=== data_memory_loader ===
data_memory_loader/route_heat.png
The bar under the picture is 20 um long. 20 x 20 tiles, from dark purple (low) to yellow (high), scaled to the fullest tile. Values are wire area over tile area, all layers added.
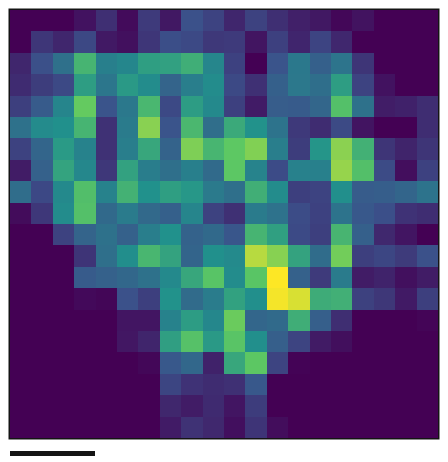

<file path="config.mk">
export PLATFORM = sky130hd
export DESIGN_NAME = data_memory_loader
export DESIGN_NICKNAME = d
export VERILOG_FILES = /design/src/rtl/data_memory_loader_pkg.sv /design/src/rtl/data_memory_loader_word_assembler.sv /design/src/rtl/data_memory_loader.sv
export SDC_FILE = /design/constraint.sdc
export NUM_CORES = 1
export LEC_CHECK = 0
export CORE_UTILIZATION = 30
export CTS_BUF_LIST = sky130_fd_sc_hd__clkbuf_16
export CTS_CLUSTER_SIZE = 14
export DETAILED_ROUTE_END_ITERATION = 8
export SYNTH_ARGS = -nofsm -noshare
export SYNTH_HDL_FRONTEND = slang
export SYNTH_SLANG_ARGS = --single-unit
</file>
<file path="constraint.sdc">
create_clock -name clock_in -period 2.6 [get_ports clock_in]
set_input_delay 0.26 -clock clock_in [delete_from_list [all_inputs] [get_ports clock_in]]
set_output_delay 0.26 -clock clock_in [all_outputs]
set_load 0.05 [all_outputs]
</file>
<file path="src/rtl/data_memory_loader_pkg.sv">
// Shared types and constants for the BIP2 boot-time data memory loader.
package bip2_loader_pkg;

  localparam int HEADER_BYTES = 2;
  localparam int COUNT_WIDTH  = 16;

  typedef enum logic [2:0] {
    IDLE,
    HEADER,
    DATA,
    WRITE,
    DONE,
    ERROR
  } loader_state_t;

  // A header asking for more words than the memory holds is rejected up front.
  function automatic logic count_exceeds_depth(input logic [COUNT_WIDTH-1:0] count,
                                               input int address_width);
    return 32'(count) > (32'd1 << address_width);
  endfunction

endpackage

</file>
<file path="src/rtl/data_memory_loader_word_assembler.sv">
// Little-endian byte-to-word assembler: the first byte shifted in lands in bits [7:0].
module word_assembler #(
  parameter int DATA_WIDTH = 16
) (
  input  logic                  clk,
  input  logic                  rst,
  input  logic                  clear,
  input  logic                  shift,
  input  logic [7:0]            byte_data,
  output logic [DATA_WIDTH-1:0] word,
  output logic                  word_complete
);

  localparam int BYTES = DATA_WIDTH / 8;
  localparam int IDX_W = (BYTES > 1) ? $clog2(BYTES) : 1;
  localparam logic [IDX_W-1:0] LAST_IDX = IDX_W'(BYTES - 1);

  logic [IDX_W-1:0]      index;
  logic [DATA_WIDTH-1:0] next_word;

  assign word_complete = shift && (index == LAST_IDX);

  // Bytes enter at the top and drift down, so after BYTES shifts byte 0 sits at [7:0].
  generate
    if (BYTES > 1) begin : g_multi
      assign next_word = {byte_data, word[DATA_WIDTH-1:8]};
    end else begin : g_single
      assign next_word = byte_data;
    end
  endgenerate

  // NOTE: sequential state uses non-blocking assignments so every register
  // samples pre-edge values regardless of statement order.
  always_ff @(posedge clk or posedge rst) begin
    if (rst) begin
      index <= '0;
      word  <= '0;
    end else if (clear) begin
      index <= '0;
      word  <= '0;
    end else if (shift) begin
      index <= word_complete ? '0 : index + 1'b1;
      word  <= next_word;
    end
  end

endmodule

</file>
<file path="src/rtl/data_memory_loader.sv">
// Boot loader: parses a word-count header, then streams little-endian words
// into the data memory at consecutive addresses from 0 while holding the core off.
module data_memory_loader
  import bip2_loader_pkg::*;
#(
  parameter int DATA_WIDTH    = 16,
  parameter int ADDRESS_WIDTH = 11
) (
  input  logic                     clock_in,
  input  logic                     reset_in,
  input  logic                     start_in,
  input  logic [7:0]               byte_in,
  input  logic                     byte_valid_in,
  output logic                     byte_ready_out,
  output logic [DATA_WIDTH-1:0]    data_out,
  output logic [ADDRESS_WIDTH-1:0] address_out,
  output logic                     data_memory_wr_out,
  output logic                     busy_out,
  output logic                     done_out,
  output logic                     error_out,
  output logic [ADDRESS_WIDTH:0]   words_loaded_out
);

  localparam int HDR_IDX_W = (HEADER_BYTES > 1) ? $clog2(HEADER_BYTES) : 1;
  localparam logic [HDR_IDX_W-1:0] HDR_LAST = HDR_IDX_W'(HEADER_BYTES - 1);

  loader_state_t            state_q, state_d;
  logic [COUNT_WIDTH-1:0]   count_q;
  logic [COUNT_WIDTH-1:0]   header_value;
  logic [HDR_IDX_W-1:0]     hdr_idx_q;
  logic [ADDRESS_WIDTH-1:0] address_q;
  logic [ADDRESS_WIDTH:0]   words_q;
  logic [ADDRESS_WIDTH:0]   words_next;
  logic                     accept;
  logic                     start_ok;
  logic                     header_last;
  logic                     last_word;
  logic                     data_shift;
  logic                     word_complete;
  logic [DATA_WIDTH-1:0]    word;

  assign accept       = byte_valid_in && byte_ready_out;
  assign start_ok     = start_in && (state_q inside {IDLE, DONE, ERROR});
  assign header_last  = (state_q == HEADER) && accept && (hdr_idx_q == HDR_LAST);
  assign header_value = {byte_in, count_q[COUNT_WIDTH-1:8]};
  assign words_next   = words_q + 1'b1;
  assign last_word    = (32'(words_next) == 32'(count_q));
  assign data_shift   = accept && (state_q == DATA);

  word_assembler #(
    .DATA_WIDTH(DATA_WIDTH)
  ) u_word_assembler (
    .clk          (clock_in),
    .rst          (reset_in),
    .clear        (start_ok),
    .shift        (data_shift),
    .byte_data    (byte_in),
    .word         (word),
    .word_complete(word_complete)
  );

  // The assembler holds its word through WRITE because no byte is accepted then.
  assign data_out         = word;
  assign address_out      = address_q;
  assign words_loaded_out = words_q;

  // NOTE: every output of this block gets a default before the case so no
  // path leaves a signal unassigned and infers a latch.
  always_comb begin
    state_d            = state_q;
    byte_ready_out     = 1'b0;
    busy_out           = 1'b0;
    data_memory_wr_out = 1'b0;
    done_out           = 1'b0;
    error_out          = 1'b0;
    unique case (state_q)
      IDLE: begin
        if (start_ok) state_d = HEADER;
      end
      HEADER: begin
        byte_ready_out = 1'b1;
        busy_out       = 1'b1;
        if (header_last) begin
          if (header_value == '0)                                     state_d = DONE;
          else if (count_exceeds_depth(header_value, ADDRESS_WIDTH)) state_d = ERROR;
          else                                                        state_d = DATA;
        end
      end
      DATA: begin
        byte_ready_out = 1'b1;
        busy_out       = 1'b1;
        if (word_complete) state_d = WRITE;
      end
      WRITE: begin
        busy_out           = 1'b1;
        data_memory_wr_out = 1'b1;
        state_d            = last_word ? DONE : DATA;
      end
      DONE: begin
        done_out = 1'b1;
        state_d  = start_ok ? HEADER : IDLE;
      end
      ERROR: begin
        error_out = 1'b1;
        if (start_ok) state_d = HEADER;
      end
      default: state_d = IDLE;
    endcase
  end

  always_ff @(posedge clock_in or posedge reset_in) begin
    if (reset_in) begin
      state_q   <= IDLE;
      count_q   <= '0;
      hdr_idx_q <= '0;
      address_q <= '0;
      words_q   <= '0;
    end else begin
      state_q <= state_d;
      if (start_ok) begin
        count_q   <= '0;
        hdr_idx_q <= '0;
        address_q <= '0;
        words_q   <= '0;
      end
      if (accept && (state_q == HEADER)) begin
        count_q   <= header_value;
        hdr_idx_q <= (hdr_idx_q == HDR_LAST) ? '0 : hdr_idx_q + 1'b1;
      end
      // A full-depth load wraps the address back to 0; no write follows it.
      if (state_q == WRITE) begin
        address_q <= address_q + 1'b1;
        words_q   <= words_next;
      end
    end
  end

endmodule
</file>
=== pipe_stage_reg ===
[src/rtl/pipe_stage_reg.sv]
// Inter-stage pipeline register with valid/ready handshake, flush and an optional
// second skid entry. Control bits are masked whenever the head entry is not valid.
module pipe_stage_reg #(
  parameter int TAG_W  = 64,
  parameter int CTRL_W = 8,
  parameter int DATA_W = 96,
  parameter int SKID   = 1
) (
  input  logic              clk,
  input  logic              rst_n,
  input  logic              flush,
  input  logic              in_valid,
  output logic              in_ready,
  input  logic [TAG_W-1:0]  in_tag,
  input  logic [CTRL_W-1:0] in_ctrl,
  input  logic [DATA_W-1:0] in_data,
  output logic              out_valid,
  input  logic              out_ready,
  output logic [TAG_W-1:0]  out_tag,
  output logic [CTRL_W-1:0] out_ctrl,
  output logic [DATA_W-1:0] out_data,
  output logic [1:0]        occupancy
);

  typedef enum logic [1:0] {
    EMPTY = 2'd0,
    ONE   = 2'd1,
    TWO   = 2'd2
  } state_e;

  state_e            state_q, state_d;
  logic [TAG_W-1:0]  mainTag_q, mainTag_d, skidTag_q, skidTag_d;
  logic [CTRL_W-1:0] mainCtrl_q, mainCtrl_d, skidCtrl_q, skidCtrl_d;
  logic [DATA_W-1:0] mainData_q, mainData_d, skidData_q, skidData_d;
  logic              push, pop;

  // Without a skid entry the stage can only accept when the head leaves this cycle;
  // with one, readiness depends only on the registered state.
  assign out_valid = (state_q != EMPTY);
  assign in_ready  = (SKID == 0) ? (~out_valid | out_ready) : (state_q != TWO);
  assign push      = in_valid & in_ready;
  assign pop       = out_valid & out_ready;

  assign out_tag   = mainTag_q;
  assign out_data  = mainData_q;
  assign out_ctrl  = mainCtrl_q & {CTRL_W{out_valid}};
  assign occupancy = state_q;

  always_comb begin
    state_d    = state_q;
    mainTag_d  = mainTag_q;
    mainCtrl_d = mainCtrl_q;
    mainData_d = mainData_q;
    skidTag_d  = skidTag_q;
    skidCtrl_d = skidCtrl_q;
    skidData_d = skidData_q;
    if (flush) begin
      state_d    = EMPTY;
      mainCtrl_d = '0;
      skidCtrl_d = '0;
    end else begin
      unique case (state_q)
        EMPTY: begin
          if (push) begin
            state_d    = ONE;
            mainTag_d  = in_tag;
            mainCtrl_d = in_ctrl;
            mainData_d = in_data;
          end
        end
        ONE: begin
          if (push && pop) begin
            mainTag_d  = in_tag;
            mainCtrl_d = in_ctrl;
            mainData_d = in_data;
          end else if (push && (SKID != 0)) begin
            // Head is stalled, so the newcomer parks in the skid entry.
            state_d    = TWO;
            skidTag_d  = in_tag;
            skidCtrl_d = in_ctrl;
            skidData_d = in_data;
          end else if (pop) begin
            state_d    = EMPTY;
            mainCtrl_d = '0;
          end
        end
        TWO: begin
          if (pop) begin
            state_d    = ONE;
            mainTag_d  = skidTag_q;
            mainCtrl_d = skidCtrl_q;
            mainData_d = skidData_q;
            skidCtrl_d = '0;
          end
        end
        default: state_d = EMPTY;
      endcase
    end
  end

  always_ff @(posedge clk or negedge rst_n) begin
    if (!rst_n) begin
      state_q    <= EMPTY;
      mainTag_q  <= '0;
      mainCtrl_q <= '0;
      mainData_q <= '0;
      skidTag_q  <= '0;
      skidCtrl_q <= '0;
      skidData_q <= '0;
    end else begin
      state_q    <= state_d;
      mainTag_q  <= mainTag_d;
      mainCtrl_q <= mainCtrl_d;
      mainData_q <= mainData_d;
      skidTag_q  <= skidTag_d;
      skidCtrl_q <= skidCtrl_d;
      skidData_q <= skidData_d;
    end
  end

endmodule

[config.mk]
export PLATFORM = sky130hd
export DESIGN_NAME = pipe_stage_reg
export DESIGN_NICKNAME = d
export VERILOG_FILES = /design/src/rtl/pipe_stage_reg.sv
export SDC_FILE = /design/constraint.sdc
export NUM_CORES = 1
export LEC_CHECK = 0
export CORE_MARGIN = 2
export CORE_UTILIZATION = 50
export DETAILED_ROUTE_END_ITERATION = 10
export PLACE_DENSITY = 0.8
export SYNTH_ARGS = -nofsm -noshare
export SYNTH_HDL_FRONTEND = slang
export SYNTH_SLANG_ARGS = --single-unit
[constraint.sdc]
create_clock -name clk -period 2.5 [get_ports clk]
set_input_delay 0.375 -clock clk [delete_from_list [all_inputs] [get_ports clk]]
set_output_delay 0.375 -clock clk [all_outputs]
set_load 0.02 [all_outputs]
=== jtagg_user_dr_flat ===
$ cat src/rtl/jtagg_pkg.sv
// Shared constants and types for the JTAGG user data-register block.
package jtagg_pkg;

  // JTAG instruction opcodes that select the ECP5 user data registers.
  localparam logic [7:0] USER1_OPCODE = 8'h32;
  localparam logic [7:0] USER2_OPCODE = 8'h38;

  // Default DR length in bits.
  localparam int DEFAULT_DATA_LEN = 64;

  // JTCK may run at most this fraction of clk, so that the synchronised edge
  // and the jtdo update land well inside the JTCK high phase.
  localparam int MIN_CLK_PER_TCK = 8;

  // Scan state: IDLE between scans, SHIFT from Capture-DR through Update-DR.
  typedef enum logic {
    ST_IDLE  = 1'b0,
    ST_SHIFT = 1'b1
  } dr_state_e;

endpackage

$ cat src/rtl/jtagg_user_dr_if.sv
// Bundle of JTAGG-side and fabric-side signals of the user DR.
//
// Handshake: data_valid and data_error are one-clk strobes with no
// backpressure; the consumer takes data in the cycle data_valid is high.
// data stays unchanged until the next accepted update. The two strobes are
// never high together.
interface jtagg_user_dr_if
  import jtagg_pkg::*;
#(
  parameter int C_data_len = DEFAULT_DATA_LEN
);

  // JTAGG primitive outputs (asynchronous to clk).
  logic                  jtck;
  logic                  jtdi;
  logic                  jshift;
  logic                  jupdate;
  logic                  jce;
  logic                  jrstn;
  // Status word loaded at Capture-DR.
  logic [C_data_len-1:0] capture_data;

  // Responses.
  logic                  jtdo;
  logic [C_data_len-1:0] data;
  logic                  data_valid;
  logic                  data_error;
  logic                  busy;
  dr_state_e             dbg_state;

  modport slave (
    input  jtck, jtdi, jshift, jupdate, jce, jrstn, capture_data,
    output jtdo, data, data_valid, data_error, busy, dbg_state
  );

  modport master (
    output jtck, jtdi, jshift, jupdate, jce, jrstn, capture_data,
    input  jtdo, data, data_valid, data_error, busy, dbg_state
  );

endinterface

$ cat src/rtl/jtagg_sync.sv
// Multi-stage synchroniser for a bundle of asynchronous inputs, plus a
// rising-edge detector on bit 0. Bit 0 is the strobe (jtck); the remaining
// bits come out of the same stage so they stay aligned with the strobe.
module jtagg_sync #(
  parameter int W      = 6,
  parameter int STAGES = 2
) (
  input  logic         clk,
  input  logic         rstn,
  input  logic [W-1:0] d_i,
  output logic [W-2:0] q_o,
  output logic         rise_o
);

  logic [W-1:0] stage_q [STAGES];
  logic         edge_q;

  // Synchroniser chain and previous-value flop for the strobe bit.
  always_ff @(posedge clk or negedge rstn) begin
    if (!rstn) begin
      for (int i = 0; i < STAGES; i++) stage_q[i] <= '0;
      edge_q <= 1'b0;
    end else begin
      stage_q[0] <= d_i;
      for (int i = 1; i < STAGES; i++) stage_q[i] <= stage_q[i-1];
      edge_q <= stage_q[STAGES-1][0];
    end
  end

  assign q_o    = stage_q[STAGES-1][W-1:1];
  assign rise_o = stage_q[STAGES-1][0] & ~edge_q;

endmodule

$ cat src/rtl/jtagg_user_dr.sv
// JTAG user data register in the clk domain: capture / shift / update of one
// DR behind the ECP5 JTAGG primitive, with the TDO response path.
module jtagg_user_dr
  import jtagg_pkg::*;
#(
  parameter int C_data_len    = DEFAULT_DATA_LEN,
  parameter int C_sync_stages = 2
) (
  input logic              clk,
  input logic              rstn,
  jtagg_user_dr_if.slave   bus
);

  // Count must hold C_data_len+1 so an over-long scan saturates above the
  // match value instead of wrapping back onto it.
  localparam int              CW       = $clog2(C_data_len + 2);
  localparam logic [CW-1:0]   CNT_FULL = CW'(C_data_len);
  localparam logic [CW-1:0]   CNT_SAT  = CW'(C_data_len + 1);

  logic [4:0] synced;
  logic       tck_rise;
  logic       s_jtdi, s_jshift, s_jupdate, s_jce, s_jrstn;

  jtagg_sync #(
    .W      (6),
    .STAGES (C_sync_stages)
  ) u_sync (
    .clk    (clk),
    .rstn   (rstn),
    .d_i    ({bus.jrstn, bus.jce, bus.jupdate, bus.jshift, bus.jtdi, bus.jtck}),
    .q_o    (synced),
    .rise_o (tck_rise)
  );

  assign {s_jrstn, s_jce, s_jupdate, s_jshift, s_jtdi} = synced;

  dr_state_e             state_q, state_d;
  logic [C_data_len-1:0] sr_q, sr_d;
  logic [CW-1:0]         cnt_q, cnt_d;
  logic [C_data_len-1:0] data_q, data_d;
  logic                  valid_q, valid_d;
  logic                  error_q, error_d;

  // State and datapath registers.
  always_ff @(posedge clk or negedge rstn) begin
    if (!rstn) begin
      state_q <= ST_IDLE;
      sr_q    <= '0;
      cnt_q   <= '0;
      data_q  <= '0;
      valid_q <= 1'b0;
      error_q <= 1'b0;
    end else begin
      state_q <= state_d;
      sr_q    <= sr_d;
      cnt_q   <= cnt_d;
      data_q  <= data_d;
      valid_q <= valid_d;
      error_q <= error_d;
    end
  end

  // Next state: everything happens on a synced JTCK rise, in priority order
  // TAP reset > update > capture > shift.
  always_comb begin
    state_d = state_q;
    sr_d    = sr_q;
    cnt_d   = cnt_q;
    data_d  = data_q;
    valid_d = 1'b0;
    error_d = 1'b0;
    if (tck_rise) begin
      if (!s_jrstn) begin
        state_d = ST_IDLE;
        sr_d    = '0;
        cnt_d   = '0;
      end else if (s_jupdate) begin
        // Update in IDLE belongs to some other scan and is ignored.
        if (state_q == ST_SHIFT) begin
          if (cnt_q == CNT_FULL) begin
            data_d  = sr_q;
            valid_d = 1'b1;
          end else begin
            error_d = 1'b1;
          end
          state_d = ST_IDLE;
        end
      end else if (s_jce) begin
        if (state_q == ST_IDLE && !s_jshift) begin
          sr_d    = bus.capture_data;
          cnt_d   = '0;
          state_d = ST_SHIFT;
        end else if (state_q == ST_SHIFT && s_jshift) begin
          sr_d = {s_jtdi, sr_q[C_data_len-1:1]};
          if (cnt_q != CNT_SAT) cnt_d = cnt_q + CW'(1);
        end
      end
    end
  end

  assign bus.jtdo       = sr_q[0];
  assign bus.data       = data_q;
  assign bus.data_valid = valid_q;
  assign bus.data_error = error_q;
  assign bus.busy       = (state_q == ST_SHIFT);
  assign bus.dbg_state  = state_q;

endmodule

$ cat src/flat_wrapper.sv
// flat-port wrapper written by rule: the top's interface ports become plain ports
module jtagg_user_dr_flat import jtagg_pkg::*;
#(
  parameter int C_data_len    = DEFAULT_DATA_LEN,
  parameter int C_sync_stages = 2
)
  (clk, rstn, bus_jtck, bus_jtdi, bus_jshift, bus_jupdate, bus_jce, bus_jrstn, bus_capture_data, bus_jtdo, bus_data, bus_data_valid, bus_data_error, bus_busy, bus_dbg_state);
  jtagg_user_dr_if #(.C_data_len(C_data_len)) bus_i ();
  input logic clk;
  input logic rstn;
  input wire logic [$bits(bus_i.jtck)-1:0] bus_jtck;
  input wire logic [$bits(bus_i.jtdi)-1:0] bus_jtdi;
  input wire logic [$bits(bus_i.jshift)-1:0] bus_jshift;
  input wire logic [$bits(bus_i.jupdate)-1:0] bus_jupdate;
  input wire logic [$bits(bus_i.jce)-1:0] bus_jce;
  input wire logic [$bits(bus_i.jrstn)-1:0] bus_jrstn;
  input wire logic [$bits(bus_i.capture_data)-1:0] bus_capture_data;
  output wire logic [$bits(bus_i.jtdo)-1:0] bus_jtdo;
  output wire logic [$bits(bus_i.data)-1:0] bus_data;
  output wire logic [$bits(bus_i.data_valid)-1:0] bus_data_valid;
  output wire logic [$bits(bus_i.data_error)-1:0] bus_data_error;
  output wire logic [$bits(bus_i.busy)-1:0] bus_busy;
  output wire logic [$bits(bus_i.dbg_state)-1:0] bus_dbg_state;
  assign bus_i.jtck = bus_jtck;
  assign bus_i.jtdi = bus_jtdi;
  assign bus_i.jshift = bus_jshift;
  assign bus_i.jupdate = bus_jupdate;
  assign bus_i.jce = bus_jce;
  assign bus_i.jrstn = bus_jrstn;
  assign bus_i.capture_data = bus_capture_data;
  assign bus_jtdo = bus_i.jtdo;
  assign bus_data = bus_i.data;
  assign bus_data_valid = bus_i.data_valid;
  assign bus_data_error = bus_i.data_error;
  assign bus_busy = bus_i.busy;
  assign bus_dbg_state = bus_i.dbg_state;
  jtagg_user_dr #(.C_data_len(C_data_len), .C_sync_stages(C_sync_stages)) u_core (.clk(clk), .rstn(rstn), .bus(bus_i));
endmodule
$ cat config.mk
export PLATFORM = sky130hd
export DESIGN_NAME = jtagg_user_dr_flat
export DESIGN_NICKNAME = d
export VERILOG_FILES = /design/src/rtl/jtagg_pkg.sv /design/src/rtl/jtagg_user_dr_if.sv /design/src/rtl/jtagg_sync.sv /design/src/rtl/jtagg_user_dr.sv /design/src/flat_wrapper.sv
export SDC_FILE = /design/constraint.sdc
export NUM_CORES = 1
export LEC_CHECK = 0
export CORE_MARGIN = 5
export CORE_UTILIZATION = 30
export CTS_BUF_LIST = sky130_fd_sc_hd__clkbuf_8
export DETAILED_ROUTE_END_ITERATION = 8
export MAX_ROUTING_LAYER = met4
export PLACE_DENSITY_LB_ADDON = 0.25
export SYNTH_ARGS = -nofsm -noshare
export SYNTH_HDL_FRONTEND = slang
export SYNTH_HIERARCHICAL = 1
export SYNTH_SLANG_ARGS = --single-unit
$ cat constraint.sdc
create_clock -name clk -period 3.8 [get_ports clk]
set_clock_uncertainty 0.05 [all_clocks]
set_input_delay 0.76 -clock clk [delete_from_list [all_inputs] [get_ports clk]]
set_output_delay 0.76 -clock clk [all_outputs]
set_load 0.01 [all_outputs]
pipe_stage_reg/placed.png
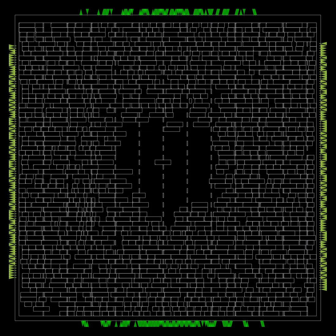
site row count: 62
sequential cell count: 338
Well Taps: 384

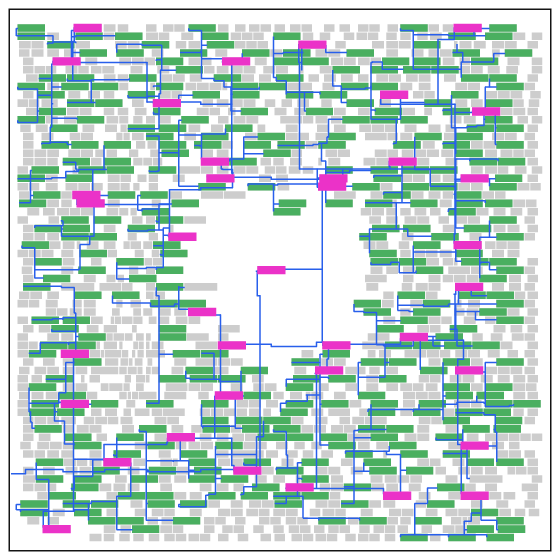
pipe_stage_reg/clock_wires.png
[clock-net drivers] magenta | count: 37
[clock wires] blue | length: 3920 um
[flip-flops] green | count: 338
flops lie	widely spread
clk pwr: 0.00532 W
skew final: 8.64 ps
Late-Pin Clk Latency: 500 ps

==> flow_summary.toml, pipe_stage_reg <==
# physical design summary
[drt]
drc_errors = 0
routedWlPerCell_um = 19.8
drtAntennaViolNets = 0

[logic_synthesis]
synth-adder-area-share_pct = 0.508
yosys_cells = 952
top_logic_kind = "multiplexers"
edf_count = 0
yosys_warnings = 0

[power]
ir_drop_mv = 0.871

[placed_design]
gp_congestion = 0.785

[clock_network]
post_cts_buffers = 0
cts.clk_slew.worst_paths_ps = 60

[critical_path]
rrSetupSlack_ps = 110
worstSetupEndpointType = "register"
startpoint_type = "register"

[finish]
inv_count = 5

[outcome]
status = "complete, no violations"

[floorplan]
die_y_um = 176

[global_routing]
antenna_found_initial = 1
-- pipe_stage_reg: report_power, final --
group | leakage (nW) | internal [W] | switching, W
Sequential | 4.04 | 0.00820 | 0.00142
Combinational | 3.78 | 0.00538 | 0.00453
Clock | 0.590 | 0.00322 | 0.00210
Total | 8.41 | 0.0168 | 0.00805
-- pipe_stage_reg: cells in the mapped netlist (2+ instances only) --
library cell | n | area share, %
buf_1 | 13 | 0.33
dfrtp_1 | 338 | 57
nand3b_1 | 3 | 0.15
nor2_1 | 4 | 0.10
clkbuf_1 | 8 | 0.20
nand3_1 | 2 | 0.068
mux2_1 | 200 | 15
a22o_1 | 8 | 0.47
nor2b_1 | 10 | 0.42
mux2_2 | 280 | 21
a21oi_1 | 2 | 0.068
buf_2 | 25 | 0.85
a32oi_1 | 8 | 0.47
ha_1 | 6 | 0.51
nand2b_1 | 4 | 0.17
inv_1 | 5 | 0.13
o21ai_1 | 3 | 0.10
mux2i_1 | 2 | 0.14
buf_6 | 10 | 0.76
o2bb2ai_1 | 8 | 0.47
a221oi_1 | 2 | 0.12
a21o_1 | 2 | 0.10
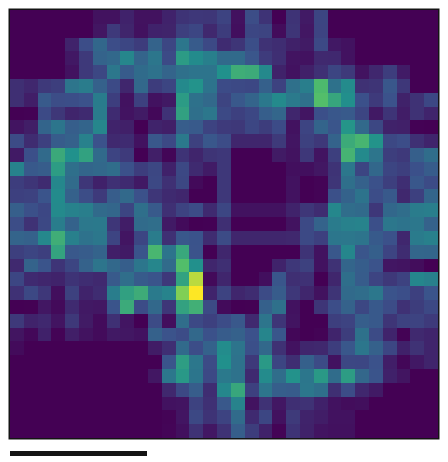
jtagg_user_dr_flat/route_heat.png
The bar under the picture is 50 um long. 31 x 31 tiles, from dark purple (low) to yellow (high), scaled to the fullest tile. Values are wire area over tile area, all layers added.
nearly empty tiles	23%
emptiest ninth of the die	lower left
tiles over half the peak	4.2%
mean over tiles	0.096

==> flow_summary.toml, jtagg_user_dr_flat <==
# physical design summary
[outcome]
status = "complete, no violations"

[drt]
drt_wl_total_um = 14900
first_pass_iters = 5

[logic_synthesis]
synth_cell_types = 33
synthCells = 500
xor_share_pct = 0.137

[sta]
worst_slack_ps = 1440
max_slew_margin_pct = 39.3
max_freq_ghz = 0.423
finalMaxSlewViolations = 0
whs_ps = 218

[critical_path]
path_depth = 1
cp.buffers_inverters = 1
cp.arrival_ps = 1550
worstReg2RegStart = "u_core/cnt_q[4]"

[power]
p_leak_nw = 3.60
total_power_w = 0.00360

[finish]
area_growth_syn_to_layout_pct = 31.3
layout_top_cell = "dfrtp_1"
drive_gt1_share_pct = 17.7

[placed_design]
post-place-cells = 883

[min_path]
hp-class = "input pin to async pin"

[floorplan]
die_y_um = 156

[clock_network]
clock_sinks = 151
-- jtagg_user_dr_flat: report_power, final --
group | total (W) | internal, W | switching, W
sequential | 0.00187 | 0.00175 | 0.000119
combinational | 0.000353 | 0.000170 | 0.000183
clock | 0.00138 | 0.000788 | 0.000594
-- jtagg_user_dr_flat: state kept, by name (all words and copies together) (netlist names) --
signal and cells:
u_core/u_sync/q_o 5, u_core/sr_q 64, u_core/bus.data_valid 1, u_core/bus.data_error 1, u_core/u_sync/edge_q 1, u_core/bus.busy 1, u_core/cnt_q 7, u_core/u_sync/stage_q 7
u_core/bus.data 64
-- jtagg_user_dr_flat: worst max path at each step --
stage,from,end,slack [ps]
5_1_grt,u_core/bus.busy,bus_dbg_state,1320
3_3_place_gp,u_core/cnt_q[4],u_core/bus.data[0],1640
3_5_place_dp,u_core/cnt_q[3],u_core/bus.data[3],1570
6_report,u_core/bus.busy,bus_dbg_state,1440
4_1_cts,u_core/bus.busy,bus_dbg_state,1390
2_1_floorplan,u_core/cnt_q[3],u_core/bus.data[14],2050
-- jtagg_user_dr_flat: metal layers --
metal	GRT usage, %	wire [um]
met1	16.3	7030
met2	19.8	6920
met3	3.66	777
met4	2.88	145
met5	-	0
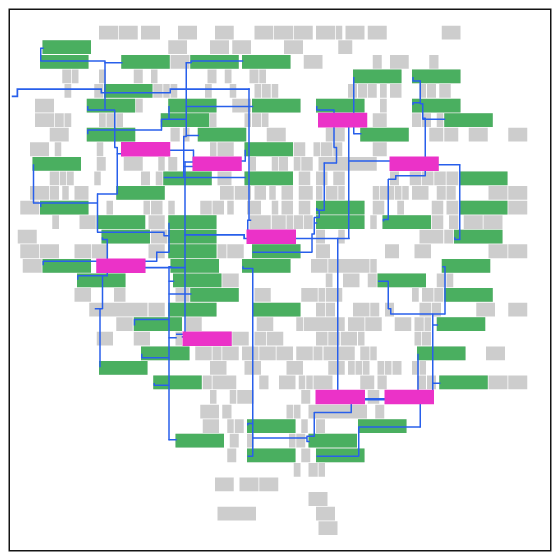
data_memory_loader/clock_wires.png
[flip-flops] green | count: 60
[clock wires] blue | length: 868 um
[clock-net drivers] magenta | count: 9
routed clock nets	10

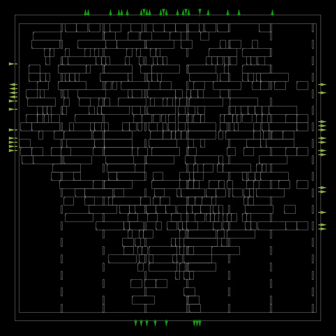
data_memory_loader/placed.png
post-route insts no fill: 503
core area: 9330 um^2
Finished Core Util: 42.7%
Well Taps: 129

Notes on data_memory_loader/route_heat.png above:
nearly empty tiles	27%
tiles over half the peak	16%
mean over tiles	0.11

==> flow_summary.toml, data_memory_loader <==
# physical design summary
[drt]
drtAntennaViolNets = 0
topRoutingLayerUsed = "met4"
first_iter_violations = 150
viasPerCell = 5.02
drt_wl_total_um = 7210

[logic_synthesis]
top_cells_by_count = "dfrtp_1 (60), nand2_1 (55), o21ai_0 (27)"
edf_count = 0
top_cell_area_share_pct = 51.3

[sta]
worst_slack_ps = 311
fin_tns_setup_ps = 0
hold_viol = 0

[finish]
buffer_area_share_pct = 15.4
drive_gt1_share_pct = 8.02
clockBufferCount = 9

[min_path]
hp-class = "input pin to async pin"

[critical_path]
critPathSlowestCell = "dfrtp_1"
startpoint_type = "register"
path_delay_family = "simple AND/OR/NAND/NOR gates"

[clock_network]
post_cts_buffers = 0
clockBufferDepth = 2

[global_routing]
grt_pass1_wl_um = 12000
grtUsageMet3_pct = 3.81

[placed_design]
post-place-cells = 488

[outcome]
status = "complete, no violations"
data_memory_loader: final timing paths:
path	start	to	slack, ps	cells past startpoint
worst min register to register	address_out[10]	address_out[10]	500	1
worst max register to register	words_loaded_out[0]	state_q[2]	460	7
max in group asynchronous	reset_in	words_loaded_out[1]	1630	3
min in group clock_in	address_out[10]	address_out[10]	500	1
worst min-delay path	reset_in	address_out[8]	470	3
worst max-delay path	state_q[2]	data_memory_wr_out	310	5
data_memory_loader: power breakdown:
part	internal, W	switching [W]	leakage [nW]
combinational	0.000409	0.000575	0.709
clock	0.000923	0.000408	0.163
sequential	0.00108	0.000188	0.810
total	0.00242	0.00117	1.68
data_memory_loader: cells by family (layout without fill, tap and decap cells):
| group | after synthesis | count (layout) | synth area share, % |
|---|---|---|---|
| buffers and inverters | 20 | 84 | 2.69 |
| AND/OR/NAND/NOR | 125 | 125 | 20.9 |
| flip-flops | 60 | 60 | 51.3 |
| multiplexers | 1 | 1 | 0.385 |
| XOR/XNOR | 21 | 21 | 6.28 |
| adder cells (fa/ha/maj) | 2 | 2 | 0.855 |
| AND-OR/OR-AND | 81 | 81 | 17.6 |

=== cordic_theta_seq ===
cordic_theta_seq/clock_wires.png
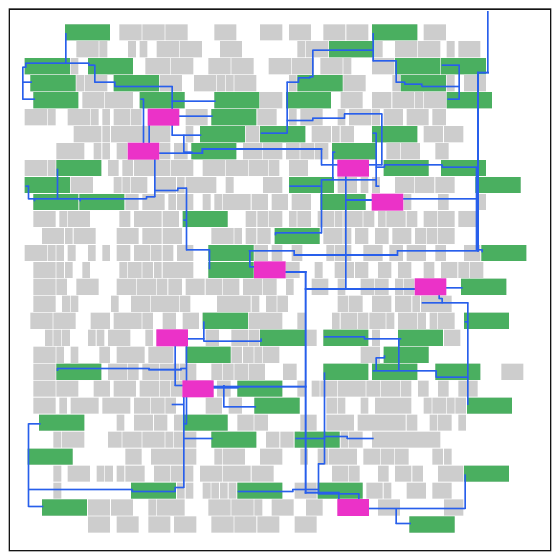

## src/rtl/cordic_pkg.sv

```systemverilog
// Shared definitions for the CORDIC angle path.
//   THETA_W    : angle width in degrees
//   DEG_FULL   : angle modulus (one full turn)
//   PERIOD_DEF : default hold length, matches the core's iteration latency
//   theta_t    : angle type
//   state_t    : sequencer states
package cordic_pkg;

    localparam int THETA_W    = 9;
    localparam int DEG_FULL   = 360;
    localparam int PERIOD_DEF = 18;

    typedef logic [THETA_W-1:0] theta_t;

    typedef enum logic [1:0] {
        IDLE = 2'd0,
        HOLD = 2'd1,
        FIN  = 2'd2
    } state_t;

endpackage

```

## src/rtl/deg_wrap_add.sv

```systemverilog
// Combinational modulo adder for degree angles.
//   a, b : operands, each already below MOD
//   sum  : (a + b) mod MOD
// The sum is formed one bit wider so a + b never overflows before the
// single conditional subtract; with both operands below MOD one subtract
// is always enough.
module deg_wrap_add #(
    parameter int W   = 9,
    parameter int MOD = 360
) (
    input  logic [W-1:0] a,
    input  logic [W-1:0] b,
    output logic [W-1:0] sum
);

    localparam logic [W:0] MOD_V = (W+1)'(MOD);

    logic [W:0] raw;
    logic [W:0] red;

    always_comb begin
        raw = {1'b0, a} + {1'b0, b};
        red = raw - MOD_V;
        sum = (raw >= MOD_V) ? red[W-1:0] : raw[W-1:0];
    end

endmodule

```

## src/rtl/cordic_theta_seq.sv

```systemverilog
// Angle sequencer feeding the CORDIC core's theta input.
// Issues a programmable sweep of angles, holding each for PERIOD cycles so
// the iterative core settles, and flags the cycle the core output is valid.
//   clk, rst      : clock, synchronous active-high reset
//   start_i       : request a sweep (acted on in IDLE only)
//   stop_i        : request a graceful end; the current hold still completes
//   start_theta_i : first angle, 0..DEG_FULL-1
//   step_i        : angle increment, 0..DEG_FULL-1
//   count_i       : number of angles; 0 runs until stop
//   theta_o       : angle to the core
//   theta_valid_o : pulse, theta_o took a new value this cycle
//   sample_o      : pulse, core output for theta_o is valid
//   busy_o        : high from first issued angle to end of last hold
//   done_o        : pulse, sweep finished
//   err_o         : pulse, start rejected for out-of-range parameters
module cordic_theta_seq
    import cordic_pkg::*;
#(
    parameter int PERIOD   = PERIOD_DEF,   // legal 2..255
    parameter int THETA_W  = cordic_pkg::THETA_W,
    parameter int DEG_FULL = cordic_pkg::DEG_FULL,
    parameter int CNT_W    = 16
) (
    input  logic               clk,
    input  logic               rst,
    input  logic               start_i,
    input  logic               stop_i,
    input  logic [THETA_W-1:0] start_theta_i,
    input  logic [THETA_W-1:0] step_i,
    input  logic [CNT_W-1:0]   count_i,
    output logic [THETA_W-1:0] theta_o,
    output logic               theta_valid_o,
    output logic               sample_o,
    output logic               busy_o,
    output logic               done_o,
    output logic               err_o
);

    localparam logic [7:0]         HOLD_LAST = 8'(PERIOD - 1);
    localparam logic [THETA_W-1:0] DEG_LIM   = THETA_W'(DEG_FULL);

    state_t             state_q, state_d;
    logic [7:0]         hold_cnt_q, hold_cnt_d;
    logic [CNT_W-1:0]   issued_q, issued_d;
    logic [CNT_W-1:0]   count_q, count_d;
    logic [THETA_W-1:0] step_q, step_d;
    logic [THETA_W-1:0] theta_q, theta_d;
    logic               stop_pend_q, stop_pend_d;
    logic               err_q, err_d;
    logic [THETA_W-1:0] theta_next;
    logic               params_ok;
    logic               last_hold;
    logic               sweep_end;

    deg_wrap_add #(
        .W   (THETA_W),
        .MOD (DEG_FULL)
    ) u_wrap (
        .a   (theta_q),
        .b   (step_q),
        .sum (theta_next)
    );

    assign params_ok = (start_theta_i < DEG_LIM) && (step_i < DEG_LIM);
    assign last_hold = (hold_cnt_q == HOLD_LAST);
    // A stop arriving on the final hold cycle is honoured immediately so
    // no further angle slips out after it.
    assign sweep_end = stop_pend_q || stop_i ||
                       ((count_q != '0) && (issued_q == count_q));

    always_ff @(posedge clk) begin
        if (rst) begin
            state_q     <= IDLE;
            hold_cnt_q  <= '0;
            issued_q    <= '0;
            count_q     <= '0;
            step_q      <= '0;
            theta_q     <= '0;
            stop_pend_q <= 1'b0;
            err_q       <= 1'b0;
        end else begin
            state_q     <= state_d;
            hold_cnt_q  <= hold_cnt_d;
            issued_q    <= issued_d;
            count_q     <= count_d;
            step_q      <= step_d;
            theta_q     <= theta_d;
            stop_pend_q <= stop_pend_d;
            err_q       <= err_d;
        end
    end

    always_comb begin
        state_d     = state_q;
        hold_cnt_d  = hold_cnt_q;
        issued_d    = issued_q;
        count_d     = count_q;
        step_d      = step_q;
        theta_d     = theta_q;
        stop_pend_d = stop_pend_q;
        err_d       = 1'b0;
        unique case (state_q)
            IDLE: begin
                // stop wins over a simultaneous start, including bad params
                if (start_i && !stop_i) begin
                    if (params_ok) begin
                        step_d     = step_i;
                        count_d    = count_i;
                        theta_d    = start_theta_i;
                        hold_cnt_d = '0;
                        issued_d   = {{(CNT_W-1){1'b0}}, 1'b1};
                        state_d    = HOLD;
                    end else begin
                        err_d = 1'b1;
                    end
                end
            end
            HOLD: begin
                if (stop_i) stop_pend_d = 1'b1;
                if (last_hold) begin
                    if (sweep_end) begin
                        state_d = FIN;
                    end else begin
                        theta_d    = theta_next;
                        hold_cnt_d = '0;
                        // only reachable saturated in continuous mode
                        if (issued_q != '1) issued_d = issued_q + 1'b1;
                    end
                end else begin
                    hold_cnt_d = hold_cnt_q + 8'd1;
                end
            end
            FIN: begin
                stop_pend_d = 1'b0;
                state_d     = IDLE;
            end
            default: state_d = IDLE;
        endcase
    end

    assign theta_o       = theta_q;
    assign theta_valid_o = (state_q == HOLD) && (hold_cnt_q == 8'd0);
    assign sample_o      = (state_q == HOLD) && last_hold;
    assign busy_o        = (state_q == HOLD);
    assign done_o        = (state_q == FIN);
    assign err_o         = err_q;

endmodule

```

## config.mk

```make
export PLATFORM = sky130hd
export DESIGN_NAME = cordic_theta_seq
export DESIGN_NICKNAME = d
export VERILOG_FILES = /design/src/rtl/cordic_pkg.sv /design/src/rtl/deg_wrap_add.sv /design/src/rtl/cordic_theta_seq.sv
export SDC_FILE = /design/constraint.sdc
export NUM_CORES = 1
export LEC_CHECK = 0
export CAP_MARGIN = 15
export CORE_MARGIN = 2
export CORE_UTILIZATION = 55
export DETAILED_ROUTE_END_ITERATION = 6
export GPL_TIMING_DRIVEN = 1
export PLACE_DENSITY = 0.82
export SKIP_LAST_GASP = 1
export SYNTH_ARGS = -nofsm -noshare
export SYNTH_HDL_FRONTEND = slang
export SYNTH_HIERARCHICAL = 1
export SYNTH_SLANG_ARGS = --single-unit
```

## constraint.sdc

```tcl
create_clock -name clk -period 3.3 [get_ports clk]
set_input_delay 0.66 -clock clk [delete_from_list [all_inputs] [get_ports clk]]
set_output_delay 0.66 -clock clk [all_outputs]
set_load 0.005 [all_outputs]
```

=== mmio_uart_hub ===
[src/rtl/mmio_uart_hub_pkg.sv]
// Shared definitions for the memory-mapped UART transmit hub: register offsets,
// STATUS/CTRL bit positions and the per-channel serializer state encoding.
package mmio_uart_hub_pkg;

  // Byte offsets of the registers inside one channel's 16-byte slot
  localparam logic [3:0] OFF_TXDATA = 4'h0;
  localparam logic [3:0] OFF_STATUS = 4'h4;
  localparam logic [3:0] OFF_CTRL   = 4'h8;

  localparam int ST_BUSY      = 0;
  localparam int ST_FULL      = 1;
  localparam int ST_EMPTY     = 2;
  localparam int ST_OVF       = 3;
  localparam int ST_LEVEL_LSB = 8;

  localparam int CTRL_EN     = 0;
  localparam int CTRL_FLUSH  = 1;
  localparam int CTRL_IRQ_EN = 2;

  typedef enum logic [1:0] {
    S_IDLE,
    S_START,
    S_DATA,
    S_STOP
  } tx_state_e;

endpackage

[src/rtl/mmio_uart_hub_chan.sv]
// uart_tx_chan: one hub channel -- TX FIFO, baud counter, 8N1 serializer, STATUS/CTRL.
// CTRL.irq_en and the TX-empty interrupt exist only when MMIO_UART_HUB_IRQ_EN is defined.
module uart_tx_chan
  import mmio_uart_hub_pkg::*;
#(
  parameter int DIV        = 10,
  parameter int FIFO_DEPTH = 16
) (
  input  logic        clk,
  input  logic        rst,
  input  logic        wr_en,
  input  logic [3:0]  reg_off,
  input  logic [7:0]  wdata,
  output logic [31:0] rdata,
  output logic        tx,
  output logic        irq
);

  localparam int AW    = $clog2(FIFO_DEPTH);
  localparam int CNT_W = $clog2(DIV);

  logic [7:0]       mem [FIFO_DEPTH];
  logic [AW-1:0]    rd_ptr, wr_ptr;
  logic [AW:0]      level;
  logic             full, empty;
  logic             push_req, push_ok, pop, flush;
  logic             ovf, ovf_set, ovf_clr;
  logic             en, irq_en, ctrl_wr;

  tx_state_e        state, state_d;
  logic [CNT_W-1:0] cnt;
  logic [2:0]       bit_idx;
  logic [7:0]       shift;
  logic             baud_done;

  assign full  = (level == (AW+1)'(FIFO_DEPTH));
  assign empty = (level == '0);

  assign push_req = wr_en && (reg_off == OFF_TXDATA);
  assign ctrl_wr  = wr_en && (reg_off == OFF_CTRL);
  assign flush    = ctrl_wr && wdata[CTRL_FLUSH];
  assign ovf_clr  = wr_en && (reg_off == OFF_STATUS) && wdata[ST_OVF];
  // A full FIFO still takes the byte when a slot frees up on the same edge.
  assign push_ok  = push_req && (!full || pop || flush);
  assign ovf_set  = push_req && !push_ok;

  // NOTE: storage has no reset; emptiness is tracked by the pointers and level alone.
  always_ff @(posedge clk) begin
    if (push_ok) mem[wr_ptr] <= wdata;
  end

  // NOTE: all state updates in clocked blocks use <= so every register samples pre-edge values.
  always_ff @(posedge clk) begin
    if (rst) begin
      rd_ptr <= '0;
      wr_ptr <= '0;
      level  <= '0;
      ovf    <= 1'b0;
      en     <= 1'b1;
    end else begin
      if (push_ok) wr_ptr <= wr_ptr + AW'(1);
      if (flush) begin
        // Flush discards everything queued before this edge, keeping only a same-cycle push.
        rd_ptr <= wr_ptr;
        level  <= push_ok ? (AW+1)'(1) : '0;
      end else begin
        if (pop) rd_ptr <= rd_ptr + AW'(1);
        case ({push_ok, pop})
          2'b10:   level <= level + (AW+1)'(1);
          2'b01:   level <= level - (AW+1)'(1);
          default: level <= level;
        endcase
      end
      if (ovf_set)      ovf <= 1'b1;
      else if (ovf_clr) ovf <= 1'b0;
      if (ctrl_wr) en <= wdata[CTRL_EN];
    end
  end

`ifdef MMIO_UART_HUB_IRQ_EN
  always_ff @(posedge clk) begin
    if (rst)          irq_en <= 1'b0;
    else if (ctrl_wr) irq_en <= wdata[CTRL_IRQ_EN];
  end
  assign irq = irq_en && empty && (state == S_IDLE);
`else
  assign irq_en = 1'b0;
  assign irq    = 1'b0;
`endif

  assign baud_done = (cnt == CNT_W'(DIV - 1));

  // NOTE: every output of this block gets a default first so no latch is inferred.
  always_comb begin
    state_d = state;
    pop     = 1'b0;
    case (state)
      S_IDLE: begin
        if (en && !empty) begin
          pop     = 1'b1;
          state_d = S_START;
        end
      end
      S_START: if (baud_done) state_d = S_DATA;
      S_DATA:  if (baud_done && bit_idx == 3'd7) state_d = S_STOP;
      S_STOP:  if (baud_done) state_d = S_IDLE;
      default: state_d = S_IDLE;
    endcase
  end

  always_ff @(posedge clk) begin
    if (rst) begin
      state   <= S_IDLE;
      cnt     <= '0;
      bit_idx <= '0;
      shift   <= '0;
      tx      <= 1'b1;
    end else begin
      state <= state_d;
      if (state == S_IDLE) begin
        cnt     <= '0;
        bit_idx <= '0;
        tx      <= !pop;
        if (pop) shift <= mem[rd_ptr];
      end else if (!baud_done) begin
        cnt <= cnt + CNT_W'(1);
      end else begin
        cnt <= '0;
        case (state)
          S_START: begin
            tx    <= shift[0];
            shift <= shift >> 1;
          end
          S_DATA: begin
            bit_idx <= bit_idx + 3'd1;
            if (bit_idx == 3'd7) begin
              tx <= 1'b1;
            end else begin
              tx    <= shift[0];
              shift <= shift >> 1;
            end
          end
          default: tx <= 1'b1;
        endcase
      end
    end
  end

  always_comb begin
    rdata = '0;
    case (reg_off)
      OFF_STATUS: begin
        rdata[ST_BUSY]              = !empty || (state != S_IDLE);
        rdata[ST_FULL]              = full;
        rdata[ST_EMPTY]             = empty;
        rdata[ST_OVF]               = ovf;
        rdata[ST_LEVEL_LSB +: 8]    = 8'(level);
      end
      OFF_CTRL: begin
        rdata[CTRL_EN]     = en;
        rdata[CTRL_IRQ_EN] = irq_en;
      end
      default: rdata = '0;
    endcase
  end

endmodule

[src/rtl/mmio_uart_hub.sv]
// mmio_uart_hub: address decode and read mux for NUM_CH memory-mapped UART TX channels.
// Defining MMIO_UART_HUB_IRQ_EN enables the per-channel TX-empty interrupt ORed onto irq.
module mmio_uart_hub
  import mmio_uart_hub_pkg::*;
#(
  parameter logic [31:0] BASE_ADDR  = 32'h0000_4000,
  parameter int          NUM_CH     = 2,
  parameter int          FIFO_DEPTH = 16,
  parameter int          CLK_HZ     = 100_000_000,
  parameter int          BAUD       = 115200
) (
  input  logic              clk,
  input  logic              rst,
  input  logic [31:0]       addr,
  input  logic [31:0]       wdata,
  input  logic              mem_read,
  input  logic              mem_write,
  output logic [31:0]       rdata,
  output logic              hit,
  output logic [NUM_CH-1:0] tx,
  output logic              irq
);

  localparam int          DIV     = CLK_HZ / BAUD;
  localparam logic [32:0] WIN_END = {1'b0, BASE_ADDR} + 33'(16 * NUM_CH);

  logic [31:0]       off;
  logic [NUM_CH-1:0] ch_sel;
  logic [NUM_CH-1:0] ch_irq;
  logic [31:0]       ch_rdata [NUM_CH];
  logic              unused_ok;

  // Compare in 33 bits so a window ending at the top of the address space still decodes.
  assign hit = ({1'b0, addr} >= {1'b0, BASE_ADDR}) && ({1'b0, addr} < WIN_END);
  assign off = addr - BASE_ADDR;

  for (genvar n = 0; n < NUM_CH; n++) begin : g_ch
    assign ch_sel[n] = hit && (off[31:4] == 28'(n));

    uart_tx_chan #(
      .DIV        (DIV),
      .FIFO_DEPTH (FIFO_DEPTH)
    ) u_chan (
      .clk     (clk),
      .rst     (rst),
      .wr_en   (mem_write && ch_sel[n]),
      .reg_off ({off[3:2], 2'b00}),
      .wdata   (wdata[7:0]),
      .rdata   (ch_rdata[n]),
      .tx      (tx[n]),
      .irq     (ch_irq[n])
    );
  end

  always_comb begin
    rdata = '0;
    for (int n = 0; n < NUM_CH; n++) begin
      if (mem_read && ch_sel[n]) rdata = rdata | ch_rdata[n];
    end
  end

  assign irq = |ch_irq;

  assign unused_ok = &{1'b0, wdata[31:8], off[1:0]};

endmodule
[config.mk]
export PLATFORM = sky130hd
export DESIGN_NAME = mmio_uart_hub
export DESIGN_NICKNAME = d
export VERILOG_FILES = /design/src/rtl/mmio_uart_hub_pkg.sv /design/src/rtl/mmio_uart_hub_chan.sv /design/src/rtl/mmio_uart_hub.sv
export SDC_FILE = /design/constraint.sdc
export NUM_CORES = 1
export LEC_CHECK = 0
export ABC_AREA = 0
export CAP_MARGIN = 20
export CORE_ASPECT_RATIO = 1.25
export CORE_MARGIN = 2
export CORE_UTILIZATION = 35
export CTS_CLUSTER_DIAMETER = 50
export DETAILED_ROUTE_END_ITERATION = 10
export SLEW_MARGIN = 20
export SYNTH_ARGS = -nofsm -noshare
export SYNTH_HDL_FRONTEND = slang
export SYNTH_SLANG_ARGS = --single-unit
[constraint.sdc]
create_clock -name clk -period 6.3 [get_ports clk]
set_clock_uncertainty 0.1 [all_clocks]
set_input_delay 1.89 -clock clk [delete_from_list [all_inputs] [get_ports clk]]
set_output_delay 1.89 -clock clk [all_outputs]
set_load 0.005 [all_outputs]
=== alu_pipe_datapath_flat ===
==> src/rtl/alu_pipe_datapath_if.sv <==
`default_nettype none
// +----------------------------------------------------------------------+
// | alu_pipe_datapath_if                                                 |
// | Issue, result/flags and debug-read bundle for alu_pipe_datapath.     |
// | Revision: 1.0                                                        |
// +----------------------------------------------------------------------+
interface alu_pipe_datapath_if #(
    parameter int WIDTH    = 16,
    parameter int NUM_REGS = 16
);
    localparam int c_ADDR_W = $clog2(NUM_REGS);

    logic                issue_valid;
    logic [3:0]          op;
    logic [c_ADDR_W-1:0] dest;
    logic [c_ADDR_W-1:0] src_a;
    logic [c_ADDR_W-1:0] src_b;
    logic                use_imm;
    logic [WIDTH-1:0]    immediate;
    logic                wb_en;
    logic                flags_en;
    logic [WIDTH-1:0]    result;
    logic                result_valid;
    logic [4:0]          flags;
    logic [c_ADDR_W-1:0] dbg_addr;
    logic [WIDTH-1:0]    dbg_data;

    modport master (
        output issue_valid, op, dest, src_a, src_b, use_imm, immediate,
               wb_en, flags_en, dbg_addr,
        input  result, result_valid, flags, dbg_data
    );

    modport slave (
        input  issue_valid, op, dest, src_a, src_b, use_imm, immediate,
               wb_en, flags_en, dbg_addr,
        output result, result_valid, flags, dbg_data
    );
endinterface
`default_nettype wire

==> src/rtl/alu_pipe_datapath.sv <==
`default_nettype none
// +----------------------------------------------------------------------+
// | alu_pipe_datapath                                                    |
// | Two-stage register-file/ALU datapath with result and flag forwarding.|
// | Revision: 1.0                                                        |
// +----------------------------------------------------------------------+
module alu_pipe_datapath #(
    parameter int WIDTH    = 16,
    parameter int NUM_REGS = 16
) (
    input  wire logic          clock,
    input  wire logic          reset,
    alu_pipe_datapath_if.slave bus
);
    localparam int c_ADDR_W  = $clog2(NUM_REGS);
    localparam int c_SHIFT_W = $clog2(WIDTH);

    localparam logic [3:0] c_OP_ADD  = 4'd0;
    localparam logic [3:0] c_OP_ADDC = 4'd1;
    localparam logic [3:0] c_OP_SUB  = 4'd2;
    localparam logic [3:0] c_OP_CMP  = 4'd3;
    localparam logic [3:0] c_OP_AND  = 4'd4;
    localparam logic [3:0] c_OP_OR   = 4'd5;
    localparam logic [3:0] c_OP_XOR  = 4'd6;
    localparam logic [3:0] c_OP_NOT  = 4'd7;
    localparam logic [3:0] c_OP_MOV  = 4'd8;
    localparam logic [3:0] c_OP_LSH  = 4'd9;
    localparam logic [3:0] c_OP_RSH  = 4'd10;
    localparam logic [3:0] c_OP_ASH  = 4'd11;

    logic [WIDTH-1:0]     r_regs [NUM_REGS];
    logic                 r_exValid;
    logic                 r_exWb;
    logic                 r_exFlagsEn;
    logic [3:0]           r_exOp;
    logic [c_ADDR_W-1:0]  r_exDest;
    logic [WIDTH-1:0]     r_exA;
    logic [WIDTH-1:0]     r_exB;
    logic [WIDTH-1:0]     r_result;
    logic                 r_resultValid;
    logic [4:0]           r_flags;

    logic [WIDTH-1:0]     w_aluOut;
    logic [4:0]           w_flagsNext;
    logic                 w_opWrites;
    logic                 w_exWrites;
    logic                 w_fwdA;
    logic                 w_fwdB;
    logic [WIDTH-1:0]     w_opA;
    logic [WIDTH-1:0]     w_opB;
    logic                 w_cin;
    logic [WIDTH:0]       w_sum;
    logic [WIDTH:0]       w_diff;
    logic [c_SHIFT_W-1:0] w_shamt;
    logic                 w_aMsb;
    logic                 w_bMsb;

    // Operand read with bypass from the EX stage's combinational result.
    assign w_exWrites = r_exValid && r_exWb && w_opWrites;
    assign w_fwdA     = w_exWrites && (r_exDest == bus.src_a);
    assign w_fwdB     = w_exWrites && (r_exDest == bus.src_b);
    assign w_opA      = w_fwdA ? w_aluOut : r_regs[bus.src_a];
    assign w_opB      = bus.use_imm ? bus.immediate
                                    : (w_fwdB ? w_aluOut : r_regs[bus.src_b]);

    // The previous op has already retired its flags, so r_flags[0] is the live carry.
    assign w_cin   = (r_exOp == c_OP_ADDC) && r_flags[0];
    assign w_sum   = {1'b0, r_exA} + {1'b0, r_exB} + {{WIDTH{1'b0}}, w_cin};
    assign w_diff  = {1'b0, r_exA} - {1'b0, r_exB};
    assign w_shamt = r_exB[c_SHIFT_W-1:0];
    assign w_aMsb  = r_exA[WIDTH-1];
    assign w_bMsb  = r_exB[WIDTH-1];

    always_comb begin
        w_aluOut    = '0;
        w_flagsNext = r_flags;
        w_opWrites  = 1'b1;
        case (r_exOp)
            c_OP_ADD, c_OP_ADDC: begin
                w_aluOut       = w_sum[WIDTH-1:0];
                w_flagsNext[0] = w_sum[WIDTH];
                w_flagsNext[2] = (w_aMsb == w_bMsb) && (w_sum[WIDTH-1] != w_aMsb);
            end
            c_OP_SUB: begin
                w_aluOut       = w_diff[WIDTH-1:0];
                w_flagsNext[0] = w_diff[WIDTH];
                w_flagsNext[2] = (w_aMsb != w_bMsb) && (w_diff[WIDTH-1] != w_aMsb);
            end
            c_OP_CMP: begin
                w_aluOut       = w_diff[WIDTH-1:0];
                w_opWrites     = 1'b0;
                w_flagsNext[1] = w_diff[WIDTH];
                w_flagsNext[3] = (r_exA == r_exB);
                w_flagsNext[4] = ($signed(r_exA) < $signed(r_exB));
            end
            c_OP_AND: w_aluOut = r_exA & r_exB;
            c_OP_OR:  w_aluOut = r_exA | r_exB;
            c_OP_XOR: w_aluOut = r_exA ^ r_exB;
            c_OP_NOT: w_aluOut = ~r_exA;
            c_OP_MOV: w_aluOut = r_exB;
            c_OP_LSH: w_aluOut = r_exA << w_shamt;
            c_OP_RSH: w_aluOut = r_exA >> w_shamt;
            c_OP_ASH: w_aluOut = $unsigned($signed(r_exA) >>> w_shamt);
            default:  w_opWrites = 1'b0;
        endcase
        if (w_opWrites) begin
            w_flagsNext[3] = (w_aluOut == '0);
            w_flagsNext[4] = w_aluOut[WIDTH-1];
        end
    end

    always_ff @(posedge clock) begin
        if (reset) begin
            for (int i = 0; i < NUM_REGS; i++) begin
                r_regs[i] <= '0;
            end
            r_exValid     <= 1'b0;
            r_exWb        <= 1'b0;
            r_exFlagsEn   <= 1'b0;
            r_exOp        <= '0;
            r_exDest      <= '0;
            r_exA         <= '0;
            r_exB         <= '0;
            r_result      <= '0;
            r_resultValid <= 1'b0;
            r_flags       <= '0;
        end else begin
            r_exValid <= bus.issue_valid;
            if (bus.issue_valid) begin
                r_exOp      <= bus.op;
                r_exDest    <= bus.dest;
                r_exA       <= w_opA;
                r_exB       <= w_opB;
                r_exWb      <= bus.wb_en;
                r_exFlagsEn <= bus.flags_en;
            end
            if (w_exWrites) begin
                r_regs[r_exDest] <= w_aluOut;
            end
            if (r_exValid && r_exFlagsEn) begin
                r_flags <= w_flagsNext;
            end
            if (r_exValid) begin
                r_result <= w_aluOut;
            end
            r_resultValid <= r_exValid;
        end
    end

    assign bus.result       = r_result;
    assign bus.result_valid = r_resultValid;
    assign bus.flags        = r_flags;
    assign bus.dbg_data     = r_regs[bus.dbg_addr];
endmodule
`default_nettype wire
==> src/flat_wrapper.sv <==
// flat-port wrapper written by rule: the top's interface ports become plain ports
module alu_pipe_datapath_flat 
#(
    parameter int WIDTH    = 16,
    parameter int NUM_REGS = 16
)
  (clock, reset, bus_issue_valid, bus_op, bus_dest, bus_src_a, bus_src_b, bus_use_imm, bus_immediate, bus_wb_en, bus_flags_en, bus_dbg_addr, bus_result, bus_result_valid, bus_flags, bus_dbg_data);
  alu_pipe_datapath_if #(.WIDTH(WIDTH), .NUM_REGS(NUM_REGS)) bus_i ();
  input  wire logic clock;
  input  wire logic reset;
  input wire logic [$bits(bus_i.issue_valid)-1:0] bus_issue_valid;
  input wire logic [$bits(bus_i.op)-1:0] bus_op;
  input wire logic [$bits(bus_i.dest)-1:0] bus_dest;
  input wire logic [$bits(bus_i.src_a)-1:0] bus_src_a;
  input wire logic [$bits(bus_i.src_b)-1:0] bus_src_b;
  input wire logic [$bits(bus_i.use_imm)-1:0] bus_use_imm;
  input wire logic [$bits(bus_i.immediate)-1:0] bus_immediate;
  input wire logic [$bits(bus_i.wb_en)-1:0] bus_wb_en;
  input wire logic [$bits(bus_i.flags_en)-1:0] bus_flags_en;
  input wire logic [$bits(bus_i.dbg_addr)-1:0] bus_dbg_addr;
  output wire logic [$bits(bus_i.result)-1:0] bus_result;
  output wire logic [$bits(bus_i.result_valid)-1:0] bus_result_valid;
  output wire logic [$bits(bus_i.flags)-1:0] bus_flags;
  output wire logic [$bits(bus_i.dbg_data)-1:0] bus_dbg_data;
  assign bus_i.issue_valid = bus_issue_valid;
  assign bus_i.op = bus_op;
  assign bus_i.dest = bus_dest;
  assign bus_i.src_a = bus_src_a;
  assign bus_i.src_b = bus_src_b;
  assign bus_i.use_imm = bus_use_imm;
  assign bus_i.immediate = bus_immediate;
  assign bus_i.wb_en = bus_wb_en;
  assign bus_i.flags_en = bus_flags_en;
  assign bus_i.dbg_addr = bus_dbg_addr;
  assign bus_result = bus_i.result;
  assign bus_result_valid = bus_i.result_valid;
  assign bus_flags = bus_i.flags;
  assign bus_dbg_data = bus_i.dbg_data;
  alu_pipe_datapath #(.WIDTH(WIDTH), .NUM_REGS(NUM_REGS)) u_core (.clock(clock), .reset(reset), .bus(bus_i));
endmodule
==> config.mk <==
export PLATFORM = sky130hd
export DESIGN_NAME = alu_pipe_datapath_flat
export DESIGN_NICKNAME = d
export VERILOG_FILES = /design/src/rtl/alu_pipe_datapath_if.sv /design/src/rtl/alu_pipe_datapath.sv /design/src/flat_wrapper.sv
export SDC_FILE = /design/constraint.sdc
export NUM_CORES = 1
export LEC_CHECK = 0
export ABC_AREA = 1
export ABC_CLOCK_PERIOD_IN_PS = 2900
export CAP_MARGIN = 20
export CORE_MARGIN = 4
export CORE_UTILIZATION = 45
export CTS_CLUSTER_DIAMETER = 120
export DETAILED_ROUTE_END_ITERATION = 12
export MAX_ROUTING_LAYER = met4
export SLEW_MARGIN = 40
export SYNTH_ARGS = -nofsm -noshare
export SYNTH_HDL_FRONTEND = slang
export SYNTH_SLANG_ARGS = --single-unit
==> constraint.sdc <==
create_clock -name clock -period 2.9 [get_ports clock]
set_input_delay 0.58 -clock clock [delete_from_list [all_inputs] [get_ports clock]]
set_output_delay 0.58 -clock clock [all_outputs]
set_load 0.02 [all_outputs]
=== pl_stage_hs ===
`src/rtl/pl_stage_hs_pkg.sv`:
```
// Shared definitions for the handshake pipeline-stage register: state encoding,
// D|E payload widths and control-field bit offsets.
package pl_stage_hs_pkg;

    localparam int DE_DATA_W = 204;
    localparam int DE_CTRL_W = 12;

    typedef enum logic [1:0] {
        PL_EMPTY = 2'd0,
        PL_ONE   = 2'd1,
        PL_TWO   = 2'd2
    } pl_state_e;

    // Control payload layout, LSB first.
    localparam int CTRL_RESULT_SRC_LSB  = 0;
    localparam int CTRL_RESULT_SRC_W    = 2;
    localparam int CTRL_ALU_CONTROL_LSB = 2;
    localparam int CTRL_ALU_CONTROL_W   = 4;
    localparam int CTRL_MEMWRITE_BIT    = 6;
    localparam int CTRL_ALU_SRC_BIT     = 7;
    localparam int CTRL_REGWRITE_BIT    = 8;
    localparam int CTRL_BRANCH_BIT      = 9;
    localparam int CTRL_JALR_BIT        = 10;
    localparam int CTRL_JUMP_BIT        = 11;

    function automatic logic [1:0] occ_of(input pl_state_e s);
        case (s)
            PL_ONE:  return 2'd1;
            PL_TWO:  return 2'd2;
            default: return 2'd0;
        endcase
    endfunction

endpackage

```
`src/rtl/pl_stage_hs_slot.sv`:
```
// One pipeline entry: valid flag, control payload and datapath payload.
// Clear kills the entry and zeroes control but keeps data; reset zeroes everything.
module pl_slot #(
    parameter int CTRL_W = 12,
    parameter int DATA_W = 204
) (
    input  logic              clk,
    input  logic              rst,
    input  logic              load,
    input  logic              clear,
    input  logic [CTRL_W-1:0] ld_ctrl,
    input  logic [DATA_W-1:0] ld_data,
    output logic              valid,
    output logic [CTRL_W-1:0] ctrl,
    output logic [DATA_W-1:0] data
);

    always_ff @(posedge clk) begin
        if (rst) begin
            valid <= 1'b0;
            ctrl  <= '0;
            data  <= '0;
        end else if (clear) begin
            valid <= 1'b0;
            ctrl  <= '0;
        end else if (load) begin
            valid <= 1'b1;
            ctrl  <= ld_ctrl;
            data  <= ld_data;
        end
    end

endmodule

```
`src/rtl/pl_stage_hs.sv`:
```
// Pipeline-stage register with valid/ready handshake, flush and optional
// 2-entry skid buffer that makes in_ready a registered signal.
module pl_stage_hs
    import pl_stage_hs_pkg::*;
#(
    parameter int DATA_W  = DE_DATA_W,
    parameter int CTRL_W  = DE_CTRL_W,
    parameter bit SKID_EN = 1'b1
) (
    input  logic              clk,
    input  logic              rst,
    input  logic              flush,
    input  logic              in_valid,
    output logic              in_ready,
    input  logic [CTRL_W-1:0] in_ctrl,
    input  logic [DATA_W-1:0] in_data,
    output logic              out_valid,
    input  logic              out_ready,
    output logic [CTRL_W-1:0] out_ctrl,
    output logic [DATA_W-1:0] out_data,
    output logic [1:0]        occupancy
);

    pl_state_e         state;
    pl_state_e         state_next;
    logic              in_fire;
    logic              out_fire;
    logic              main_load;
    logic              main_clear;
    logic              skid_load;
    logic              skid_clear;
    logic              main_valid;
    logic              skid_valid;
    logic [CTRL_W-1:0] skid_ctrl;
    logic [DATA_W-1:0] skid_data;
    logic [CTRL_W-1:0] main_ld_ctrl;
    logic [DATA_W-1:0] main_ld_data;

    assign in_fire  = in_valid & in_ready;
    assign out_fire = out_valid & out_ready;

    // The skid is only ever valid in TWO, so it doubles as the refill-source select.
    assign main_ld_ctrl = skid_valid ? skid_ctrl : in_ctrl;
    assign main_ld_data = skid_valid ? skid_data : in_data;

    always_ff @(posedge clk) begin
        if (rst) begin
            state     <= PL_EMPTY;
            occupancy <= 2'd0;
        end else begin
            state     <= state_next;
            occupancy <= occ_of(state_next);
        end
    end

    always_comb begin
        state_next = state;
        main_load  = 1'b0;
        main_clear = 1'b0;
        skid_load  = 1'b0;
        skid_clear = 1'b0;
        if (flush) begin
            state_next = PL_EMPTY;
            main_clear = 1'b1;
            skid_clear = 1'b1;
        end else begin
            case (state)
                PL_EMPTY: begin
                    if (in_fire) begin
                        main_load  = 1'b1;
                        state_next = PL_ONE;
                    end
                end
                PL_ONE: begin
                    if (in_fire && out_fire) begin
                        main_load = 1'b1;
                    end else if (out_fire) begin
                        main_clear = 1'b1;
                        state_next = PL_EMPTY;
                    end else if (in_fire && SKID_EN) begin
                        skid_load  = 1'b1;
                        state_next = PL_TWO;
                    end
                end
                PL_TWO: begin
                    if (out_fire) begin
                        main_load  = 1'b1;
                        skid_clear = 1'b1;
                        state_next = PL_ONE;
                    end
                end
                default: begin
                    state_next = PL_EMPTY;
                    main_clear = 1'b1;
                    skid_clear = 1'b1;
                end
            endcase
        end
    end

    pl_slot #(.CTRL_W(CTRL_W), .DATA_W(DATA_W)) u_main (
        .clk     (clk),
        .rst     (rst),
        .load    (main_load),
        .clear   (main_clear),
        .ld_ctrl (main_ld_ctrl),
        .ld_data (main_ld_data),
        .valid   (main_valid),
        .ctrl    (out_ctrl),
        .data    (out_data)
    );

    assign out_valid = main_valid;

    generate
        if (SKID_EN) begin : g_skid
            pl_slot #(.CTRL_W(CTRL_W), .DATA_W(DATA_W)) u_skid (
                .clk     (clk),
                .rst     (rst),
                .load    (skid_load),
                .clear   (skid_clear),
                .ld_ctrl (in_ctrl),
                .ld_data (in_data),
                .valid   (skid_valid),
                .ctrl    (skid_ctrl),
                .data    (skid_data)
            );
            assign in_ready = (state != PL_TWO);
        end else begin : g_no_skid
            assign skid_valid = 1'b0;
            assign skid_ctrl  = '0;
            assign skid_data  = '0;
            assign in_ready   = out_ready | ~out_valid;
        end
    endgenerate

endmodule

```
`config.mk`:
```
export PLATFORM = sky130hd
export DESIGN_NAME = pl_stage_hs
export DESIGN_NICKNAME = d
export VERILOG_FILES = /design/src/rtl/pl_stage_hs_pkg.sv /design/src/rtl/pl_stage_hs_slot.sv /design/src/rtl/pl_stage_hs.sv
export SDC_FILE = /design/constraint.sdc
export NUM_CORES = 1
export LEC_CHECK = 0
export CAP_MARGIN = 20
export CORE_MARGIN = 2
export CORE_UTILIZATION = 33
export CTS_BUF_LIST = sky130_fd_sc_hd__clkbuf_4 sky130_fd_sc_hd__clkbuf_8 sky130_fd_sc_hd__clkbuf_16
export DETAILED_ROUTE_END_ITERATION = 8
export MAX_ROUTING_LAYER = met4
export PLACE_DENSITY = 0.54
export REMOVE_ABC_BUFFERS = 1
export SYNTH_ARGS = -nofsm -noshare
export SYNTH_HDL_FRONTEND = slang
export SYNTH_SLANG_ARGS = --single-unit
```
`constraint.sdc`:
```
create_clock -name clk -period 3.1 [get_ports clk]
set_clock_uncertainty 0.2 [all_clocks]
set_input_delay 0.31 -clock clk [delete_from_list [all_inputs] [get_ports clk]]
set_output_delay 0.31 -clock clk [all_outputs]
set_load 0.02 [all_outputs]
```
mmio_uart_hub/ff_map.png
Other sequential cells in the stronger grey, the rest of the logic in the fainter grey.
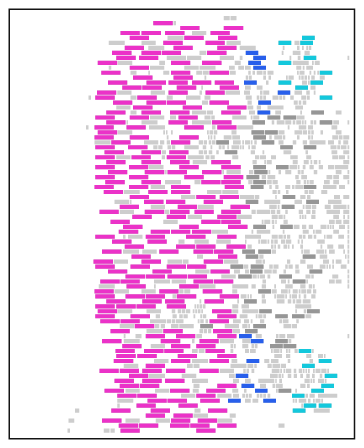
netlist name	colour	flops
g_ch.u_chan.mem	magenta	256
g_ch.u_chan.cnt	cyan	20
g_ch.u_chan.shift	blue	16
not coloured	50

==> flow_summary.toml, mmio_uart_hub <==
# physical design summary
[outcome]
status = "complete, no violations"

[sta]
rsz0062_at_grt = "no"
finalMaxSlewViolations = 0
whs_ps = 364
max_freq_ghz = 0.165

[critical_path]
critPathKind = "input pin to output pin"
slowest_delay_ps = 550
critPathSlowestCell = "clkdlybuf4s50_1"
cp.arrival_ps = 4090

[clock_network]
clock_sinks = 342
cts_htree_levels = 2
cts.clk_slew.worst_paths_ps = 60

[global_routing]
met1_usage_pct = 17.0
grt_usage_pct = 14.1
grtUsageMet3_pct = 2.65

[placed_design]
place.detailed.hpwl_um = 19200

[drt]
drtAntennaViolNets = 0
first_iter_violations = 632
via_count = 8260
first_pass_iters = 5
wl_met3_um = 1560
topRoutingLayerUsed = "met5"

[logic_synthesis]
top_logic_kind = "multiplexers"
yosys_warnings = 0
syn_area_per_cell_um2 = 15.0
xor_share_pct = 2.01
syn_area_um2 = 14800

[finish]
n_antenna_cell = 0
fillCellCount = 3776

[power]
p_leak_nw = 5.68
power_leader = "sequential cells"
-- mmio_uart_hub: critical path: cells and delay by family --
kind | cells | cell delay [ps]
AND-OR/OR-AND | 1 | 220
AND/OR/NAND/NOR | 4 | 830
buffers and inverters | 3 | 1140
-- mmio_uart_hub: through the flow --
stage                     std cells  power, W  cell area (um^2)  setup WS [ps]  utilization, %
after detailed placement       1583   0.00358             16000            137            38.2
final                          1645   0.00558             17100            224            40.9
after global placement         1583   0.00356             16000            193            38.2
after CTS                      1645   0.00565             17100            132            40.9
after global routing           1645   0.00584             17100           57.4            40.9
after floorplan                1014   0.00333             14900           1030               -
-- mmio_uart_hub: path summary, 6_finish.rpt --
kind,end,slack [ps],cells after the start
worst min-delay path,g_ch[1].u_chan.cnt[0],360,1
worst max-delay path,rdata[0],220,8
worst min register to register,g_ch[1].u_chan.cnt[0],360,1
worst max register to register,g_ch[0].u_chan.level[4],2200,15
-- mmio_uart_hub: final cells by class --
class                   count  area [um^2]  area share (%)
flip-flops and latches    342         9410            54.9
multi-input cells         560         5010            29.2
clock buffers              42          945            5.51
repair buffers             87          761            4.44
well taps                 559          699            4.08
clock inverters            20          183            1.07
inverters                  35          131           0.767
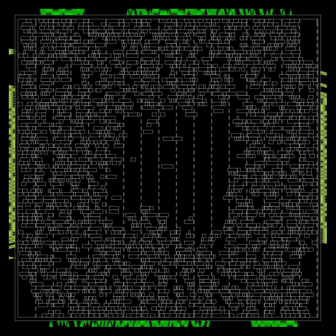
pl_stage_hs/placed.png
register share of the cell area: 34.9%
Finished Core Util: 45.7%
Well Taps: 748
sequential cell count: 438
number of fill cells in the layout: 5367

==> flow_summary.toml, pl_stage_hs <==
# physical design summary
[outcome]
status = "complete, no violations"

[logic_synthesis]
edf_count = 0
ys_seq_share_pct = 47.7
ys_sh_aoi_pct = 24.9
synth-adder-area-share_pct = 0
yosys_cells = 2194
synth_top_cell_by_count = "nand2_1"
ys_sh_simple_pct = 17.0
ys_sh_mux_pct = 0.654

[global_routing]
grtUsageMet3_pct = 4.78
grt_max_degree = 158
grt_pass1_vias = 16100
antenna_found_initial = 9
gr-usage-met2_pct = 32.5
met1_usage_pct = 25.7

[placed_design]
post-place-cells = 3212
postPlaceCellArea_um2 = 23400
post-place-ws_ps = 388
gp_congestion = 0.784

[clock_network]
clockRootBuffer = "clkbuf_16"
cts.clk_slew.worst_paths_ps = 60
cts_buffers = 50

[sta]
finalSetupViolCount = 0
rsz0062_at_grt = "no"
hold_viol = 0

[floorplan]
num_rows = 86
chipWidth_um = 240
chipArea_um2 = 57600

[power]
swShare_pct = 25.2
ir_drop_mv = 0.425
p_sw_w = 0.00353
total_power_w = 0.0140
seq_cell_power_w = 0.00601

[critical_path]
worstSetupEndpointType = "register"
cp.required_ps = 3360
critPathKind = "register to register"
crit_chain = "and2_1, or4b_4, buf_4, nand2_1, a21oi_1, dlygate4sd3_1"
cp.arrival_ps = 3010

[finish]
fin_nets = 2741
stdcell_count = 3317
drive_gt1_share_pct = 5.78
fin_area_um2 = 25200

[flow_run]
openroad.warnings = 33

[drt]
drt_wl_total_um = 59100
routedWlPerCell_um = 17.8
drc_errors = 0
first_pass_iters = 5
pl_stage_hs: flip-flops by register name, summed over array words and instances, names as in the netlist:
register and flops:
u_main.valid 1, g_skid.u_skid.data 204, u_main.data 204, g_skid.u_skid.ctrl 12
state 2, occupancy 2, g_skid.u_skid.valid 1, u_main.ctrl 12
pl_stage_hs: final timing paths:
kind	startpoint	endpoint	slack, ps	cells past startpoint
setup / recovery	u_main.valid	g_skid.u_skid.data[146]	360	6
hold / removal	in_data[168]	g_skid.u_skid.data[168]	90	3
setup reg to reg	u_main.valid	g_skid.u_skid.data[146]	360	6
hold reg to reg	g_skid.u_skid.data[111]	g_skid.u_skid.data[111]	250	2
pl_stage_hs: area by class of cell:
class                           count  area, um^2
Timing Repair Buffer              489        5090
Tap cell                          748         936
Fill cell                        5367       29900
Multi-Input combinational cell   1336        7850
Antenna cell                        9        22.5
Clock buffer                       83        1680
Clock inverter                      9        47.5
Sequential cell                   438        8770
Inverter                          205         769
pl_stage_hs: worst max-delay path: cells and delay by family (launching register included):
kind | cells | cell delay (ps)
buf+inv | 2 | 890
simple gates | 3 | 1080
compound gates | 1 | 60
flops | 1 | 380
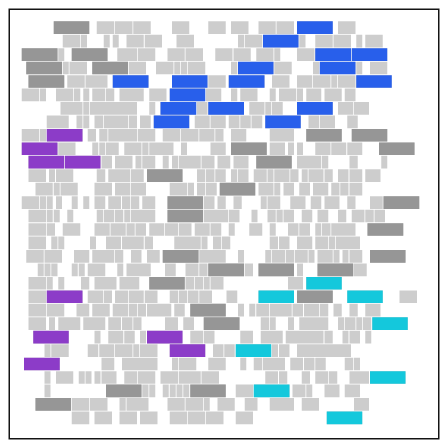
cordic_theta_seq/ff_map.png
Other sequential cells in the stronger grey, the rest of the logic in the fainter grey.
netlist name	colour	flops
hold_cnt_q	cyan	8
count_q	blue	16
theta_o	purple	9
not coloured	29

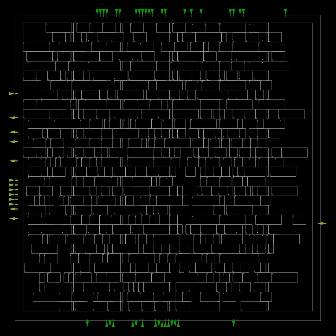
cordic_theta_seq/placed.png
site row count: 30
core area: 6680 um^2
post-route insts no fill: 575

About cordic_theta_seq/clock_wires.png:
[clock wires] blue | length: 848 um
[clock-net drivers] magenta | count: 9
[flip-flops] green | count: 62
routed clock nets	10

==> flow_summary.toml, cordic_theta_seq <==
# physical design summary
[sta]
max_freq_ghz = 0.340
finalSetupViolCount = 0
fin_tns_setup_ps = 0
finalClockPeriodUsage_pct = 89.0
worst_slack_ps = 363

[logic_synthesis]
synth_top_cell_by_count = "dfxtp_1"
syn_area_um2 = 3750
syn_area_per_cell_um2 = 8.53
synthesis.nets = 492
synth-seq-cells = 62
edf_count = 0

[critical_path]
startpoint_type = "register"
critPathSlowestCell = "or4_4"
critPathMaxFanout = 5
cp.buffers_inverters = 1
critPathKind = "register to output pin"

[power]
total_power_w = 0.00174
power_per_cell_area_nw_per_um2 = 385
pwr-share-clk_pct = 39.5
power_leader = "sequential cells"

[placed_design]
postPlaceCellArea_um2 = 4320
place.detailed.hpwl_um = 6850

[floorplan]
fp_util_pct = 56.1
chipArea_um2 = 7490

[global_routing]
grt_max_degree = 45
grt_pass1_vias = 3522

[clock_network]
cts_tree = "done"

[outcome]
status = "complete, no violations"

[min_path]
whs_path_depth = 1

[finish]
utilization_pct = 67.7

[drt]
drtAntennaViolNets = 0
[cordic_theta_seq: sequential cells by signal (all words and copies together), names as in the netlist]
register	flops
err_o	1
state_q	2
count_q	16
hold_cnt_q	8
issued_q	16
stop_pend_q	1
theta_o	9
step_q	9
[cordic_theta_seq: per-layer routing]
metal,track usage [%],vias to the layer above,wire [um]
met3,6.29,27,446
li1,-,1707,-
met1,32.6,1711,4140
met2,46.4,126,4910
met4,11.5,0,232
met5,0,-,0
[cordic_theta_seq: layout make-up]
| class | instances | area (um^2) |
|---|---|---|
| clock inverters | 3 | 42.5 |
| clock buffers | 13 | 159 |
| inverters | 10 | 37.5 |
| well taps | 80 | 100 |
| repair buffers | 58 | 563 |
| multi-input cells | 349 | 2380 |
| fillers | 553 | 2160 |
| flip-flops and latches | 62 | 1240 |
[cordic_theta_seq: logic make-up (layout without fill, tap and decap cells)]
family                     count (synthesis)  in the layout  synth area share [%]
AOI/OAI and AO/OA                         98             98                  19.0
xor gates and xnor gates                  23             23                  5.58
adders and majority gates                 15             15                  5.21
buffers and inverters                     28             84                  3.27
DFF                                       62             62                  33.1
muxes                                     36             36                  9.62
and+or+nand+nor                          177            177                  24.2
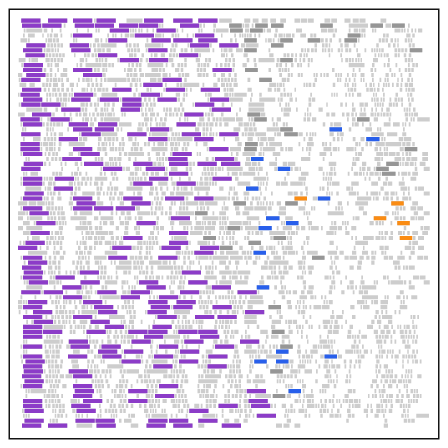
alu_pipe_datapath_flat/ff_map.png
Other sequential cells in the stronger grey, the rest of the logic in the fainter grey.
netlist name	colour	flops
u_core.r_regs	purple	256
u_core.r_exB	blue	16
u_core.bus.flags	orange	5
register area: 8990 um^2
register share of the cell area: 30.5%
P_seq: 0.00527 W

==> flow_summary.toml, alu_pipe_datapath_flat <==
# physical design summary
[logic_synthesis]
synth_top_cell_by_count = "nand2_1"
synthesis.nets = 3438
synth_cell_types = 43
syn_area_um2 = 23300
synth-seq-cells = 321
ys_sh_simple_pct = 26.9
xor_share_pct = 0.188
yosys_warnings = 0

[finish]
utilization_pct = 57.5
buffer_area_share_pct = 15.0
area_growth_syn_to_layout_pct = 26.3
n_antenna_cell = 3
clk_share_pct = 4.69
inv_count = 290

[power]
pg_comb_w = 0.00465
pwr-share-clk_pct = 35.2
swShare_pct = 33.8
p_leak_nw = 12.3
power_per_cell_area_nw_per_um2 = 519
seqPwrFrac_pct = 34.4

[drt]
first_iter_violations = 4303
first_pass_iters = 6

[global_routing]
grt_max_degree = 82
grtUsageMet3_pct = 6.37

[critical_path]
critPathSlowestCell = "fa_2"
rr_worst_depth = 18
cp.buffers_inverters = 7
startpoint = "u_core.r_exOp[0]"
worstSetupEndpoint = "u_core.r_regs[12][1]"

[floorplan]
ios = 80

[outcome]
status = "complete, no violations"

[flow_run]
drv_cap = 0

[placed_design]
place.detailed.hpwl_um = 77900

[clock_network]
cts_htree_levels = 2

[sta]
hold_viol = 0
finalClockPeriodUsage_pct = 99.3
## alu_pipe_datapath_flat: cell usage in the layout, fill, tap and decap left out, types with 45 or more instances in the layout
cell | synthesis | final
a21oi_1 | 334 | 324
ha_1 | 49 | 45
inv_1 | 274 | 270
clkdlybuf4s50_1 | 0 | 54
buf_4 | 4 | 266
nand2_1 | 597 | 575
o21ai_0 | 399 | 394
nor2_1 | 451 | 400
dfxtp_1 | 65 | 60
o211ai_1 | 148 | 148
nand3_1 | 350 | 326
buf_12 | 0 | 57
edfxtp_1 | 256 | 256
clkbuf_16 | 0 | 53
## alu_pipe_datapath_flat: worst min-delay path by stage
| stage | start | endpoint | slack, ps | cells after the start |
|---|---|---|---|---|
| 2_1_floorplan | u_core.r_exFlagsEn | u_core.r_exFlagsEn | 460 | 2 |
| 3_3_place_gp | u_core.bus.result[13] | u_core.bus.result[13] | 460 | 2 |
| 3_5_place_dp | u_core.bus.result[5] | u_core.bus.result[5] | 470 | 2 |
| 4_1_cts | u_core.bus.result[4] | u_core.bus.result[4] | 490 | 2 |
| 5_1_grt | u_core.bus.result[4] | u_core.bus.result[4] | 510 | 2 |
| 6_report | u_core.bus.result[5] | u_core.bus.result[5] | 490 | 2 |

==> notes/layouts.md <==
Pictures saved along the way, in no particular order.

Met4 routing.
shot_01.png
The bar under the picture is 50 um long. Supply wires on this layer in grey.
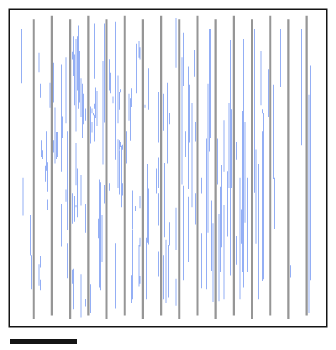
shot_02.png
The bar under the picture is 50 um long. Supply wires on this layer in grey.
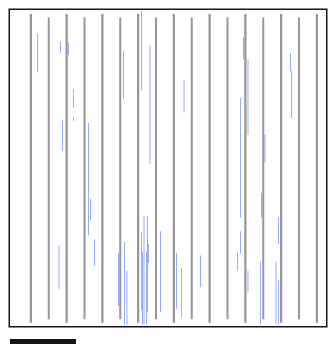
shot_03.png
The bar under the picture is 50 um long. Supply wires on this layer in grey.
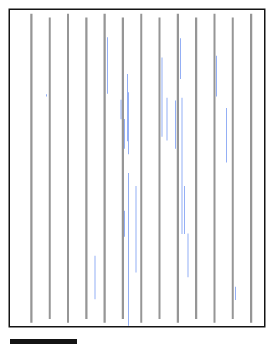
shot_04.png
The bar under the picture is 20 um long. Supply wires on this layer in grey.
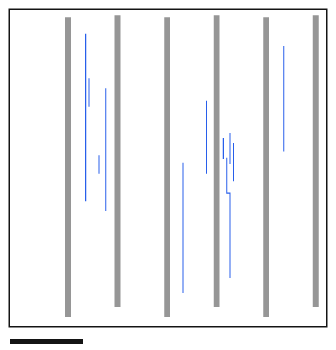
alu_pipe_datapath_flat is shot_01.png.
mmio_uart_hub is shot_03.png.
cordic_theta_seq is shot_04.png.
pl_stage_hs is shot_02.png.
The one with the smallest die is shot_04.png.

Key to shot_04.png:
nets with wire on the layer	10
longest straight run	45.6 um
share of all routed wire	2.4%
main direction	vertical


=== fp_mul_seq ===
fp_mul_seq/placed.png
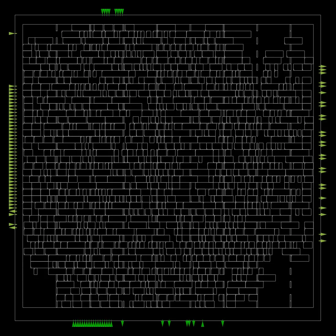

[src/rtl/fp_pkg.sv]
// ============================================================================
// Module   : fp_pkg
// Brief    : Shared types and IEEE-754 single-precision constants for fp_mul_seq
// Revision : 1.0
// ============================================================================
`default_nettype none

package fp_pkg;

    localparam int EXP_W     = 8;
    localparam int FRAC_W    = 23;
    localparam int MANT_W    = FRAC_W + 1;
    localparam int PROD_W    = 2 * MANT_W;
    localparam int EXP_SUM_W = 10;
    localparam int BIAS      = 127;

    localparam logic [31:0] QNAN    = 32'h7FC0_0000;
    localparam logic [31:0] POS_INF = 32'h7F80_0000;

    typedef enum logic [1:0] {
        IDLE = 2'd0,
        MUL  = 2'd1,
        NORM = 2'd2,
        DONE = 2'd3
    } state_t;

endpackage

`default_nettype wire

[src/rtl/fp_round_pack.sv]
// ============================================================================
// Module   : fp_round_pack
// Brief    : Combinational normalise, round-to-nearest-even and pack of a product
// Revision : 1.0
// ============================================================================
`default_nettype none

module fp_round_pack
    import fp_pkg::*;
(
    input  logic                        i_sign,
    input  logic signed [EXP_SUM_W-1:0] i_exp,
    input  logic [PROD_W-1:0]           i_prod,
    output logic [31:0]                 o_result
);

    logic [MANT_W-1:0]           w_mant;
    logic                        w_guard;
    logic                        w_sticky;
    logic                        w_round_up;
    logic [MANT_W:0]             w_mant_r;
    logic [FRAC_W-1:0]           w_frac;
    logic signed [EXP_SUM_W-1:0] w_exp_n;
    logic signed [EXP_SUM_W-1:0] w_exp_f;

    always_comb begin
        // Product of two [1,2) significands lies in [1,4): leading one at bit 47 or 46.
        if (i_prod[PROD_W-1]) begin
            w_mant   = i_prod[47:24];
            w_guard  = i_prod[23];
            w_sticky = |i_prod[22:0];
            w_exp_n  = i_exp + 10'sd1;
        end else begin
            w_mant   = i_prod[46:23];
            w_guard  = i_prod[22];
            w_sticky = |i_prod[21:0];
            w_exp_n  = i_exp;
        end

        w_round_up = w_guard & (w_sticky | w_mant[0]);
        w_mant_r   = {1'b0, w_mant} + {{MANT_W{1'b0}}, w_round_up};

        if (w_mant_r[MANT_W]) begin
            w_exp_f = w_exp_n + 10'sd1;
            w_frac  = w_mant_r[FRAC_W:1];
        end else begin
            w_exp_f = w_exp_n;
            w_frac  = w_mant_r[FRAC_W-1:0];
        end

        if (w_exp_f >= 10'sd255) begin
            o_result = {i_sign, 8'hFF, {FRAC_W{1'b0}}};
        end else if (w_exp_f <= 10'sd0) begin
            o_result = {i_sign, 31'd0};
        end else begin
            o_result = {i_sign, w_exp_f[EXP_W-1:0], w_frac};
        end
    end

endmodule

`default_nettype wire

[src/rtl/fp_mul_seq.sv]
// ============================================================================
// Module   : fp_mul_seq
// Brief    : Sequential single-precision multiplier, 24-cycle shift-add core
// Revision : 1.0
// ============================================================================
`default_nettype none

module fp_mul_seq
    import fp_pkg::*;
#(
    parameter int DATA_WIDTH = 32
) (
    input  logic                  clk,
    input  logic                  rst,
    input  logic                  in_valid,
    output logic                  in_ready,
    input  logic [DATA_WIDTH-1:0] in1,
    input  logic [DATA_WIDTH-1:0] in2,
    output logic                  out_valid,
    input  logic                  out_ready,
    output logic [DATA_WIDTH-1:0] out
);

    state_t                      r_state_q, w_state_d;
    logic [4:0]                  r_cnt_q, w_cnt_d;
    logic [MANT_W-1:0]           r_ma_q, w_ma_d;
    logic [PROD_W-1:0]           r_prod_q, w_prod_d;
    logic                        r_sign_q, w_sign_d;
    logic signed [EXP_SUM_W-1:0] r_exp_q, w_exp_d;
    logic                        r_spec_q, w_spec_d;
    logic [31:0]                 r_spec_val_q, w_spec_val_d;
    logic [31:0]                 r_out_q, w_out_d;

    logic [EXP_W-1:0]            w_e1, w_e2;
    logic [FRAC_W-1:0]           w_f1, w_f2;
    logic                        w_sign;
    logic                        w_nan1, w_nan2, w_inf1, w_inf2, w_zero1, w_zero2;
    logic [EXP_SUM_W-1:0]        w_exp_sum;
    logic [MANT_W:0]             w_sum;
    logic [31:0]                 w_packed;

    assign w_e1   = in1[30:23];
    assign w_e2   = in2[30:23];
    assign w_f1   = in1[22:0];
    assign w_f2   = in2[22:0];
    assign w_sign = in1[31] ^ in2[31];

    // Denormal inputs are flushed: any zero exponent counts as zero.
    assign w_nan1  = (w_e1 == 8'hFF) && (w_f1 != '0);
    assign w_nan2  = (w_e2 == 8'hFF) && (w_f2 != '0);
    assign w_inf1  = (w_e1 == 8'hFF) && (w_f1 == '0);
    assign w_inf2  = (w_e2 == 8'hFF) && (w_f2 == '0);
    assign w_zero1 = (w_e1 == 8'h00);
    assign w_zero2 = (w_e2 == 8'h00);

    assign w_exp_sum = {2'b00, w_e1} + {2'b00, w_e2} - 10'(BIAS);

    // One shift-add step: conditionally add the multiplicand to the upper half, shift right.
    assign w_sum = {1'b0, r_prod_q[PROD_W-1:MANT_W]}
                 + (r_prod_q[0] ? {1'b0, r_ma_q} : {(MANT_W+1){1'b0}});

    fp_round_pack u_round_pack (
        .i_sign   (r_sign_q),
        .i_exp    (r_exp_q),
        .i_prod   (r_prod_q),
        .o_result (w_packed)
    );

    always_comb begin
        w_state_d    = r_state_q;
        w_cnt_d      = r_cnt_q;
        w_ma_d       = r_ma_q;
        w_prod_d     = r_prod_q;
        w_sign_d     = r_sign_q;
        w_exp_d      = r_exp_q;
        w_spec_d     = r_spec_q;
        w_spec_val_d = r_spec_val_q;
        w_out_d      = r_out_q;

        case (r_state_q)
            IDLE: begin
                if (in_valid) begin
                    w_ma_d    = {1'b1, w_f1};
                    w_prod_d  = {{MANT_W{1'b0}}, 1'b1, w_f2};
                    w_sign_d  = w_sign;
                    w_exp_d   = w_exp_sum;
                    w_cnt_d   = 5'd0;
                    w_state_d = MUL;
                    w_spec_d  = 1'b1;
                    if (w_nan1 || w_nan2 || (w_inf1 && w_zero2) || (w_zero1 && w_inf2)) begin
                        w_spec_val_d = QNAN;
                    end else if (w_inf1 || w_inf2) begin
                        w_spec_val_d = POS_INF | {w_sign, 31'd0};
                    end else if (w_zero1 || w_zero2) begin
                        w_spec_val_d = {w_sign, 31'd0};
                    end else begin
                        w_spec_d     = 1'b0;
                        w_spec_val_d = 32'd0;
                    end
                end
            end
            MUL: begin
                w_prod_d = {w_sum, r_prod_q[MANT_W-1:1]};
                if (r_cnt_q == 5'd23) begin
                    w_cnt_d   = 5'd0;
                    w_state_d = NORM;
                end else begin
                    w_cnt_d = r_cnt_q + 5'd1;
                end
            end
            NORM: begin
                w_out_d   = r_spec_q ? r_spec_val_q : w_packed;
                w_state_d = DONE;
            end
            DONE: begin
                if (out_ready) begin
                    w_state_d = IDLE;
                end
            end
            default: w_state_d = IDLE;
        endcase
    end

    always_ff @(posedge clk) begin
        if (rst) begin
            r_state_q    <= IDLE;
            r_cnt_q      <= '0;
            r_ma_q       <= '0;
            r_prod_q     <= '0;
            r_sign_q     <= 1'b0;
            r_exp_q      <= '0;
            r_spec_q     <= 1'b0;
            r_spec_val_q <= '0;
            r_out_q      <= '0;
        end else begin
            r_state_q    <= w_state_d;
            r_cnt_q      <= w_cnt_d;
            r_ma_q       <= w_ma_d;
            r_prod_q     <= w_prod_d;
            r_sign_q     <= w_sign_d;
            r_exp_q      <= w_exp_d;
            r_spec_q     <= w_spec_d;
            r_spec_val_q <= w_spec_val_d;
            r_out_q      <= w_out_d;
        end
    end

    assign in_ready  = (r_state_q == IDLE);
    assign out_valid = (r_state_q == DONE);
    assign out       = r_out_q;

endmodule

`default_nettype wire

[config.mk]
export PLATFORM = sky130hd
export DESIGN_NAME = fp_mul_seq
export DESIGN_NICKNAME = d
export VERILOG_FILES = /design/src/rtl/fp_pkg.sv /design/src/rtl/fp_round_pack.sv /design/src/rtl/fp_mul_seq.sv
export SDC_FILE = /design/constraint.sdc
export NUM_CORES = 1
export LEC_CHECK = 0
export CAP_MARGIN = 20
export CORE_MARGIN = 3
export CORE_UTILIZATION = 59
export CTS_BUF_LIST = sky130_fd_sc_hd__clkbuf_8
export DETAILED_ROUTE_END_ITERATION = 7
export PLACE_DENSITY = 0.84
export SLEW_MARGIN = 20
export SYNTH_ARGS = -nofsm -noshare
export SYNTH_HDL_FRONTEND = slang
export SYNTH_SLANG_ARGS = --single-unit
[constraint.sdc]
create_clock -name clk -period 5.9 [get_ports clk]
set_clock_uncertainty 0.15 [all_clocks]
set_input_delay 0.59 -clock clk [delete_from_list [all_inputs] [get_ports clk]]
set_output_delay 0.59 -clock clk [all_outputs]
set_load 0.02 [all_outputs]
=== hdmi_tile_packer ===
**config.mk**
```make
export PLATFORM = sky130hd
export DESIGN_NAME = hdmi_tile_packer
export DESIGN_NICKNAME = d
export VERILOG_FILES = /design/src/rtl/hdmi_tile_packer.sv
export SDC_FILE = /design/constraint.sdc
export NUM_CORES = 1
export LEC_CHECK = 0
export CORE_AREA = 2 2 85 107
export DETAILED_ROUTE_END_ITERATION = 10
export DIE_AREA = 0 0 87 109
export PLACE_DENSITY_LB_ADDON = 0.15
export SLEW_MARGIN = 20
export SYNTH_ARGS = -nofsm -noshare
export SYNTH_HDL_FRONTEND = slang
export SYNTH_SLANG_ARGS = --single-unit
```
**constraint.sdc**
```tcl
create_clock -name clk -period 3.1 [get_ports clk]
set_clock_uncertainty 0.15 [all_clocks]
set_input_delay 0.31 -clock clk [delete_from_list [all_inputs] [get_ports clk]]
set_output_delay 0.31 -clock clk [all_outputs]
set_load 0.01 [all_outputs]
```
**src/rtl/hdmi_tile_packer.sv**
```systemverilog
// Packs 24-bit FWFT FIFO pixels 4:3 into 32-bit stream words; 1 clk pop-to-tvalid, pops stall while the output word is held.
// Optional stats (tile/stall counters on tile_count) under HDMI_TILE_PACKER_STATS_EN.
module hdmi_tile_packer #(
  parameter int TILE_W = 64,
  parameter int TILE_H = 64,
  parameter int CNT_W  = 16
) (
  input  logic        clk,
  input  logic        reset_n,
  input  logic        flush,
  input  logic        fifo_empty,
  input  logic [23:0] fifo_dout,
  output logic        fifo_rd_en,
  output logic [31:0] m_tdata,
  output logic        m_tvalid,
  input  logic        m_tready,
  output logic        m_tlast,
  output logic        m_tuser,
  output logic [15:0] tile_count
);

  localparam int TILE_PIX = TILE_W * TILE_H;
  localparam logic [CNT_W-1:0] LAST_PIX = CNT_W'(TILE_PIX - 1);

  typedef enum logic [1:0] {P0, P1, P2, P3} phase_e;

  phase_e           phase_q, phase_d;
  logic [23:0]      residue_q, residue_d;
  logic [CNT_W-1:0] pix_cnt_q;
  logic [31:0]      word_d;
  logic [31:0]      m_tdata_q;
  logic             m_tvalid_q, m_tlast_q, m_tuser_q;
  logic             out_free, pop, tile_done;

  assign out_free  = !m_tvalid_q || m_tready;
  // P0 only fills the residue, so it never needs room in the output register.
  assign pop       = reset_n && !flush && !fifo_empty && ((phase_q == P0) || out_free);
  assign tile_done = pop && (phase_q == P3) && (pix_cnt_q == LAST_PIX);

  assign fifo_rd_en = pop;
  assign m_tdata    = m_tdata_q;
  assign m_tvalid   = m_tvalid_q;
  assign m_tlast    = m_tlast_q;
  assign m_tuser    = m_tuser_q;

  always_comb begin
    word_d    = '0;
    residue_d = residue_q;
    phase_d   = phase_q;
    unique case (phase_q)
      P0: begin
        residue_d = fifo_dout;
        phase_d   = P1;
      end
      P1: begin
        word_d    = {fifo_dout[7:0], residue_q};
        residue_d = {8'h00, fifo_dout[23:8]};
        phase_d   = P2;
      end
      P2: begin
        word_d    = {fifo_dout[15:0], residue_q[15:0]};
        residue_d = {16'h0000, fifo_dout[23:16]};
        phase_d   = P3;
      end
      P3: begin
        word_d    = {fifo_dout, residue_q[7:0]};
        phase_d   = P0;
      end
    endcase
  end

  always_ff @(posedge clk or negedge reset_n) begin
    if (!reset_n) begin
      phase_q    <= P0;
      residue_q  <= '0;
      pix_cnt_q  <= '0;
      m_tdata_q  <= '0;
      m_tvalid_q <= 1'b0;
      m_tlast_q  <= 1'b0;
      m_tuser_q  <= 1'b0;
    end else begin
      if (flush) begin
        phase_q   <= P0;
        residue_q <= '0;
        pix_cnt_q <= '0;
      end else if (pop) begin
        phase_q   <= phase_d;
        residue_q <= residue_d;
        pix_cnt_q <= tile_done ? '0 : pix_cnt_q + CNT_W'(1);
      end
      // A word already in the output register survives flush and drains normally.
      if (pop && (phase_q != P0)) begin
        m_tvalid_q <= 1'b1;
        m_tdata_q  <= word_d;
        m_tuser_q  <= (phase_q == P1) && (pix_cnt_q == CNT_W'(1));
        m_tlast_q  <= tile_done;
      end else if (m_tready) begin
        m_tvalid_q <= 1'b0;
      end
    end
  end

`ifdef HDMI_TILE_PACKER_STATS_EN
  logic [15:0] tile_cnt_q;
  logic [15:0] stall_cnt_q;

  always_ff @(posedge clk or negedge reset_n) begin
    if (!reset_n) begin
      tile_cnt_q  <= '0;
      stall_cnt_q <= '0;
    end else begin
      if (tile_done)
        tile_cnt_q <= tile_cnt_q + 16'd1;
      if (m_tvalid_q && !m_tready && (stall_cnt_q != 16'hFFFF))
        stall_cnt_q <= stall_cnt_q + 16'd1;
    end
  end

  // Holding flush doubles as the debug strobe for the stall counter.
  assign tile_count = flush ? stall_cnt_q : tile_cnt_q;
`else
  assign tile_count = '0;
`endif

endmodule

```
=== tick_arbiter ===
File: config.mk
export PLATFORM = sky130hd
export DESIGN_NAME = tick_arbiter
export DESIGN_NICKNAME = d
export VERILOG_FILES = /design/src/rtl/tick_arbiter.sv
export SDC_FILE = /design/constraint.sdc
export NUM_CORES = 1
export LEC_CHECK = 0
export CAP_MARGIN = 10
export CORE_AREA = 2 2 96 98
export DETAILED_ROUTE_END_ITERATION = 6
export DIE_AREA = 0 0 98 100
export PLACE_DENSITY_LB_ADDON = 0.05
export SLEW_MARGIN = 5
export SYNTH_ARGS = -nofsm -noshare
export SYNTH_HDL_FRONTEND = slang
export SYNTH_SLANG_ARGS = --single-unit
File: constraint.sdc
create_clock -name clk -period 8.7 [get_ports clk]
set_input_delay 1.74 -clock clk [delete_from_list [all_inputs] [get_ports clk]]
set_output_delay 1.74 -clock clk [all_outputs]
set_load 0.02 [all_outputs]
File: src/rtl/tick_arbiter.sv
`default_nettype none
// ============================================================================
// Module   : tick_arbiter
// Purpose  : Round-robin arbiter sharing one in-order pipeline among NUM_SRC
//            tick sources; returns results tagged with their source index.
// Revision : 1.0  initial release
// ============================================================================
module tick_arbiter #(
    parameter  int NUM_SRC      = 4,
    parameter  int MAX_INFLIGHT = 8,
    localparam int IDW          = $clog2(NUM_SRC),
    localparam int CW           = $clog2(MAX_INFLIGHT) + 1
) (
    input  logic                     clk,
    input  logic                     rst_n,

    input  logic [NUM_SRC-1:0]       src_valid,
    output logic [NUM_SRC-1:0]       src_ready,
    input  logic [NUM_SRC-1:0][31:0] src_data,

    output logic                     pipe_in_valid,
    input  logic                     pipe_in_ready,
    output logic [31:0]              pipe_in_data,

    input  logic                     pipe_out_valid,
    output logic                     pipe_out_ready,
    input  logic [31:0]              pipe_out_data,

    output logic                     res_valid,
    input  logic                     res_ready,
    output logic [31:0]              res_data,
    output logic [IDW-1:0]           res_id,

    input  logic                     drain_req,
    output logic                     drain_done,
    output logic [CW-1:0]            inflight,
    output logic                     tag_err
);

    localparam int              PW       = $clog2(MAX_INFLIGHT);
    localparam logic [CW-1:0]   MAX_CNT  = CW'(MAX_INFLIGHT);
    localparam logic [IDW-1:0]  LAST_SRC = IDW'(NUM_SRC - 1);

    typedef enum logic [1:0] {
        RUN    = 2'd0,
        DRAIN  = 2'd1,
        HALTED = 2'd2
    } state_t;

    state_t         state;
    state_t         state_nxt;

    logic [IDW-1:0] last;
    logic [IDW-1:0] lock_idx;
    logic           lock_held;
    logic [IDW-1:0] rr_winner;
    logic [IDW-1:0] rr_cand;
    logic           rr_found;
    logic [IDW-1:0] grant;

    logic           issue_en;
    logic           issue;
    logic           result;
    logic           fifo_empty;
    logic           orphan;

    logic [IDW-1:0] tag_mem [MAX_INFLIGHT];
    logic [PW-1:0]  wr_ptr;
    logic [PW-1:0]  rd_ptr;

    // Round-robin search begins one past the last source that actually issued.
    always_comb begin
        rr_winner = last;
        rr_cand   = '0;
        rr_found  = 1'b0;
        for (int i = 1; i <= NUM_SRC; i++) begin
            rr_cand = IDW'((int'(last) + i) % NUM_SRC);
            if (!rr_found && src_valid[rr_cand]) begin
                rr_winner = rr_cand;
                rr_found  = 1'b1;
            end
        end
    end

    // A stalled offer keeps its source until it transfers.
    assign grant = lock_held ? lock_idx : rr_winner;

    // Outputs are gated by rst_n so every handshake is quiet while reset is low.
    assign issue_en      = rst_n && ((state == RUN) || lock_held) && (inflight < MAX_CNT);
    assign pipe_in_valid = src_valid[grant] && issue_en;
    assign pipe_in_data  = src_data[grant];
    assign issue         = pipe_in_valid && pipe_in_ready;

    generate
        for (genvar g = 0; g < NUM_SRC; g++) begin : g_src_ready
            assign src_ready[g] = (grant == IDW'(g)) && pipe_in_ready && issue_en;
        end
    endgenerate

    assign fifo_empty     = (inflight == '0);
    assign res_valid      = rst_n && pipe_out_valid && !fifo_empty;
    assign res_data       = pipe_out_data;
    assign res_id         = tag_mem[rd_ptr];
    assign pipe_out_ready = rst_n && (fifo_empty ? 1'b1 : res_ready);
    assign result         = res_valid && res_ready;
    assign orphan         = rst_n && pipe_out_valid && fifo_empty;

    assign drain_done     = (state == HALTED);

    always_comb begin
        state_nxt = state;
        unique case (state)
            RUN: begin
                if (drain_req) state_nxt = DRAIN;
            end
            DRAIN: begin
                if (!drain_req)
                    state_nxt = RUN;
                else if (fifo_empty && !lock_held)
                    state_nxt = HALTED;
            end
            HALTED: begin
                if (!drain_req) state_nxt = RUN;
            end
            default: state_nxt = RUN;
        endcase
    end

    always_ff @(posedge clk or negedge rst_n) begin
        if (!rst_n) begin
            state     <= RUN;
            last      <= LAST_SRC;
            lock_held <= 1'b0;
            lock_idx  <= '0;
            wr_ptr    <= '0;
            rd_ptr    <= '0;
            inflight  <= '0;
            tag_err   <= 1'b0;
        end else begin
            state     <= state_nxt;
            lock_held <= pipe_in_valid && !pipe_in_ready;
            if (pipe_in_valid && !pipe_in_ready)
                lock_idx <= grant;
            if (issue) begin
                last   <= grant;
                wr_ptr <= wr_ptr + 1'b1;
            end
            if (result)
                rd_ptr <= rd_ptr + 1'b1;
            unique case ({issue, result})
                2'b10:   inflight <= inflight + 1'b1;
                2'b01:   inflight <= inflight - 1'b1;
                default: inflight <= inflight;
            endcase
            if (orphan)
                tag_err <= 1'b1;
        end
    end

    // Tag storage needs no reset: entries are only read behind a valid count.
    always_ff @(posedge clk) begin
        if (issue)
            tag_mem[wr_ptr] <= grant;
    end

endmodule
`default_nettype wire

tick_arbiter/ff_map.png
Other sequential cells in the stronger grey, the rest of the logic in the fainter grey.
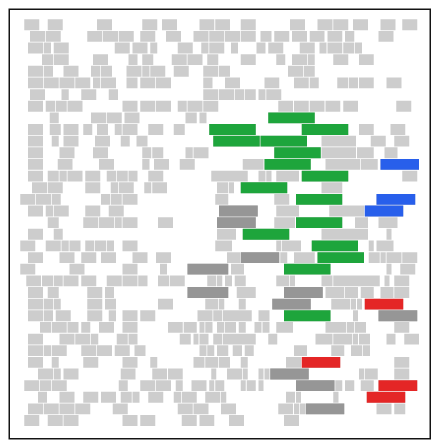
netlist name	colour	flops
tag_mem	green	16
rd_ptr	blue	3
inflight	red	4
not coloured	11
register area: 933 um^2
P_seq: 0.000293 W

==> flow_summary.toml, tick_arbiter <==
# physical design summary
[floorplan]
chipWidth_um = 98
die_y_um = 100
num_rows = 35

[logic_synthesis]
synthesis.nets = 504
synth-async-reset-ratio_pct = 52.9
yosys_warnings = 0
ys_sh_aoi_pct = 20.2
topCellsByArea = "edfxtp_1 (16%), dfrtp_1 (13%), mux2i_1 (10%)"
ys_sh_simple_pct = 16.9

[placed_design]
post-place-cells = 573

[finish]
area_growth_syn_to_layout_pct = 58.4
buffers = 189

[outcome]
status = "complete, no violations"

[clock_network]
clockRootBuffer = "clkbuf_8"

[sta]
max_freq_ghz = 0.152

[global_routing]
grt_usage_pct = 19.6

[critical_path]
path_delay_family = "buffers and inverters"
-- tick_arbiter: state kept, by name, summed over array words and instances (netlist names) --
signal	flops
inflight	4
last	2
lock_held	1
lock_idx	2
rd_ptr	3
state	2
tag_err	1
tag_mem	16
wr_ptr	3
-- tick_arbiter: final timing paths --
kind / from / to / slack [ps] / cells after the start
max: src_valid[3] / pipe_in_data[11] / 2130 / 8
min: tag_err / tag_err / 470 / 1
max reg2reg: last[1] / inflight[2] / 5270 / 13
min reg2reg: tag_err / tag_err / 470 / 1
max in group asynchronous: rst_n / last[0] / 6630 / 2
min in group asynchronous: rst_n / inflight[3] / 1790 / 2
-- tick_arbiter: power by group --
group | switching [W] | leakage [nW] | internal, W
combinational | 0.000589 | 1.42 | 0.000530
sequential | 0.0000686 | 0.359 | 0.000224
clock | 0.0000593 | 0.0683 | 0.000115
-- tick_arbiter: per-layer routing --
layer  wire length (um)  GRT usage [%]  part of all wire [%]  vias to the layer above
met3               1260           8.70                    13                       14
li1                   -              -                     -                     1450
met2               4550           30.4                    45                      128
met1               4120           25.3                    41                     1336
met5                  0              0                     0                        -
met4                 97           4.49                  0.97                        0
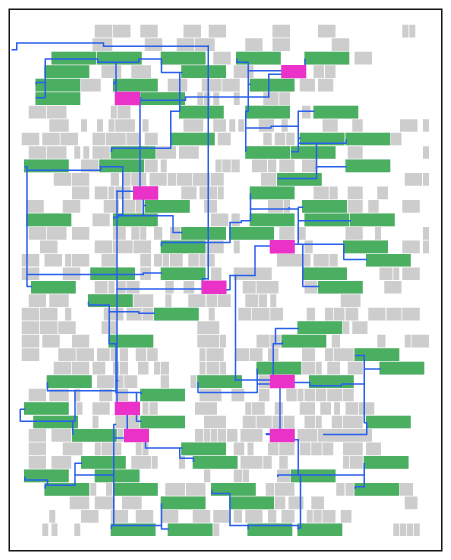
hdmi_tile_packer/clock_wires.png
[clock wires] blue | length: 1000 um
[clock-net drivers] magenta | count: 9
[flip-flops] green | count: 77
routed clock nets	10
flops lie	widely spread
Late-Pin Clk Latency: 360 ps
clock network fraction of total power: 35.9%
clk pwr: 0.000759 W

==> flow_summary.toml, hdmi_tile_packer <==
# physical design summary
[global_routing]
met1_usage_pct = 31.7
antenna_found_initial = 0
grt_pass1_wl_um = 16900

[power]
power_per_cell_area_nw_per_um2 = 419
swShare_pct = 26.4
seqPwrFrac_pct = 51.0

[drt]
wl_met2_um = 5020
drc_errors = 0
topRoutingLayerUsed = "met4"

[logic_synthesis]
synth_top_cell_by_count = "dfrtp_1"
xor_share_pct = 0.209
ys_sh_simple_pct = 15.1
top_cells_by_count = "dfrtp_1 (77), mux2_2 (32), o21ai_0 (32)"

[clock_network]
cts_hold_buf = 0
cts.clk_slew.worst_paths_ps = 80
cts_resized = 0
clock_sinks = 77
cts_htree_levels = 3

[outcome]
status = "complete, no violations"

[finish]
fin_nets = 497
n_antenna_cell = 0

[critical_path]
cp.required_ps = 2640
cp.buffers_inverters = 2
path_delay_family = "buffers and inverters"

[floorplan]
ios = 81
-- hdmi_tile_packer: cell type report --
class                           count  area [um^2]
Clock buffer                       12          145
Clock inverter                      4         47.5
Fill cell                         723         3460
Inverter                           10         37.5
Multi-Input combinational cell    285         2020
Sequential cell                    77         1930
Tap cell                          100          125
Timing Repair Buffer               78          743
-- hdmi_tile_packer: worst paths after layout --
| path | to | slack, ps | depth (start not counted) |
|---|---|---|---|
| max reg2reg | residue_q[2] | 280 | 7 |
| min | pix_cnt_q[4] | 70 | 2 |
| max | fifo_rd_en | 260 | 5 |
| min in group clk | m_tdata[20] | 360 | 1 |
| min reg2reg | m_tdata[20] | 360 | 1 |
| max in group asynchronous | m_tdata[24] | 2120 | 2 |
-- hdmi_tile_packer: sequential cells by signal, indices dropped and copies added, names as in the netlist --
register	count
m_tdata	32
residue_q	24
pix_cnt_q	16
phase_q	2
m_tlast	1
m_tuser	1
m_tvalid	1
-- hdmi_tile_packer: stage by stage --
stage               total power (W)  setup slack, ps
floorplan                   0.00125              951
global placement            0.00137              407
detailed placement          0.00137              288
CTS                         0.00213              220
global route                0.00221             58.6
finish                      0.00211              262
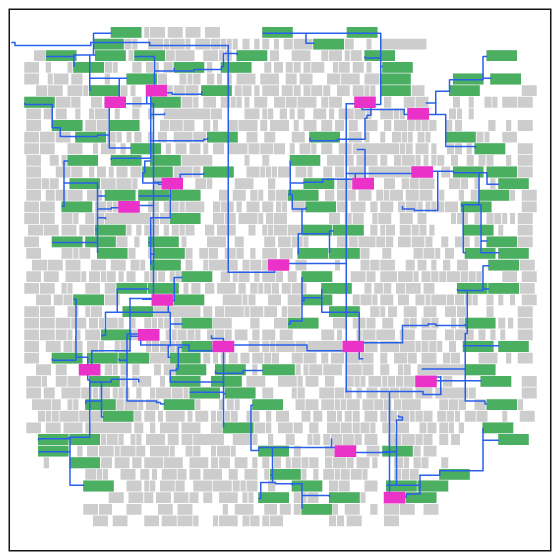
fp_mul_seq/clock_wires.png
[flip-flops] green | count: 126
[clock wires] blue | length: 1620 um
[clock-net drivers] magenta | count: 17
flops lie	widely spread
routed clock nets	18

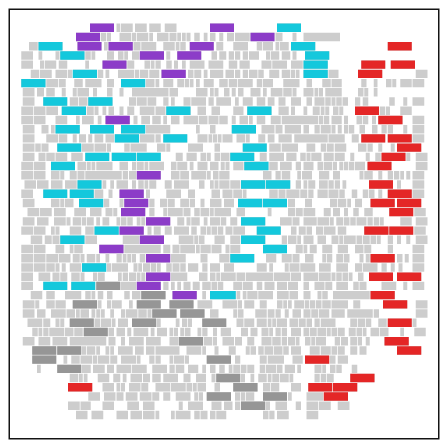
fp_mul_seq/ff_map.png
Other sequential cells in the stronger grey, the rest of the logic in the fainter grey.
netlist name	colour	flops
r_prod_q	cyan	48
r_ma_q	purple	24
out	red	32
register share of the cell area: 25.2%
P_seq: 0.00121 W
Finished Core Util: 71.4%

About fp_mul_seq/placed.png:
site row count: 43
post-route insts no fill: 1346
Well Taps: 180
sequential cell count: 126
core area: 14000 um^2

==> flow_summary.toml, fp_mul_seq <==
# physical design summary
[outcome]
status = "complete, no violations"

[drt]
first_iter_violations = 782
wl_met3_um = 1350
wl_met2_um = 9600
drtAntennaViolNets = 0
topRoutingLayerUsed = "met4"

[sta]
max_slew_margin_pct = 34.7

[power]
swShare_pct = 38.4
p_sw_w = 0.00130
powerClk_w = 0.000951

[floorplan]
fp_util_pct = 60.8

[placed_design]
postPlaceCellArea_um2 = 9530
io_buffers = 101

[logic_synthesis]
yosys_cells = 1093
edf_count = 0

[critical_path]
path_depth = 11
worstSetupEndpointType = "register"
startpoint = "r_prod_q[47]"

[min_path]
hp-start = "out[18]"

[finish]
n_antenna_cell = 0
largest_register_ffs = 48

[clock_network]
cts_htree_levels = 4

[global_routing]
busiest_layer = "met2"
==> fp_mul_seq: cell type report <==
type                            count  area share, %
Multi-Input combinational cell    869           55.8
Sequential cell                   126           25.2
Timing Repair Buffer              109           10.6
Clock inverter                     15           2.66
Clock buffer                       17           2.33
Tap cell                          180           2.25
Inverter                           30           1.12
==> fp_mul_seq: cell usage in the layout, fill, tap and decap left out, types with 16 or more instances in the layout <==
cell type	instances
a21oi_1	90
nor4_1	23
clkbuf_8	17
o21ai_0	32
mux2i_1	34
and2_1	34
ha_1	47
inv_1	30
nor2_1	96
o21ai_1	17
nor2b_1	16
dfxtp_1	125
xor2_1	17
clkdlybuf4s50_1	100
nand3_1	27
nand2_1	146
a211oi_1	38
xnor2_1	31
a22oi_1	20
nand4_1	25
==> fp_mul_seq: cell families (layout without fill, tap and decap cells) <==
family | count (synthesis) | after routing | share of synthesized area [%]
AND-OR/OR-AND | 299 | 299 | 23.5
XOR/XNOR | 49 | 49 | 5.19
adder cells (fa/ha/maj) | 49 | 49 | 7.36
buffers and inverters | 98 | 171 | 4.90
flip-flops | 126 | 126 | 29.5
multiplexers | 39 | 39 | 4.68
AND/OR/NAND/NOR | 433 | 433 | 24.9

=== register_renew_scheduler ===
register_renew_scheduler/placed.png
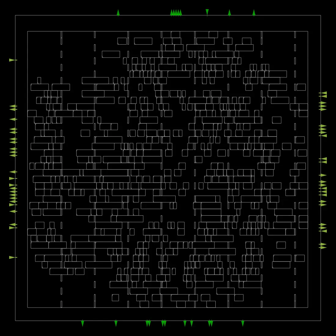

===== src/rtl/register_renew_scheduler.sv =====
// register_renew_scheduler: front-end arbiter for the dual-processor register
// renew manager. Grants one renew request per cycle on the shared register_num
// bus, emits the matching boot pulse, and locks the target register until the
// owning processor signals completion with an idle rising edge.
module register_renew_scheduler #(
    parameter int REGISTER_AMOUNT = 32,
    parameter int REG_CTN_WIDTH   = $clog2(REGISTER_AMOUNT),
    parameter int CNT_WIDTH       = 8
) (
    input  logic                       clk,
    input  logic                       rst,
    input  logic                       req_valid_1,
    input  logic [REG_CTN_WIDTH-1:0]   req_reg_1,
    output logic                       req_ready_1,
    input  logic                       req_valid_2,
    input  logic [REG_CTN_WIDTH-1:0]   req_reg_2,
    output logic                       req_ready_2,
    input  logic                       processor_idle_1,
    input  logic                       processor_idle_2,
    output logic                       boot_renew_register_1,
    output logic                       boot_renew_register_2,
    output logic [REG_CTN_WIDTH-1:0]   register_num,
    output logic                       busy_1,
    output logic                       busy_2,
    output logic [REGISTER_AMOUNT-1:0] reg_locked,
    output logic                       ra_reject,
    output logic [CNT_WIDTH-1:0]       conflict_count
);

    typedef enum logic {FREE = 1'b0, ACTIVE = 1'b1} trk_state_t;

    // Register 1 (ra) is hardwired in the manager and can never be renewed.
    localparam logic [REG_CTN_WIDTH-1:0] RA_REG = REG_CTN_WIDTH'(1);

    // Index 0 is processor 1 (main), index 1 is processor 2 (sub).
    logic [1:0]               w_valid;
    logic [1:0]               w_idle;
    logic [REG_CTN_WIDTH-1:0] w_req_reg [2];
    logic [1:0]               w_elig;
    logic [1:0]               w_ready;
    logic [1:0]               w_accept;
    logic [1:0]               w_is_ra;
    logic [1:0]               w_issue;
    logic [1:0]               w_done;
    logic [1:0]               w_stall;
    logic [1:0]               w_stall_n;
    logic [CNT_WIDTH:0]       w_cnt_sum;
    logic [CNT_WIDTH-1:0]     w_cnt_next;
    trk_state_t               w_state_next [2];

    trk_state_t               r_state [2];
    logic [REG_CTN_WIDTH-1:0] r_trk_reg [2];
    logic [1:0]               r_boot;
    logic [1:0]               r_idle_prev;
    logic [REGISTER_AMOUNT-1:0] r_locked;
    logic [REG_CTN_WIDTH-1:0] r_register_num;
    logic                     r_ra_reject;
    logic                     r_rr;
    logic [CNT_WIDTH-1:0]     r_conflict;

    assign w_valid      = {req_valid_2, req_valid_1};
    assign w_idle       = {processor_idle_2, processor_idle_1};
    assign w_req_reg[0] = req_reg_1;
    assign w_req_reg[1] = req_reg_2;

    generate
        for (genvar gi = 0; gi < 2; gi++) begin : g_proc
            assign w_elig[gi]   = w_valid[gi] && (r_state[gi] == FREE) && !r_locked[w_req_reg[gi]];
            assign w_is_ra[gi]  = (w_req_reg[gi] == RA_REG);
            assign w_accept[gi] = w_valid[gi] && w_ready[gi];
            assign w_issue[gi]  = w_accept[gi] && !w_is_ra[gi];
            assign w_stall[gi]  = w_valid[gi] && !w_accept[gi];
            // Edges seen in the boot-pulse cycle belong to the previous job.
            assign w_done[gi]   = (r_state[gi] == ACTIVE) && !r_boot[gi]
                                  && w_idle[gi] && !r_idle_prev[gi];
        end
    endgenerate

    // Grant: a lone eligible processor wins; a tie goes to the round-robin pointer.
    always_comb begin
        w_ready = 2'b00;
        if (&w_elig) begin
            w_ready[r_rr] = 1'b1;
        end else begin
            w_ready = w_elig;
        end
    end

    // Tracker next-state: FREE until an issued update, ACTIVE until completion.
    always_comb begin
        for (int i = 0; i < 2; i++) begin
            w_state_next[i] = r_state[i];
            case (r_state[i])
                FREE:    if (w_issue[i]) w_state_next[i] = ACTIVE;
                ACTIVE:  if (w_done[i])  w_state_next[i] = FREE;
                default: w_state_next[i] = FREE;
            endcase
        end
    end

    // Saturating conflict counter increment (0, 1 or 2 stalled requests).
    always_comb begin
        w_stall_n  = {1'b0, w_stall[0]} + {1'b0, w_stall[1]};
        w_cnt_sum  = {1'b0, r_conflict} + {{(CNT_WIDTH-1){1'b0}}, w_stall_n};
        w_cnt_next = w_cnt_sum[CNT_WIDTH] ? {CNT_WIDTH{1'b1}} : w_cnt_sum[CNT_WIDTH-1:0];
    end

    // State registers: trackers, locks, issue bus, pointer and counter.
    always_ff @(posedge clk) begin
        if (rst) begin
            for (int i = 0; i < 2; i++) begin
                r_state[i]   <= FREE;
                r_trk_reg[i] <= '0;
            end
            r_boot         <= 2'b00;
            r_idle_prev    <= 2'b11;
            r_locked       <= '0;
            r_register_num <= '0;
            r_ra_reject    <= 1'b0;
            r_rr           <= 1'b0;
            r_conflict     <= '0;
        end else begin
            for (int i = 0; i < 2; i++) begin
                r_state[i] <= w_state_next[i];
                if (w_done[i])  r_locked[r_trk_reg[i]] <= 1'b0;
                if (w_issue[i]) begin
                    r_locked[w_req_reg[i]] <= 1'b1;
                    r_trk_reg[i]           <= w_req_reg[i];
                end
            end
            r_boot      <= w_issue;
            r_idle_prev <= w_idle;
            if (w_issue[0]) begin
                r_register_num <= w_req_reg[0];
            end else if (w_issue[1]) begin
                r_register_num <= w_req_reg[1];
            end
            r_ra_reject <= |(w_accept & w_is_ra);
            if (&w_elig) r_rr <= ~r_rr;
            r_conflict  <= w_cnt_next;
        end
    end

    assign req_ready_1           = w_ready[0];
    assign req_ready_2           = w_ready[1];
    assign boot_renew_register_1 = r_boot[0];
    assign boot_renew_register_2 = r_boot[1];
    assign register_num          = r_register_num;
    assign busy_1                = (r_state[0] == ACTIVE);
    assign busy_2                = (r_state[1] == ACTIVE);
    assign reg_locked            = r_locked;
    assign ra_reject             = r_ra_reject;
    assign conflict_count        = r_conflict;

endmodule

===== config.mk =====
export PLATFORM = sky130hd
export DESIGN_NAME = register_renew_scheduler
export DESIGN_NICKNAME = d
export VERILOG_FILES = /design/src/rtl/register_renew_scheduler.sv
export SDC_FILE = /design/constraint.sdc
export NUM_CORES = 1
export LEC_CHECK = 0
export CAP_MARGIN = 10
export CELL_PAD_IN_SITES_DETAIL_PLACEMENT = 0
export CELL_PAD_IN_SITES_GLOBAL_PLACEMENT = 2
export CORE_MARGIN = 5
export CORE_UTILIZATION = 30
export DETAILED_ROUTE_END_ITERATION = 6
export PLACE_DENSITY = 0.77
export SKIP_LAST_GASP = 1
export SLEW_MARGIN = 20
export SYNTH_ARGS = -nofsm -noshare
export SYNTH_HDL_FRONTEND = slang
export SYNTH_SLANG_ARGS = --single-unit

===== constraint.sdc =====
create_clock -name clk -period 6.9 [get_ports clk]
set_input_delay 2.07 -clock clk [delete_from_list [all_inputs] [get_ports clk]]
set_output_delay 2.07 -clock clk [all_outputs]
set_load 0.03 [all_outputs]

=== sort4_seq_ctrl ===
$ cat config.mk
export PLATFORM = sky130hd
export DESIGN_NAME = sort4_seq_ctrl
export DESIGN_NICKNAME = d
export VERILOG_FILES = /design/src/rtl/sort_pkg.sv /design/src/rtl/max_comparator.sv /design/src/rtl/sort4_seq_ctrl.sv
export SDC_FILE = /design/constraint.sdc
export NUM_CORES = 1
export LEC_CHECK = 0
export ABC_AREA = 1
export CORE_MARGIN = 2
export CORE_UTILIZATION = 48
export CTS_BUF_LIST = sky130_fd_sc_hd__clkbuf_4 sky130_fd_sc_hd__clkbuf_8
export CTS_CLUSTER_SIZE = 40
export DETAILED_ROUTE_END_ITERATION = 16
export PLACE_DENSITY = 0.78
export SLEW_MARGIN = 5
export SYNTH_ARGS = -nofsm -noshare
export SYNTH_HDL_FRONTEND = slang
export SYNTH_SLANG_ARGS = --single-unit
$ cat constraint.sdc
create_clock -name clk -period 3.2 [get_ports clk]
set_input_delay 0.64 -clock clk [delete_from_list [all_inputs] [get_ports clk]]
set_output_delay 0.64 -clock clk [all_outputs]
set_load 0.02 [all_outputs]
$ cat src/rtl/sort_pkg.sv
// Shared definitions for the sequential 4-element sorter: sizes, FSM states and
// the compare-exchange schedule run by the single shared comparator.
package sort_pkg;

  localparam int DATA_W  = 13;
  localparam int N_ELEM  = 4;
  localparam int N_STEPS = 5;

  typedef enum logic [1:0] {
    IDLE,
    CMP,
    DONE
  } state_t;

  // Operand indices (a, b) and the destinations of the larger (hi) and smaller (lo) result.
  typedef struct packed {
    logic [1:0] a;
    logic [1:0] b;
    logic [1:0] hi;
    logic [1:0] lo;
  } step_ops_t;

  localparam step_ops_t STEP_TABLE [N_STEPS] = '{
    '{a: 2'd0, b: 2'd1, hi: 2'd0, lo: 2'd1},
    '{a: 2'd2, b: 2'd3, hi: 2'd2, lo: 2'd3},
    '{a: 2'd0, b: 2'd2, hi: 2'd0, lo: 2'd2},
    '{a: 2'd1, b: 2'd3, hi: 2'd1, lo: 2'd3},
    '{a: 2'd2, b: 2'd1, hi: 2'd1, lo: 2'd2}
  };

endpackage

$ cat src/rtl/max_comparator.sv
// Signed two's-complement max/min compare; ties route operand a to max_val.
module max_comparator #(
  parameter int W = 13
) (
  input  logic signed [W-1:0] a,
  input  logic signed [W-1:0] b,
  output logic signed [W-1:0] max_val,
  output logic signed [W-1:0] min_val,
  output logic                compare_result
);

  assign compare_result = (a >= b);
  assign max_val        = compare_result ? a : b;
  assign min_val        = compare_result ? b : a;

endmodule

$ cat src/rtl/sort4_seq_ctrl.sv
// Sequential descending sort of a 4-element signed vector using one shared
// comparator stepped over a five-step compare-exchange network.
module sort4_seq_ctrl #(
  parameter int DATA_W = sort_pkg::DATA_W,
  parameter int CNT_W  = 16
) (
  input  logic                     clk,
  input  logic                     rst,
  input  logic                     clear,
  input  logic                     in_valid,
  output logic                     in_ready,
  input  logic signed [DATA_W-1:0] in_mat4 [0:3],
  output logic                     out_valid,
  input  logic                     out_ready,
  output logic signed [DATA_W-1:0] out_mat4 [0:3],
  output logic                     busy,
  output logic [CNT_W-1:0]         sort_cnt
);

  import sort_pkg::state_t;
  import sort_pkg::IDLE;
  import sort_pkg::CMP;
  import sort_pkg::DONE;
  import sort_pkg::step_ops_t;
  import sort_pkg::STEP_TABLE;
  import sort_pkg::N_ELEM;
  import sort_pkg::N_STEPS;

  localparam logic [2:0] LAST_STEP = 3'(N_STEPS - 1);

  state_t                   state;
  logic [2:0]               step;
  logic signed [DATA_W-1:0] r     [0:N_ELEM-1];
  logic signed [DATA_W-1:0] r_cmp [0:N_ELEM-1];
  logic signed [DATA_W-1:0] op_a, op_b, max_val, min_val;
  logic                     cmp_unused;
  step_ops_t                ops;

  assign ops  = STEP_TABLE[step];
  assign op_a = r[ops.a];
  assign op_b = r[ops.b];

  max_comparator #(.W(DATA_W)) u_cmp (
    .a              (op_a),
    .b              (op_b),
    .max_val        (max_val),
    .min_val        (min_val),
    .compare_result (cmp_unused)
  );

  // NOTE: every element gets its default first so no path through the mux can infer a latch.
  always_comb begin
    for (int i = 0; i < N_ELEM; i++) begin
      r_cmp[i] = r[i];
      if (2'(i) == ops.hi)      r_cmp[i] = max_val;
      else if (2'(i) == ops.lo) r_cmp[i] = min_val;
    end
  end

  assign in_ready = (state == IDLE) || ((state == DONE) && out_ready);
  assign out_mat4 = r;

  // NOTE: state uses non-blocking assignments so every register samples pre-edge values.
  // NOTE: the small register file is reset too, so out_mat4 never shows stale data after rst.
  always_ff @(posedge clk or posedge rst) begin
    if (rst) begin
      state     <= IDLE;
      step      <= '0;
      r         <= '{default: '0};
      sort_cnt  <= '0;
      out_valid <= 1'b0;
      busy      <= 1'b0;
    end else if (clear) begin
      // Abort keeps the register contents; only control returns to IDLE.
      state     <= IDLE;
      step      <= '0;
      out_valid <= 1'b0;
      busy      <= 1'b0;
    end else begin
      case (state)
        IDLE: begin
          if (in_valid) begin
            r     <= in_mat4;
            step  <= '0;
            state <= CMP;
            busy  <= 1'b1;
          end
        end
        CMP: begin
          r <= r_cmp;
          if (step == LAST_STEP) begin
            state     <= DONE;
            out_valid <= 1'b1;
            busy      <= 1'b0;
          end else begin
            step <= step + 3'd1;
          end
        end
        DONE: begin
          if (out_ready) begin
            sort_cnt  <= sort_cnt + CNT_W'(1);
            out_valid <= 1'b0;
            if (in_valid) begin
              r     <= in_mat4;
              step  <= '0;
              state <= CMP;
              busy  <= 1'b1;
            end else begin
              state <= IDLE;
            end
          end
        end
        default: state <= IDLE;
      endcase
    end
  end

endmodule

=== alu_mul_sequencer_flat ===
==> src/rtl/alu_mul_sequencer_if.sv <==
// alu_mul_sequencer_if
//   Operand/function/flag bus between the multiply sequencer (master) and the
//   ALU (slave).
//   ALU_A, ALU_B  : 32-bit operands, driven by the master
//   ALU_FunSel    : 5-bit function select, driven by the master
//   ALU_WF        : flag write enable, driven by the master
//   ALU_Out       : combinational ALU result, driven by the slave
//   ALU_Flags     : registered {Z,C,N,O}, driven by the slave
interface alu_mul_sequencer_if;
   logic [31:0] ALU_A;
   logic [31:0] ALU_B;
   logic [4:0]  ALU_FunSel;
   logic        ALU_WF;
   logic [31:0] ALU_Out;
   logic [3:0]  ALU_Flags;

   modport master (
      output ALU_A, ALU_B, ALU_FunSel, ALU_WF,
      input  ALU_Out, ALU_Flags
   );

   modport slave (
      input  ALU_A, ALU_B, ALU_FunSel, ALU_WF,
      output ALU_Out, ALU_Flags
   );
endinterface

==> src/rtl/alu_mul_sequencer.sv <==
// alu_mul_sequencer
//   Unsigned WIDTH x WIDTH shift-and-add multiplier that borrows the ALU's
//   32-bit adder for every partial-product add, then issues one flag-write
//   pass so the ALU's Z/N flags describe the product.
//   Clock, Reset  : system clock, synchronous active-high reset
//   Start         : request, accepted in IDLE or DONE
//   Multiplicand  : WIDTH-bit operand, sampled on the accepting edge
//   Multiplier    : WIDTH-bit operand, sampled on the accepting edge
//   Busy          : high in ITER and FLAG
//   Done          : one-cycle pulse in DONE
//   Product       : 32-bit zero-extended product, held until next Start
//   Zero          : product-zero from the ALU Z flag
//   alu           : ALU operand/function/flag bus (master side)
module alu_mul_sequencer #(
   parameter int WIDTH = 16
) (
   input  logic                Clock,
   input  logic                Reset,
   input  logic                Start,
   input  logic [WIDTH-1:0]    Multiplicand,
   input  logic [WIDTH-1:0]    Multiplier,
   output logic                Busy,
   output logic                Done,
   output logic [31:0]         Product,
   output logic                Zero,
   alu_mul_sequencer_if.master alu
);

   localparam logic [4:0] FS_ADD   = 5'b10100;
   localparam logic [4:0] FS_PASS  = 5'b10000;
   localparam logic [4:0] CNT_LAST = 5'(WIDTH - 1);

   typedef enum logic [1:0] {IDLE, ITER, FLAG, DONE} state_e;

   state_e           state_q, state_d;
   logic [31:0]      mcand_q, mcand_d;
   logic [WIDTH-1:0] mplier_q, mplier_d;
   logic [31:0]      acc_q, acc_d;
   logic [4:0]       cnt_q, cnt_d;
   logic             zero_q, zero_d;
   logic             accept;

   // C/N/O are never consulted: no overflow is possible for WIDTH <= 16.
   logic unused_flags;
   assign unused_flags = ^alu.ALU_Flags[2:0];

   assign accept = Start && (state_q == IDLE || state_q == DONE);

   // ---- state register ----
   always_ff @(posedge Clock) begin
      if (Reset) begin
         state_q  <= IDLE;
         mcand_q  <= '0;
         mplier_q <= '0;
         acc_q    <= '0;
         cnt_q    <= '0;
         zero_q   <= 1'b0;
      end else begin
         state_q  <= state_d;
         mcand_q  <= mcand_d;
         mplier_q <= mplier_d;
         acc_q    <= acc_d;
         cnt_q    <= cnt_d;
         zero_q   <= zero_d;
      end
   end

   // ---- next-state logic ----
   always_comb begin
      state_d = state_q;
      case (state_q)
         IDLE:    if (Start) state_d = ITER;
         ITER:    if (cnt_q == CNT_LAST) state_d = FLAG;
         FLAG:    state_d = DONE;
         DONE:    state_d = Start ? ITER : IDLE;
         default: state_d = IDLE;
      endcase
   end

   // ---- datapath next values ----
   always_comb begin
      mcand_d  = mcand_q;
      mplier_d = mplier_q;
      acc_d    = acc_q;
      cnt_d    = cnt_q;
      zero_d   = zero_q;
      if (accept) begin
         mcand_d  = 32'(Multiplicand);
         mplier_d = Multiplier;
         acc_d    = '0;
         cnt_d    = '0;
      end else if (state_q == ITER) begin
         // ALU_Out is the add of acc and mcand issued this same cycle.
         if (mplier_q[0]) acc_d = alu.ALU_Out;
         mcand_d  = mcand_q << 1;
         mplier_d = mplier_q >> 1;
         cnt_d    = cnt_q + 5'd1;
      end
      // Flags were written at the FLAG edge; keep Z for after DONE.
      if (state_q == DONE) zero_d = alu.ALU_Flags[3];
   end

   // ---- outputs ----
   always_comb begin
      Busy           = 1'b0;
      Done           = 1'b0;
      Product        = acc_q;
      Zero           = zero_q;
      alu.ALU_A      = '0;
      alu.ALU_B      = '0;
      alu.ALU_FunSel = FS_PASS;
      alu.ALU_WF     = 1'b0;
      case (state_q)
         ITER: begin
            Busy      = 1'b1;
            alu.ALU_A = acc_q;
            if (mplier_q[0]) begin
               alu.ALU_B      = mcand_q;
               alu.ALU_FunSel = FS_ADD;
            end
         end
         FLAG: begin
            Busy       = 1'b1;
            alu.ALU_A  = acc_q;
            alu.ALU_WF = 1'b1;
         end
         DONE: begin
            Done = 1'b1;
            Zero = alu.ALU_Flags[3];
         end
         default: ;
      endcase
   end

endmodule

==> src/flat_wrapper.sv <==
// flat-port wrapper written by rule: the top's interface ports become plain ports
module alu_mul_sequencer_flat 
#(
   parameter int WIDTH = 16
)
  (Clock, Reset, Start, Multiplicand, Multiplier, Busy, Done, Product, Zero, alu_ALU_A, alu_ALU_B, alu_ALU_FunSel, alu_ALU_WF, alu_ALU_Out, alu_ALU_Flags);
  alu_mul_sequencer_if alu_i ();
  input  logic Clock;
  input  logic Reset;
  input  logic Start;
  input  logic [WIDTH-1:0] Multiplicand;
  input  logic [WIDTH-1:0] Multiplier;
  output logic Busy;
  output logic Done;
  output logic [31:0] Product;
  output logic Zero;
  output wire logic [$bits(alu_i.ALU_A)-1:0] alu_ALU_A;
  output wire logic [$bits(alu_i.ALU_B)-1:0] alu_ALU_B;
  output wire logic [$bits(alu_i.ALU_FunSel)-1:0] alu_ALU_FunSel;
  output wire logic [$bits(alu_i.ALU_WF)-1:0] alu_ALU_WF;
  input wire logic [$bits(alu_i.ALU_Out)-1:0] alu_ALU_Out;
  input wire logic [$bits(alu_i.ALU_Flags)-1:0] alu_ALU_Flags;
  assign alu_ALU_A = alu_i.ALU_A;
  assign alu_ALU_B = alu_i.ALU_B;
  assign alu_ALU_FunSel = alu_i.ALU_FunSel;
  assign alu_ALU_WF = alu_i.ALU_WF;
  assign alu_i.ALU_Out = alu_ALU_Out;
  assign alu_i.ALU_Flags = alu_ALU_Flags;
  alu_mul_sequencer #(.WIDTH(WIDTH)) u_core (.Clock(Clock), .Reset(Reset), .Start(Start), .Multiplicand(Multiplicand), .Multiplier(Multiplier), .Busy(Busy), .Done(Done), .Product(Product), .Zero(Zero), .alu(alu_i));
endmodule
==> config.mk <==
export PLATFORM = sky130hd
export DESIGN_NAME = alu_mul_sequencer_flat
export DESIGN_NICKNAME = d
export VERILOG_FILES = /design/src/rtl/alu_mul_sequencer_if.sv /design/src/rtl/alu_mul_sequencer.sv /design/src/flat_wrapper.sv
export SDC_FILE = /design/constraint.sdc
export NUM_CORES = 1
export LEC_CHECK = 0
export ABC_CLOCK_PERIOD_IN_PS = 2100
export CORE_ASPECT_RATIO = 1.2
export CORE_UTILIZATION = 29
export DETAILED_ROUTE_END_ITERATION = 6
export PLACE_DENSITY = 0.57
export SLEW_MARGIN = 40
export SYNTH_ARGS = -nofsm -noshare
export SYNTH_HDL_FRONTEND = slang
export SYNTH_SLANG_ARGS = --single-unit
==> constraint.sdc <==
create_clock -name Clock -period 2.1 [get_ports Clock]
set_input_delay 0.21 -clock Clock [delete_from_list [all_inputs] [get_ports Clock]]
set_output_delay 0.21 -clock Clock [all_outputs]
set_load 0.05 [all_outputs]
=== io_bus_arbiter_flat ===
### config.mk
export PLATFORM = sky130hd
export DESIGN_NAME = io_bus_arbiter_flat
export DESIGN_NICKNAME = d
export VERILOG_FILES = /design/src/rtl/io_bus_arbiter_if.sv /design/src/rtl/io_bus_arbiter.sv /design/src/flat_wrapper.sv
export SDC_FILE = /design/constraint.sdc
export NUM_CORES = 1
export LEC_CHECK = 0
export CELL_PAD_IN_SITES_DETAIL_PLACEMENT = 0
export CELL_PAD_IN_SITES_GLOBAL_PLACEMENT = 1
export CORE_AREA = 2 2 129 131
export DETAILED_ROUTE_END_ITERATION = 6
export DIE_AREA = 0 0 131 133
export HOLD_SLACK_MARGIN = 0.03
export PLACE_DENSITY_LB_ADDON = 0.1
export SYNTH_ARGS = -nofsm -noshare
export SYNTH_HDL_FRONTEND = slang
export SYNTH_SLANG_ARGS = --single-unit
export TNS_END_PERCENT = 30
### constraint.sdc
create_clock -name clk -period 2.8 [get_ports clk]
set_input_delay 0.84 -clock clk [delete_from_list [all_inputs] [get_ports clk]]
set_output_delay 0.84 -clock clk [all_outputs]
set_load 0.03 [all_outputs]
### src/rtl/io_bus_arbiter_if.sv
// Request/response bundle between one IO bus master and the arbiter.
// The master drives req/we/addr/wdata and receives a one-cycle ack plus the held read data.
interface io_bus_arbiter_if #(
    parameter int ADDR_W = 8,
    parameter int DATA_W = 32
);
    logic              req;
    logic              we;
    logic [ADDR_W-1:0] addr;
    logic [DATA_W-1:0] wdata;
    logic              ack;
    logic [DATA_W-1:0] rdata;

    modport master (output req, we, addr, wdata, input ack, rdata);
    modport slave  (input req, we, addr, wdata, output ack, rdata);
endinterface

### src/rtl/io_bus_arbiter.sv
// Round-robin arbiter sharing the IO bus between two masters, with fixed wait states
// and a decoded timer window steered to mtime_we / mtime_dout.
//
// state  | meaning
// IDLE   | no access in flight; a request here is granted and latched
// ACCESS | bus cycle of WAIT_CYCLES+1 clocks; strobes on the first, read capture on the last
// DONE   | one-cycle ack to the granted master; requests are ignored
module io_bus_arbiter #(
    parameter int         ADDR_W      = 8,
    parameter int         DATA_W      = 32,
    parameter int         WAIT_CYCLES = 1,
    parameter logic [3:0] TIMER_BASE  = 4'hF
) (
    input  logic              clk,
    input  logic              resetb,
    io_bus_arbiter_if.slave   m0,
    io_bus_arbiter_if.slave   m1,
    output logic [ADDR_W-1:0] io_addr,
    output logic              io_en,
    output logic              io_we,
    output logic [DATA_W-1:0] io_data_write,
    input  logic [DATA_W-1:0] io_data_read,
    output logic              mtime_we,
    input  logic [DATA_W-1:0] mtime_dout
);

    typedef enum logic [1:0] {
        IDLE   = 2'd0,
        ACCESS = 2'd1,
        DONE   = 2'd2
    } state_t;

    localparam logic [3:0] WAIT_LAST = 4'(WAIT_CYCLES);

    state_t            state;
    state_t            state_nxt;
    logic              grant;
    logic              last_grant;
    logic              we_q;
    logic [3:0]        wait_cnt;
    logic [DATA_W-1:0] rdata0;
    logic [DATA_W-1:0] rdata1;
    logic [DATA_W-1:0] rd_src;
    logic              sel;
    logic              start;
    logic              last_access;
    logic              first_access;
    logic              timer_hit;

    assign timer_hit    = (io_addr[ADDR_W-1 -: 4] == TIMER_BASE);
    assign first_access = (wait_cnt == 4'd0);
    assign rd_src       = timer_hit ? mtime_dout : io_data_read;
    assign m0.rdata     = rdata0;
    assign m1.rdata     = rdata1;

    always_ff @(posedge clk or negedge resetb) begin
        if (!resetb) begin
            state <= IDLE;
        end else begin
            state <= state_nxt;
        end
    end

    always_comb begin
        state_nxt   = state;
        sel         = last_grant;
        start       = 1'b0;
        last_access = 1'b0;
        io_en       = 1'b0;
        io_we       = 1'b0;
        mtime_we    = 1'b0;
        m0.ack      = 1'b0;
        m1.ack      = 1'b0;
        case (state)
            IDLE: begin
                if (m0.req || m1.req) begin
                    start     = 1'b1;
                    // with both pending, the master that did not win last time goes next
                    sel       = (m0.req && m1.req) ? ~last_grant : m1.req;
                    state_nxt = ACCESS;
                end
            end
            ACCESS: begin
                io_en    = !timer_hit;
                io_we    = !timer_hit && we_q && first_access;
                mtime_we = timer_hit && we_q && first_access;
                if (wait_cnt == WAIT_LAST) begin
                    last_access = 1'b1;
                    state_nxt   = DONE;
                end
            end
            DONE: begin
                m0.ack    = !grant;
                m1.ack    = grant;
                state_nxt = IDLE;
            end
            default: state_nxt = IDLE;
        endcase
    end

    always_ff @(posedge clk or negedge resetb) begin
        if (!resetb) begin
            grant         <= 1'b0;
            last_grant    <= 1'b1;
            we_q          <= 1'b0;
            wait_cnt      <= 4'd0;
            io_addr       <= '0;
            io_data_write <= '0;
            rdata0        <= '0;
            rdata1        <= '0;
        end else begin
            if (start) begin
                grant         <= sel;
                last_grant    <= sel;
                we_q          <= sel ? m1.we    : m0.we;
                io_addr       <= sel ? m1.addr  : m0.addr;
                io_data_write <= sel ? m1.wdata : m0.wdata;
                wait_cnt      <= 4'd0;
            end else if (state == ACCESS && wait_cnt != WAIT_LAST) begin
                wait_cnt <= wait_cnt + 4'd1;
            end
            if (last_access && !we_q) begin
                if (grant) begin
                    rdata1 <= rd_src;
                end else begin
                    rdata0 <= rd_src;
                end
            end
        end
    end

endmodule
### src/flat_wrapper.sv
// flat-port wrapper written by rule: the top's interface ports become plain ports
module io_bus_arbiter_flat 
#(
    parameter int         ADDR_W      = 8,
    parameter int         DATA_W      = 32,
    parameter int         WAIT_CYCLES = 1,
    parameter logic [3:0] TIMER_BASE  = 4'hF
)
  (clk, resetb, io_addr, io_en, io_we, io_data_write, io_data_read, mtime_we, mtime_dout, m0_req, m0_we, m0_addr, m0_wdata, m0_ack, m0_rdata, m1_req, m1_we, m1_addr, m1_wdata, m1_ack, m1_rdata);
  io_bus_arbiter_if #(.ADDR_W(ADDR_W), .DATA_W(DATA_W)) m0_i ();
  io_bus_arbiter_if #(.ADDR_W(ADDR_W), .DATA_W(DATA_W)) m1_i ();
  input  logic clk;
  input  logic resetb;
  output logic [ADDR_W-1:0] io_addr;
  output logic io_en;
  output logic io_we;
  output logic [DATA_W-1:0] io_data_write;
  input  logic [DATA_W-1:0] io_data_read;
  output logic mtime_we;
  input  logic [DATA_W-1:0] mtime_dout;
  input wire logic [$bits(m0_i.req)-1:0] m0_req;
  input wire logic [$bits(m0_i.we)-1:0] m0_we;
  input wire logic [$bits(m0_i.addr)-1:0] m0_addr;
  input wire logic [$bits(m0_i.wdata)-1:0] m0_wdata;
  output wire logic [$bits(m0_i.ack)-1:0] m0_ack;
  output wire logic [$bits(m0_i.rdata)-1:0] m0_rdata;
  input wire logic [$bits(m1_i.req)-1:0] m1_req;
  input wire logic [$bits(m1_i.we)-1:0] m1_we;
  input wire logic [$bits(m1_i.addr)-1:0] m1_addr;
  input wire logic [$bits(m1_i.wdata)-1:0] m1_wdata;
  output wire logic [$bits(m1_i.ack)-1:0] m1_ack;
  output wire logic [$bits(m1_i.rdata)-1:0] m1_rdata;
  assign m0_i.req = m0_req;
  assign m0_i.we = m0_we;
  assign m0_i.addr = m0_addr;
  assign m0_i.wdata = m0_wdata;
  assign m0_ack = m0_i.ack;
  assign m0_rdata = m0_i.rdata;
  assign m1_i.req = m1_req;
  assign m1_i.we = m1_we;
  assign m1_i.addr = m1_addr;
  assign m1_i.wdata = m1_wdata;
  assign m1_ack = m1_i.ack;
  assign m1_rdata = m1_i.rdata;
  io_bus_arbiter #(.ADDR_W(ADDR_W), .DATA_W(DATA_W), .WAIT_CYCLES(WAIT_CYCLES), .TIMER_BASE(TIMER_BASE)) u_core (.clk(clk), .resetb(resetb), .m0(m0_i), .m1(m1_i), .io_addr(io_addr), .io_en(io_en), .io_we(io_we), .io_data_write(io_data_write), .io_data_read(io_data_read), .mtime_we(mtime_we), .mtime_dout(mtime_dout));
endmodule
sort4_seq_ctrl/placed.png
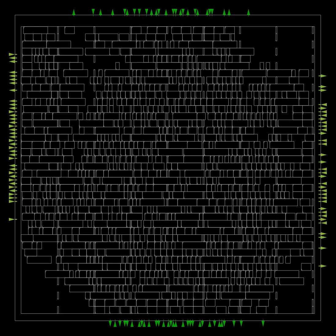
Finished Core Util: 72.8%
Well Taps: 168
core area: 12100 um^2
site row count: 40

==> flow_summary.toml, sort4_seq_ctrl <==
# physical design summary
[clock_network]
clock_sinks = 75
cts_resized = 10
clk_latency_ps = 380

[finish]
drive_gt1_share_pct = 18.2
fillCellCount = 926
seqCellArea_um2 = 1880
clk_share_pct = 1.94

[floorplan]
chipWidth_um = 116
die_y_um = 116

[global_routing]
grt_usage_pct = 30.1
grtUsageMet3_pct = 7.79
grt.overflow.total = 0
busiest_layer = "met2"

[sta]
worst_slack_ps = -87.0
whs_ps = 474
finalSetupViolCount = 11
rsz0062_at_grt = "yes"
max_freq_ghz = 0.304
hold_viol = 0

[logic_synthesis]
ys_seq_share_pct = 31.2
synth_top_cell_by_count = "nand2_1"

[drt]
via_count = 7429

[critical_path]
critPathKind = "register to register"
startpoint_type = "register"

[power]
power_per_cell_area_nw_per_um2 = 1340

[flow_run]
drv_cap = 0

[outcome]
violations = "negative setup slack"
status = "finished with violations"
sort4_seq_ctrl: sequential cells by signal (all words and copies together), names as in the netlist:
name and flops:
busy 1, out_mat4 52, out_valid 1, sort_cnt 16, state 2, step 3
sort4_seq_ctrl: power by group:
| part | internal (W) | total, W | switching (W) |
|---|---|---|---|
| combinational | 0.00391 | 0.00950 | 0.00559 |
| clock | 0.000290 | 0.000688 | 0.000397 |
| sequential | 0.00132 | 0.00165 | 0.000329 |
| total | 0.00551 | 0.0118 | 0.00632 |
sort4_seq_ctrl: worst max path at each step:
stage / cells after the start / end / slack (ps) / startpoint
6_report: 18 / out_mat4[14] / -90 / step[1]
5_1_grt: 20 / out_mat4[14] / -160 / step[1]
4_1_cts: 22 / out_mat4[14] / 10 / step[0]
3_5_place_dp: 20 / out_mat4[41] / -40 / step[0]
3_3_place_gp: 22 / out_mat4[18] / 30 / step[0]
2_1_floorplan: 20 / out_mat4[45] / 3 / step[0]
sort4_seq_ctrl: per-layer routing:
layer  vias to the layer above  share of wire [%]
met1                      3365                 38
met4                         0                4.2
met3                       114                 13
met5                         -                  0
li1                       3403                  -
met2                       547                 45
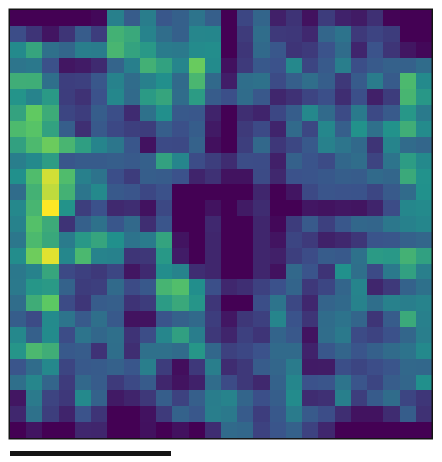
io_bus_arbiter_flat/route_heat.png
The bar under the picture is 50 um long. 26 x 27 tiles, from dark purple (low) to yellow (high), scaled to the fullest tile. Values are wire area over tile area, all layers added.
nearly empty tiles	8.0%
fullest tile	0.52
mean over tiles	0.15
Routed Wire Length: 15600 um
DR vias: 4259
total track usage: 18.1%
Avg WL per Cell: 18.2 um

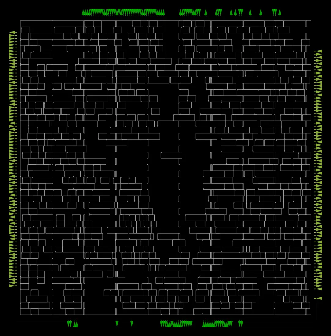
io_bus_arbiter_flat/placed.png
site row count: 47
sequential cell count: 113
Well Taps: 220
post-route insts no fill: 856
register share of the cell area: 32.5%

==> flow_summary.toml, io_bus_arbiter_flat <==
# physical design summary
[finish]
buffers = 270
n_antenna_cell = 0
largest_class = "flip-flops and latches"
seqCellArea_um2 = 2830

[clock_network]
cts.clk_slew.worst_paths_ps = 50
cts_buffers = 17
cts_resized = 1

[floorplan]
coreArea_um2 = 16200
chipArea_um2 = 17400
chipWidth_um = 131
die_y_um = 133

[global_routing]
grt_pass1_vias = 4441
grtUsageMet3_pct = 7.48
grt.overflow.total = 0

[power]
p_sw_w = 0.00409
p_int_w = 0.00628
ir_drop_mv = 0.536

[critical_path]
startpoint_type = "register"
rr_worst_depth = 4

[placed_design]
io_buffers = 258

[outcome]
status = "complete, no violations"

[flow_run]
openroad.warnings = 28
drv_cap = 0

[logic_synthesis]
top_logic_kind = "multiplexers"
syn_area_um2 = 5370
yosys_area_um2 = 5370
synth_cell_types = 38
yosys_warnings = 0
top_cell_area_share_pct = 52.2

[drt]
viasPerCell = 4.98
first_iter_violations = 122
first_pass_iters = 4

[sta]
hold_viol = 0
finalClockPeriodUsage_pct = 93.1
whs_ps = 389
==> io_bus_arbiter_flat: how the worst max path moves through the flow <==
| stage | start | slack, ps | endpoint | cells after the start |
|---|---|---|---|---|
| 2_1_floorplan | u_core.io_addr[5] | 570 | mtime_we | 3 |
| 3_3_place_gp | u_core.wait_cnt[2] | 350 | io_we | 4 |
| 3_5_place_dp | u_core.wait_cnt[2] | 330 | io_we | 4 |
| 4_1_cts | u_core.state[1] | 20 | io_en | 3 |
| 5_1_grt | u_core.state[0] | 70 | m0_ack | 2 |
| 6_report | u_core.wait_cnt[2] | 190 | io_we | 4 |
==> io_bus_arbiter_flat: metrics by stage <==
| step | util, % | power (W) | cells | setup WS [ps] |
|---|---|---|---|---|
| global route | 53.9 | 0.0109 | 856 | 73.3 |
| CTS | 53.9 | 0.0105 | 856 | 24.3 |
| detailed placement | 50.3 | 0.00836 | 824 | 329 |
| floorplan | - | 0.00607 | 367 | 565 |
| global placement | 50.3 | 0.00829 | 824 | 347 |
| finish | 53.9 | 0.0104 | 856 | 193 |
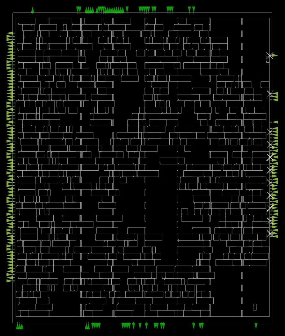
alu_mul_sequencer_flat/placed.png
core area: 13900 um^2
site row count: 47
Well Taps: 171
post-route insts no fill: 784
sequential cell count: 88

==> flow_summary.toml, alu_mul_sequencer_flat <==
# physical design summary
[outcome]
status = "finished with violations"
violations = "design-rule violations"

[critical_path]
critPathMaxFanout = 35
startpoint_type = "register"
critPathKind = "register to output pin"

[drt]
drc_errors = 22
wl_met3_um = 1090

[logic_synthesis]
xor_share_pct = 0.635
top_cell_area_share_pct = 42.6
synth-seq-cells = 88
synth_top_cell_by_count = "dfxtp_1"
syn_area_um2 = 4140

[sta]
finalMaxSlewViolations = 0

[power]
pwr-share-clk_pct = 24.2
powerClk_w = 0.00164

[global_routing]
grtUsageMet3_pct = 6.14

[min_path]
whs_path_depth = 3

[clock_network]
cts_buffers = 9
alu_mul_sequencer_flat: through the flow:
stage | instances | power, W | setup slack [ps] | util [%]
after CTS | 784 | 0.00687 | 15.6 | 49.5
after global routing | 784 | 0.00721 | 68.4 | 49.5
after detailed placement | 769 | 0.00515 | 279 | 47.2
final | 784 | 0.00678 | 137 | 49.5
after global placement | 769 | 0.00507 | 330 | 47.2
after floorplan | 463 | 0.00431 | 101 | -
alu_mul_sequencer_flat: final cells by class:
type	instances	share of cell area (%)
clock inverter	3	0.983
multi-input combinational	327	30.6
timing repair buffer	178	36.0
inverter	5	0.273
tap	171	3.11
sequential	88	25.7
clock buffer	12	3.44
alu_mul_sequencer_flat: how the worst max path moves through the flow:
stage / end / slack [ps] / cells after the start
3_5_place_dp: alu_ALU_A[4] / 280 / 5
2_1_floorplan: alu_ALU_A[0] / 100 / 4
6_report: alu_ALU_A[4] / 140 / 5
3_3_place_gp: alu_ALU_A[4] / 330 / 5
4_1_cts: alu_ALU_A[4] / 20 / 5
5_1_grt: alu_ALU_A[4] / 70 / 5
alu_mul_sequencer_flat: what timing repair did:
action                     in CTS  in global routing
hold buffers                    0                  0
resized                         2                  2
setup endpoints to repair      32                 32
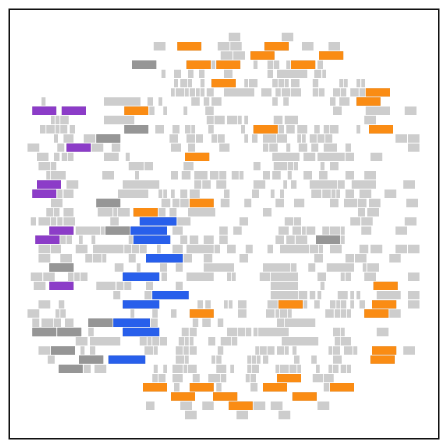
register_renew_scheduler/ff_map.png
Other sequential cells in the stronger grey, the rest of the logic in the fainter grey.
netlist name	colour	flops
reg_locked	orange	32
conflict_count	purple	8
r_trk_reg	blue	10
not coloured	13

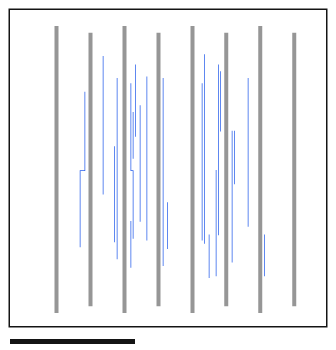
register_renew_scheduler/m4.png
The bar under the picture is 50 um long. Supply wires on this layer in grey.
main direction	vertical
longest straight run	75.5 um
wire length on this layer	1000 um
share of all routed wire	5.7%

About register_renew_scheduler/placed.png:
site row count: 42
sequential cell count: 63
core area: 13200 um^2

==> flow_summary.toml, register_renew_scheduler <==
# physical design summary
[critical_path]
worstSetupEndpoint = "req_ready_2"
path_depth = 9
path_delay_family = "buffers and inverters"
startpoint = "req_reg_1[0]"
cp.required_ps = 4830

[logic_synthesis]
synth_top_cell_by_count = "nand2_1"
top_cell_area_share_pct = 26.1
synth-async-reset-ratio_pct = 0
ys_seq_share_pct = 33.5
ys_sh_mux_pct = 8.97

[power]
ir_drop_mv = 0.129
p_leak_nw = 1.82

[clock_network]
cts_tree = "done"
clockBufferDepth = 2

[flow_run]
openroad.warnings = 26

[finish]
utilization_pct = 40.4

[drt]
via_count = 4345

[sta]
finalClockPeriodUsage_pct = 97.9

[outcome]
status = "complete, no violations"

[placed_design]
postPlaceCellArea_um2 = 5010

[global_routing]
grt_max_degree = 30

[floorplan]
fp_util_pct = 30.6
==> register_renew_scheduler: layout make-up <==
| class | instances | share of cell area (%) |
|---|---|---|
| clock inverters | 6 | 2.03 |
| multi-input cells | 378 | 46.4 |
| repair buffers | 95 | 17.0 |
| inverters | 10 | 0.725 |
| flip-flops and latches | 63 | 25.4 |
| clock buffers | 10 | 4.28 |
| well taps | 176 | 4.11 |
==> register_renew_scheduler: cells by family after synthesis <==
family | count (synthesis)
buffers and inverters | 47
and+or+nand+nor | 227
adders and majority gates | 2
xor gates and xnor gates | 5
AOI/OAI and AO/OA | 122
muxes | 22
DFF | 63
==> register_renew_scheduler: power breakdown <==
part           switching, W  internal, W
Sequential        0.0000306     0.000396
Clock              0.000176     0.000352
Combinational      0.000140    0.0000891
==> register_renew_scheduler: repair_timing <==
action,CTS,global route
setup endpoints to repair,1,1
hold buffers,0,0
hold endpoints to repair,0,0
resized,1,1
==> register_renew_scheduler: metal layers <==
metal	wire [um]	global-route usage [%]	vias to the layer above
met1	7460	29.6	2072
met4	999	13.0	0
li1	-	-	1948
met2	7360	31.8	274
met5	0	0	-
met3	1760	5.42	51


==> layout pictures side by side <==
Clock distribution.
(a)
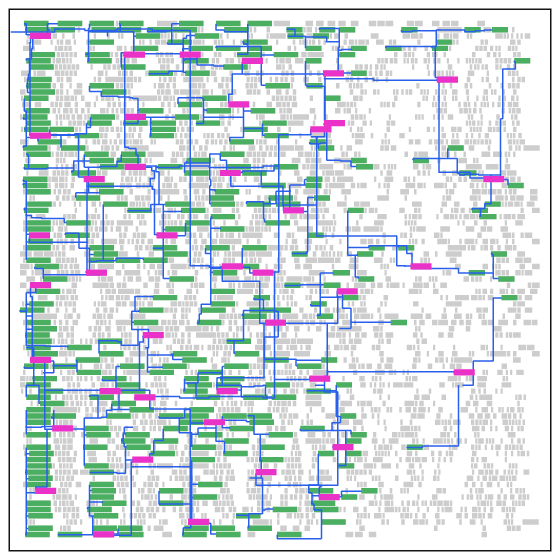
(b)
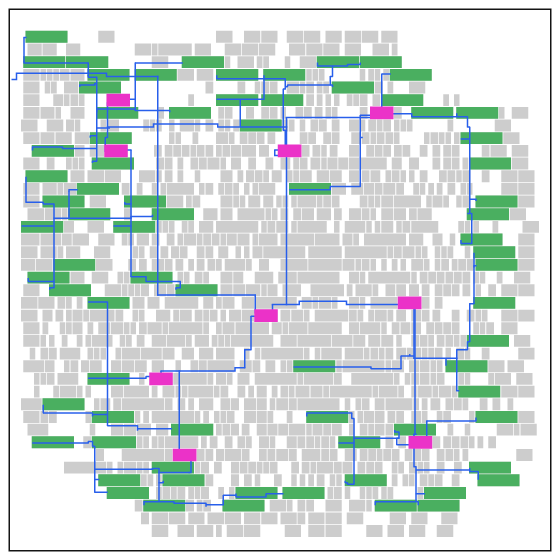
(c)
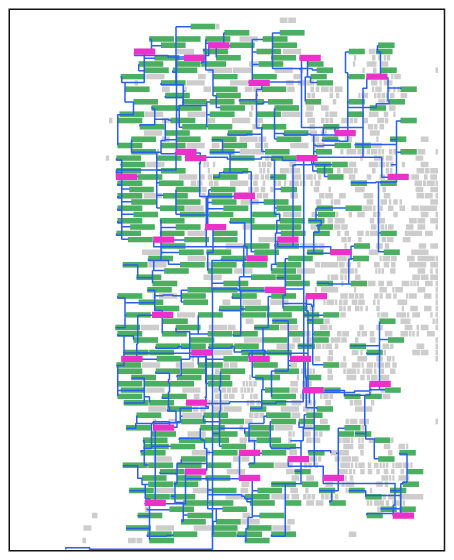
(d)
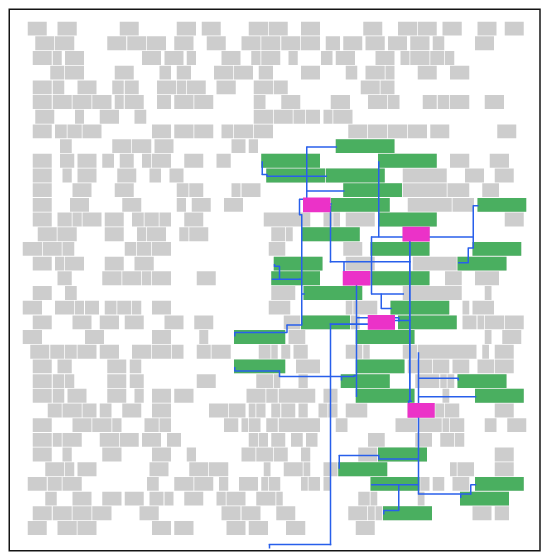
(e)
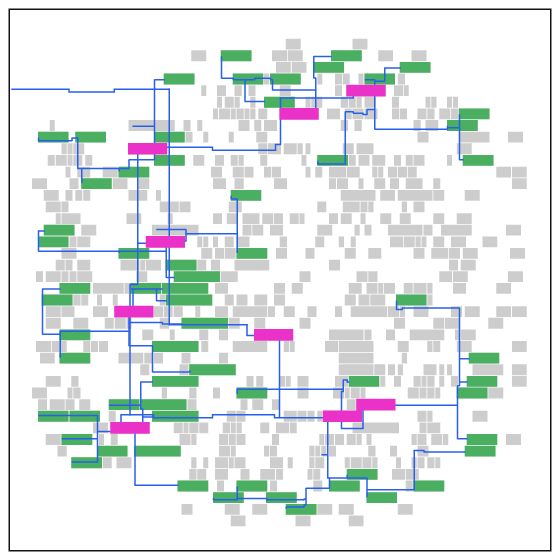
(f)
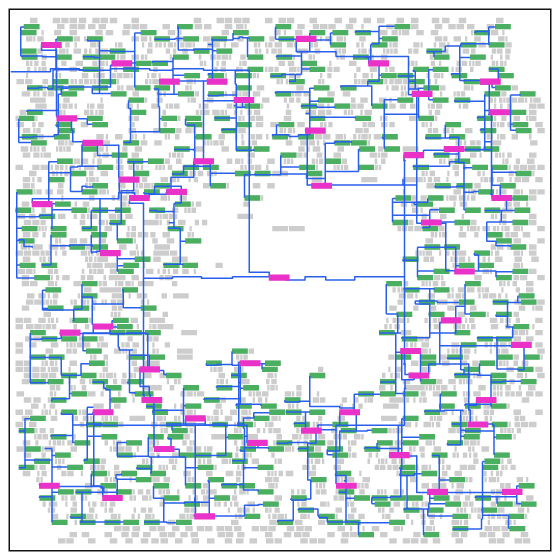
sort4_seq_ctrl: (b)
pl_stage_hs: (f)
alu_pipe_datapath_flat: (a)
tick_arbiter: (d)
mmio_uart_hub: (c)
register_renew_scheduler: (e)

Key to (b):
[clock-net drivers] magenta | count: 9
[clock wires] blue | length: 1130 um
[flip-flops] green | count: 75
routed clock nets	10


==> notes/layouts.md <==
Pictures saved along the way, in no particular order.

Clock distribution.
panel A
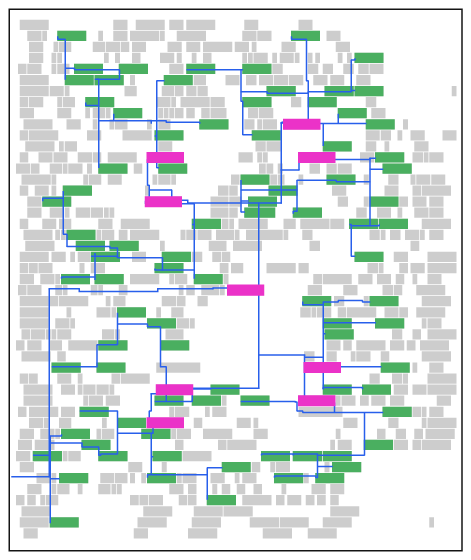
panel B
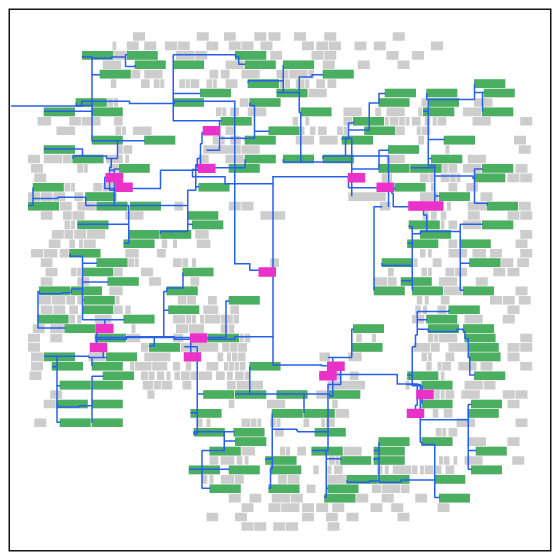
panel C
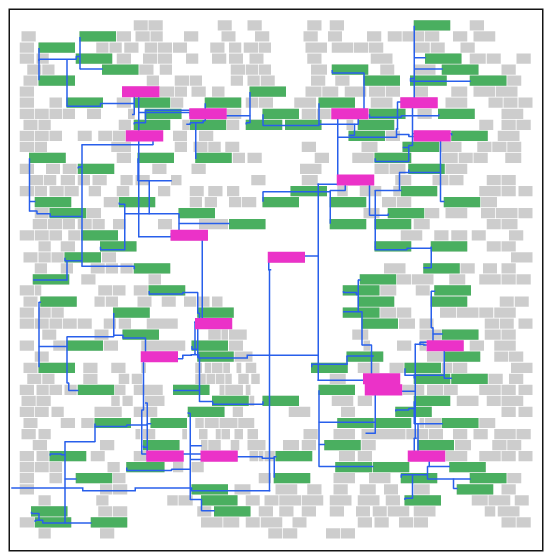
The one with the most sequential cells is panel B.
The one with the fewest sequential cells is panel A.
panel B -> jtagg_user_dr_flat
panel A -> alu_mul_sequencer_flat
panel C -> io_bus_arbiter_flat

Key to panel C:
[flip-flops] green | count: 113
[clock wires] blue | length: 1630 um
[clock-net drivers] magenta | count: 17
routed clock nets	18
flops lie	widely spread

Power figures rest on the tool's default switching activity, not on a simulated workload.
